==================== design 1
==> design_1/clocks.png <==
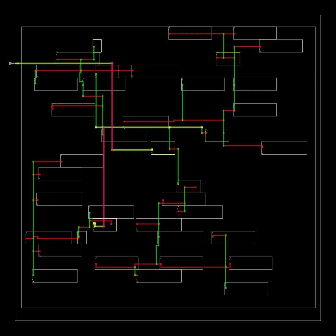

### src/rtl/apple_generate_module.sv
// apple_generate_module: snake-game apple placement; LFSR-driven relocation after each eat.
// Optional idle relocation enabled by defining APPLE_TIMEOUT_EN.
module apple_generate_module #(
  parameter int GRID_W = 40,
  parameter int GRID_H = 30,
  parameter int TIMEOUT_CYCLES = 25_000_000
) (
  input  logic       Clk_50mhz,
  input  logic       Rst_n,
  input  logic [5:0] Head_x,
  input  logic [5:0] Head_y,
  output logic [5:0] Apple_x,
  output logic [4:0] Apple_y,
  output logic       Apple_type,
  output logic       Body_add_sig
);
  typedef enum logic [1:0] {IDLE, GROW, SEARCH} state_t;
  state_t state, state_nx;
  logic [15:0] lfsr;
  logic [5:0] cand_x;
  logic [4:0] cand_y;
  logic grow_cnt, grow_cnt_nx, match, accept, timeout;
  assign cand_x = lfsr[5:0];
  assign cand_y = lfsr[12:8];
  assign match = Head_x == Apple_x && !Head_y[5] && Head_y[4:0] == Apple_y;
  // Border cells and the head's own cell are never offered as a new apple.
  assign accept = cand_x != 6'd0 && int'(cand_x) <= GRID_W - 2 && cand_y != 5'd0 &&
                  int'(cand_y) <= GRID_H - 2 && !(cand_x == Head_x && cand_y == Head_y[4:0]);
`ifdef APPLE_TIMEOUT_EN
  localparam int TW = $clog2(TIMEOUT_CYCLES + 1);
  logic [TW-1:0] idle_cnt;
  assign timeout = idle_cnt == TW'(TIMEOUT_CYCLES - 1);
  always_ff @(posedge Clk_50mhz or posedge Rst_n)
    if (Rst_n) idle_cnt <= '0;
    else idle_cnt <= (state == IDLE && state_nx == IDLE) ? idle_cnt + 1'b1 : '0;
`else
  localparam int unused_timeout = TIMEOUT_CYCLES;
  assign timeout = 1'b0;
`endif
  // A golden apple keeps GROW for a second cycle.
  assign grow_cnt_nx = state == GROW && !grow_cnt && Apple_type;
  always_comb begin
    state_nx = state;
    case (state)
      IDLE:    state_nx = match ? GROW : timeout ? SEARCH : IDLE;
      GROW:    state_nx = grow_cnt_nx ? GROW : SEARCH;
      SEARCH:  state_nx = accept ? IDLE : SEARCH;
      default: state_nx = IDLE;
    endcase
  end
  always_ff @(posedge Clk_50mhz or posedge Rst_n) begin
    if (Rst_n) begin
      state <= IDLE;
      lfsr <= 16'hACE1;
      grow_cnt <= 1'b0;
      Apple_x <= 6'd24;
      Apple_y <= 5'd10;
      Apple_type <= 1'b0;
      Body_add_sig <= 1'b0;
    end else begin
      state <= state_nx;
      lfsr <= {lfsr[14:0], lfsr[15] ^ lfsr[13] ^ lfsr[12] ^ lfsr[10]};
      grow_cnt <= grow_cnt_nx;
      Body_add_sig <= state_nx == GROW;
      if (state == SEARCH && accept) begin
        Apple_x <= cand_x;
        Apple_y <= cand_y;
        Apple_type <= lfsr[3:0] == 4'd0;
      end
    end
  end
endmodule

### config.mk
export PLATFORM = sky130hd
export DESIGN_NAME = apple_generate_module
export DESIGN_NICKNAME = d
export VERILOG_FILES = /design/src/rtl/apple_generate_module.sv
export SDC_FILE = /design/constraint.sdc
export NUM_CORES = 1
export LEC_CHECK = 0
export CELL_PAD_IN_SITES_DETAIL_PLACEMENT = 1
export CELL_PAD_IN_SITES_GLOBAL_PLACEMENT = 2
export CORE_MARGIN = 1
export CORE_UTILIZATION = 35
export DETAILED_ROUTE_END_ITERATION = 7
export MAX_ROUTING_LAYER = met4
export PLACE_DENSITY_LB_ADDON = 0.1
export SYNTH_ARGS = -nofsm -noshare
export SYNTH_HDL_FRONTEND = slang
export SYNTH_SLANG_ARGS = --single-unit
### constraint.sdc
create_clock -name Clk_50mhz -period 2.6 [get_ports Clk_50mhz]
set_input_delay 0.52 -clock Clk_50mhz [delete_from_list [all_inputs] [get_ports Clk_50mhz]]
set_output_delay 0.52 -clock Clk_50mhz [all_outputs]
set_load 0.005 [all_outputs]
==================== design 2
## src/rtl/ped_request_ctrl.sv

```systemverilog
// ped_request_ctrl: debounced pedestrian button to single-cycle pass pulses with cooldown and pending request
module ped_request_ctrl #(
  parameter int DEBOUNCE_CYC = 16,
  parameter int COOLDOWN_CYC = 2048,
  parameter int CNT_W        = 8
) (
  input  logic             clk,
  input  logic             rst,
  input  logic             btn,
  input  logic             en,
  output logic             pass,
  output logic             pending,
  output logic             locked,
  output logic [CNT_W-1:0] press_cnt
);
  localparam int DW = (DEBOUNCE_CYC > 2) ? $clog2(DEBOUNCE_CYC) : 1;
  localparam int CW = $clog2(COOLDOWN_CYC);
  typedef enum logic [1:0] {S_IDLE, S_DEB, S_REL} state_t;
  state_t state;
  logic s1, btn_s, valid, fire;
  logic [DW-1:0] db_cnt;
  logic [CW-1:0] cd_cnt;
  // the S_IDLE cycle that first sees btn_s high counts as one of the stable cycles
  always_comb begin
    valid = en && state == S_DEB && btn_s && db_cnt == DW'(DEBOUNCE_CYC - 2);
    fire  = en && (valid || pending) && cd_cnt == '0;
  end
  assign locked = cd_cnt != '0;
  always_ff @(posedge clk) begin
    if (rst) begin
      s1        <= 1'b0;
      btn_s     <= 1'b0;
      state     <= S_IDLE;
      db_cnt    <= '0;
      cd_cnt    <= '0;
      pass      <= 1'b0;
      pending   <= 1'b0;
      press_cnt <= '0;
    end else begin
      s1      <= btn;
      btn_s   <= s1;
      pass    <= fire;
      pending <= en && !fire && (pending || valid);
      cd_cnt  <= fire ? CW'(COOLDOWN_CYC - 1) : locked ? cd_cnt - CW'(1) : cd_cnt;
      if (fire && press_cnt != {CNT_W{1'b1}})
        press_cnt <= press_cnt + CNT_W'(1);
      if (!en) begin
        state  <= S_IDLE;
        db_cnt <= '0;
      end else begin
        case (state)
          S_IDLE: begin
            state  <= btn_s ? S_DEB : S_IDLE;
            db_cnt <= '0;
          end
          S_DEB: begin
            state  <= !btn_s ? S_IDLE : valid ? S_REL : S_DEB;
            db_cnt <= (!btn_s || valid) ? '0 : db_cnt + DW'(1);
          end
          S_REL: begin
            state  <= (!btn_s && db_cnt == DW'(DEBOUNCE_CYC - 1)) ? S_IDLE : S_REL;
            db_cnt <= (btn_s || db_cnt == DW'(DEBOUNCE_CYC - 1)) ? '0 : db_cnt + DW'(1);
          end
          default: begin
            state  <= S_IDLE;
            db_cnt <= '0;
          end
        endcase
      end
    end
  end
endmodule
```

## config.mk

```make
export PLATFORM = sky130hd
export DESIGN_NAME = ped_request_ctrl
export DESIGN_NICKNAME = d
export VERILOG_FILES = /design/src/rtl/ped_request_ctrl.sv
export SDC_FILE = /design/constraint.sdc
export NUM_CORES = 1
export LEC_CHECK = 0
export CORE_ASPECT_RATIO = 0.6
export CORE_MARGIN = 5
export CORE_UTILIZATION = 43
export CTS_BUF_LIST = sky130_fd_sc_hd__clkbuf_8 sky130_fd_sc_hd__clkbuf_16
export CTS_CLUSTER_SIZE = 25
export DETAILED_ROUTE_END_ITERATION = 8
export MAX_ROUTING_LAYER = met4
export SLEW_MARGIN = 25
export SYNTH_ARGS = -nofsm -noshare
export SYNTH_HDL_FRONTEND = slang
export SYNTH_SLANG_ARGS = --single-unit
```

## constraint.sdc

```tcl
create_clock -name clk -period 2.2 [get_ports clk]
set_clock_uncertainty 0.1 [all_clocks]
set_input_delay 0.33 -clock clk [delete_from_list [all_inputs] [get_ports clk]]
set_output_delay 0.33 -clock clk [all_outputs]
set_load 0.1 [all_outputs]
```

==> design_2/metal_density.png <==
Bar = 20 um. The die is cut into 17 by 11 equal tiles; dark blue is low, red is high, scaled to the fullest tile. Values are wire area over tile area, all layers added.
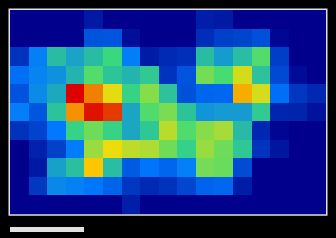
nearly empty tiles: 32%
mean over tiles: 0.12
tiles over half the peak: 17%
emptiest ninth of the die: south-east
fullest tile: 0.53
wire per inst: 15.2 um
drt total wl: 3.63 mm

==> design_2/io_placement.png <==
Bar = 20 um. Pins as bars across the die edge, other pins in gray.
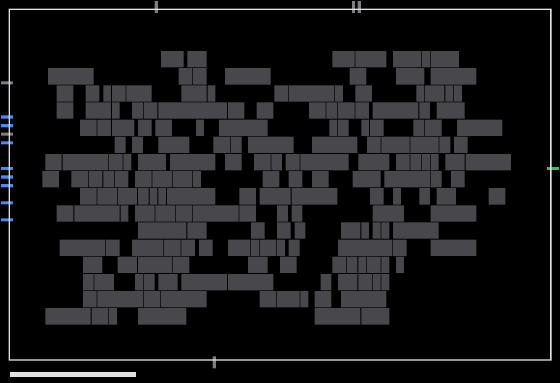
legend:
  press_cnt:
    color: blue
    pins: 8
    direction: output
    edge: west
  pass:
    color: green
    pins: 1
    direction: output
    edge: east
all pins by edge: 10 west, 3 north, 1 south, 1 east
die height: 55.4 um
Port Buf Inserts: 14

==> impl_metrics.toml, design 2 <==
# generated from flow reports
[run_status]
outcome = "finished, final reports clean"

[layout]
nNonClkInverters = 13
reg_top3 = "cd_cnt (11), press_cnt (8), db_cnt (4)"
buf_share = 0.119
area_dominant_class = "multi-input combinational cells"
seq_area_frac = 0.314
fill_cells = 295
final_cells = 239
largest_reg_flops = 11
final_cell_area_um2 = 1870
clockNetworkAreaShare = 0.0623
mi_logic_area_um2 = 837
largest-register = "cd_cnt"

[pwr]
finalPower_mw = 2.19
power_switching_share = 0.363

[floorplan]
fp-utilization = 0.450

[grt]
busiest_layer = "met2"
grt_use_total = 0.163
antenna_found_initial = 0
grt_use_met3 = 0.0639

[synthesis]
simple_gate_share = 0.258
ys_sh_xor = 0.0237
ys_top_cells_by_count = "29 x dfxtp_1, 13 x inv_1, 10 x nor2_1, 9 x ha_1, 9 x nand3_1"
top_logic_kind = "simple AND/OR/NAND/NOR gates"
netlist.area_leader.share = 0.393
mux_share = 0.0296
yosys.area.top_type = "dfxtp_1"

[worst_setup_path]
startpoint = "cd_cnt[0]"
required_ns = 2.27
reg2reg_depth = 7
cp_cell_sequence = "inv_1 -> ha_1 -> nor4b_4 -> nand3_2 -> buf_4 -> nor4b_1 -> mux2_2"
crit_end = "press_cnt[3]"
critPathMaxFanout = 10

[cts]
numCtsBuffers = 5

[hold_path]
holdPathStages = 1

[timing]
hold_slack_ns = 0.337
finalSetupViolCount = 0
tns_ns = 0

[detailed_routing]
ant_nets = 0

[placed_design]
dp_cells = 229
==> design_1/io_placement.png <==
Bar = 20 um. Pins as bars across the die edge, other pins in gray.
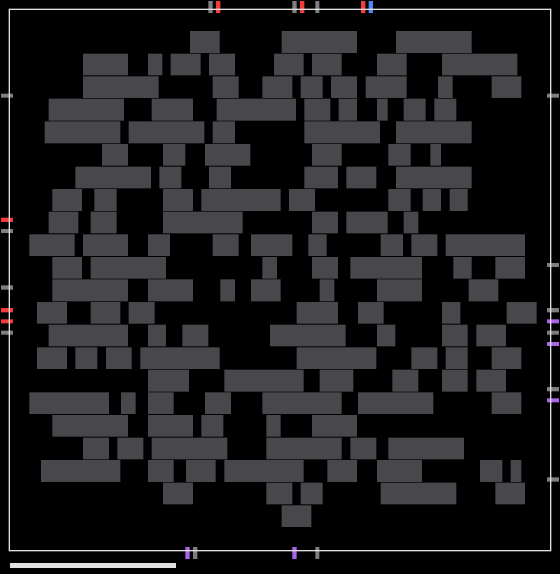
legend:
  Apple_y:
    color: purple
    pins: 5
    direction: output
    edge: 3 east, 2 south
  Apple_type:
    color: blue
    pins: 1
    direction: output
    edge: north
  Apple_x:
    color: red
    pins: 6
    direction: output
    edge: 3 north, 3 west
all pins by edge: 9 east, 7 north, 7 west, 4 south
die height: 65.1 um
Port Buf Inserts: 26
die span in x: 65.1 um

## Picture notes: design_1/clocks.png
clk sinks: 32
clk pwr: 0.390 mW
clock buffer count: 6
Flops: 32

==> impl_metrics.toml, design 1 <==
# generated from flow reports
[layout]
num_antenna_cells = 0
area_growth_pct = 35.6
final_layout_size_suffix_gt1_frac = 0.326
largest_reg_flops = 16

[cts]
clk_path_buf_depth = 2
post_cts_buffers = 2
clock.latency.late_pin_ns = 0.28

[worst_setup_path]
arrival_ns = 2.31
slowest_delay_ns = 0.50
cp_cell_sequence = "clkdlybuf4s50_1 -> xnor2_1 -> nand4_1 -> nor3_1 -> nor4b_4 -> buf_4 -> mux2_4"
reg2reg_to = "Apple_x[1]"

[timing]
max_freq_mhz = 464
min_period_ns = 2.15
skew_ns = 0.00726
worst_pin_slew_ns = 0.444

[placed_design]
gp_congestion = 0.689

[detailed_routing]
ant_nets = 0
drc = 0
wl_met2_mm = 1.39
firstDrtPassIters = 4

[run_status]
outcome = "finished, final reports clean"

[pwr]
power_leader = "sequential cells"
power_density_nw_per_um2 = 504
powerSeq_mw = 0.499
powerComb_mw = 0.0620
p_int_mw = 0.746

[synthesis]
synth-edff-count = 0
area_leaders = "dfrtp_1 36%, dfstp_2 23%, xnor2_1 12%"
synth_area_um2 = 1390
netlist.area_leader.share = 0.360

[grt]
overflow = 0

[floorplan]
fp-utilization = 0.372

==================== design 3
**config.mk**
```make
export PLATFORM = sky130hd
export DESIGN_NAME = multisim_push_packer
export DESIGN_NICKNAME = d
export VERILOG_FILES = /design/src/rtl/multisim_packer_pkg.sv /design/src/rtl/multisim_sync_fifo.sv /design/src/rtl/multisim_push_packer.sv
export SDC_FILE = /design/constraint.sdc
export NUM_CORES = 1
export LEC_CHECK = 0
export ABC_AREA = 1
export CAP_MARGIN = 20
export CORE_MARGIN = 10
export CORE_UTILIZATION = 40
export CTS_BUF_LIST = sky130_fd_sc_hd__clkbuf_8
export DETAILED_ROUTE_END_ITERATION = 10
export REMOVE_ABC_BUFFERS = 1
export SYNTH_ARGS = -nofsm -noshare
export SYNTH_HDL_FRONTEND = slang
export SYNTH_SLANG_ARGS = --single-unit
```
**constraint.sdc**
```tcl
create_clock -name clk -period 2.7 [get_ports clk]
set_input_delay 0.27 -clock clk [delete_from_list [all_inputs] [get_ports clk]]
set_output_delay 0.27 -clock clk [all_outputs]
set_load 0.01 [all_outputs]
```
**src/rtl/multisim_packer_pkg.sv**
```systemverilog
// Shared types and helpers for the multisim push packer.
//   lane_cnt_t    : lane count type for the default configuration (RATIO=8)
//   packed_word_t : packed word plus lane count for the default configuration
//   merge_lane    : places one beat into its lane of a packed word; lanes not yet
//                   written stay at whatever the accumulator holds (zero after clear)
// The top derives its own widths from its parameters; the helper is width-generic
// up to MAX_DATA_WIDTH bits so it serves any legal override.
package multisim_packer_pkg;

  localparam int unsigned DEF_IN_WIDTH   = 8;
  localparam int unsigned DEF_RATIO      = 8;
  localparam int unsigned DEF_DATA_WIDTH = DEF_IN_WIDTH * DEF_RATIO;
  localparam int unsigned MAX_DATA_WIDTH = 1024;

  typedef logic [$clog2(DEF_RATIO+1)-1:0] lane_cnt_t;

  typedef struct packed {
    logic [DEF_DATA_WIDTH-1:0] data;
    lane_cnt_t                 lanes;
  } packed_word_t;

  function automatic logic [MAX_DATA_WIDTH-1:0] merge_lane(
    input logic [MAX_DATA_WIDTH-1:0] acc,
    input logic [MAX_DATA_WIDTH-1:0] beat,
    input int unsigned               lane,
    input int unsigned               in_width
  );
    return acc | (beat << (lane * in_width));
  endfunction

endpackage

```
**src/rtl/multisim_sync_fifo.sv**
```systemverilog
// Single-clock FIFO with registered storage and head read-out.
//   clk, rst_n : clock, asynchronous active-low reset (contents cleared)
//   push, wr_data : write request/data, ignored when full
//   pop, rd_data  : read request, ignored when empty; rd_data is the current head
//   full, empty, count : occupancy status
// DEPTH must be a power of two; pointers wrap by natural overflow.
module multisim_sync_fifo #(
  parameter int unsigned WIDTH = 8,
  parameter int unsigned DEPTH = 4
) (
  input  logic                       clk,
  input  logic                       rst_n,
  input  logic                       push,
  input  logic [WIDTH-1:0]           wr_data,
  input  logic                       pop,
  output logic [WIDTH-1:0]           rd_data,
  output logic                       full,
  output logic                       empty,
  output logic [$clog2(DEPTH+1)-1:0] count
);

  localparam int unsigned AW = $clog2(DEPTH);
  localparam int unsigned CW = $clog2(DEPTH+1);

  logic [WIDTH-1:0] mem [DEPTH];
  logic [AW-1:0]    wptr;
  logic [AW-1:0]    rptr;
  logic             do_push;
  logic             do_pop;

  assign full    = (count == CW'(DEPTH));
  assign empty   = (count == '0);
  assign do_push = push && !full;
  assign do_pop  = pop && !empty;
  assign rd_data = mem[rptr];

  always_ff @(posedge clk or negedge rst_n) begin
    if (!rst_n) begin
      for (int unsigned i = 0; i < DEPTH; i++) mem[i] <= '0;
      wptr  <= '0;
      rptr  <= '0;
      count <= '0;
    end else begin
      if (do_push) begin
        mem[wptr] <= wr_data;
        wptr      <= wptr + AW'(1);
      end
      if (do_pop) rptr <= rptr + AW'(1);
      case ({do_push, do_pop})
        2'b10:   count <= count + CW'(1);
        2'b01:   count <= count - CW'(1);
        default: count <= count;
      endcase
    end
  end

endmodule

```
**src/rtl/multisim_push_packer.sv**
```systemverilog
// Packs narrow IN_WIDTH beats into IN_WIDTH*RATIO words (first beat in the LSBs)
// and buffers them for the multisim push server.
//   clk, rst_n          : clock, asynchronous active-low reset
//   in_vld/in_rdy       : input beat handshake; in_rdy depends on registered state only
//   in_data, in_last    : beat payload; in_last closes the word, upper lanes zero
//   out_vld/out_rdy     : packed word handshake toward the server
//   out_data, out_lanes : FIFO head word and its number of valid beats (1..RATIO)
// Optional feature: define MULTISIM_PUSH_PACKER_TIMEOUT_EN to flush a partial word
// after TIMEOUT_CYCLES idle cycles.
module multisim_push_packer
  import multisim_packer_pkg::*;
#(
  parameter int unsigned IN_WIDTH       = 8,
  parameter int unsigned RATIO          = 8,
  parameter int unsigned FIFO_DEPTH     = 4,
  parameter int unsigned TIMEOUT_CYCLES = 16
) (
  input  logic                         clk,
  input  logic                         rst_n,
  input  logic                         in_vld,
  output logic                         in_rdy,
  input  logic [IN_WIDTH-1:0]          in_data,
  input  logic                         in_last,
  output logic                         out_vld,
  input  logic                         out_rdy,
  output logic [IN_WIDTH*RATIO-1:0]    out_data,
  output logic [$clog2(RATIO+1)-1:0]   out_lanes
);

  localparam int unsigned DATA_WIDTH = IN_WIDTH * RATIO;
  localparam int unsigned LW         = $clog2(RATIO+1);
  localparam int unsigned IW         = $clog2(RATIO);
  localparam int unsigned CW         = $clog2(FIFO_DEPTH+1);

  logic [IW-1:0]            lane_idx;
  logic [DATA_WIDTH-1:0]    acc;
  logic [DATA_WIDTH-1:0]    merged;
  logic                     accept;
  logic                     complete;
  logic                     flush_now;
  logic                     push;
  logic [DATA_WIDTH+LW-1:0] push_word;
  logic [DATA_WIDTH+LW-1:0] head_word;
  logic                     fifo_full;
  logic                     fifo_empty;
  logic [CW-1:0]            fifo_count;
  logic                     fifo_count_unused;

  assign fifo_count_unused = ^fifo_count;

  // Flush cycle blocks input so the partial word is queued before any later beat.
  assign in_rdy  = !fifo_full && !flush_now;
  assign accept  = in_vld && in_rdy;
  assign out_vld = !fifo_empty;
  assign {out_data, out_lanes} = head_word;

  always_comb begin
    merged    = DATA_WIDTH'(merge_lane(MAX_DATA_WIDTH'(acc), MAX_DATA_WIDTH'(in_data),
                                       32'(lane_idx), IN_WIDTH));
    complete  = accept && ((lane_idx == IW'(RATIO-1)) || in_last);
    push      = complete || flush_now;
    push_word = {acc, LW'(lane_idx)};
    if (complete) push_word = {merged, LW'(lane_idx) + LW'(1)};
  end

  always_ff @(posedge clk or negedge rst_n) begin
    if (!rst_n) begin
      lane_idx <= '0;
      acc      <= '0;
    end else if (complete || flush_now) begin
      lane_idx <= '0;
      acc      <= '0;
    end else if (accept) begin
      lane_idx <= lane_idx + IW'(1);
      acc      <= merged;
    end
  end

`ifdef MULTISIM_PUSH_PACKER_TIMEOUT_EN
  localparam int unsigned TW = $clog2(TIMEOUT_CYCLES+1);

  logic [TW-1:0] idle_cnt;

  // Counter saturates at the limit so a flush blocked by a full FIFO stays pending.
  assign flush_now = (lane_idx != '0) && (idle_cnt == TW'(TIMEOUT_CYCLES)) && !fifo_full;

  always_ff @(posedge clk or negedge rst_n) begin
    if (!rst_n) begin
      idle_cnt <= '0;
    end else if (accept || flush_now || (lane_idx == '0)) begin
      idle_cnt <= '0;
    end else if (idle_cnt != TW'(TIMEOUT_CYCLES)) begin
      idle_cnt <= idle_cnt + TW'(1);
    end
  end
`else
  assign flush_now = 1'b0;
`endif

  multisim_sync_fifo #(
    .WIDTH (DATA_WIDTH + LW),
    .DEPTH (FIFO_DEPTH)
  ) u_fifo (
    .clk     (clk),
    .rst_n   (rst_n),
    .push    (push),
    .wr_data (push_word),
    .pop     (out_vld && out_rdy),
    .rd_data (head_word),
    .full    (fifo_full),
    .empty   (fifo_empty),
    .count   (fifo_count)
  );

endmodule

```
==================== design 4
[config.mk]
export PLATFORM = sky130hd
export DESIGN_NAME = feedback_loop_window_stats
export DESIGN_NICKNAME = d
export VERILOG_FILES = /design/src/rtl/feedback_loop_window_stats.sv
export SDC_FILE = /design/constraint.sdc
export NUM_CORES = 1
export LEC_CHECK = 0
export CAP_MARGIN = 5
export CORE_ASPECT_RATIO = 0.8
export CORE_MARGIN = 1
export CORE_UTILIZATION = 57
export CTS_BUF_LIST = sky130_fd_sc_hd__clkbuf_8
export DETAILED_ROUTE_END_ITERATION = 12
export GPL_ROUTABILITY_DRIVEN = 0
export PLACE_DENSITY = 0.82
export SKIP_LAST_GASP = 1
export SLEW_MARGIN = 20
export SYNTH_ARGS = -nofsm -noshare
export SYNTH_HDL_FRONTEND = slang
export SYNTH_SLANG_ARGS = --single-unit
[constraint.sdc]
create_clock -name system1000 -period 3 [get_ports system1000]
set_clock_uncertainty 0.15 [all_clocks]
set_input_delay 0.45 -clock system1000 [delete_from_list [all_inputs] [get_ports system1000]]
set_output_delay 0.45 -clock system1000 [all_outputs]
set_load 0.01 [all_outputs]
[src/rtl/feedback_loop_window_stats.sv]
// feedback_loop_window_stats
//   Collects consecutive accepted signed 8-bit samples into windows of N and
//   reports each window's minimum, maximum and exact signed sum through a
//   valid/ready result register.
//
// Ports
//   system1000       clock, all state updates on the rising edge
//   system1000_rstn  synchronous active-low reset
//   clear            discards the partial window (result register untouched)
//   in_valid/in_data/in_ready  sample input handshake (in_data signed)
//   res_valid/res_ready        result handshake
//   res_min/res_max/res_sum    window statistics (signed)
module feedback_loop_window_stats #(
  parameter  int N     = 8,
  localparam int SUM_W = 8 + $clog2(N)
) (
  input  logic                    system1000,
  input  logic                    system1000_rstn,
  input  logic                    clear,
  input  logic                    in_valid,
  input  logic signed [7:0]       in_data,
  output logic                    in_ready,
  output logic                    res_valid,
  input  logic                    res_ready,
  output logic signed [7:0]       res_min,
  output logic signed [7:0]       res_max,
  output logic signed [SUM_W-1:0] res_sum
);

  localparam int CW = (N > 1) ? $clog2(N) : 1;

  typedef enum logic {
    EMPTY = 1'b0,
    FULL  = 1'b1
  } state_t;

  state_t state_q, state_d;

  logic [CW-1:0]           count;
  logic signed [7:0]       acc_min, acc_max;
  logic signed [SUM_W-1:0] acc_sum;

  logic accept, last, complete, xfer;
  logic signed [7:0]       new_min, new_max;
  logic signed [SUM_W-1:0] new_sum;

  assign res_valid = (state_q == FULL);
  assign last      = (count == CW'(N - 1));
  // Stall only when the closing sample would overwrite a result nobody takes.
  assign in_ready  = ~(res_valid & ~res_ready & last);
  assign accept    = in_valid & in_ready;
  assign xfer      = res_valid & res_ready;
  // A sample accepted while clear is high is discarded, so it cannot complete.
  assign complete  = accept & last & ~clear;

  assign new_min = (in_data < acc_min) ? in_data : acc_min;
  assign new_max = (in_data > acc_max) ? in_data : acc_max;
  assign new_sum = acc_sum + $signed({{(SUM_W-8){in_data[7]}}, in_data});

  always_comb begin
    state_d = state_q;
    case (state_q)
      EMPTY: if (complete) state_d = FULL;
      FULL:  if (!complete && xfer) state_d = EMPTY;
      default: state_d = EMPTY;
    endcase
  end

  always_ff @(posedge system1000) begin
    if (!system1000_rstn) state_q <= EMPTY;
    else                  state_q <= state_d;
  end

  always_ff @(posedge system1000) begin
    if (!system1000_rstn || clear) begin
      count   <= '0;
      acc_min <= 8'sd127;
      acc_max <= -8'sd128;
      acc_sum <= '0;
    end else if (accept) begin
      if (last) begin
        count   <= '0;
        acc_min <= 8'sd127;
        acc_max <= -8'sd128;
        acc_sum <= '0;
      end else begin
        count   <= count + CW'(1);
        acc_min <= new_min;
        acc_max <= new_max;
        acc_sum <= new_sum;
      end
    end
  end

  always_ff @(posedge system1000) begin
    if (!system1000_rstn) begin
      res_min <= '0;
      res_max <= '0;
      res_sum <= '0;
    end else if (complete) begin
      res_min <= new_min;
      res_max <= new_max;
      res_sum <= new_sum;
    end
  end

endmodule

==================== design 5
===== config.mk =====
export PLATFORM = sky130hd
export DESIGN_NAME = if_stage
export DESIGN_NICKNAME = d
export VERILOG_FILES = /design/src/rtl/if_stage.sv
export SDC_FILE = /design/constraint.sdc
export NUM_CORES = 1
export LEC_CHECK = 0
export ABC_AREA = 1
export CAP_MARGIN = 20
export CORE_MARGIN = 4
export CORE_UTILIZATION = 45
export CTS_BUF_LIST = sky130_fd_sc_hd__clkbuf_4
export DETAILED_ROUTE_END_ITERATION = 16
export PLACE_DENSITY = 0.78
export SYNTH_ARGS = -nofsm -noshare
export SYNTH_HDL_FRONTEND = slang
export SYNTH_SLANG_ARGS = --single-unit

===== constraint.sdc =====
create_clock -name CLK -period 4.2 [get_ports CLK]
set_clock_uncertainty 0.15 [all_clocks]
set_input_delay 1.26 -clock CLK [delete_from_list [all_inputs] [get_ports CLK]]
set_output_delay 1.26 -clock CLK [all_outputs]
set_load 0.005 [all_outputs]

===== src/rtl/if_stage.sv =====
// Instruction fetch stage with IF/ID register for the RV32IM pipeline.
// The PC issues word reads over a busy/ready handshake; stall and redirect are handled here.
//
// state   | meaning
// --------+--------------------------------------------------------------
// S_BOOT  | one idle cycle after reset release, no memory request
// S_FETCH | request at PC outstanding; completions load IF/ID
// S_HOLD  | fetched word parked in skid buffer while ID is stalled
// S_DRAIN | redirected while a request was in flight; finish and discard it
module if_stage #(
  parameter logic [31:0] RESET_PC  = 32'h0000_0000,
  parameter logic [31:0] NOP_INSTR = 32'h0000_0013
) (
  input  logic        CLK,
  input  logic        RESET_N,
  input  logic        STALL,
  input  logic        BRANCH_TAKEN,
  input  logic [31:0] BRANCH_TARGET,
  output logic        IMEM_READ,
  output logic [31:0] IMEM_ADDR,
  input  logic [31:0] IMEM_READDATA,
  input  logic        IMEM_BUSY,
  output logic [31:0] IFID_PC,
  output logic [31:0] IFID_INSTR,
  output logic        IFID_VALID,
  output logic [6:0]  OPCODE,
  output logic [2:0]  FUNC3,
  output logic [6:0]  FUNC7,
  output logic [4:0]  RS1,
  output logic [4:0]  RS2,
  output logic [4:0]  RD
);

  typedef enum logic [1:0] {S_BOOT, S_FETCH, S_HOLD, S_DRAIN} state_t;

  state_t      r_state;
  logic [31:0] r_pc;
  logic [31:0] r_drain_addr;
  logic [31:0] r_skid_pc;
  logic [31:0] r_skid_instr;
  logic [31:0] r_ifid_pc;
  logic [31:0] r_ifid_instr;
  logic        r_ifid_valid;

  logic [31:0] w_target;
  logic [31:0] w_pc_inc;

  // Masking keeps the low target bits architecturally dead without leaving them unread.
  assign w_target = BRANCH_TARGET & 32'hFFFF_FFFC;
  assign w_pc_inc = r_pc + 32'd4;

  assign IMEM_READ = (r_state == S_FETCH) || (r_state == S_DRAIN);
  assign IMEM_ADDR = (r_state == S_DRAIN) ? r_drain_addr : r_pc;

  assign IFID_PC    = r_ifid_pc;
  assign IFID_INSTR = r_ifid_instr;
  assign IFID_VALID = r_ifid_valid;

  assign OPCODE = r_ifid_instr[6:0];
  assign FUNC3  = r_ifid_instr[14:12];
  assign FUNC7  = r_ifid_instr[31:25];
  assign RS1    = r_ifid_instr[19:15];
  assign RS2    = r_ifid_instr[24:20];
  assign RD     = r_ifid_instr[11:7];

  always_ff @(posedge CLK or negedge RESET_N) begin
    if (!RESET_N) begin
      r_state      <= S_BOOT;
      r_pc         <= RESET_PC;
      r_drain_addr <= RESET_PC;
      r_skid_pc    <= 32'd0;
      r_skid_instr <= 32'd0;
      r_ifid_pc    <= 32'd0;
      r_ifid_instr <= NOP_INSTR;
      r_ifid_valid <= 1'b0;
    end else begin
      case (r_state)
        S_BOOT: begin
          if (BRANCH_TAKEN) r_pc <= w_target;
          r_state <= S_FETCH;
        end

        S_FETCH: begin
          if (BRANCH_TAKEN) begin
            r_pc         <= w_target;
            r_ifid_pc    <= 32'd0;
            r_ifid_instr <= NOP_INSTR;
            r_ifid_valid <= 1'b0;
            r_skid_pc    <= 32'd0;
            r_skid_instr <= 32'd0;
            // An in-flight request must still complete on the bus before the new PC is issued.
            if (IMEM_BUSY) begin
              r_drain_addr <= r_pc;
              r_state      <= S_DRAIN;
            end
          end else if (!IMEM_BUSY) begin
            if (STALL) begin
              r_skid_pc    <= r_pc;
              r_skid_instr <= IMEM_READDATA;
              r_state      <= S_HOLD;
            end else begin
              r_ifid_pc    <= r_pc;
              r_ifid_instr <= IMEM_READDATA;
              r_ifid_valid <= 1'b1;
              r_pc         <= w_pc_inc;
            end
          end else if (!STALL) begin
            r_ifid_valid <= 1'b0;
          end
        end

        S_HOLD: begin
          if (BRANCH_TAKEN) begin
            r_pc         <= w_target;
            r_ifid_pc    <= 32'd0;
            r_ifid_instr <= NOP_INSTR;
            r_ifid_valid <= 1'b0;
            r_skid_pc    <= 32'd0;
            r_skid_instr <= 32'd0;
            r_state      <= S_FETCH;
          end else if (!STALL) begin
            r_ifid_pc    <= r_skid_pc;
            r_ifid_instr <= r_skid_instr;
            r_ifid_valid <= 1'b1;
            r_pc         <= w_pc_inc;
            r_state      <= S_FETCH;
          end
        end

        S_DRAIN: begin
          if (BRANCH_TAKEN) r_pc <= w_target;
          if (!IMEM_BUSY) r_state <= S_FETCH;
        end

        default: r_state <= S_BOOT;
      endcase
    end
  end

endmodule


==> design_4/io_placement.png <==
Bar = 20 um. Pins as bars across the die edge, other pins in gray.
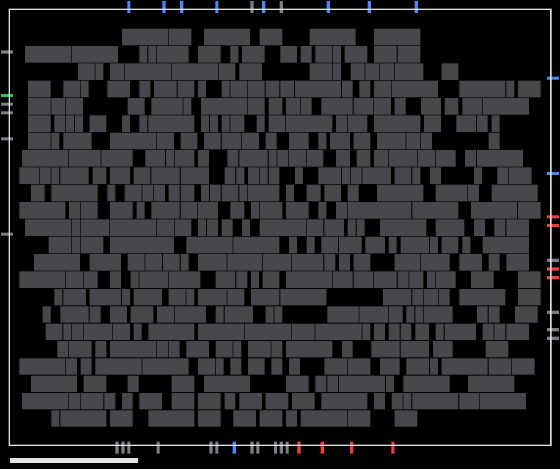
legend:
  res_valid:
    color: green
    pins: 1
    direction: output
    edge: west
  res_sum:
    color: blue
    pins: 11
    direction: output
    edge: 8 north, 2 east, 1 south
  res_max:
    color: red
    pins: 8
    direction: output
    edge: 4 east, 4 south
die height: 68.1 um
Port Buf Inserts: 41
die span in x: 84.7 um

==> impl_metrics.toml, design 4 <==
# generated from flow reports
[run_status]
outcome = "finished, final reports clean"

[layout]
final_layout_size_suffix_gt1_frac = 0.112
buf_share = 0.150
seqCellArea_um2 = 1160

[hold_path]
holdPathStages = 2
hold_end = "res_sum[6]"

[synthesis]
ys_top_cells_by_count = "58 x dfxtp_1, 35 x a21oi_1, 34 x nand2_1, 27 x ha_1, 27 x o21ai_0"
synthAdderAreaFrac = 0.115
mux_share = 0.0546

[job]
timing.max_cap.violations = 0

[detailed_routing]
drc = 0

[pwr]
power.switching_mw = 0.478

[placed_design]
post-place-ws_ns = -0.0435

[timing]
fin_ws_ns = 0.276

[cts]
ctsResizeCount = 0
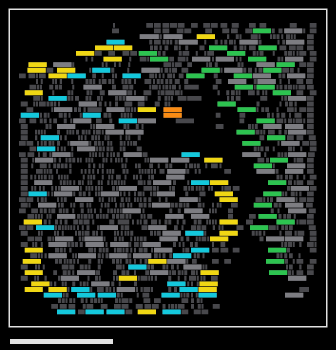
(design_5/flops_by_reg.png)
Bar = 50 um. Other sequential cells in the stronger gray, the rest of the logic in the fainter gray.
legend:
  r_state:
    color: orange
    placed_flops: 2
  IFID_PC:
    color: yellow
    placed_flops: 31
    where: widely spread
  r_skid_instr:
    color: green
    placed_flops: 32
  r_drain_addr:
    color: cyan
    placed_flops: 30
not colored: 94
sequential cell area: 4730 um^2
flop share of the area: 0.408

==> impl_metrics.toml, design 5 <==
# generated from flow reports
[run_status]
outcome = "finished, final reports clean"

[cts]
ctsHoldBuffers = 0

[synthesis]
area_leaders = "dfrtp_1 49%, nand2_1 14%, o21ai_0 6.3%"
mux_share = 0
aoi_share = 0.134
synthArstFlopShare = 1.00
synth_seq_share = 0.501

[worst_setup_path]
cp.depth = 5
critPathKind = "reg -> out"
arrival_ns = 2.51
crit_end = "IMEM_ADDR[5]"
r2r_slack_ns = 1.75
required_ns = 2.79

[grt]
met2_usage = 0.355
grt_use_total = 0.218
grt_pass1_wl_mm = 42.3

[detailed_routing]
drc = 0
vias_per_cell = 5.27
wl_mm = 25.6

[pwr]
p_int_mw = 4.98

[placed_design]
gp_congestion = 0.947
io_buffers = 194

[layout]
buf_share = 0.183
fin_nets = 1427
clockNetworkAreaShare = 0.0229

[floorplan]
num_tap_cells = 270

[timing]
fin_ws_ns = 0.281
==> design_3/flops_by_reg.png <==
Bar = 50 um. Other sequential cells in the stronger gray, the rest of the logic in the fainter gray.
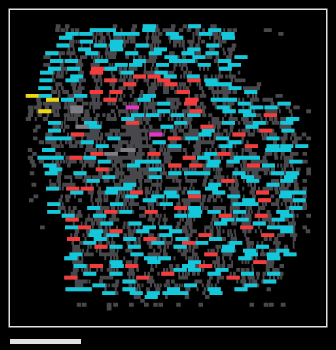
legend:
  u_fifo.wptr:
    color: magenta
    placed_flops: 2
  acc:
    color: red
    placed_flops: 64
  u_fifo.mem:
    color: cyan
    placed_flops: 272
    where: widely spread
  u_fifo.count:
    color: yellow
    placed_flops: 3
sequential cell area: 8660 um^2
flop share of the area: 0.446
fin util: 0.478
Seq. pwr: 8.13 mW

==> design_3/clocks.png <==
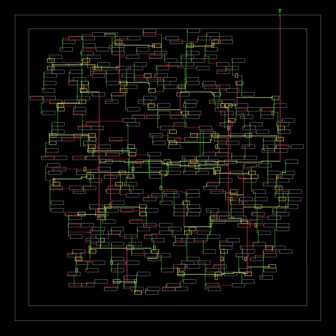
Flops: 346
Worst-Skew Late Latency: 0.65 ns
clock buffer count: 78
clk pwr: 4.76 mW
CTS buffer count: 60

==> impl_metrics.toml, design 3 <==
# generated from flow reports
[floorplan]
fp-utilization = 0.402
die.size.y_um = 222

[synthesis]
mux_share = 0
simple_gate_share = 0.226
synth_area_um2 = 16400
yosys.area.top_type = "dfrtp_1"

[cts]
clkTransAtPathRegs_ns = 0.07

[detailed_routing]
wire_per_inst_um = 20.6

[placed_design]
gp_congestion = 0.811
place_area_um2 = 17800

[timing]
final-max-slew-violation-count = 0

[layout]
fin_nets = 2063
final_layout_size_suffix_gt1_frac = 0.0902

[worst_setup_path]
critPathKind = "reg -> out"

[run_status]
outcome = "finished, final reports clean"

==================== design 6
==> design_6/layer_met1.png <==
Bar = 50 um.
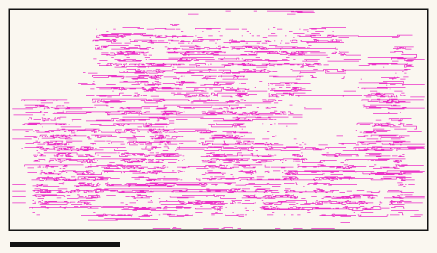

--- src/rtl/gru_fpu_pkg.sv ---
// Shared definitions for the GRU FPU front-end blocks: sequencer state
// encoding, common float constants and the default float word width.
package gru_fpu_pkg;

  localparam int FPU_DATA_WIDTH = 32;

  localparam logic [31:0] FP_ZERO = 32'h0000_0000;
  localparam logic [31:0] FP_ONE  = 32'h3F80_0000;

  typedef enum logic [2:0] {
    ST_IDLE,
    ST_FETCH,
    ST_WAIT_RD,
    ST_MUL,
    ST_MUL_WAIT,
    ST_ADD,
    ST_ADD_WAIT,
    ST_FINISH
  } seq_state_t;

endpackage

--- src/rtl/gru_dot_sequencer_if.sv ---
// Shared FPU pair bus: common a/b operand bus, start/done handshakes for the
// multiplier and the adder, and their result words.
interface gru_dot_sequencer_if
  import gru_fpu_pkg::*;
#(
  parameter int DATA_WIDTH = FPU_DATA_WIDTH
);
  logic [DATA_WIDTH-1:0] fpu_a;
  logic [DATA_WIDTH-1:0] fpu_b;
  logic                  mult_start;
  logic                  add_start;
  logic                  mult_done;
  logic                  add_done;
  logic [DATA_WIDTH-1:0] mult_out;
  logic [DATA_WIDTH-1:0] add_out;

  // Sequencer side: drives operands and start pulses
  modport master (
    output fpu_a, fpu_b, mult_start, add_start,
    input  mult_done, add_done, mult_out, add_out
  );

  // FPU side: consumes operands, returns results
  modport slave (
    input  fpu_a, fpu_b, mult_start, add_start,
    output mult_done, add_done, mult_out, add_out
  );
endinterface

--- src/rtl/gru_dot_watchdog.sv ---
// FPU done watchdog: counts cycles spent waiting on the FPU and flags the
// last permitted waiting cycle. Cleared in the cycle before each wait starts.
module gru_dot_watchdog #(
  parameter int TIMEOUT_CYCLES = 64
)(
  input  logic clk,
  input  logic rstn,
  input  logic i_clear,
  input  logic i_run,
  output logic o_expired
);
  localparam int CW = $clog2(TIMEOUT_CYCLES + 1);

  logic [CW-1:0] r_cnt;

  // Count waiting cycles; restart from zero on every new wait
  always_ff @(posedge clk) begin
    if (rstn || i_clear) r_cnt <= '0;
    else if (i_run)      r_cnt <= r_cnt + CW'(1);
  end

  assign o_expired = i_run && (r_cnt == CW'(TIMEOUT_CYCLES - 1));
endmodule

--- src/rtl/gru_dot_sequencer.sv ---
// GRU gate pre-activation sequencer: acc = bias + sum(w[i]*x[i]) computed by
// time-sharing an external FPU multiplier/adder pair.
// Optional FPU watchdog enabled by defining GRU_DOT_SEQ_TIMEOUT_EN.
module gru_dot_sequencer
  import gru_fpu_pkg::*;
#(
  parameter int DATA_WIDTH     = FPU_DATA_WIDTH,
  parameter int VEC_LEN        = 16,
  parameter int ADDR_WIDTH     = $clog2(VEC_LEN),
  parameter int TIMEOUT_CYCLES = 64
)(
  input  logic                  clk,
  input  logic                  rstn,
  input  logic                  start,
  input  logic [ADDR_WIDTH:0]   n_elems,
  input  logic [DATA_WIDTH-1:0] bias,
  output logic [ADDR_WIDTH-1:0] elem_addr,
  input  logic [DATA_WIDTH-1:0] w_data,
  input  logic [DATA_WIDTH-1:0] x_data,
  gru_dot_sequencer_if.master   fpu,
  output logic                  busy,
  output logic                  done,
  output logic [DATA_WIDTH-1:0] result,
  output logic                  err
);
  localparam int NW = ADDR_WIDTH + 1;

  seq_state_t            r_state;
  logic [NW-1:0]         r_n;
  logic [ADDR_WIDTH-1:0] r_idx;
  logic [ADDR_WIDTH-1:0] r_addr;
  logic [DATA_WIDTH-1:0] r_acc;
  logic [DATA_WIDTH-1:0] r_fpu_a;
  logic [DATA_WIDTH-1:0] r_fpu_b;
  logic                  r_mult_start;
  logic                  r_add_start;
  logic                  r_busy;
  logic                  r_done;
  logic                  r_err;
  logic [DATA_WIDTH-1:0] r_result;

  logic [NW-1:0]         w_n_sat;
  logic                  w_last;
  logic [ADDR_WIDTH-1:0] w_idx_next;
  logic                  w_wd_expired;

  assign w_n_sat    = (n_elems > NW'(VEC_LEN)) ? NW'(VEC_LEN) : n_elems;
  assign w_last     = ({1'b0, r_idx} == (r_n - NW'(1)));
  assign w_idx_next = r_idx + ADDR_WIDTH'(1);

`ifdef GRU_DOT_SEQ_TIMEOUT_EN
  logic w_wd_clear;
  logic w_wd_run;
  assign w_wd_clear = (r_state == ST_MUL) || (r_state == ST_ADD);
  assign w_wd_run   = (r_state == ST_MUL_WAIT) || (r_state == ST_ADD_WAIT);

  gru_dot_watchdog #(
    .TIMEOUT_CYCLES(TIMEOUT_CYCLES)
  ) u_watchdog (
    .clk      (clk),
    .rstn     (rstn),
    .i_clear  (w_wd_clear),
    .i_run    (w_wd_run),
    .o_expired(w_wd_expired)
  );
`else
  logic w_unused_timeout_cfg;
  assign w_unused_timeout_cfg = (TIMEOUT_CYCLES > 0);
  assign w_wd_expired = 1'b0;
`endif

  // Control FSM; every output is a register set on the transition into the
  // state that owns it, so start/done pulses line up with their states.
  always_ff @(posedge clk) begin
    if (rstn) begin
      r_state      <= ST_IDLE;
      r_n          <= '0;
      r_idx        <= '0;
      r_addr       <= '0;
      r_fpu_a      <= FP_ZERO;
      r_fpu_b      <= FP_ZERO;
      r_mult_start <= 1'b0;
      r_add_start  <= 1'b0;
      r_busy       <= 1'b0;
      r_done       <= 1'b0;
      r_err        <= 1'b0;
      r_result     <= FP_ZERO;
    end else begin
      r_mult_start <= 1'b0;
      r_add_start  <= 1'b0;
      r_done       <= 1'b0;
      r_err        <= 1'b0;
      case (r_state)
        ST_IDLE: begin
          if (start) begin
            r_n    <= w_n_sat;
            r_acc  <= bias;
            r_idx  <= '0;
            r_busy <= 1'b1;
            if (w_n_sat != '0) begin
              r_addr  <= '0;
              r_state <= ST_FETCH;
            end else begin
              r_result <= bias;
              r_done   <= 1'b1;
              r_state  <= ST_FINISH;
            end
          end
        end
        ST_FETCH:   r_state <= ST_WAIT_RD;
        ST_WAIT_RD: begin
          // Memory data is valid now; it becomes the multiplier operands
          r_fpu_a      <= w_data;
          r_fpu_b      <= x_data;
          r_mult_start <= 1'b1;
          r_state      <= ST_MUL;
        end
        ST_MUL:     r_state <= ST_MUL_WAIT;
        ST_MUL_WAIT: begin
          if (fpu.mult_done) begin
            r_fpu_a     <= r_acc;
            r_fpu_b     <= fpu.mult_out;
            r_add_start <= 1'b1;
            r_state     <= ST_ADD;
          end else if (w_wd_expired) begin
            r_busy  <= 1'b0;
            r_err   <= 1'b1;
            r_state <= ST_IDLE;
          end
        end
        ST_ADD:     r_state <= ST_ADD_WAIT;
        ST_ADD_WAIT: begin
          if (fpu.add_done) begin
            r_acc <= fpu.add_out;
            if (w_last) begin
              r_result <= fpu.add_out;
              r_done   <= 1'b1;
              r_state  <= ST_FINISH;
            end else begin
              r_idx   <= w_idx_next;
              r_addr  <= w_idx_next;
              r_state <= ST_FETCH;
            end
          end else if (w_wd_expired) begin
            r_busy  <= 1'b0;
            r_err   <= 1'b1;
            r_state <= ST_IDLE;
          end
        end
        ST_FINISH: begin
          r_busy  <= 1'b0;
          r_state <= ST_IDLE;
        end
        default:   r_state <= ST_IDLE;
      endcase
    end
  end

  assign elem_addr      = r_addr;
  assign fpu.fpu_a      = r_fpu_a;
  assign fpu.fpu_b      = r_fpu_b;
  assign fpu.mult_start = r_mult_start;
  assign fpu.add_start  = r_add_start;
  assign busy           = r_busy;
  assign done           = r_done;
  assign err            = r_err;
  assign result         = r_result;
endmodule

--- src/flat_wrapper.sv ---
// flat-port wrapper written by rule: the top's interface ports become plain ports
module gru_dot_sequencer_flat import gru_fpu_pkg::*;
#(
  parameter int DATA_WIDTH     = FPU_DATA_WIDTH,
  parameter int VEC_LEN        = 16,
  parameter int ADDR_WIDTH     = $clog2(VEC_LEN),
  parameter int TIMEOUT_CYCLES = 64
)
  (clk, rstn, start, n_elems, bias, elem_addr, w_data, x_data, busy, done, result, err, fpu_fpu_a, fpu_fpu_b, fpu_mult_start, fpu_add_start, fpu_mult_done, fpu_add_done, fpu_mult_out, fpu_add_out);
  gru_dot_sequencer_if #(.DATA_WIDTH(DATA_WIDTH)) fpu_i ();
  input  logic clk;
  input  logic rstn;
  input  logic start;
  input  logic [ADDR_WIDTH:0] n_elems;
  input  logic [DATA_WIDTH-1:0] bias;
  output logic [ADDR_WIDTH-1:0] elem_addr;
  input  logic [DATA_WIDTH-1:0] w_data;
  input  logic [DATA_WIDTH-1:0] x_data;
  output logic busy;
  output logic done;
  output logic [DATA_WIDTH-1:0] result;
  output logic err;
  output wire logic [$bits(fpu_i.fpu_a)-1:0] fpu_fpu_a;
  output wire logic [$bits(fpu_i.fpu_b)-1:0] fpu_fpu_b;
  output wire logic [$bits(fpu_i.mult_start)-1:0] fpu_mult_start;
  output wire logic [$bits(fpu_i.add_start)-1:0] fpu_add_start;
  input wire logic [$bits(fpu_i.mult_done)-1:0] fpu_mult_done;
  input wire logic [$bits(fpu_i.add_done)-1:0] fpu_add_done;
  input wire logic [$bits(fpu_i.mult_out)-1:0] fpu_mult_out;
  input wire logic [$bits(fpu_i.add_out)-1:0] fpu_add_out;
  assign fpu_fpu_a = fpu_i.fpu_a;
  assign fpu_fpu_b = fpu_i.fpu_b;
  assign fpu_mult_start = fpu_i.mult_start;
  assign fpu_add_start = fpu_i.add_start;
  assign fpu_i.mult_done = fpu_mult_done;
  assign fpu_i.add_done = fpu_add_done;
  assign fpu_i.mult_out = fpu_mult_out;
  assign fpu_i.add_out = fpu_add_out;
  gru_dot_sequencer #(.DATA_WIDTH(DATA_WIDTH), .VEC_LEN(VEC_LEN), .ADDR_WIDTH(ADDR_WIDTH), .TIMEOUT_CYCLES(TIMEOUT_CYCLES)) u_core (.clk(clk), .rstn(rstn), .start(start), .n_elems(n_elems), .bias(bias), .elem_addr(elem_addr), .w_data(w_data), .x_data(x_data), .fpu(fpu_i), .busy(busy), .done(done), .result(result), .err(err));
endmodule
--- config.mk ---
export PLATFORM = sky130hd
export DESIGN_NAME = gru_dot_sequencer_flat
export DESIGN_NICKNAME = d
export VERILOG_FILES = /design/src/rtl/gru_fpu_pkg.sv /design/src/rtl/gru_dot_sequencer_if.sv /design/src/rtl/gru_dot_watchdog.sv /design/src/rtl/gru_dot_sequencer.sv /design/src/flat_wrapper.sv
export SDC_FILE = /design/constraint.sdc
export NUM_CORES = 1
export LEC_CHECK = 0
export ABC_AREA = 1
export CAP_MARGIN = 5
export CORE_ASPECT_RATIO = 0.5
export CORE_MARGIN = 5
export CORE_UTILIZATION = 40
export DETAILED_ROUTE_END_ITERATION = 6
export PLACE_DENSITY = 0.76
export SYNTH_ARGS = -nofsm -noshare
export SYNTH_HDL_FRONTEND = slang
export SYNTH_HIERARCHICAL = 1
export SYNTH_SLANG_ARGS = --single-unit
--- constraint.sdc ---
create_clock -name clk -period 3.31 [get_ports clk]
set_clock_uncertainty 0.05 [all_clocks]
set_input_delay 0.8275 -clock clk [delete_from_list [all_inputs] [get_ports clk]]
set_output_delay 0.8275 -clock clk [all_outputs]
set_load 0.02 [all_outputs]
==================== design 7
--- config.mk ---
export PLATFORM = sky130hd
export DESIGN_NAME = switch_offset_decoder
export DESIGN_NICKNAME = d
export VERILOG_FILES = /design/src/rtl/switch_offset_decoder.sv
export SDC_FILE = /design/constraint.sdc
export NUM_CORES = 1
export LEC_CHECK = 0
export ABC_CLOCK_PERIOD_IN_PS = 3800
export CAP_MARGIN = 20
export CORE_UTILIZATION = 31
export CTS_CLUSTER_DIAMETER = 30
export CTS_CLUSTER_SIZE = 40
export DETAILED_ROUTE_END_ITERATION = 8
export SYNTH_ARGS = -nofsm -noshare
export SYNTH_HDL_FRONTEND = slang
export SYNTH_SLANG_ARGS = --single-unit
--- constraint.sdc ---
create_clock -name clk_50MHz -period 3.8 [get_ports clk_50MHz]
set_clock_uncertainty 0.05 [all_clocks]
set_input_delay 0.38 -clock clk_50MHz [delete_from_list [all_inputs] [get_ports clk_50MHz]]
set_output_delay 0.38 -clock clk_50MHz [all_outputs]
set_load 0.02 [all_outputs]
--- src/rtl/switch_offset_decoder.sv ---
// Multi-channel slide-switch decoder: synchronise, debounce and publish a glyph
// code plus font-ROM byte offset per switch group, with frame-boundary freeze.
module switch_offset_decoder #(
    parameter int          CHANNELS        = 4,
    parameter int          CODE_W          = 4,
    parameter int          OFFSET_W        = 11,
    parameter int          GLYPH_SHIFT     = 6,
    parameter int unsigned BASE_ADDR       = 0,
    parameter int          DEBOUNCE_CYCLES = 500000
) (
    input  logic                         clk_50MHz,
    input  logic                         reset_n,
    input  logic [CHANNELS*CODE_W-1:0]   switch_bus,
    input  logic                         freeze,
    output logic [CHANNELS*CODE_W-1:0]   code,
    output logic [CHANNELS*OFFSET_W-1:0] offset,
    output logic [CHANNELS-1:0]          changed
);

    localparam int                CNT_W   = $clog2(DEBOUNCE_CYCLES + 1);
    localparam logic [CNT_W-1:0]  CNT_MAX = CNT_W'(DEBOUNCE_CYCLES - 1);

    // Byte offset of a glyph in the font ROM; carries beyond OFFSET_W wrap silently.
    function automatic logic [OFFSET_W-1:0] glyph_offset(input logic [CODE_W-1:0] c);
        return OFFSET_W'(64'(BASE_ADDR) + (64'(c) << GLYPH_SHIFT));
    endfunction

    for (genvar k = 0; k < CHANNELS; k++) begin : g_ch
        logic [CODE_W-1:0]   w_raw;
        logic [CODE_W-1:0]   r_sync1_p0;
        logic [CODE_W-1:0]   r_sync2_p1;
        logic [CODE_W-1:0]   r_cand_p2;
        logic [CNT_W-1:0]    r_cnt_p2;
        logic [CODE_W-1:0]   r_stable_p2;
        logic [CODE_W-1:0]   r_code_p3;
        logic [OFFSET_W-1:0] r_offset_p3;
        logic                r_changed_p3;

        assign w_raw = switch_bus[k*CODE_W +: CODE_W];

        // p0/p1: two-flop synchroniser for the asynchronous switch inputs
        always_ff @(posedge clk_50MHz) begin
            if (!reset_n) begin
                r_sync1_p0 <= '0;
                r_sync2_p1 <= '0;
            end else begin
                r_sync1_p0 <= w_raw;
                r_sync2_p1 <= r_sync1_p0;
            end
        end

        // p2: debounce; any new synchronised value restarts the stability count
        always_ff @(posedge clk_50MHz) begin
            if (!reset_n) begin
                r_cand_p2   <= '0;
                r_cnt_p2    <= '0;
                r_stable_p2 <= '0;
            end else if (r_sync2_p1 != r_cand_p2) begin
                r_cand_p2 <= r_sync2_p1;
                r_cnt_p2  <= '0;
            end else if (r_cnt_p2 < CNT_MAX) begin
                r_cnt_p2 <= r_cnt_p2 + CNT_W'(1);
            end else begin
                r_stable_p2 <= r_cand_p2;
            end
        end

        // p3: publish the registered stable code unless frozen for active video
        always_ff @(posedge clk_50MHz) begin
            if (!reset_n) begin
                r_code_p3    <= '0;
                r_offset_p3  <= glyph_offset('0);
                r_changed_p3 <= 1'b0;
            end else if (!freeze && (r_code_p3 != r_stable_p2)) begin
                r_code_p3    <= r_stable_p2;
                r_offset_p3  <= glyph_offset(r_stable_p2);
                r_changed_p3 <= 1'b1;
            end else begin
                r_changed_p3 <= 1'b0;
            end
        end

        assign code[k*CODE_W +: CODE_W]       = r_code_p3;
        assign offset[k*OFFSET_W +: OFFSET_W] = r_offset_p3;
        assign changed[k]                     = r_changed_p3;
    end

endmodule

==================== design 8
File: config.mk
export PLATFORM = sky130hd
export DESIGN_NAME = video_effect_ctrl
export DESIGN_NICKNAME = d
export VERILOG_FILES = /design/src/rtl/video_effect_ctrl.sv
export SDC_FILE = /design/constraint.sdc
export NUM_CORES = 1
export LEC_CHECK = 0
export CORE_MARGIN = 1.5
export CORE_UTILIZATION = 25
export DETAILED_ROUTE_END_ITERATION = 10
export DONT_BUFFER_PORTS = 1
export PLACE_DENSITY_LB_ADDON = 0.08
export SYNTH_ARGS = -nofsm -noshare
export SYNTH_HDL_FRONTEND = slang
export SYNTH_SLANG_ARGS = --single-unit
File: constraint.sdc
create_clock -name i_clk -period 9.1 [get_ports i_clk]
set_clock_uncertainty 0.15 [all_clocks]
set_input_delay 1.365 -clock i_clk [delete_from_list [all_inputs] [get_ports i_clk]]
set_output_delay 1.365 -clock i_clk [all_outputs]
set_load 0.01 [all_outputs]
File: src/rtl/video_effect_ctrl.sv
// Frame-synchronous effect scheduler and two-stage pixel pipeline for the video path.
// Mode changes (requested or auto-cycled) are committed only at frame boundaries.
module video_effect_ctrl #(
  parameter bit          VSYNC_POL       = 1'b1,
  parameter int unsigned DEFAULT_MODE    = 0,
  parameter int unsigned FRAMES_PER_MODE = 60,
  parameter int unsigned THRESH          = 128
) (
  input  logic        i_clk,
  input  logic        i_rst,
  input  logic        i_VDE,
  input  logic        i_HSYNC,
  input  logic        i_VSYNC,
  input  logic [23:0] i_pixelData,
  input  logic [1:0]  i_modeReq,
  input  logic        i_modeValid,
  output logic        o_modeAck,
  output logic        o_pending,
  input  logic        i_autoEn,
  output logic        o_VDE,
  output logic        o_HSYNC,
  output logic        o_VSYNC,
  output logic [23:0] o_pixelData,
  output logic [1:0]  o_curMode,
  output logic [15:0] o_frameCnt
);

  localparam logic [1:0]  ResetMode = 2'(DEFAULT_MODE);
  localparam logic [15:0] LastCnt   = 16'(FRAMES_PER_MODE - 1);
  localparam logic [8:0]  ThreshW   = 9'(THRESH);

  typedef enum logic [0:0] {StWaitFrame, StRun} state_e;

  state_e      state_q;
  logic        vsync_prev_q;
  logic        ack_q;
  logic        pending_q;
  logic [1:0]  req_mode_q;
  logic [1:0]  cur_mode_q;
  logic [15:0] auto_cnt_q;
  logic [15:0] frame_cnt_q;

  logic frame_b;
  logic accept;

  assign frame_b = (i_VSYNC == VSYNC_POL) && (vsync_prev_q != VSYNC_POL);
  assign accept  = i_modeValid && !ack_q;

  // Control FSM. Acceptance is applied after the commit so a request landing on
  // a frame boundary survives as pending for the next one.
  always_ff @(posedge i_clk or posedge i_rst) begin
    if (i_rst) begin
      state_q      <= StWaitFrame;
      vsync_prev_q <= VSYNC_POL;
      ack_q        <= 1'b0;
      pending_q    <= 1'b0;
      req_mode_q   <= 2'd0;
      cur_mode_q   <= ResetMode;
      auto_cnt_q   <= 16'd0;
      frame_cnt_q  <= 16'd0;
    end else begin
      vsync_prev_q <= i_VSYNC;
      ack_q        <= accept;
      if (frame_b) begin
        state_q     <= StRun;
        frame_cnt_q <= frame_cnt_q + 16'd1;
        if (pending_q) begin
          cur_mode_q <= req_mode_q;
          pending_q  <= 1'b0;
          auto_cnt_q <= 16'd0;
        end else if (i_autoEn) begin
          if (auto_cnt_q >= LastCnt) begin
            cur_mode_q <= cur_mode_q + 2'd1;
            auto_cnt_q <= 16'd0;
          end else begin
            auto_cnt_q <= auto_cnt_q + 16'd1;
          end
        end
      end
      if (accept) begin
        req_mode_q <= i_modeReq;
        pending_q  <= 1'b1;
      end
    end
  end

  assign o_modeAck  = ack_q;
  assign o_pending  = pending_q;
  assign o_curMode  = cur_mode_q;
  assign o_frameCnt = frame_cnt_q;

  // Luma weights sum to 256, so the 16-bit accumulator cannot overflow.
  logic [15:0] luma_acc;
  logic [7:0]  luma;

  assign luma_acc = 16'd77  * {8'd0, i_pixelData[23:16]}
                  + 16'd150 * {8'd0, i_pixelData[7:0]}
                  + 16'd29  * {8'd0, i_pixelData[15:8]};
  assign luma     = 8'(luma_acc >> 8);

  logic        s1_vde_q;
  logic        s1_hsync_q;
  logic        s1_vsync_q;
  logic [23:0] s1_pix_q;
  logic [7:0]  s1_luma_q;
  logic [1:0]  s1_mode_q;
  logic [23:0] effect_pix;

  always_comb begin
    effect_pix = s1_pix_q;
    unique case (s1_mode_q)
      2'd0: effect_pix = s1_pix_q;
      2'd1: effect_pix = ~s1_pix_q;
      2'd2: effect_pix = {3{s1_luma_q}};
      2'd3: effect_pix = ({1'b0, s1_luma_q} >= ThreshW) ? 24'hFFFFFF : 24'h000000;
    endcase
  end

  // Stage 1 captures the mode with the pixel, so a boundary commit never splits a frame.
  always_ff @(posedge i_clk or posedge i_rst) begin
    if (i_rst) begin
      s1_vde_q    <= 1'b0;
      s1_hsync_q  <= 1'b0;
      s1_vsync_q  <= 1'b0;
      s1_pix_q    <= 24'd0;
      s1_luma_q   <= 8'd0;
      s1_mode_q   <= 2'd0;
      o_VDE       <= 1'b0;
      o_HSYNC     <= 1'b0;
      o_VSYNC     <= 1'b0;
      o_pixelData <= 24'd0;
    end else begin
      s1_vde_q    <= i_VDE && (state_q == StRun);
      s1_hsync_q  <= i_HSYNC;
      s1_vsync_q  <= i_VSYNC;
      s1_pix_q    <= i_pixelData;
      s1_luma_q   <= luma;
      s1_mode_q   <= cur_mode_q;
      o_VDE       <= s1_vde_q;
      o_HSYNC     <= s1_hsync_q;
      o_VSYNC     <= s1_vsync_q;
      o_pixelData <= s1_vde_q ? effect_pix : 24'd0;
    end
  end

endmodule


==> gallery <==
Clock nets.
picture 1
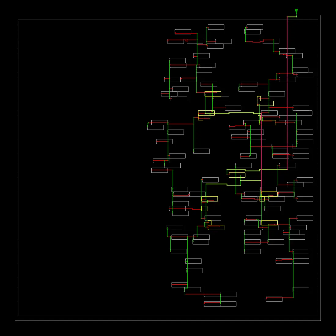
picture 2
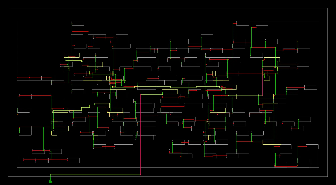
picture 3
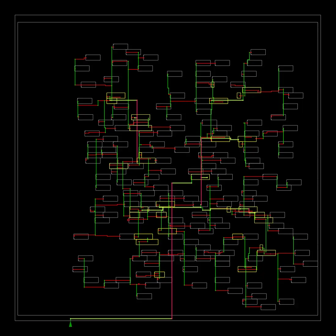
| picture | from |
|---|---|
| picture 1 | design 8 |
| picture 2 | design 6 |
| picture 3 | design 7 |
Of these, fewest sequential cells: picture 1
Of these, fewest clock buffers: picture 1

==> design_7/detail.png <==
Bar = 20 um. Window x 52 to 102, y 82 to 132 um. Cells in gray, sequential cells in the stronger gray; small squares are vias.
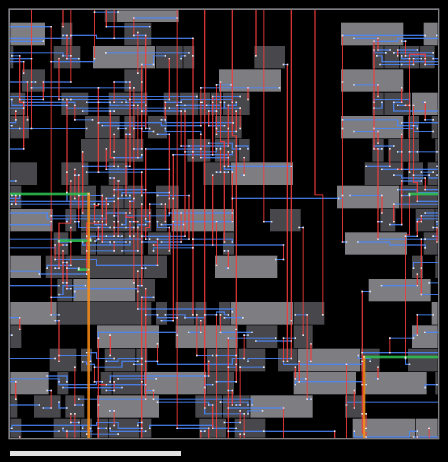
legend:
  metal 1:
    color: blue
  metal 3:
    color: green
  metal 2:
    color: red
  metal 4:
    color: orange
most frequent: dfxtp_1 (27), nor2_1 (12), nand2_1 (10)
sequential cells in the window: 27
cells with their middle in the window: 129
netlist names of flops here include: g_ch.r_cnt_p2 (15), g_ch.r_stable_p2 (3), g_ch.r_cand_p2 (2)

==> impl_metrics.toml, design 7 <==
# generated from flow reports
[synthesis]
synthAdderAreaFrac = 0.00706
postSynthAreaPerCell_um2 = 9.15
synth_seq_share = 0.452
synth-edff-count = 0

[grt]
grt_pass1_wl_mm = 22.3

[placed_design]
io_buffers = 54

[timing]
tns_ns = 0
rsz0062_at_grt = "false"
min_period_ns = 2.37
finalSetupViolCount = 0

[layout]
area_dominant_class = "multi-input combinational cells"
mi_logic_area_um2 = 3450
mostFrequentLayoutCells = "160 x dfxtp_1, 67 x nand2_1, 61 x nor2_1, 53 x and2_1, 53 x clkdlybuf4s50_1"
layout_top_cell = "dfxtp_1"

[detailed_routing]
drt-initial-drc-count = 229
wl_mm = 13.2

[pwr]
powerSeq_mw = 1.72
p_int_mw = 2.83
p_seq_frac = 0.482
power_leader = "sequential cells"

[run_status]
outcome = "finished, final reports clean"

[cts]
ctsHoldBuffers = 0
clock.latency.late_pin_ns = 0.42
cts_tree = "built"
clkTransAtPathRegs_ns = 0.06
htree_num_levels = 4

[job]
warnings = 26
==> design_8/io_placement.png <==
Bar = 50 um. Pins as bars across the die edge, other pins in gray.
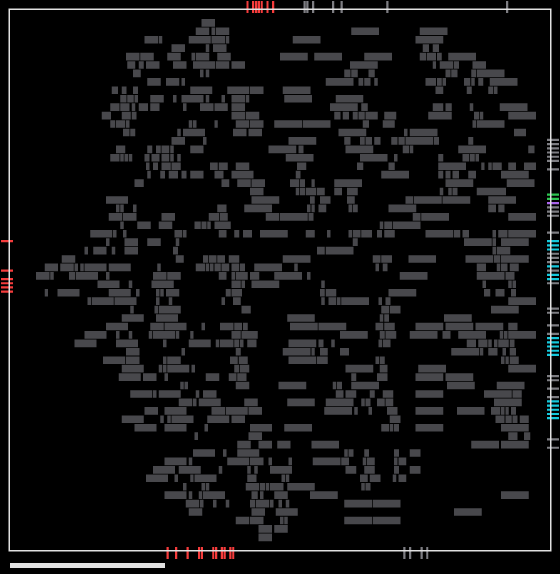
legend:
  i_VSYNC:
    color: purple
    pins: 1
    direction: input
    edge: east
  o_frameCnt:
    color: cyan
    pins: 16
    direction: output
    edge: east
  o_curMode:
    color: green
    pins: 2
    direction: output
    edge: east
  i_pixelData:
    color: red
    pins: 24
    direction: input
    edge: 11 south, 7 north, 6 west
die span in x: 174 um
die height: 174 um
Port Buf Inserts: 0

==> design_8/layer_met1.png <==
Bar = 50 um.
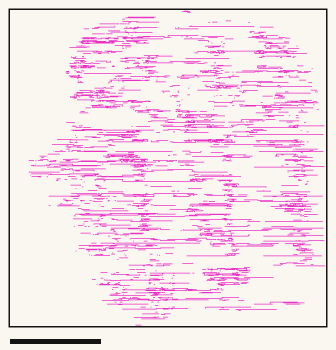
longest straight run: 46.5 um
nets with wire on the layer: 811
main direction: horizontal
drt total wl: 17.1 mm
vias: 4,660
met1 GRT Util: 0.158

==> impl_metrics.toml, design 8 <==
# generated from flow reports
[run_status]
outcome = "finished, final reports clean"

[worst_setup_path]
reg2reg_to = "o_pixelData[6]"
crit_slowest_cell = "fa_1"
start_kind = "input port"
critPathMaxFanout = 5
critPathKind = "in -> reg"

[synthesis]
synthAdderAreaFrac = 0.297
synth_seq_share = 0.356
ff_type = "dfrtp_1"
ys_sh_xor = 0.0419

[grt]
grt_pass1_vias = 4933
grt_use_met3 = 0.0184

[pwr]
power_leader = "combinational logic"
p_leak_nw = 3.98

[layout]
mostFrequentLayoutCells = "115 x inv_1, 103 x dfrtp_1, 86 x ha_1, 55 x fa_1, 35 x nand2_1"
area_dominant_class = "multi-input combinational cells"
buf_share = 0.00281
clockNetworkAreaShare = 0.0328

[cts]
clk_path_buf_depth = 2

[detailed_routing]
drt-initial-drc-count = 228
top_layer = "met4"
ant_nets = 0

[floorplan]
num_tap_cells = 384
fp-utilization = 0.254

[placed_design]
dpl.hpwl_mm = 13.8
==> design_6/io_placement.png <==
Bar = 50 um. Pins as bars across the die edge, other pins in gray.
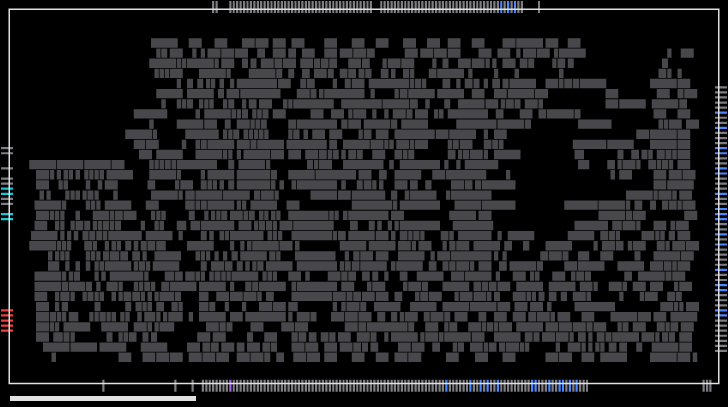
legend:
  fpu_mult_done:
    color: purple
    pins: 1
    direction: input
    edge: south
  fpu_mult_out:
    color: blue
    pins: 32
    direction: input
    edge: 17 east, 12 south, 3 north
  elem_addr:
    color: cyan
    pins: 4
    direction: output
    edge: west
  n_elems:
    color: red
    pins: 5
    direction: input
    edge: west
all pins by edge: 119 south, 87 north, 53 east, 16 west
die span in x: 190 um
die height: 100 um
Port Buf Inserts: 273

Notes on design_6/layer_met1.png above:
nets with wire on the layer: 1,164
share of all routed wire: 40%
wire length on this layer: 8,920 um
longest straight run: 39.1 um
main direction: horizontal
vias: 6,630
met1 GRT Util: 0.268
drt total wl: 22.1 mm

==> impl_metrics.toml, design 6 <==
# generated from flow reports
[synthesis]
synth_dominant_cell_count = "nand2_1"
ys_area_um2 = 6470
syn_inst = 848
numSynthFlops = 148
ys_sh_xor = 0.00135
synth_cell_types = 34

[grt]
met2_usage = 0.381
grt_pass1_vias = 6527
grt_use_met3 = 0.0615
grt_use_total = 0.222
busiest_layer = "met2"

[placed_design]
dp_cells = 1297
place_area_um2 = 9370
post-place-ws_ns = 0.676

[layout]
nNonClkInverters = 65
area_dominant_class = "sequential cells"
fin_nets = 1267
seq_cells = 148

[run_status]
outcome = "finished, final reports clean"

[worst_setup_path]
critPathMaxFanout = 33

[timing]
fin_ws_ns = 0.665
worst_pin_slew_ns = 0.725

[cts]
clock_tree.root_cell = "clkbuf_16"
ctsHoldBuffers = 0
cts_tree = "built"
clk_path_buf_depth = 2

[floorplan]
coreArea_um2 = 15700

[detailed_routing]
ant_nets = 0

==================== design 9
==> src/rtl/ula_multiciclo.sv <==
// Multi-cycle ALU with valid/ready handshake and a full flag set.
// Define ULA_MULDIV_EN to build the iterative shift-add multiplier and restoring divider.
module ula_multiciclo #(
    parameter int WIDTH = 8
) (
    input  logic             clk,
    input  logic             rst_n,
    input  logic             in_valid,
    output logic             in_ready,
    input  logic [WIDTH-1:0] SrcA,
    input  logic [WIDTH-1:0] SrcB,
    input  logic [2:0]       ULAControl,
    output logic             out_valid,
    input  logic             out_ready,
    output logic [WIDTH-1:0] ULAResult,
    output logic [WIDTH-1:0] ULAResultHi,
    output logic             FlagZ,
    output logic             FlagN,
    output logic             FlagC,
    output logic             FlagV,
    output logic             FlagDZ,
    output logic             FlagIllegal
);

    typedef enum logic [1:0] {
        S_IDLE = 2'd0,
`ifdef ULA_MULDIV_EN
        S_CALC = 2'd1,
`endif
        S_DONE = 2'd2
    } state_t;

    typedef enum logic [2:0] {
        OP_ADD = 3'b000, OP_SUB = 3'b001, OP_AND = 3'b010, OP_OR  = 3'b011,
        OP_MUL = 3'b100, OP_SLT = 3'b101, OP_DIV = 3'b110, OP_XOR = 3'b111
    } op_t;

    state_t           r_state;
    logic [WIDTH-1:0] r_res;
    logic [WIDTH-1:0] r_res_hi;
    logic             r_z, r_n, r_c, r_v;

    logic [WIDTH:0]   w_sum;
    logic [WIDTH:0]   w_diff;
    logic [WIDTH-1:0] w_res;
    logic             w_c, w_v;
    logic             w_muldiv;

    // Single-cycle datapath, evaluated straight from the accepted operands.
    always_comb begin
        w_sum    = {1'b0, SrcA} + {1'b0, SrcB};
        w_diff   = {1'b0, SrcA} - {1'b0, SrcB};
        w_res    = '0;
        w_c      = 1'b0;
        w_v      = 1'b0;
        w_muldiv = (ULAControl == OP_MUL) || (ULAControl == OP_DIV);
        case (ULAControl)
            OP_ADD: begin
                w_res = w_sum[WIDTH-1:0];
                w_c   = w_sum[WIDTH];
                w_v   = (SrcA[WIDTH-1] == SrcB[WIDTH-1]) && (w_sum[WIDTH-1] != SrcA[WIDTH-1]);
            end
            OP_SUB: begin
                w_res = w_diff[WIDTH-1:0];
                w_c   = w_diff[WIDTH];
                w_v   = (SrcA[WIDTH-1] != SrcB[WIDTH-1]) && (w_diff[WIDTH-1] != SrcA[WIDTH-1]);
            end
            OP_AND:  w_res = SrcA & SrcB;
            OP_OR:   w_res = SrcA | SrcB;
            OP_XOR:  w_res = SrcA ^ SrcB;
            OP_SLT:  w_res = {{(WIDTH-1){1'b0}}, w_diff[WIDTH]};
            default: w_res = '0;
        endcase
    end

`ifdef ULA_MULDIV_EN
    localparam int CW = $clog2(WIDTH);

    // r_hi:r_lo is the product register for MUL and remainder:quotient for DIV;
    // r_opnd holds the multiplicand (MUL) or the divisor (DIV).
    logic [WIDTH-1:0] r_hi, r_lo, r_opnd;
    logic [CW-1:0]    r_cnt;
    logic             r_is_div;
    logic             r_dz;

    logic [WIDTH:0]   w_madd;
    logic [WIDTH:0]   w_rshift;
    logic [WIDTH-1:0] w_rsub;
    logic             w_ge;
    logic [WIDTH-1:0] w_nhi, w_nlo;

    always_comb begin
        w_madd   = {1'b0, r_hi} + (r_lo[0] ? {1'b0, r_opnd} : '0);
        w_rshift = {r_hi, r_lo[WIDTH-1]};
        w_ge     = (w_rshift >= {1'b0, r_opnd});
        w_rsub   = w_rshift[WIDTH-1:0] - r_opnd;
        if (r_is_div) begin
            w_nhi = w_ge ? w_rsub : w_rshift[WIDTH-1:0];
            w_nlo = {r_lo[WIDTH-2:0], w_ge};
        end else begin
            w_nhi = w_madd[WIDTH:1];
            w_nlo = {w_madd[0], r_lo[WIDTH-1:1]};
        end
    end
`else
    logic r_ill;
`endif

    always_ff @(posedge clk or negedge rst_n) begin
        if (!rst_n) begin
            r_state  <= S_IDLE;
            r_res    <= '0;
            r_res_hi <= '0;
            r_z      <= 1'b0;
            r_n      <= 1'b0;
            r_c      <= 1'b0;
            r_v      <= 1'b0;
`ifdef ULA_MULDIV_EN
            r_hi     <= '0;
            r_lo     <= '0;
            r_opnd   <= '0;
            r_cnt    <= '0;
            r_is_div <= 1'b0;
            r_dz     <= 1'b0;
`else
            r_ill    <= 1'b0;
`endif
        end else begin
            case (r_state)
                S_IDLE: if (in_valid) begin
`ifdef ULA_MULDIV_EN
                    if (w_muldiv) begin
                        r_is_div <= (ULAControl == OP_DIV);
                        r_hi     <= '0;
                        r_lo     <= (ULAControl == OP_DIV) ? SrcA : SrcB;
                        r_opnd   <= (ULAControl == OP_DIV) ? SrcB : SrcA;
                        r_cnt    <= CW'(WIDTH - 1);
                        r_state  <= S_CALC;
                    end else begin
                        r_res    <= w_res;
                        r_res_hi <= '0;
                        r_z      <= (w_res == '0);
                        r_n      <= w_res[WIDTH-1];
                        r_c      <= w_c;
                        r_v      <= w_v;
                        r_dz     <= 1'b0;
                        r_state  <= S_DONE;
                    end
`else
                    r_res    <= w_res;
                    r_res_hi <= '0;
                    r_z      <= (w_res == '0);
                    r_n      <= w_res[WIDTH-1];
                    r_c      <= w_c;
                    r_v      <= w_v;
                    r_ill    <= w_muldiv;
                    r_state  <= S_DONE;
`endif
                end
`ifdef ULA_MULDIV_EN
                S_CALC: begin
                    r_hi <= w_nhi;
                    r_lo <= w_nlo;
                    if (r_cnt == '0) begin
                        r_res    <= w_nlo;
                        r_res_hi <= w_nhi;
                        r_z      <= (w_nlo == '0);
                        r_n      <= w_nlo[WIDTH-1];
                        r_c      <= 1'b0;
                        r_v      <= 1'b0;
                        r_dz     <= r_is_div && (r_opnd == '0);
                        r_state  <= S_DONE;
                    end else begin
                        r_cnt <= r_cnt - 1'b1;
                    end
                end
`endif
                S_DONE: if (out_ready) r_state <= S_IDLE;
                default: r_state <= S_IDLE;
            endcase
        end
    end

    assign in_ready    = (r_state == S_IDLE);
    assign out_valid   = (r_state == S_DONE);
    assign ULAResult   = r_res;
    assign ULAResultHi = r_res_hi;
    assign FlagZ       = r_z;
    assign FlagN       = r_n;
    assign FlagC       = r_c;
    assign FlagV       = r_v;
`ifdef ULA_MULDIV_EN
    assign FlagDZ      = r_dz;
    assign FlagIllegal = 1'b0;
`else
    assign FlagDZ      = 1'b0;
    assign FlagIllegal = r_ill;
`endif

endmodule

==> config.mk <==
export PLATFORM = sky130hd
export DESIGN_NAME = ula_multiciclo
export DESIGN_NICKNAME = d
export VERILOG_FILES = /design/src/rtl/ula_multiciclo.sv
export SDC_FILE = /design/constraint.sdc
export NUM_CORES = 1
export LEC_CHECK = 0
export ABC_CLOCK_PERIOD_IN_PS = 1600
export CAP_MARGIN = 20
export CORE_AREA = 2 2 82 84
export DETAILED_ROUTE_END_ITERATION = 6
export DIE_AREA = 0 0 84 86
export PLACE_DENSITY = 0.53
export SYNTH_ARGS = -nofsm -noshare
export SYNTH_HDL_FRONTEND = slang
export SYNTH_SLANG_ARGS = --single-unit
==> constraint.sdc <==
create_clock -name clk -period 1.6 [get_ports clk]
set_input_delay 0.24 -clock clk [delete_from_list [all_inputs] [get_ports clk]]
set_output_delay 0.24 -clock clk [all_outputs]
set_load 0.05 [all_outputs]
==================== design 10
### src/rtl/pc_pkg.sv
// Shared types and defaults for the fetch-stage program-counter unit.
// Optional return-address stack is enabled with the PC_RAS_EN macro.
package pc_pkg;

   typedef enum logic [1:0] {
      BOOT   = 2'd0,
      RUN    = 2'd1,
      BUBBLE = 2'd2,
      HALT   = 2'd3
   } pc_state_e;

   typedef enum logic [2:0] {
      SRC_NONE = 3'd0,
      SRC_TRAP = 3'd1,
      SRC_BR   = 3'd2,
      SRC_JMP  = 3'd3,
      SRC_RET  = 3'd4
   } redir_src_e;

   localparam logic [31:0] PC_RESET_VALUE = 32'h0000_0000;
   localparam int unsigned PC_STEP        = 4;

endpackage

### src/rtl/pc_ras.sv
// Circular return-address stack: push, pop, same-slot replace, saturating count.
// Instantiated by pc_unit only when PC_RAS_EN is defined.
module pc_ras
   import pc_pkg::*;
#(
   parameter int unsigned XLEN  = 32,
   parameter int unsigned DEPTH = 4
) (
   input  logic            clk,
   input  logic            rst_n,
   input  logic            push_i,
   input  logic            pop_i,
   input  logic [XLEN-1:0] data_i,
   output logic [XLEN-1:0] top_o,
   output logic            empty_o
);

   localparam int unsigned PW   = $clog2(DEPTH);
   localparam logic [PW:0] FULL = (PW+1)'(DEPTH);

   logic [PW-1:0]   top_q, top_d;
   logic [PW:0]     cnt_q, cnt_d;
   logic [XLEN-1:0] mem_q [DEPTH];
   logic            wr_en;
   logic [PW-1:0]   wr_idx;

   always_comb begin
      top_d  = top_q;
      cnt_d  = cnt_q;
      wr_en  = 1'b0;
      wr_idx = top_q;
      if (push_i && pop_i && (cnt_q != '0)) begin
         // pop returns the current top, then the link overwrites that same slot
         wr_en = 1'b1;
      end else if (push_i) begin
         top_d  = top_q + 1'b1;
         wr_idx = top_q + 1'b1;
         wr_en  = 1'b1;
         cnt_d  = (cnt_q == FULL) ? cnt_q : cnt_q + 1'b1;
      end else if (pop_i && (cnt_q != '0)) begin
         top_d = top_q - 1'b1;
         cnt_d = cnt_q - 1'b1;
      end
   end

   always_ff @(posedge clk or negedge rst_n) begin
      if (!rst_n) begin
         top_q <= '0;
         cnt_q <= '0;
      end else begin
         top_q <= top_d;
         cnt_q <= cnt_d;
      end
   end

   always_ff @(posedge clk) begin
      if (wr_en) mem_q[wr_idx] <= data_i;
   end

   assign top_o   = mem_q[top_q];
   assign empty_o = (cnt_q == '0);

endmodule

### src/rtl/pc_unit.sv
// Fetch-stage program counter with prioritised redirects and valid/ready fetch handshake.
// Define PC_RAS_EN to build in the return-address stack (call/ret prediction).
module pc_unit
   import pc_pkg::*;
#(
   parameter int unsigned     XLEN        = 32,
   parameter logic [XLEN-1:0] RESET_VALUE = XLEN'(PC_RESET_VALUE),
   parameter int unsigned     STEP        = PC_STEP,
   parameter int unsigned     ALIGN_BITS  = 2,
   parameter int unsigned     RAS_DEPTH   = 4
) (
   input  logic            clk,
   input  logic            rst_n,
   input  logic            stall,
   input  logic            halt,
   input  logic            trap,
   input  logic [XLEN-1:0] trap_vec,
   input  logic            br_taken,
   input  logic [XLEN-1:0] br_target,
   input  logic            jmp,
   input  logic [XLEN-1:0] jmp_target,
   input  logic            call,
   input  logic [XLEN-1:0] link_addr,
   input  logic            ret,
   input  logic            fetch_ready,
   output logic            fetch_valid,
   output logic [XLEN-1:0] pc_Out,
   output logic            ras_empty,
   output logic            ras_underflow
);

   localparam logic [XLEN-1:0] ALIGN_MASK = ~((XLEN'(1) << ALIGN_BITS) - XLEN'(1));

   pc_state_e       state_q, state_d;
   logic [XLEN-1:0] pc_q, pc_d;
   logic            valid_q, valid_d;
   redir_src_e      src;
   logic [XLEN-1:0] tgt;
   logic            ret_ok;
   logic [XLEN-1:0] ras_top;

`ifdef PC_RAS_EN
   logic ras_act;
   logic ras_empty_w;
   logic uf_q, uf_d;

   // HALT freezes the stack entirely; a ret superseded by a higher redirect still pops
   assign ras_act = (state_q != HALT);
   assign ret_ok  = ret && !ras_empty_w;
   assign uf_d    = ret && ras_act && ras_empty_w;

   pc_ras #(
      .XLEN  (XLEN),
      .DEPTH (RAS_DEPTH)
   ) u_ras (
      .clk     (clk),
      .rst_n   (rst_n),
      .push_i  (call && ras_act),
      .pop_i   (ret_ok && ras_act),
      .data_i  (link_addr),
      .top_o   (ras_top),
      .empty_o (ras_empty_w)
   );

   always_ff @(posedge clk or negedge rst_n) begin
      if (!rst_n) uf_q <= 1'b0;
      else        uf_q <= uf_d;
   end

   assign ras_empty     = ras_empty_w;
   assign ras_underflow = uf_q;
`else
   logic unused_ok;

   assign unused_ok     = ^{call, ret, link_addr, 1'(RAS_DEPTH)};
   assign ret_ok        = 1'b0;
   assign ras_top       = '0;
   assign ras_empty     = 1'b1;
   assign ras_underflow = 1'b0;
`endif

   always_comb begin
      src = SRC_NONE;
      tgt = '0;
      if (trap) begin
         src = SRC_TRAP;
         tgt = trap_vec;
      end else if (state_q != HALT) begin
         if (br_taken) begin
            src = SRC_BR;
            tgt = br_target;
         end else if (jmp) begin
            src = SRC_JMP;
            tgt = jmp_target;
         end else if (ret_ok) begin
            src = SRC_RET;
            tgt = ras_top;
         end
      end
   end

   always_comb begin
      state_d = state_q;
      pc_d    = pc_q;
      if (src != SRC_NONE) begin
         pc_d    = tgt & ALIGN_MASK;
         state_d = BUBBLE;
      end else begin
         unique case (state_q)
            BOOT:   state_d = RUN;
            RUN: begin
               if (halt) state_d = HALT;
               else if (valid_q && fetch_ready && !stall) pc_d = pc_q + XLEN'(STEP);
            end
            BUBBLE: state_d = halt ? HALT : RUN;
            HALT:   state_d = HALT;
            default: state_d = BOOT;
         endcase
      end
      valid_d = (state_d == RUN);
   end

   always_ff @(posedge clk or negedge rst_n) begin
      if (!rst_n) begin
         state_q <= BOOT;
         pc_q    <= RESET_VALUE;
         valid_q <= 1'b0;
      end else begin
         state_q <= state_d;
         pc_q    <= pc_d;
         valid_q <= valid_d;
      end
   end

   assign fetch_valid = valid_q;
   assign pc_Out      = pc_q;

endmodule

### config.mk
export PLATFORM = sky130hd
export DESIGN_NAME = pc_unit
export DESIGN_NICKNAME = d
export VERILOG_FILES = /design/src/rtl/pc_pkg.sv /design/src/rtl/pc_ras.sv /design/src/rtl/pc_unit.sv
export SDC_FILE = /design/constraint.sdc
export NUM_CORES = 1
export LEC_CHECK = 0
export CAP_MARGIN = 40
export CORE_MARGIN = 3
export CORE_UTILIZATION = 36
export CTS_CLUSTER_SIZE = 40
export DETAILED_ROUTE_END_ITERATION = 8
export GPL_TIMING_DRIVEN = 0
export PLACE_DENSITY = 0.86
export SLEW_MARGIN = 20
export SYNTH_ARGS = -nofsm -noshare
export SYNTH_HDL_FRONTEND = slang
export SYNTH_SLANG_ARGS = --single-unit
export TNS_END_PERCENT = 30
### constraint.sdc
create_clock -name clk -period 2.55 [get_ports clk]
set_input_delay 0.51 -clock clk [delete_from_list [all_inputs] [get_ports clk]]
set_output_delay 0.51 -clock clk [all_outputs]
set_load 0.1 [all_outputs]

==> notes/layouts.md <==
Pictures saved along the way, in no particular order.

Clock nets.
shot_01.png
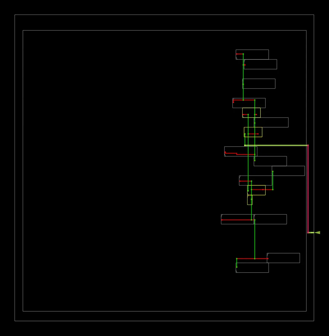
shot_02.png
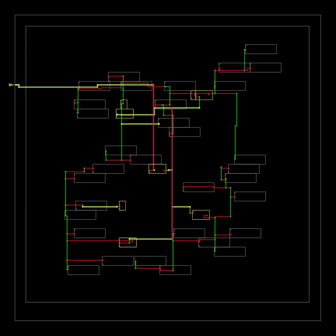
| from | picture |
|---|---|
| design 10 | shot_02.png |
| design 9 | shot_01.png |

==> design_9/metal_density.png <==
Bar = 20 um. The die is cut into 17 by 17 equal tiles; dark blue is low, red is high, scaled to the fullest tile. Values are wire area over tile area, all layers added.
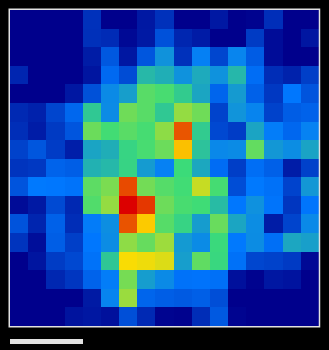
emptiest ninth of the die: north-west
mean over tiles: 0.12
nearly empty tiles: 20%
fullest tile: 0.53
tiles over half the peak: 15%
wire per inst: 13.6 um
drt total wl: 5.76 mm
vias: 2,041
gr usage total: 0.159

==> design_9/io_placement.png <==
Bar = 20 um. Pins as bars across the die edge, other pins in gray.
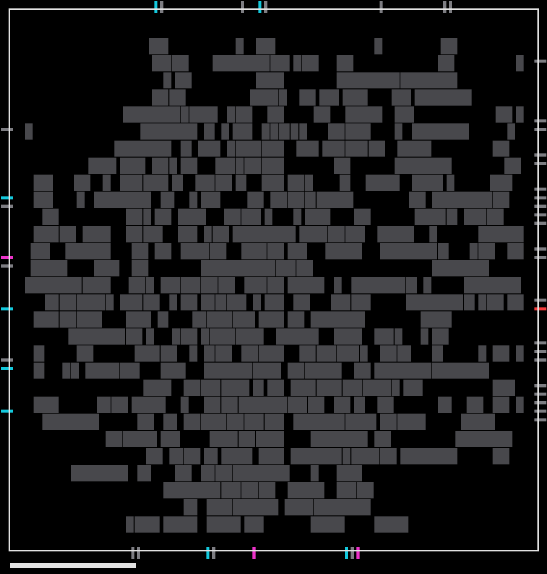
legend:
  ULAControl:
    color: magenta
    pins: 3
    direction: input
    edge: 2 south, 1 west
  SrcB:
    color: cyan
    pins: 8
    direction: input
    edge: 4 west, 2 south, 2 north
  FlagIllegal:
    color: red
    pins: 1
    direction: output
    edge: east
all pins by edge: 22 east, 9 west, 8 north, 8 south
die height: 86 um
Port Buf Inserts: 37
die span in x: 84 um

==> impl_metrics.toml, design 9 <==
# generated from flow reports
[run_status]
outcome = "complete, but fails checks"
violations = "setup timing"

[worst_setup_path]
arrival_ns = 2.20

[timing]
finalSetupViolCount = 8
fin_ws_ns = -0.476

[synthesis]
simple_gate_share = 0.176
ys_top_cells_by_count = "27 x inv_1, 26 x ha_1, 15 x nor2_1"

[pwr]
power.switching_mw = 0.952
p_seq_frac = 0.196

[layout]
utilization = 0.567
layout_top_cell = "buf_4"
buf_share = 0.318
fill_cells = 575
area_dominant_class = "multi-input combinational cells"

[detailed_routing]
drc = 0

[cts]
clkTransAtPathRegs_ns = 0.05
clock.latency.late_pin_ns = 0.23

[floorplan]
fp-utilization = 0.307

[placed_design]
gp_congestion = 0.873

[grt]
busiest_layer = "met2"
==> design_10/io_placement.png <==
Bar = 20 um. Pins as bars across the die edge, other pins in gray.
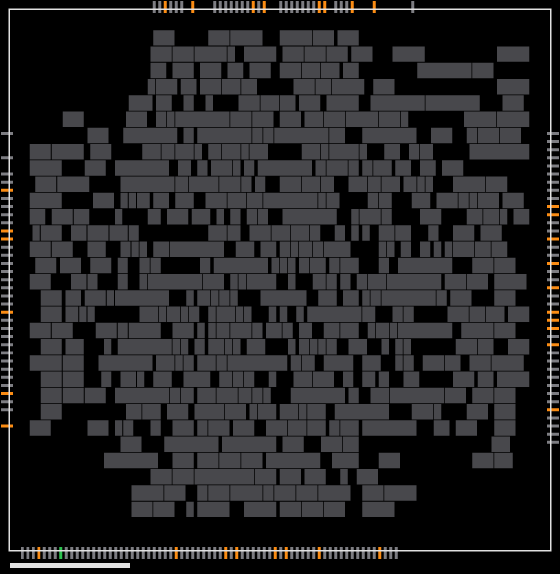
legend:
  trap_vec:
    color: orange
    pins: 32
    direction: input
    edge: 10 east, 8 south, 8 north, 6 west
  call:
    color: green
    pins: 1
    direction: input
    edge: south
die height: 90.3 um
die span in x: 90.3 um
Port Buf Inserts: 128

==> impl_metrics.toml, design 10 <==
# generated from flow reports
[worst_setup_path]
slowest_delay_ns = 0.51
cp.depth = 6
cp_cell_sequence = "clkdlybuf4s50_1 -> and4b_1 -> nand2_1 -> clkbuf_1 -> nand2_1 -> o221a_2"
setup.worst_path.end_class = "flop"
reg2reg_depth = 5

[synthesis]
synth_dominant_cell_count = "dfrtp_1"
top_logic_kind = "AND-OR/OR-AND gates"
synthArstFlopShare = 1.00
ys_top_cells_by_count = "33 x dfrtp_1, 32 x nand2_1, 25 x a22oi_1, 22 x nor2_1"

[run_status]
outcome = "finished, final reports clean"

[detailed_routing]
vias_per_cell = 6.15
vias = 3553
ant_nets = 0
met1_length_mm = 4.24
wl_met2_mm = 5.40

[hold_path]
min_path_type = "in -> async"

[floorplan]
io_pins = 173
row_count = 30
fp-utilization = 0.375

[pwr]
powerSeq_mw = 0.667

[timing]
min_period_ns = 2.50

[placed_design]
gp_congestion = 0.911

[cts]
cts_tree = "built"
ctsResizeCount = 1

[layout]
nNonClkInverters = 7

==================== design 11
==> design_11/flops_by_reg.png <==
Bar = 20 um. Other sequential cells in the stronger gray, the rest of the logic in the fainter gray.
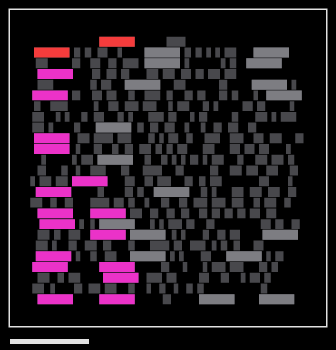

===== src/rtl/hazard_scoreboard_if.sv =====
// Decode/issue/retire bundle between the pipeline (master) and the hazard scoreboard (slave).
// Issue fires on issue_valid & ~dep_stall & ~flush; retire fires on retire_valid & ~flush; neither waits on anything else.
interface hazard_scoreboard_if #(
  parameter int NUM_REGS    = 8,
  parameter int REG_W       = $clog2(NUM_REGS),
  parameter int STALL_CNT_W = 16
);
  logic                   sr1_needed;
  logic                   sr2_needed;
  logic [REG_W-1:0]       sr1;
  logic [REG_W-1:0]       sr2;
  logic                   de_br_op;
  logic                   issue_valid;
  logic                   issue_ld_reg;
  logic                   issue_ld_cc;
  logic [REG_W-1:0]       issue_dr;
  logic                   retire_valid;
  logic                   retire_ld_reg;
  logic                   retire_ld_cc;
  logic [REG_W-1:0]       retire_dr;
  logic                   flush;
  logic                   dep_stall;
  logic [NUM_REGS-1:0]    busy_vec;
  logic                   cc_pending;
  logic                   sb_err;
  logic [STALL_CNT_W-1:0] stall_cycles;

  modport master (
    output sr1_needed, sr2_needed, sr1, sr2, de_br_op,
    output issue_valid, issue_ld_reg, issue_ld_cc, issue_dr,
    output retire_valid, retire_ld_reg, retire_ld_cc, retire_dr, flush,
    input  dep_stall, busy_vec, cc_pending, sb_err, stall_cycles
  );

  modport slave (
    input  sr1_needed, sr2_needed, sr1, sr2, de_br_op,
    input  issue_valid, issue_ld_reg, issue_ld_cc, issue_dr,
    input  retire_valid, retire_ld_reg, retire_ld_cc, retire_dr, flush,
    output dep_stall, busy_vec, cc_pending, sb_err, stall_cycles
  );
endinterface


===== src/rtl/hazard_scoreboard.sv =====
// Per-register and CC pending-writer counters driving the decode stall, plus a saturating stall counter.
// Optional HAZARD_RETIRE_BYPASS_EN: a last pending writer retiring this cycle does not stall decode.
module hazard_scoreboard #(
  parameter int NUM_REGS     = 8,
  parameter int REG_W        = $clog2(NUM_REGS),
  parameter int MAX_INFLIGHT = 3,
  parameter int STALL_CNT_W  = 16
) (
  input  logic            clk,
  input  logic            reset_n,
  hazard_scoreboard_if.slave sb
);
  localparam int CNT_W = $clog2(MAX_INFLIGHT + 1);
  localparam logic [CNT_W-1:0] CNT_MAX = CNT_W'(MAX_INFLIGHT);
  localparam logic [CNT_W-1:0] CNT_ONE = CNT_W'(1);

  logic [CNT_W-1:0]       reg_cnt [NUM_REGS];
  logic [CNT_W-1:0]       reg_nxt [NUM_REGS];
  logic [CNT_W-1:0]       cc_cnt;
  logic [CNT_W-1:0]       cc_nxt;
  logic [NUM_REGS-1:0]    reg_inc, reg_dec, reg_ovf, reg_unf;
  logic                   cc_inc, cc_dec, cc_err;
  logic                   sb_err_q;
  logic [STALL_CNT_W-1:0] stall_q;
  logic                   issue_fire, retire_fire, ret_reg, ret_cc;
  logic                   sr1_byp, sr2_byp, cc_byp;
  logic                   sr1_busy, sr2_busy, cc_busy, dep_stall;

  assign retire_fire = sb.retire_valid & ~sb.flush;
  assign ret_reg     = retire_fire & sb.retire_ld_reg;
  assign ret_cc      = retire_fire & sb.retire_ld_cc;

`ifdef HAZARD_RETIRE_BYPASS_EN
  // Write-through regfile: decode sees the writeback value, so the last writer retiring now is not a hazard.
  assign sr1_byp = ret_reg & (sb.retire_dr == sb.sr1) & (reg_cnt[sb.sr1] == CNT_ONE);
  assign sr2_byp = ret_reg & (sb.retire_dr == sb.sr2) & (reg_cnt[sb.sr2] == CNT_ONE);
  assign cc_byp  = ret_cc & (cc_cnt == CNT_ONE);
`else
  assign sr1_byp = 1'b0;
  assign sr2_byp = 1'b0;
  assign cc_byp  = 1'b0;
`endif

  assign sr1_busy   = (reg_cnt[sb.sr1] != '0) & ~sr1_byp;
  assign sr2_busy   = (reg_cnt[sb.sr2] != '0) & ~sr2_byp;
  assign cc_busy    = (cc_cnt != '0) & ~cc_byp;
  assign dep_stall  = (sb.sr1_needed & sr1_busy) | (sb.sr2_needed & sr2_busy) | (sb.de_br_op & cc_busy);
  assign issue_fire = sb.issue_valid & ~dep_stall & ~sb.flush;

  // Net-zero updates (inc and dec together) leave the counter alone and never flag an error.
  always_comb begin
    reg_inc = '0;
    reg_dec = '0;
    reg_ovf = '0;
    reg_unf = '0;
    for (int i = 0; i < NUM_REGS; i++) begin
      reg_inc[i] = issue_fire & sb.issue_ld_reg & (sb.issue_dr == REG_W'(i));
      reg_dec[i] = ret_reg & (sb.retire_dr == REG_W'(i));
      reg_nxt[i] = reg_cnt[i];
      if (reg_inc[i] & ~reg_dec[i]) begin
        if (reg_cnt[i] == CNT_MAX) reg_ovf[i] = 1'b1;
        else                       reg_nxt[i] = reg_cnt[i] + CNT_ONE;
      end else if (reg_dec[i] & ~reg_inc[i]) begin
        if (reg_cnt[i] == '0) reg_unf[i] = 1'b1;
        else                  reg_nxt[i] = reg_cnt[i] - CNT_ONE;
      end
    end
  end

  always_comb begin
    cc_inc = issue_fire & sb.issue_ld_cc;
    cc_dec = ret_cc;
    cc_nxt = cc_cnt;
    cc_err = 1'b0;
    if (cc_inc & ~cc_dec) begin
      if (cc_cnt == CNT_MAX) cc_err = 1'b1;
      else                   cc_nxt = cc_cnt + CNT_ONE;
    end else if (cc_dec & ~cc_inc) begin
      if (cc_cnt == '0) cc_err = 1'b1;
      else              cc_nxt = cc_cnt - CNT_ONE;
    end
  end

  always_ff @(posedge clk or negedge reset_n) begin
    if (!reset_n) begin
      for (int i = 0; i < NUM_REGS; i++) reg_cnt[i] <= '0;
      cc_cnt   <= '0;
      sb_err_q <= 1'b0;
      stall_q  <= '0;
    end else begin
      // Flush drops every in-flight writer; error and perf state survive it.
      if (sb.flush) begin
        for (int i = 0; i < NUM_REGS; i++) reg_cnt[i] <= '0;
        cc_cnt <= '0;
      end else begin
        for (int i = 0; i < NUM_REGS; i++) reg_cnt[i] <= reg_nxt[i];
        cc_cnt <= cc_nxt;
      end
      if ((|reg_ovf) | (|reg_unf) | cc_err) sb_err_q <= 1'b1;
      if (dep_stall && (stall_q != '1)) stall_q <= stall_q + STALL_CNT_W'(1);
    end
  end

  always_comb begin
    sb.busy_vec = '0;
    for (int i = 0; i < NUM_REGS; i++) sb.busy_vec[i] = (reg_cnt[i] != '0);
  end

  assign sb.dep_stall    = dep_stall;
  assign sb.cc_pending   = (cc_cnt != '0);
  assign sb.sb_err       = sb_err_q;
  assign sb.stall_cycles = stall_q;
endmodule


===== src/flat_wrapper.sv =====
// flat-port wrapper written by rule: the top's interface ports become plain ports
module hazard_scoreboard_flat 
#(
  parameter int NUM_REGS     = 8,
  parameter int REG_W        = $clog2(NUM_REGS),
  parameter int MAX_INFLIGHT = 3,
  parameter int STALL_CNT_W  = 16
)
  (clk, reset_n, sb_sr1_needed, sb_sr2_needed, sb_sr1, sb_sr2, sb_de_br_op, sb_issue_valid, sb_issue_ld_reg, sb_issue_ld_cc, sb_issue_dr, sb_retire_valid, sb_retire_ld_reg, sb_retire_ld_cc, sb_retire_dr, sb_flush, sb_dep_stall, sb_busy_vec, sb_cc_pending, sb_sb_err, sb_stall_cycles);
  hazard_scoreboard_if #(.NUM_REGS(NUM_REGS), .REG_W(REG_W), .STALL_CNT_W(STALL_CNT_W)) sb_i ();
  input  logic clk;
  input  logic reset_n;
  input wire logic [$bits(sb_i.sr1_needed)-1:0] sb_sr1_needed;
  input wire logic [$bits(sb_i.sr2_needed)-1:0] sb_sr2_needed;
  input wire logic [$bits(sb_i.sr1)-1:0] sb_sr1;
  input wire logic [$bits(sb_i.sr2)-1:0] sb_sr2;
  input wire logic [$bits(sb_i.de_br_op)-1:0] sb_de_br_op;
  input wire logic [$bits(sb_i.issue_valid)-1:0] sb_issue_valid;
  input wire logic [$bits(sb_i.issue_ld_reg)-1:0] sb_issue_ld_reg;
  input wire logic [$bits(sb_i.issue_ld_cc)-1:0] sb_issue_ld_cc;
  input wire logic [$bits(sb_i.issue_dr)-1:0] sb_issue_dr;
  input wire logic [$bits(sb_i.retire_valid)-1:0] sb_retire_valid;
  input wire logic [$bits(sb_i.retire_ld_reg)-1:0] sb_retire_ld_reg;
  input wire logic [$bits(sb_i.retire_ld_cc)-1:0] sb_retire_ld_cc;
  input wire logic [$bits(sb_i.retire_dr)-1:0] sb_retire_dr;
  input wire logic [$bits(sb_i.flush)-1:0] sb_flush;
  output wire logic [$bits(sb_i.dep_stall)-1:0] sb_dep_stall;
  output wire logic [$bits(sb_i.busy_vec)-1:0] sb_busy_vec;
  output wire logic [$bits(sb_i.cc_pending)-1:0] sb_cc_pending;
  output wire logic [$bits(sb_i.sb_err)-1:0] sb_sb_err;
  output wire logic [$bits(sb_i.stall_cycles)-1:0] sb_stall_cycles;
  assign sb_i.sr1_needed = sb_sr1_needed;
  assign sb_i.sr2_needed = sb_sr2_needed;
  assign sb_i.sr1 = sb_sr1;
  assign sb_i.sr2 = sb_sr2;
  assign sb_i.de_br_op = sb_de_br_op;
  assign sb_i.issue_valid = sb_issue_valid;
  assign sb_i.issue_ld_reg = sb_issue_ld_reg;
  assign sb_i.issue_ld_cc = sb_issue_ld_cc;
  assign sb_i.issue_dr = sb_issue_dr;
  assign sb_i.retire_valid = sb_retire_valid;
  assign sb_i.retire_ld_reg = sb_retire_ld_reg;
  assign sb_i.retire_ld_cc = sb_retire_ld_cc;
  assign sb_i.retire_dr = sb_retire_dr;
  assign sb_i.flush = sb_flush;
  assign sb_dep_stall = sb_i.dep_stall;
  assign sb_busy_vec = sb_i.busy_vec;
  assign sb_cc_pending = sb_i.cc_pending;
  assign sb_sb_err = sb_i.sb_err;
  assign sb_stall_cycles = sb_i.stall_cycles;
  hazard_scoreboard #(.NUM_REGS(NUM_REGS), .REG_W(REG_W), .MAX_INFLIGHT(MAX_INFLIGHT), .STALL_CNT_W(STALL_CNT_W)) u_core (.clk(clk), .reset_n(reset_n), .sb(sb_i));
endmodule

===== config.mk =====
export PLATFORM = sky130hd
export DESIGN_NAME = hazard_scoreboard_flat
export DESIGN_NICKNAME = d
export VERILOG_FILES = /design/src/rtl/hazard_scoreboard_if.sv /design/src/rtl/hazard_scoreboard.sv /design/src/flat_wrapper.sv
export SDC_FILE = /design/constraint.sdc
export NUM_CORES = 1
export LEC_CHECK = 0
export CELL_PAD_IN_SITES_DETAIL_PLACEMENT = 1
export CELL_PAD_IN_SITES_GLOBAL_PLACEMENT = 1
export CORE_MARGIN = 5
export CORE_UTILIZATION = 50
export DETAILED_ROUTE_END_ITERATION = 8
export DONT_BUFFER_PORTS = 1
export PLACE_DENSITY_LB_ADDON = 0.1
export SYNTH_ARGS = -nofsm -noshare
export SYNTH_HDL_FRONTEND = slang
export SYNTH_SLANG_ARGS = --single-unit

===== constraint.sdc =====
create_clock -name clk -period 5.8 [get_ports clk]
set_input_delay 1.16 -clock clk [delete_from_list [all_inputs] [get_ports clk]]
set_output_delay 1.16 -clock clk [all_outputs]
set_load 0.005 [all_outputs]

==================== design 12
==> config.mk <==
export PLATFORM = sky130hd
export DESIGN_NAME = ntsc_clock_monitor
export DESIGN_NICKNAME = d
export VERILOG_FILES = /design/src/rtl/ntsc_clock_monitor.sv
export SDC_FILE = /design/constraint.sdc
export NUM_CORES = 1
export LEC_CHECK = 0
export ABC_AREA = 1
export CAP_MARGIN = 20
export CORE_MARGIN = 3
export CORE_UTILIZATION = 30
export DETAILED_ROUTE_END_ITERATION = 16
export MAX_ROUTING_LAYER = met4
export SLEW_MARGIN = 20
export SYNTH_ARGS = -nofsm -noshare
export SYNTH_HDL_FRONTEND = slang
export SYNTH_SLANG_ARGS = --single-unit
==> constraint.sdc <==
create_clock -name clock_in -period 2.2 [get_ports clock_in]
set_input_delay 0.22 -clock clock_in [delete_from_list [all_inputs] [get_ports clock_in]]
set_output_delay 0.22 -clock clock_in [all_outputs]
set_load 0.02 [all_outputs]
==> src/rtl/ntsc_clock_monitor.sv <==
// Frequency checker for a divided NTSC-derived clock: counts synchronised rising
// edges of sig_in over a fixed gate window and reports count, in-range and lost flags.
module ntsc_clock_monitor #(
  parameter int GATE_CYCLES = 100000,
  parameter int CNT_W       = 16,
  parameter int EXP_MIN     = 3570,
  parameter int EXP_MAX     = 3590
) (
  input  logic             clock_in,
  input  logic             reset_n,
  input  logic             sig_in,
  input  logic             enable,
  output logic [CNT_W-1:0] count_out,
  output logic             count_valid,
  output logic             in_range,
  output logic             lost,
  output logic             busy
);

  localparam int               TMR_W    = (GATE_CYCLES > 2) ? $clog2(GATE_CYCLES) : 1;
  localparam logic [TMR_W-1:0] TMR_LOAD = TMR_W'(GATE_CYCLES - 1);
  localparam logic [CNT_W-1:0] CNT_MAX  = '1;
  localparam logic [CNT_W-1:0] CNT_LO   = CNT_W'(EXP_MIN);
  localparam logic [CNT_W-1:0] CNT_HI   = CNT_W'(EXP_MAX);

  localparam logic [1:0] ST_IDLE   = 2'd0;
  localparam logic [1:0] ST_GATE   = 2'd1;
  localparam logic [1:0] ST_REPORT = 2'd2;

  logic [1:0]       state;
  logic             s1, s2, s3;
  logic             sig_edge;
  logic [CNT_W-1:0] edge_cnt;
  logic [TMR_W-1:0] timer;

  // s1/s2 form the metastability synchroniser; s3 only delays s2 for edge detection.
  // NOTE: non-blocking assignments make s1->s2->s3 a true shift; blocking ones would collapse it into one flop.
  always_ff @(posedge clock_in) begin
    if (!reset_n) begin
      s1 <= 1'b0;
      s2 <= 1'b0;
      s3 <= 1'b0;
    end else begin
      s1 <= sig_in;
      s2 <= s1;
      s3 <= s2;
    end
  end

  assign sig_edge = s2 & ~s3;
  assign busy     = (state == ST_GATE);

  always_ff @(posedge clock_in) begin
    if (!reset_n) begin
      state       <= ST_IDLE;
      edge_cnt    <= '0;
      timer       <= '0;
      count_out   <= '0;
      count_valid <= 1'b0;
      in_range    <= 1'b0;
      lost        <= 1'b0;
    end else begin
      // NOTE: default-low here turns count_valid into a single-cycle pulse without extra state.
      count_valid <= 1'b0;
      case (state)
        ST_IDLE: begin
          if (enable) begin
            state    <= ST_GATE;
            timer    <= TMR_LOAD;
            edge_cnt <= '0;
          end
        end

        ST_GATE: begin
          if (!enable) begin
            // Abort: result outputs keep the last completed window.
            state <= ST_IDLE;
          end else begin
            if (sig_edge && (edge_cnt != CNT_MAX)) begin
              edge_cnt <= edge_cnt + CNT_W'(1);
            end
            if (timer == '0) begin
              state <= ST_REPORT;
            end else begin
              timer <= timer - TMR_W'(1);
            end
          end
        end

        ST_REPORT: begin
          count_out   <= edge_cnt;
          count_valid <= 1'b1;
          in_range    <= (edge_cnt >= CNT_LO) && (edge_cnt <= CNT_HI);
          lost        <= (edge_cnt == '0);
          if (enable) begin
            state    <= ST_GATE;
            timer    <= TMR_LOAD;
            edge_cnt <= '0;
          end else begin
            state <= ST_IDLE;
          end
        end

        default: state <= ST_IDLE;
      endcase
    end
  end

endmodule


==> screenshots <==
Clock nets.
image #1
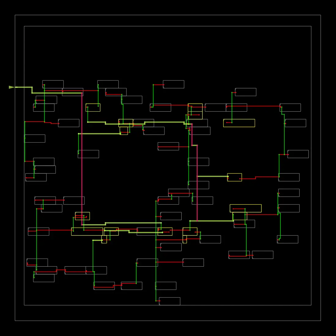
image #2
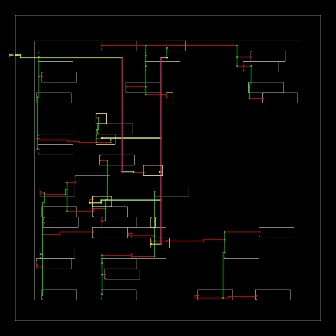
image #1 -> design 12
image #2 -> design 11
Of these, most clock buffers: image #1

==> design_11/layer_met1.png <==
Bar = 20 um.
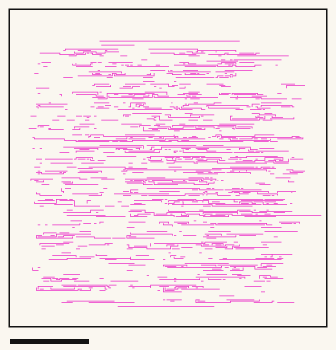
main direction: horizontal
share of all routed wire: 45%
wire length on this layer: 3,080 um
drt total wl: 6.83 mm
met1 GRT Util: 0.275
vias: 2,224

==> design_11/io_placement.png <==
Bar = 20 um. Pins as bars across the die edge, other pins in gray.
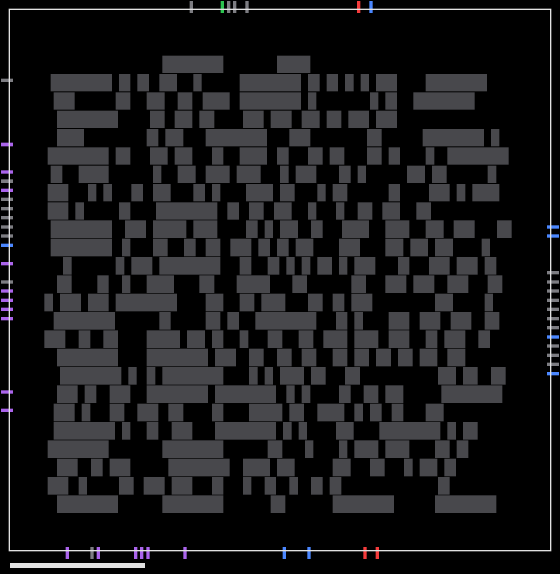
legend:
  sb_issue_dr:
    color: red
    pins: 3
    direction: input
    edge: 2 south, 1 north
  sb_busy_vec:
    color: blue
    pins: 8
    direction: output
    edge: 4 east, 2 south, 1 west, 1 north
  sb_stall_cycles:
    color: purple
    pins: 16
    direction: output
    edge: 10 west, 6 south
  sb_retire_valid:
    color: green
    pins: 1
    direction: input
    edge: north
all pins by edge: 19 west, 14 east, 11 south, 7 north
die span in x: 80.1 um
die height: 80.1 um

Notes on design_11/flops_by_reg.png above:
legend:
  u_core.cc_cnt:
    color: red
    placed_flops: 2
  u_core.sb.stall_cycles:
    color: magenta
    placed_flops: 16
not colored: 17
sequential cell area: 876 um^2
Seq. pwr: 0.298 mW
flop share of the area: 0.338

==> impl_metrics.toml, design 11 <==
# generated from flow reports
[run_status]
outcome = "finished, final reports clean"

[floorplan]
num_tap_cells = 67
io_pins = 51

[layout]
comb_area_share = 0.589
buf_share = 0
mi_logic_area_um2 = 1530
nClkBuffers = 6
num_antenna_cells = 0

[detailed_routing]
top_layer = "met4"
ant_nets = 0
wire_per_inst_um = 19.5

[synthesis]
synthesis.nets = 307
synthAdderAreaFrac = 0.00509
ys_area_um2 = 2460
synth_area_um2 = 2460
synth_cell_types = 56
synth-edff-count = 0
synthArstFlopShare = 1.00
area_leaders = "dfrtp_1 36%, xnor2_1 4.3%, nor2_1 3.5%"

[grt]
busiest_layer = "met2"
grt_use_total = 0.222
antenna_found_initial = 0

[hold_path]
hold_end = "u_core.sb.stall_cycles[10]"

[worst_setup_path]
r2r_slack_ns = 2.97
critical-path-top-delay-family = "simple AND/OR/NAND/NOR gates"
crit_end = "sb_dep_stall"

[cts]
ctsHoldBuffers = 0

[timing]
fin_ws_ns = 2.11
relSlewSlack = 0.389

[pwr]
p_comb_frac = 0.142
==> design_12/layer_met1.png <==
Bar = 20 um.
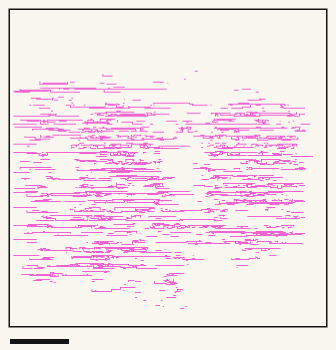
wire length on this layer: 3,640 um
longest straight run: 31.3 um
vias: 3,039
met1 GRT Util: 0.187

==> impl_metrics.toml, design 12 <==
# generated from flow reports
[layout]
largest-register = "timer"
seqCellArea_um2 = 1140
area_growth_pct = 19.2
final_cells = 634
final_cell_area_um2 = 3670
mostFrequentLayoutCells = "121 x nand2_1, 70 x nor2_1, 62 x nand3_1, 57 x dfxtp_1, 40 x inv_1"
nNonClkInverters = 45
fill_cells = 1081
largest_reg_flops = 17

[cts]
clock_tree.root_cell = "clkbuf_8"
clock.latency.late_pin_ns = 0.33
clkSinkCount = 57
ctsResizeCount = 0

[pwr]
power.switching_mw = 0.690
pg_clk_mw = 1.21
power_leader = "the clock network"

[synthesis]
netlist.area_leader.share = 0.371
postSynthAreaPerCell_um2 = 6.49
synth_seq_share = 0.371
simple_gate_share = 0.383
syn_inst = 474

[worst_setup_path]
r2r_slack_ns = 0.26
reg2reg_depth = 11

[floorplan]
die.size.y_um = 107
dieArea_um2 = 11500
die_x_um = 107
row_count = 36

[timing]
hold_slack_ns = 0.429
final-max-slew-violation-count = 0
relSlewSlack = 0.735
worst_pin_slew_ns = 0.398

[run_status]
outcome = "finished, final reports clean"

==================== design 13
$ cat config.mk
export PLATFORM = sky130hd
export DESIGN_NAME = mem_access_ctrl
export DESIGN_NICKNAME = d
export VERILOG_FILES = /design/src/rtl/mem_access_ctrl_pkg.sv /design/src/rtl/mem_access_ctrl_mem_wb_reg.sv /design/src/rtl/mem_access_ctrl.sv
export SDC_FILE = /design/constraint.sdc
export NUM_CORES = 1
export LEC_CHECK = 0
export CAP_MARGIN = 20
export CELL_PAD_IN_SITES_DETAIL_PLACEMENT = 1
export CELL_PAD_IN_SITES_GLOBAL_PLACEMENT = 2
export CORE_MARGIN = 2
export CORE_UTILIZATION = 20
export DETAILED_ROUTE_END_ITERATION = 8
export PLACE_DENSITY = 0.83
export SKIP_LAST_GASP = 1
export SYNTH_ARGS = -nofsm -noshare
export SYNTH_HDL_FRONTEND = slang
export SYNTH_SLANG_ARGS = --single-unit
$ cat constraint.sdc
create_clock -name clk -period 2.16 [get_ports clk]
set_clock_uncertainty 0.15 [all_clocks]
set_input_delay 0.432 -clock clk [delete_from_list [all_inputs] [get_ports clk]]
set_output_delay 0.432 -clock clk [all_outputs]
set_load 0.03 [all_outputs]
$ cat src/rtl/mem_access_ctrl_pkg.sv
// Shared definitions for the MEM-stage access controller: FSM encoding,
// register-number width and default access timeout.
package mem_access_ctrl_pkg;

  typedef enum logic {
    ST_IDLE = 1'b0,
    ST_BUSY = 1'b1
  } state_e;

  localparam int RN_W            = 5;
  localparam int DEFAULT_TIMEOUT = 255;

  // Word accesses only: both low address bits must be clear.
  function automatic logic is_word_aligned(input logic [1:0] lsb);
    return (lsb == 2'b00);
  endfunction

endpackage

$ cat src/rtl/mem_access_ctrl_mem_wb_reg.sv
// MEM/WB pipeline register: captures a completed instruction, otherwise
// inserts a bubble while keeping the last destination/data visible.
module mem_wb_reg
  import mem_access_ctrl_pkg::*;
#(
  parameter int DATA_W = 32
) (
  input  logic              clk,
  input  logic              clrn,
  input  logic              load_i,
  input  logic              wreg_i,
  input  logic [RN_W-1:0]   rn_i,
  input  logic [DATA_W-1:0] data_i,
  output logic              valid_o,
  output logic              wreg_o,
  output logic [RN_W-1:0]   rn_o,
  output logic [DATA_W-1:0] data_o
);

  logic              valid_q;
  logic              wreg_q;
  logic [RN_W-1:0]   rn_q;
  logic [DATA_W-1:0] data_q;

  always_ff @(posedge clk or negedge clrn) begin
    if (!clrn) begin
      valid_q <= 1'b0;
      wreg_q  <= 1'b0;
      rn_q    <= '0;
      data_q  <= '0;
    end else if (load_i) begin
      valid_q <= 1'b1;
      wreg_q  <= wreg_i;
      rn_q    <= rn_i;
      data_q  <= data_i;
    end else begin
      // Bubble: rn/data hold so a stalled view stays stable for debug.
      valid_q <= 1'b0;
      wreg_q  <= 1'b0;
    end
  end

  assign valid_o = valid_q;
  assign wreg_o  = wreg_q;
  assign rn_o    = rn_q;
  assign data_o  = data_q;

endmodule

$ cat src/rtl/mem_access_ctrl.sv
// MEM-stage sequencer: runs the EXE/MEM instruction's data-memory access over
// a variable-latency req/ack port, stalls upstream until done, owns MEM/WB.
module mem_access_ctrl
  import mem_access_ctrl_pkg::*;
#(
  parameter int DATA_W  = 32,
  parameter int TIMEOUT = DEFAULT_TIMEOUT,
  parameter int TO_W    = 8
) (
  input  logic              clk,
  input  logic              clrn,
  input  logic              mem_valid,
  input  logic [DATA_W-1:0] mem_Alu_Result,
  input  logic [DATA_W-1:0] mem_rb,
  input  logic              mem_wmem,
  input  logic              mem_m2reg,
  input  logic              mem_wreg,
  input  logic [RN_W-1:0]   mem_rn,
  output logic              dm_req,
  output logic              dm_we,
  output logic [DATA_W-1:0] dm_addr,
  output logic [DATA_W-1:0] dm_wdata,
  input  logic              dm_ack,
  input  logic [DATA_W-1:0] dm_rdata,
  output logic              stall,
  output logic              wb_valid,
  output logic              wb_wreg,
  output logic [RN_W-1:0]   wb_rn,
  output logic [DATA_W-1:0] wb_data,
  output logic              err_timeout,
  output logic              err_align
);

  localparam logic [TO_W-1:0] CNT_LAST = TO_W'(TIMEOUT - 1);

  state_e          state_q, state_d;
  logic [TO_W-1:0] cnt_q, cnt_d;
  logic            err_timeout_q, err_timeout_d;
  logic            err_align_q, err_align_d;

  logic memop;
  logic misal;
  logic access;
  logic complete;
  logic abort;

  assign memop  = mem_valid & (mem_wmem | mem_m2reg);
  assign misal  = memop & ~is_word_aligned(mem_Alu_Result[1:0]);
  assign access = memop & ~misal;

  always_ff @(posedge clk or negedge clrn) begin
    if (!clrn) begin
      state_q       <= ST_IDLE;
      cnt_q         <= '0;
      err_timeout_q <= 1'b0;
      err_align_q   <= 1'b0;
    end else begin
      state_q       <= state_d;
      cnt_q         <= cnt_d;
      err_timeout_q <= err_timeout_d;
      err_align_q   <= err_align_d;
    end
  end

  always_comb begin
    state_d  = state_q;
    cnt_d    = cnt_q;
    complete = 1'b1;
    abort    = 1'b0;
    dm_req   = 1'b0;
    case (state_q)
      ST_IDLE: begin
        if (access) begin
          dm_req = 1'b1;
          if (!dm_ack) begin
            complete = 1'b0;
            state_d  = ST_BUSY;
            cnt_d    = '0;
          end
        end
      end
      ST_BUSY: begin
        dm_req = 1'b1;
        if (dm_ack) begin
          state_d = ST_IDLE;
          cnt_d   = '0;
        end else if (cnt_q == CNT_LAST) begin
          // Ack wins over abort when both land in the final cycle.
          abort   = 1'b1;
          state_d = ST_IDLE;
          cnt_d   = '0;
        end else begin
          complete = 1'b0;
          cnt_d    = cnt_q + TO_W'(1);
        end
      end
      default: begin
        state_d = ST_IDLE;
        cnt_d   = '0;
      end
    endcase
    err_timeout_d = err_timeout_q | abort;
    err_align_d   = err_align_q | misal;
  end

  // Address/data come straight from EXE/MEM, which is frozen while stall is high.
  assign dm_we    = mem_wmem;
  assign dm_addr  = {mem_Alu_Result[DATA_W-1:2], 2'b00};
  assign dm_wdata = mem_rb;
  assign stall    = access & ~complete;

  logic              wb_load;
  logic              wb_wreg_in;
  logic [DATA_W-1:0] wb_data_in;

  assign wb_load    = complete & mem_valid;
  assign wb_wreg_in = mem_wreg & ~misal & ~abort;
  assign wb_data_in = mem_m2reg ? dm_rdata : mem_Alu_Result;

  mem_wb_reg #(
    .DATA_W (DATA_W)
  ) u_mem_wb_reg (
    .clk     (clk),
    .clrn    (clrn),
    .load_i  (wb_load),
    .wreg_i  (wb_wreg_in),
    .rn_i    (mem_rn),
    .data_i  (wb_data_in),
    .valid_o (wb_valid),
    .wreg_o  (wb_wreg),
    .rn_o    (wb_rn),
    .data_o  (wb_data)
  );

  assign err_timeout = err_timeout_q;
  assign err_align   = err_align_q;

endmodule

==================== design 14
--- src/rtl/buffer_index_selector_if.sv ---
// Request/response bundle between the candidate-list generator, the index
// selector and the buffer scheduler. Parameter BS must match the selector.
// master = requester/consumer side, slave = buffer_index_selector.
interface buffer_index_selector_if #(
  parameter int BS = 16
) ();
  localparam int IW = $clog2(BS);

  logic [BS-1:0] candidate_list;
  logic [IW-1:0] random_number;
  logic          req_valid;
  logic          req_ready;
  logic          hist_clear;
  logic          idx_valid;
  logic [IW-1:0] idx;
  logic          idx_ready;
  logic          relaxed;
  logic          empty_err;
  logic [IW:0]   count;

  modport master (
    output candidate_list, random_number, req_valid, hist_clear, idx_ready,
    input  req_ready, idx_valid, idx, relaxed, empty_err, count
  );

  modport slave (
    input  candidate_list, random_number, req_valid, hist_clear, idx_ready,
    output req_ready, idx_valid, idx, relaxed, empty_err, count
  );
endinterface

--- src/rtl/buffer_index_selector.sv ---
// Picks one eligible buffer index: history-masked compaction, random modulo select.
// Latency: count 1 cycle after accept, idx_valid/empty_err 2 cycles after accept.
// Backpressure: req_ready only in IDLE; idx held stable until idx_ready.
// Optional IDXSEL_LFSR_EN: internal 16-bit Galois LFSR replaces random_number.
module buffer_index_selector #(
  parameter  int BS   = 16,
  parameter  int HIST = 3,
  localparam int IW   = $clog2(BS)
) (
  input  logic                     clk,
  input  logic                     rst,
  buffer_index_selector_if.slave   bus
);

  typedef enum logic [1:0] {IDLE, COMPACT, SELECT, HOLD} state_t;

  state_t          state_q, state_d;
  logic [BS-1:0]   cand_q, cand_d;
  logic            relax_q, relax_d;
  logic [IW-1:0]   rnd_q, rnd_d;
  logic [IW-1:0]   tbl_q [BS];
  logic [IW-1:0]   tbl_d [BS];
  logic [IW-1:0]   tbl_c [BS];
  logic [IW:0]     count_q, count_d;
  logic [IW:0]     pop_c;
  logic [IW-1:0]   hist_idx_q [HIST];
  logic [IW-1:0]   hist_idx_d [HIST];
  logic [HIST-1:0] hist_vld_q, hist_vld_d, hist_vld_base;
  logic [IW-1:0]   idx_q, idx_d;
  logic            idx_vld_q, idx_vld_d;
  logic            relaxed_q, relaxed_d;
  logic            empty_q, empty_d;
  logic [BS-1:0]   mask_c;
  logic [IW:0]     sel_c;
  logic [IW-1:0]   pick_c;
  logic [IW-1:0]   rnd_src;

`ifdef IDXSEL_LFSR_EN
  logic [15:0] lfsr_q;

  // Free-running Galois LFSR, x^16+x^14+x^13+x^11+1, right-shifting form
  always_ff @(posedge clk) begin
    if (rst) lfsr_q <= 16'hACE1;
    else     lfsr_q <= {1'b0, lfsr_q[15:1]} ^ (lfsr_q[0] ? 16'hB400 : 16'h0000);
  end

  assign rnd_src = lfsr_q[IW-1:0];
`else
  assign rnd_src = bus.random_number;
`endif

  // One-hot OR of all valid history entries
  always_comb begin
    mask_c = '0;
    for (int h = 0; h < HIST; h++) begin
      if (hist_vld_q[h]) mask_c[hist_idx_q[h]] = 1'b1;
    end
  end

  // Compact set bits of cand_q into an ascending table and count them
  always_comb begin
    for (int k = 0; k < BS; k++) tbl_c[k] = '0;
    pop_c = '0;
    for (int i = 0; i < BS; i++) begin
      if (cand_q[i]) begin
        tbl_c[pop_c[IW-1:0]] = IW'(i);
        pop_c = pop_c + 1'b1;
      end
    end
  end

  // Random modulo over the compacted table; guarded against count of zero
  always_comb begin
    sel_c  = '0;
    pick_c = '0;
    if (count_q != '0) sel_c = {1'b0, rnd_q} % count_q;
    for (int k = 0; k < BS; k++) begin
      if (sel_c == (IW+1)'(k)) pick_c = tbl_q[k];
    end
  end

  // Next-state and datapath control
  always_comb begin
    state_d    = state_q;
    cand_d     = cand_q;
    relax_d    = relax_q;
    rnd_d      = rnd_q;
    tbl_d      = tbl_q;
    count_d    = count_q;
    hist_idx_d = hist_idx_q;
    idx_d      = idx_q;
    idx_vld_d  = idx_vld_q;
    relaxed_d  = relaxed_q;
    empty_d    = 1'b0;
    // A clear lands before any push on the same edge
    hist_vld_base = bus.hist_clear ? '0 : hist_vld_q;
    hist_vld_d    = hist_vld_base;

    case (state_q)
      IDLE: begin
        if (bus.req_valid) begin
          if ((bus.candidate_list & ~mask_c) != '0) begin
            cand_d  = bus.candidate_list & ~mask_c;
            relax_d = 1'b0;
          end else begin
            // Every candidate was recently issued: fall back to the raw list
            cand_d  = bus.candidate_list;
            relax_d = 1'b1;
          end
          rnd_d   = rnd_src;
          state_d = COMPACT;
        end
      end
      COMPACT: begin
        tbl_d   = tbl_c;
        count_d = pop_c;
        state_d = SELECT;
      end
      SELECT: begin
        if (count_q == '0) begin
          empty_d = 1'b1;
          state_d = IDLE;
        end else begin
          idx_d     = pick_c;
          relaxed_d = relax_q;
          idx_vld_d = 1'b1;
          for (int h = 1; h < HIST; h++) begin
            hist_idx_d[h] = hist_idx_q[h-1];
            hist_vld_d[h] = hist_vld_base[h-1];
          end
          hist_idx_d[0] = pick_c;
          hist_vld_d[0] = 1'b1;
          state_d       = HOLD;
        end
      end
      HOLD: begin
        if (bus.idx_ready) begin
          idx_vld_d = 1'b0;
          state_d   = IDLE;
        end
      end
      default: state_d = IDLE;
    endcase
  end

  // State and datapath registers; reset drops any in-flight request silently
  always_ff @(posedge clk) begin
    if (rst) begin
      state_q    <= IDLE;
      cand_q     <= '0;
      relax_q    <= 1'b0;
      rnd_q      <= '0;
      tbl_q      <= '{default: '0};
      count_q    <= '0;
      hist_idx_q <= '{default: '0};
      hist_vld_q <= '0;
      idx_q      <= '0;
      idx_vld_q  <= 1'b0;
      relaxed_q  <= 1'b0;
      empty_q    <= 1'b0;
    end else begin
      state_q    <= state_d;
      cand_q     <= cand_d;
      relax_q    <= relax_d;
      rnd_q      <= rnd_d;
      tbl_q      <= tbl_d;
      count_q    <= count_d;
      hist_idx_q <= hist_idx_d;
      hist_vld_q <= hist_vld_d;
      idx_q      <= idx_d;
      idx_vld_q  <= idx_vld_d;
      relaxed_q  <= relaxed_d;
      empty_q    <= empty_d;
    end
  end

  assign bus.req_ready = (state_q == IDLE);
  assign bus.idx_valid = idx_vld_q;
  assign bus.idx       = idx_q;
  assign bus.relaxed   = relaxed_q;
  assign bus.empty_err = empty_q;
  assign bus.count     = count_q;

endmodule

--- src/flat_wrapper.sv ---
// flat-port wrapper written by rule: the top's interface ports become plain ports
module buffer_index_selector_flat 
#(
  parameter  int BS   = 16,
  parameter  int HIST = 3,
  localparam int IW   = $clog2(BS)
)
  (clk, rst, bus_candidate_list, bus_random_number, bus_req_valid, bus_hist_clear, bus_idx_ready, bus_req_ready, bus_idx_valid, bus_idx, bus_relaxed, bus_empty_err, bus_count);
  buffer_index_selector_if #(.BS(BS)) bus_i ();
  input  logic clk;
  input  logic rst;
  input wire logic [$bits(bus_i.candidate_list)-1:0] bus_candidate_list;
  input wire logic [$bits(bus_i.random_number)-1:0] bus_random_number;
  input wire logic [$bits(bus_i.req_valid)-1:0] bus_req_valid;
  input wire logic [$bits(bus_i.hist_clear)-1:0] bus_hist_clear;
  input wire logic [$bits(bus_i.idx_ready)-1:0] bus_idx_ready;
  output wire logic [$bits(bus_i.req_ready)-1:0] bus_req_ready;
  output wire logic [$bits(bus_i.idx_valid)-1:0] bus_idx_valid;
  output wire logic [$bits(bus_i.idx)-1:0] bus_idx;
  output wire logic [$bits(bus_i.relaxed)-1:0] bus_relaxed;
  output wire logic [$bits(bus_i.empty_err)-1:0] bus_empty_err;
  output wire logic [$bits(bus_i.count)-1:0] bus_count;
  assign bus_i.candidate_list = bus_candidate_list;
  assign bus_i.random_number = bus_random_number;
  assign bus_i.req_valid = bus_req_valid;
  assign bus_i.hist_clear = bus_hist_clear;
  assign bus_i.idx_ready = bus_idx_ready;
  assign bus_req_ready = bus_i.req_ready;
  assign bus_idx_valid = bus_i.idx_valid;
  assign bus_idx = bus_i.idx;
  assign bus_relaxed = bus_i.relaxed;
  assign bus_empty_err = bus_i.empty_err;
  assign bus_count = bus_i.count;
  buffer_index_selector #(.BS(BS), .HIST(HIST)) u_core (.clk(clk), .rst(rst), .bus(bus_i));
endmodule
--- config.mk ---
export PLATFORM = sky130hd
export DESIGN_NAME = buffer_index_selector_flat
export DESIGN_NICKNAME = d
export VERILOG_FILES = /design/src/rtl/buffer_index_selector_if.sv /design/src/rtl/buffer_index_selector.sv /design/src/flat_wrapper.sv
export SDC_FILE = /design/constraint.sdc
export NUM_CORES = 1
export LEC_CHECK = 0
export CAP_MARGIN = 30
export CORE_MARGIN = 5
export CORE_UTILIZATION = 55
export CTS_CLUSTER_DIAMETER = 50
export DETAILED_ROUTE_END_ITERATION = 10
export GPL_TIMING_DRIVEN = 0
export PLACE_DENSITY = 0.74
export REMOVE_ABC_BUFFERS = 1
export SLEW_MARGIN = 30
export SYNTH_ARGS = -nofsm -noshare
export SYNTH_HDL_FRONTEND = slang
export SYNTH_SLANG_ARGS = --single-unit
--- constraint.sdc ---
create_clock -name clk -period 11.1 [get_ports clk]
set_input_delay 1.11 -clock clk [delete_from_list [all_inputs] [get_ports clk]]
set_output_delay 1.11 -clock clk [all_outputs]
set_load 0.02 [all_outputs]
==================== design 15
[src/rtl/mode_display_arbiter.sv]
// Mode scheduler for the shared 7-segment bus and LEDs: debounced next/prev
// buttons select one mode block, with a timed banner inserted on every change.
module mode_display_arbiter #(
    parameter int NUM_MODES       = 4,
    parameter int DEBOUNCE_CYCLES = 2_000_000,
    parameter int BLANK_CYCLES    = 50_000_000,
    parameter int CNT_W           = 28
) (
    input  logic                      clk,
    input  logic                      reset,
    input  logic                      btn_next,
    input  logic                      btn_prev,
    input  logic [20*NUM_MODES-1:0]   mode_seg,
    input  logic [16*NUM_MODES-1:0]   mode_led,
    output logic [NUM_MODES-1:0]      active,
    output logic [1:0]                mode_idx,
    output logic [19:0]               seg_data,
    output logic [15:0]               led,
    output logic                      mode_changed
);

    typedef enum logic {
        ST_RUN    = 1'b0,
        ST_BANNER = 1'b1
    } state_t;

    localparam logic [CNT_W-1:0] DEB_LAST   = CNT_W'(DEBOUNCE_CYCLES - 1);
    localparam logic [CNT_W-1:0] BLANK_LAST = CNT_W'(BLANK_CYCLES - 1);
    localparam logic [1:0]       LAST_IDX   = 2'(NUM_MODES - 1);

    // Index 0 is the next button, index 1 the prev button.
    logic [1:0]       sync1_r;
    logic [1:0]       sync2_r;
    logic [1:0]       deb_r;
    logic [1:0]       deb_d_r;
    logic [CNT_W-1:0] deb_cnt_r [2];

    logic [1:0]       press_s;
    logic             next_press_s;
    logic             prev_press_s;

    state_t           state_r;
    state_t           state_s;
    logic [CNT_W-1:0] blank_cnt_r;
    logic [CNT_W-1:0] blank_cnt_s;
    logic [1:0]       mode_idx_r;
    logic [1:0]       mode_idx_s;

    logic [NUM_MODES-1:0] active_s;
    logic [19:0]          seg_s;
    logic [15:0]          led_s;
    logic                 changed_s;
    logic [19:0]          sel_seg_s;
    logic [15:0]          sel_led_s;

    function automatic logic [NUM_MODES-1:0] one_hot(input logic [1:0] idx);
        logic [NUM_MODES-1:0] r;
        for (int k = 0; k < NUM_MODES; k++) begin
            r[k] = (idx == 2'(k));
        end
        return r;
    endfunction

    // Two-stage synchronizer for both raw buttons.
    always_ff @(posedge clk or posedge reset) begin
        if (reset) begin
            sync1_r <= 2'b00;
            sync2_r <= 2'b00;
        end else begin
            sync1_r <= {btn_prev, btn_next};
            sync2_r <= sync1_r;
        end
    end

    // Debounce: accept the synchronized level only after it has differed long enough.
    always_ff @(posedge clk or posedge reset) begin
        if (reset) begin
            deb_r   <= 2'b00;
            deb_d_r <= 2'b00;
            for (int i = 0; i < 2; i++) begin
                deb_cnt_r[i] <= '0;
            end
        end else begin
            deb_d_r <= deb_r;
            for (int i = 0; i < 2; i++) begin
                if (sync2_r[i] != deb_r[i]) begin
                    if (deb_cnt_r[i] == DEB_LAST) begin
                        deb_r[i]     <= sync2_r[i];
                        deb_cnt_r[i] <= '0;
                    end else begin
                        deb_cnt_r[i] <= deb_cnt_r[i] + CNT_W'(1);
                    end
                end else begin
                    deb_cnt_r[i] <= '0;
                end
            end
        end
    end

    // Rising edges only; a same-cycle next+prev pair cancels out.
    assign press_s      = deb_r & ~deb_d_r;
    assign next_press_s = press_s[0] & ~press_s[1];
    assign prev_press_s = press_s[1] & ~press_s[0];

    // FSM state register.
    always_ff @(posedge clk or posedge reset) begin
        if (reset) begin
            state_r     <= ST_RUN;
            blank_cnt_r <= '0;
            mode_idx_r  <= 2'd0;
        end else begin
            state_r     <= state_s;
            blank_cnt_r <= blank_cnt_s;
            mode_idx_r  <= mode_idx_s;
        end
    end

    // FSM next-state: a press in any state restarts the banner.
    always_comb begin
        state_s     = state_r;
        blank_cnt_s = blank_cnt_r;
        mode_idx_s  = mode_idx_r;
        if (next_press_s) begin
            mode_idx_s  = (mode_idx_r == LAST_IDX) ? 2'd0 : mode_idx_r + 2'd1;
            state_s     = ST_BANNER;
            blank_cnt_s = '0;
        end else if (prev_press_s) begin
            mode_idx_s  = (mode_idx_r == 2'd0) ? LAST_IDX : mode_idx_r - 2'd1;
            state_s     = ST_BANNER;
            blank_cnt_s = '0;
        end else begin
            case (state_r)
                ST_RUN: begin
                    blank_cnt_s = '0;
                end
                ST_BANNER: begin
                    if (blank_cnt_r == BLANK_LAST) begin
                        state_s     = ST_RUN;
                        blank_cnt_s = '0;
                    end else begin
                        blank_cnt_s = blank_cnt_r + CNT_W'(1);
                    end
                end
                default: begin
                    state_s     = ST_RUN;
                    blank_cnt_s = '0;
                end
            endcase
        end
    end

    // FSM outputs: next values for the registered display and enable outputs.
    always_comb begin
        sel_seg_s = 20'h00000;
        sel_led_s = 16'h0000;
        for (int k = 0; k < NUM_MODES; k++) begin
            sel_seg_s = sel_seg_s | (mode_seg[20*k +: 20] & {20{mode_idx_r == 2'(k)}});
            sel_led_s = sel_led_s | (mode_led[16*k +: 16] & {16{mode_idx_r == 2'(k)}});
        end
        active_s  = (state_s == ST_RUN) ? one_hot(mode_idx_s) : '0;
        changed_s = next_press_s | prev_press_s;
        case (state_r)
            ST_RUN: begin
                seg_s = sel_seg_s;
                led_s = sel_led_s;
            end
            ST_BANNER: begin
                seg_s = {5'h1F, 5'h1F, 5'h1E, 3'b000, mode_idx_r};
                led_s = 16'h0001 << mode_idx_r;
            end
            default: begin
                seg_s = 20'h00000;
                led_s = 16'h0000;
            end
        endcase
    end

    // Output registers.
    always_ff @(posedge clk or posedge reset) begin
        if (reset) begin
            active       <= one_hot(2'd0);
            seg_data     <= 20'h00000;
            led          <= 16'h0000;
            mode_changed <= 1'b0;
        end else begin
            active       <= active_s;
            seg_data     <= seg_s;
            led          <= led_s;
            mode_changed <= changed_s;
        end
    end

    assign mode_idx = mode_idx_r;

endmodule

[config.mk]
export PLATFORM = sky130hd
export DESIGN_NAME = mode_display_arbiter
export DESIGN_NICKNAME = d
export VERILOG_FILES = /design/src/rtl/mode_display_arbiter.sv
export SDC_FILE = /design/constraint.sdc
export NUM_CORES = 1
export LEC_CHECK = 0
export ABC_AREA = 1
export CORE_ASPECT_RATIO = 0.8
export CORE_MARGIN = 3
export CORE_UTILIZATION = 55
export CTS_BUF_LIST = sky130_fd_sc_hd__clkbuf_4 sky130_fd_sc_hd__clkbuf_8
export CTS_CLUSTER_SIZE = 12
export DETAILED_ROUTE_END_ITERATION = 8
export HOLD_SLACK_MARGIN = 0.08
export PLACE_DENSITY = 0.94
export SLEW_MARGIN = 20
export SYNTH_ARGS = -nofsm -noshare
export SYNTH_HDL_FRONTEND = slang
export SYNTH_SLANG_ARGS = --single-unit
[constraint.sdc]
create_clock -name clk -period 9.48 [get_ports clk]
set_input_delay 0.948 -clock clk [delete_from_list [all_inputs] [get_ports clk]]
set_output_delay 0.948 -clock clk [all_outputs]
set_load 0.01 [all_outputs]
==================== design 16
### src/rtl/i2c_init_seq.sv
// i2c_init_seq: boot-time register-write sequencer for the i2c master.
// Reads (regAdr, data) pairs from a synchronous table and, for each entry,
// issues START + {DEV_ADR,W}, regAdr, data + STOP on the controller's cmd*
// interface. Each entry has bounded retry and a per-byte watchdog.
// Ports:
//   clk, reset         clock, synchronous active-high reset
//   start              pulse, begins the sequence at entry 0 (ignored while busy)
//   tblAdr / tblData   table address out, {regAdr,data} back one cycle later
//   cmdBegin/cmdClear  one-cycle pulses toward the byte controller
//   cmdBit*/cmdByteWr  byte-operation flags and byte, stable between cmdBegins
//   cmdRdy/cmdErr      byte completion and status from the controller
//   cmdBusy            controller active
//   busy/done/fail     sequence status; failIdx = entry that failed
module i2c_init_seq #(
  parameter int unsigned N_ENTRIES  = 16,
  parameter logic [6:0]  DEV_ADR    = 7'h1A,
  parameter int unsigned RETRY_MAX  = 3,
  parameter int unsigned TIMEOUT    = 65535,
  parameter int unsigned GAP_CYCLES = 64,
  localparam int unsigned IDX_W     = (N_ENTRIES > 1) ? $clog2(N_ENTRIES) : 1
) (
  input  logic             clk,
  input  logic             reset,
  input  logic             start,
  output logic [IDX_W-1:0] tblAdr,
  input  logic [15:0]      tblData,
  output logic             cmdBegin,
  output logic             cmdClear,
  output logic             cmdBitStart,
  output logic             cmdBitWr,
  output logic             cmdBitAck,
  output logic             cmdBitStop,
  output logic [7:0]       cmdByteWr,
  input  logic             cmdRdy,
  input  logic [1:0]       cmdErr,
  input  logic             cmdBusy,
  output logic             busy,
  output logic             done,
  output logic             fail,
  output logic [IDX_W-1:0] failIdx
);

  localparam int unsigned RT_W = (RETRY_MAX > 0) ? $clog2(RETRY_MAX + 1) : 1;
  localparam int unsigned WD_W = (TIMEOUT > 1) ? $clog2(TIMEOUT + 1) : 1;
  localparam int unsigned GP_W = (GAP_CYCLES > 1) ? $clog2(GAP_CYCLES + 1) : 1;

  typedef enum logic [3:0] {
    S_IDLE, S_FETCH, S_LOAD, S_SEND_DEV, S_WAIT_DEV, S_SEND_REG, S_WAIT_REG,
    S_SEND_DAT, S_WAIT_DAT, S_GAP, S_CLEAR, S_FAIL
  } state_t;

  state_t           r_state, w_state;
  logic [IDX_W-1:0] r_idx, w_idx;
  logic [RT_W-1:0]  r_retry, w_retry;
  logic [WD_W-1:0]  r_wdog, w_wdog;
  logic [GP_W-1:0]  r_gap, w_gap;
  logic [7:0]       r_reg, w_reg, r_dat, w_dat;
  logic             r_cmd_begin, w_cmd_begin, r_cmd_clear, w_cmd_clear;
  logic             r_bit_start, w_bit_start, r_bit_wr, w_bit_wr;
  logic             r_bit_ack, w_bit_ack, r_bit_stop, w_bit_stop;
  logic [7:0]       r_byte_wr, w_byte_wr;
  logic             r_busy, w_busy, r_done, w_done, r_fail, w_fail;
  logic [IDX_W-1:0] r_fail_idx, w_fail_idx;

  // Next-state and next-output logic
  always_comb begin
    w_state     = r_state;
    w_idx       = r_idx;
    w_retry     = r_retry;
    w_wdog      = r_wdog;
    w_gap       = r_gap;
    w_reg       = r_reg;
    w_dat       = r_dat;
    w_cmd_begin = 1'b0;
    w_cmd_clear = 1'b0;
    w_bit_start = r_bit_start;
    w_bit_wr    = r_bit_wr;
    w_bit_ack   = r_bit_ack;
    w_bit_stop  = r_bit_stop;
    w_byte_wr   = r_byte_wr;
    w_busy      = r_busy;
    w_done      = 1'b0;
    w_fail      = r_fail;
    w_fail_idx  = r_fail_idx;

    case (r_state)
      S_IDLE, S_FAIL: begin
        if (start) begin
          w_fail     = 1'b0;
          w_fail_idx = '0;
          w_idx      = '0;
          w_retry    = '0;
          w_busy     = 1'b1;
          w_state    = S_FETCH;
        end
      end
      S_FETCH: w_state = S_LOAD;
      S_LOAD: begin
        w_reg   = tblData[15:8];
        w_dat   = tblData[7:0];
        w_state = S_SEND_DEV;
      end
      S_SEND_DEV, S_SEND_REG, S_SEND_DAT: begin
        if (!cmdBusy) begin
          w_cmd_begin = 1'b1;
          w_wdog      = '0;
          w_bit_wr    = 1'b1;
          w_bit_ack   = 1'b0;
          w_bit_start = 1'b0;
          w_bit_stop  = 1'b0;
          case (r_state)
            S_SEND_DEV: begin
              w_byte_wr   = {DEV_ADR, 1'b0};
              w_bit_start = 1'b1;
              w_state     = S_WAIT_DEV;
            end
            S_SEND_REG: begin
              w_byte_wr = r_reg;
              w_state   = S_WAIT_REG;
            end
            default: begin
              w_byte_wr  = r_dat;
              w_bit_stop = 1'b1;
              w_state    = S_WAIT_DAT;
            end
          endcase
        end
      end
      S_WAIT_DEV, S_WAIT_REG, S_WAIT_DAT: begin
        // cmdRdy wins over a watchdog expiry in the same cycle
        if (cmdRdy) begin
          if (cmdErr == 2'b00) begin
            case (r_state)
              S_WAIT_DEV: w_state = S_SEND_REG;
              S_WAIT_REG: w_state = S_SEND_DAT;
              default: begin
                w_gap   = '0;
                w_state = S_GAP;
              end
            endcase
          end else begin
            w_cmd_clear = 1'b1;
            w_state     = S_CLEAR;
          end
        end else if (r_wdog == WD_W'(TIMEOUT - 1)) begin
          w_cmd_clear = 1'b1;
          w_state     = S_CLEAR;
        end else begin
          w_wdog = WD_W'(r_wdog + WD_W'(1));
        end
      end
      S_CLEAR: begin
        // cmdClear is high in the first CLEAR cycle; let the controller see it
        if (!r_cmd_clear && !cmdBusy) begin
          if (r_retry < RT_W'(RETRY_MAX)) begin
            w_retry = RT_W'(r_retry + RT_W'(1));
            w_state = S_FETCH;
          end else begin
            w_fail     = 1'b1;
            w_fail_idx = r_idx;
            w_busy     = 1'b0;
            w_state    = S_FAIL;
          end
        end
      end
      S_GAP: begin
        if (r_gap == GP_W'(GAP_CYCLES - 1)) begin
          if (r_idx == IDX_W'(N_ENTRIES - 1)) begin
            w_done  = 1'b1;
            w_busy  = 1'b0;
            w_state = S_IDLE;
          end else begin
            w_idx   = IDX_W'(r_idx + IDX_W'(1));
            w_retry = '0;
            w_state = S_FETCH;
          end
        end else begin
          w_gap = GP_W'(r_gap + GP_W'(1));
        end
      end
      default: w_state = S_IDLE;
    endcase
  end

  // State and output registers
  always_ff @(posedge clk) begin
    if (reset) begin
      r_state     <= S_IDLE;
      r_idx       <= '0;
      r_retry     <= '0;
      r_wdog      <= '0;
      r_gap       <= '0;
      r_reg       <= '0;
      r_dat       <= '0;
      r_cmd_begin <= 1'b0;
      r_cmd_clear <= 1'b0;
      r_bit_start <= 1'b0;
      r_bit_wr    <= 1'b0;
      r_bit_ack   <= 1'b0;
      r_bit_stop  <= 1'b0;
      r_byte_wr   <= '0;
      r_busy      <= 1'b0;
      r_done      <= 1'b0;
      r_fail      <= 1'b0;
      r_fail_idx  <= '0;
    end else begin
      r_state     <= w_state;
      r_idx       <= w_idx;
      r_retry     <= w_retry;
      r_wdog      <= w_wdog;
      r_gap       <= w_gap;
      r_reg       <= w_reg;
      r_dat       <= w_dat;
      r_cmd_begin <= w_cmd_begin;
      r_cmd_clear <= w_cmd_clear;
      r_bit_start <= w_bit_start;
      r_bit_wr    <= w_bit_wr;
      r_bit_ack   <= w_bit_ack;
      r_bit_stop  <= w_bit_stop;
      r_byte_wr   <= w_byte_wr;
      r_busy      <= w_busy;
      r_done      <= w_done;
      r_fail      <= w_fail;
      r_fail_idx  <= w_fail_idx;
    end
  end

  assign tblAdr      = r_idx;
  assign cmdBegin    = r_cmd_begin;
  assign cmdClear    = r_cmd_clear;
  assign cmdBitStart = r_bit_start;
  assign cmdBitWr    = r_bit_wr;
  assign cmdBitAck   = r_bit_ack;
  assign cmdBitStop  = r_bit_stop;
  assign cmdByteWr   = r_byte_wr;
  assign busy        = r_busy;
  assign done        = r_done;
  assign fail        = r_fail;
  assign failIdx     = r_fail_idx;

endmodule

### config.mk
export PLATFORM = sky130hd
export DESIGN_NAME = i2c_init_seq
export DESIGN_NICKNAME = d
export VERILOG_FILES = /design/src/rtl/i2c_init_seq.sv
export SDC_FILE = /design/constraint.sdc
export NUM_CORES = 1
export LEC_CHECK = 0
export CORE_MARGIN = 10
export CORE_UTILIZATION = 35
export CTS_CLUSTER_DIAMETER = 40
export DETAILED_ROUTE_END_ITERATION = 7
export GPL_TIMING_DRIVEN = 0
export PLACE_DENSITY = 0.58
export RECOVER_POWER = 50
export SLEW_MARGIN = 10
export SYNTH_ARGS = -nofsm -noshare
export SYNTH_HDL_FRONTEND = slang
export SYNTH_SLANG_ARGS = --single-unit
### constraint.sdc
create_clock -name clk -period 1.95 [get_ports clk]
set_input_delay 0.4875 -clock clk [delete_from_list [all_inputs] [get_ports clk]]
set_output_delay 0.4875 -clock clk [all_outputs]
set_load 0.02 [all_outputs]
==> design_15/layer_met1.png <==
Bar = 50 um.
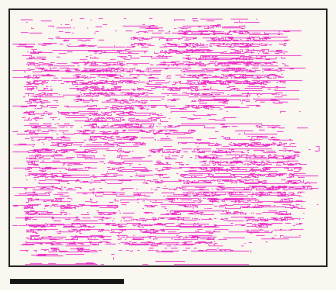
longest straight run: 35.4 um
nets with wire on the layer: 1,305
wire length on this layer: 9,000 um
share of all routed wire: 39%
main direction: horizontal
met1 GRT Util: 0.353
drt total wl: 23.2 mm
vias: 7,974

==> design_15/flops_by_reg.png <==
Bar = 50 um. Other sequential cells in the stronger gray, the rest of the logic in the fainter gray.
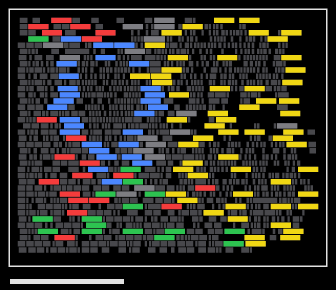
legend:
  blank_cnt_r:
    color: blue
    placed_flops: 28
  led:
    color: green
    placed_flops: 16
  seg_data:
    color: red
    placed_flops: 20
  deb_cnt_r:
    color: yellow
    placed_flops: 56
flop share of the area: 0.333
sequential cell area: 3400 um^2
Seq. pwr: 0.596 mW
fin util: 0.749

==> impl_metrics.toml, design 15 <==
# generated from flow reports
[run_status]
outcome = "finished, final reports clean"

[pwr]
peakVddDrop_mv = 0.110
power.switching_mw = 0.277

[synthesis]
synthArstFlopShare = 1.00
ys_sh_xor = 0.0408
aoi_share = 0.0465
synth_dominant_cell_count = "nand2_1"
simple_gate_share = 0.393
area_leaders = "dfrtp_1 44%, nand2_1 19%, nor2_1 11%"
netlist.area_leader.share = 0.437
numSynthFlops = 136

[timing]
skew_ns = 0.0106
max_freq_mhz = 403
relSlewSlack = 0.355
rsz0062_at_grt = "false"
final-max-slew-violation-count = 0

[layout]
reg_top3 = "deb_cnt_r (56), blank_cnt_r (28), seg_data (20)"
final_layout_size_suffix_gt1_frac = 0.0528
largest-register = "deb_cnt_r"
final_cells = 1490
layout_top_cell = "nand2_1"

[detailed_routing]
drc = 0
wl_met2_mm = 11.2
drt-initial-drc-count = 729
wire_per_inst_um = 15.6

[floorplan]
io_pins = 191
dieArea_um2 = 15500
coreArea_um2 = 13600
row_count = 38

[job]
timing.max_cap.violations = 0

[hold_path]
min_path_type = "reg -> reg"

[worst_setup_path]
crit_end = "mode_idx[0]"
cp_cell_sequence = "clkdlybuf4s50_1"
arrival_ns = 1.53
reg2reg_depth = 9

[grt]
antenna_found_initial = 3

[cts]
ctsHoldBuffers = 0

[placed_design]
dp_cells = 1455
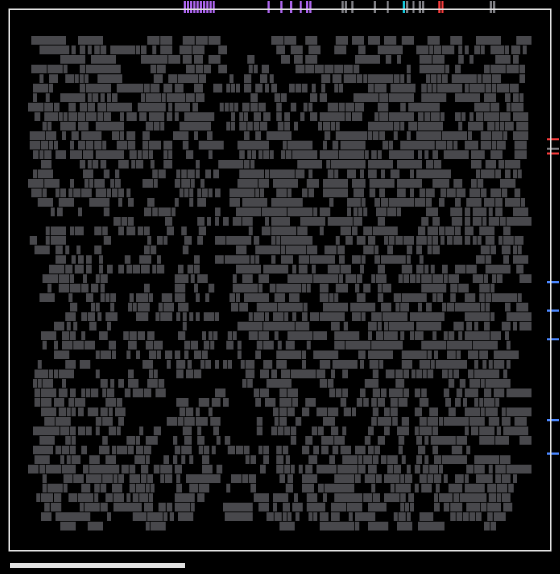
(design_14/io_placement.png)
Bar = 50 um. Pins as bars across the die edge, other pins in gray.
legend:
  bus_count:
    color: blue
    pins: 5
    direction: output
    edge: east
  bus_random_number:
    color: red
    pins: 4
    direction: input
    edge: 2 east, 2 north
  bus_idx_valid:
    color: cyan
    pins: 1
    direction: output
    edge: north
  bus_candidate_list:
    color: purple
    pins: 16
    direction: input
    edge: north
all pins by edge: 30 north, 8 east
die height: 154 um
Port Buf Inserts: 37
die span in x: 154 um

==> impl_metrics.toml, design 14 <==
# generated from flow reports
[synthesis]
ys_sh_xor = 0.0655
numSynthFlops = 110
area_leaders = "dfxtp_1 19%, ha_1 7.7%, nor2_1 7.4%"
yosys.area.top_type = "dfxtp_1"
synth_warnings = 0
synth_cell_types = 86
aoi_share = 0.301

[timing]
relSlewSlack = 0.283
finalSetupViolCount = 0

[cts]
ctsResizeCount = 15
htree_num_levels = 3

[layout]
fill_cells = 1936
utilization = 0.611
layout_top_cell = "nor2_1"
mostFrequentLayoutCells = "221 x nor2_1, 169 x nand2_1, 109 x nor3_1, 107 x dfxtp_1, 98 x a21oi_1"
comb_cells = 1351
final_cells = 1850

[run_status]
outcome = "finished, final reports clean"

[grt]
met1_usage = 0.480
grt_use_met3 = 0.0497
overflow = 0

[worst_setup_path]
crit_slowest_cell = "fa_2"
critPathBufInv = 2
r2r_slack_ns = 0.38
startpoint = "u_core.cand_q[2]"
setup.worst_path.end_class = "flop"
slowest_delay_ns = 0.63
reg2reg_depth = 43

[detailed_routing]
wl_mm = 42.1
met1_length_mm = 17.9

[hold_path]
min_path_type = "reg -> reg"

[floorplan]
row_count = 52
num_tap_cells = 270

[pwr]
p_int_mw = 1.21
power.share.clock = 0.132
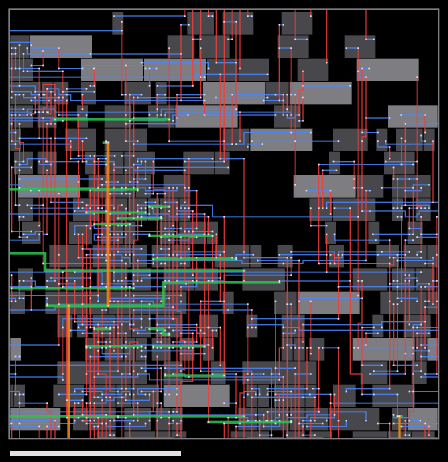
(design_16/detail.png)
Bar = 20 um. Window x 35 to 85, y 59 to 109 um. Cells in gray, sequential cells in the stronger gray; small squares are vias.
legend:
  metal 2:
    color: red
  metal 4:
    color: orange
  metal 1:
    color: blue
  metal 3:
    color: green
cells with their middle in the window: 168
netlist names of flops here include: failIdx (4), r_gap (4), tblAdr (2)
sequential cells in the window: 15
most frequent: dfxtp_1 (14), nor2_1 (12), nand2_1 (11)

==> design_16/flops_by_reg.png <==
Bar = 20 um. Other sequential cells in the stronger gray, the rest of the logic in the fainter gray.
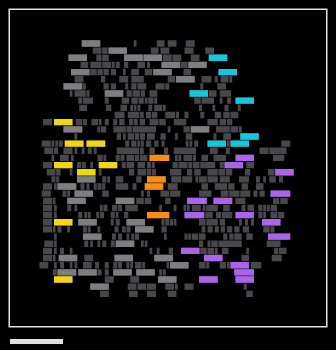
legend:
  r_gap:
    color: cyan
    placed_flops: 7
  r_state:
    color: orange
    placed_flops: 4
    where: center
  r_dat:
    color: yellow
    placed_flops: 8
    where: west
  r_wdog:
    color: purple
    placed_flops: 16
not colored: 34
sequential cell area: 1400 um^2
fin util: 0.462
flop share of the area: 0.309
Seq. pwr: 1.62 mW

==> impl_metrics.toml, design 16 <==
# generated from flow reports
[floorplan]
die_x_um = 120

[cts]
post_cts_buffers = 4
clkTransAtPathRegs_ns = 0.09
ctsResizeCount = 16

[synthesis]
ys_sh_xor = 0.0125
synth_area_um2 = 3510
yosys.area.top_type = "dfxtp_1"

[worst_setup_path]
slowest_delay_ns = 0.48
timing.rr.start = "r_state[0]"
crit_top_cell = "buf_6"

[layout]
buf_share = 0.155
nNonClkInverters = 11
num_antenna_cells = 0
area_dominant_class = "multi-input combinational cells"
area_growth_pct = 28.7

[timing]
tns_ns = 0
finalHoldViolations = 0

[detailed_routing]
firstDrtPassIters = 4
met1_length_mm = 4.51

[job]
timing.max_cap.violations = 0

[placed_design]
place_area_um2 = 4130

[run_status]
outcome = "finished, final reports clean"

[hold_path]
holdPathStages = 2
hold_end = "r_gap[6]"
==> design_13/clocks.png <==
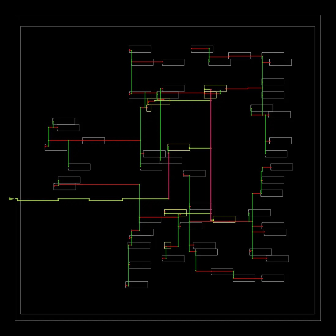
Flops: 50
clk pwr: 0.820 mW
clock buffer count: 6

==> impl_metrics.toml, design 13 <==
# generated from flow reports
[run_status]
outcome = "finished, final reports clean"

[grt]
met1_usage = 0.109
grt_pass1_vias = 2424
grt_max_degree = 33
grt_use_total = 0.0998

[layout]
area_growth_pct = 51.7
buffers = 176
layout_top_cell = "clkdlybuf4s50_1"
utilization = 0.314
area_dominant_class = "buffers"
final_cells = 546
nNonClkInverters = 5

[detailed_routing]
met1_length_mm = 3.39
drt-initial-drc-count = 35
ant_nets = 0
wl_met2_mm = 4.36

[floorplan]
num_tap_cells = 184
dieArea_um2 = 16200

[timing]
tns_ns = 0
rsz0062_at_grt = "true"

[pwr]
powerSeq_mw = 1.11
power_switching_share = 0.312
p_comb_frac = 0.361

[worst_setup_path]
critPathBufInv = 4
timing.rr.start = "cnt_q[0]"
critPathKind = "reg -> reg"
crit_slowest_cell = "dfrtp_1"
cp.depth = 9

[synthesis]
synth_seq_share = 0.413
netlist.area_leader.share = 0.413
synthAdderAreaFrac = 0.00826
ys_area_um2 = 3030
ff_type = "dfrtp_1"
syn_inst = 251

[hold_path]
min_from = "err_timeout"

[cts]
post_cts_buffers = 6


==> layout pictures side by side <==
Sequential cells colored by netlist name.
Plate I
Bar = 50 um. Other sequential cells in the stronger gray, the rest of the logic in the fainter gray.
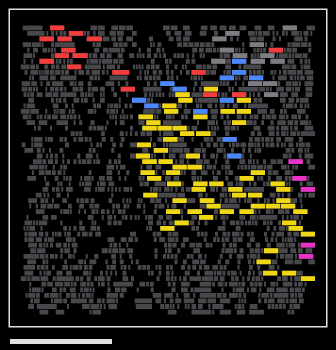
Plate II
Bar = 20 um. Other sequential cells in the stronger gray, the rest of the logic in the fainter gray.
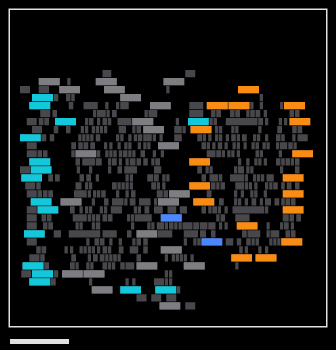
Plate III
Bar = 20 um. Other sequential cells in the stronger gray, the rest of the logic in the fainter gray.
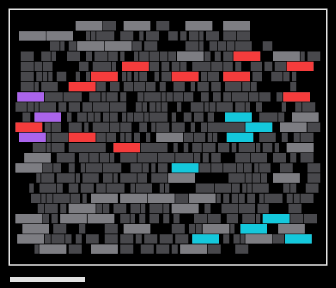
Plate IV
Bar = 50 um. Other sequential cells in the stronger gray, the rest of the logic in the fainter gray.
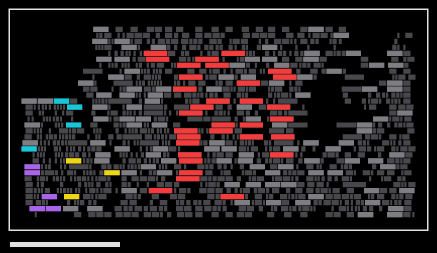
Plate V
Bar = 20 um. Other sequential cells in the stronger gray, the rest of the logic in the fainter gray.
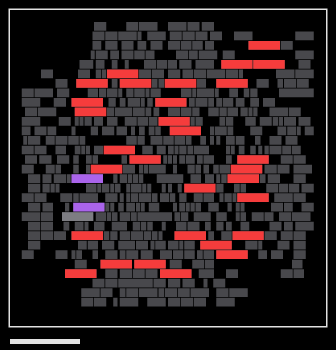
Plate VI
Bar = 20 um. Other sequential cells in the stronger gray, the rest of the logic in the fainter gray.
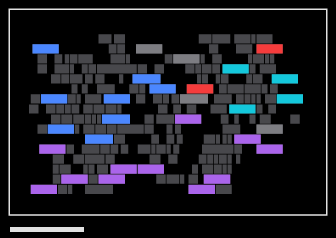
The one with the most cells is Plate I.
The one with the smallest die is Plate VI.
design 14: Plate I
design 4: Plate III
design 12: Plate II
design 10: Plate V
design 6: Plate IV
design 2: Plate VI

Key to Plate III:
legend:
  count:
    color: purple
    placed_flops: 3
  acc_sum:
    color: red
    placed_flops: 11
  acc_max:
    color: cyan
    placed_flops: 8
not colored: 36


==> gallery <==
Ports around the boundary.
panel A
Bar = 50 um. Pins as bars across the die edge, other pins in gray.
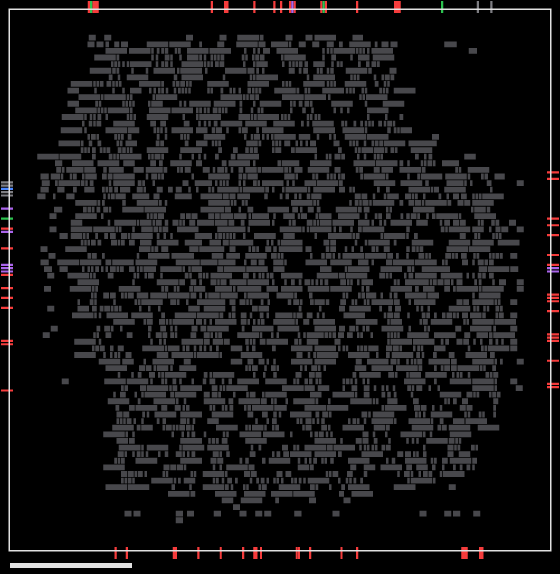
panel B
Bar = 50 um. Pins as bars across the die edge, other pins in gray.
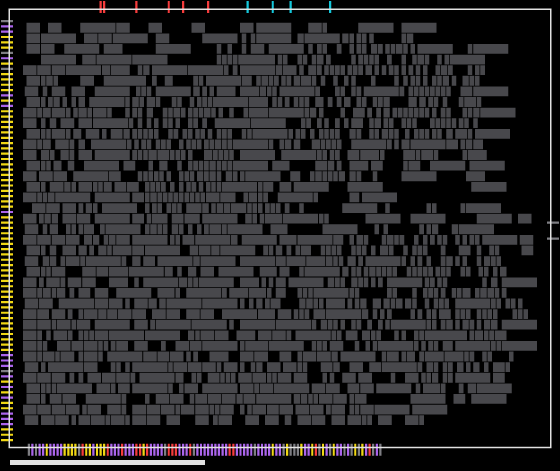
panel C
Bar = 20 um. Pins as bars across the die edge, other pins in gray.
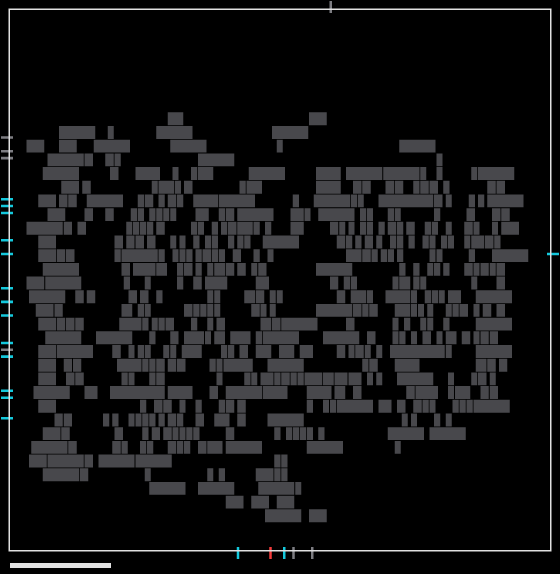
panel D
Bar = 50 um. Pins as bars across the die edge, other pins in gray.
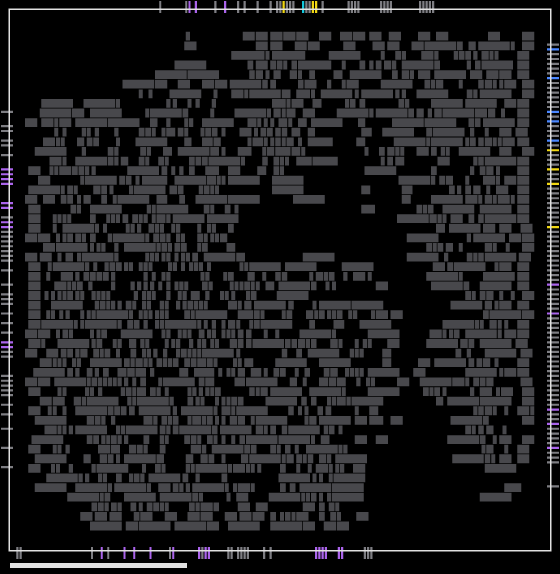
panel E
Bar = 50 um. Pins as bars across the die edge, other pins in gray.
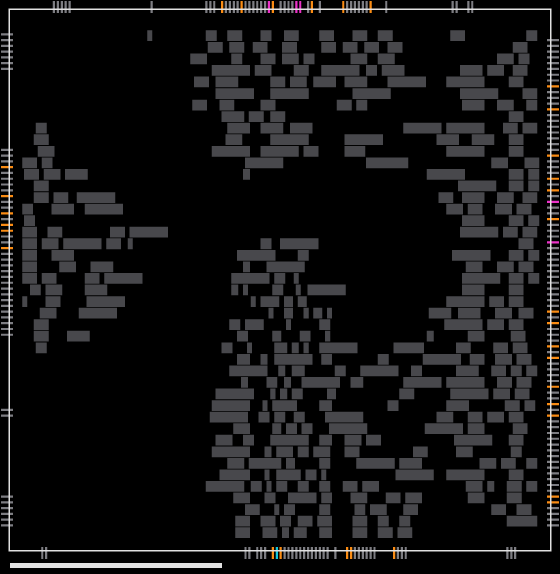
panel F
Bar = 20 um. Pins as bars across the die edge, other pins in gray.
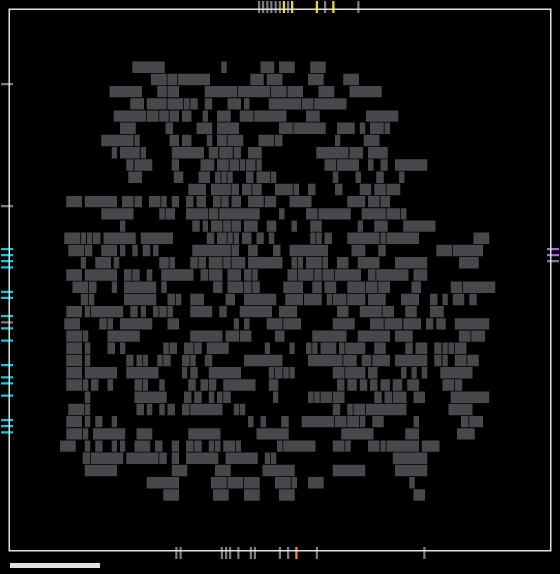
| picture | from |
|---|---|
| panel F | design 16 |
| panel A | design 3 |
| panel D | design 5 |
| panel C | design 12 |
| panel E | design 13 |
| panel B | design 15 |
Of these, largest die: panel A
Of these, smallest die: panel C

Power is estimated from default activity; no workload was simulated.
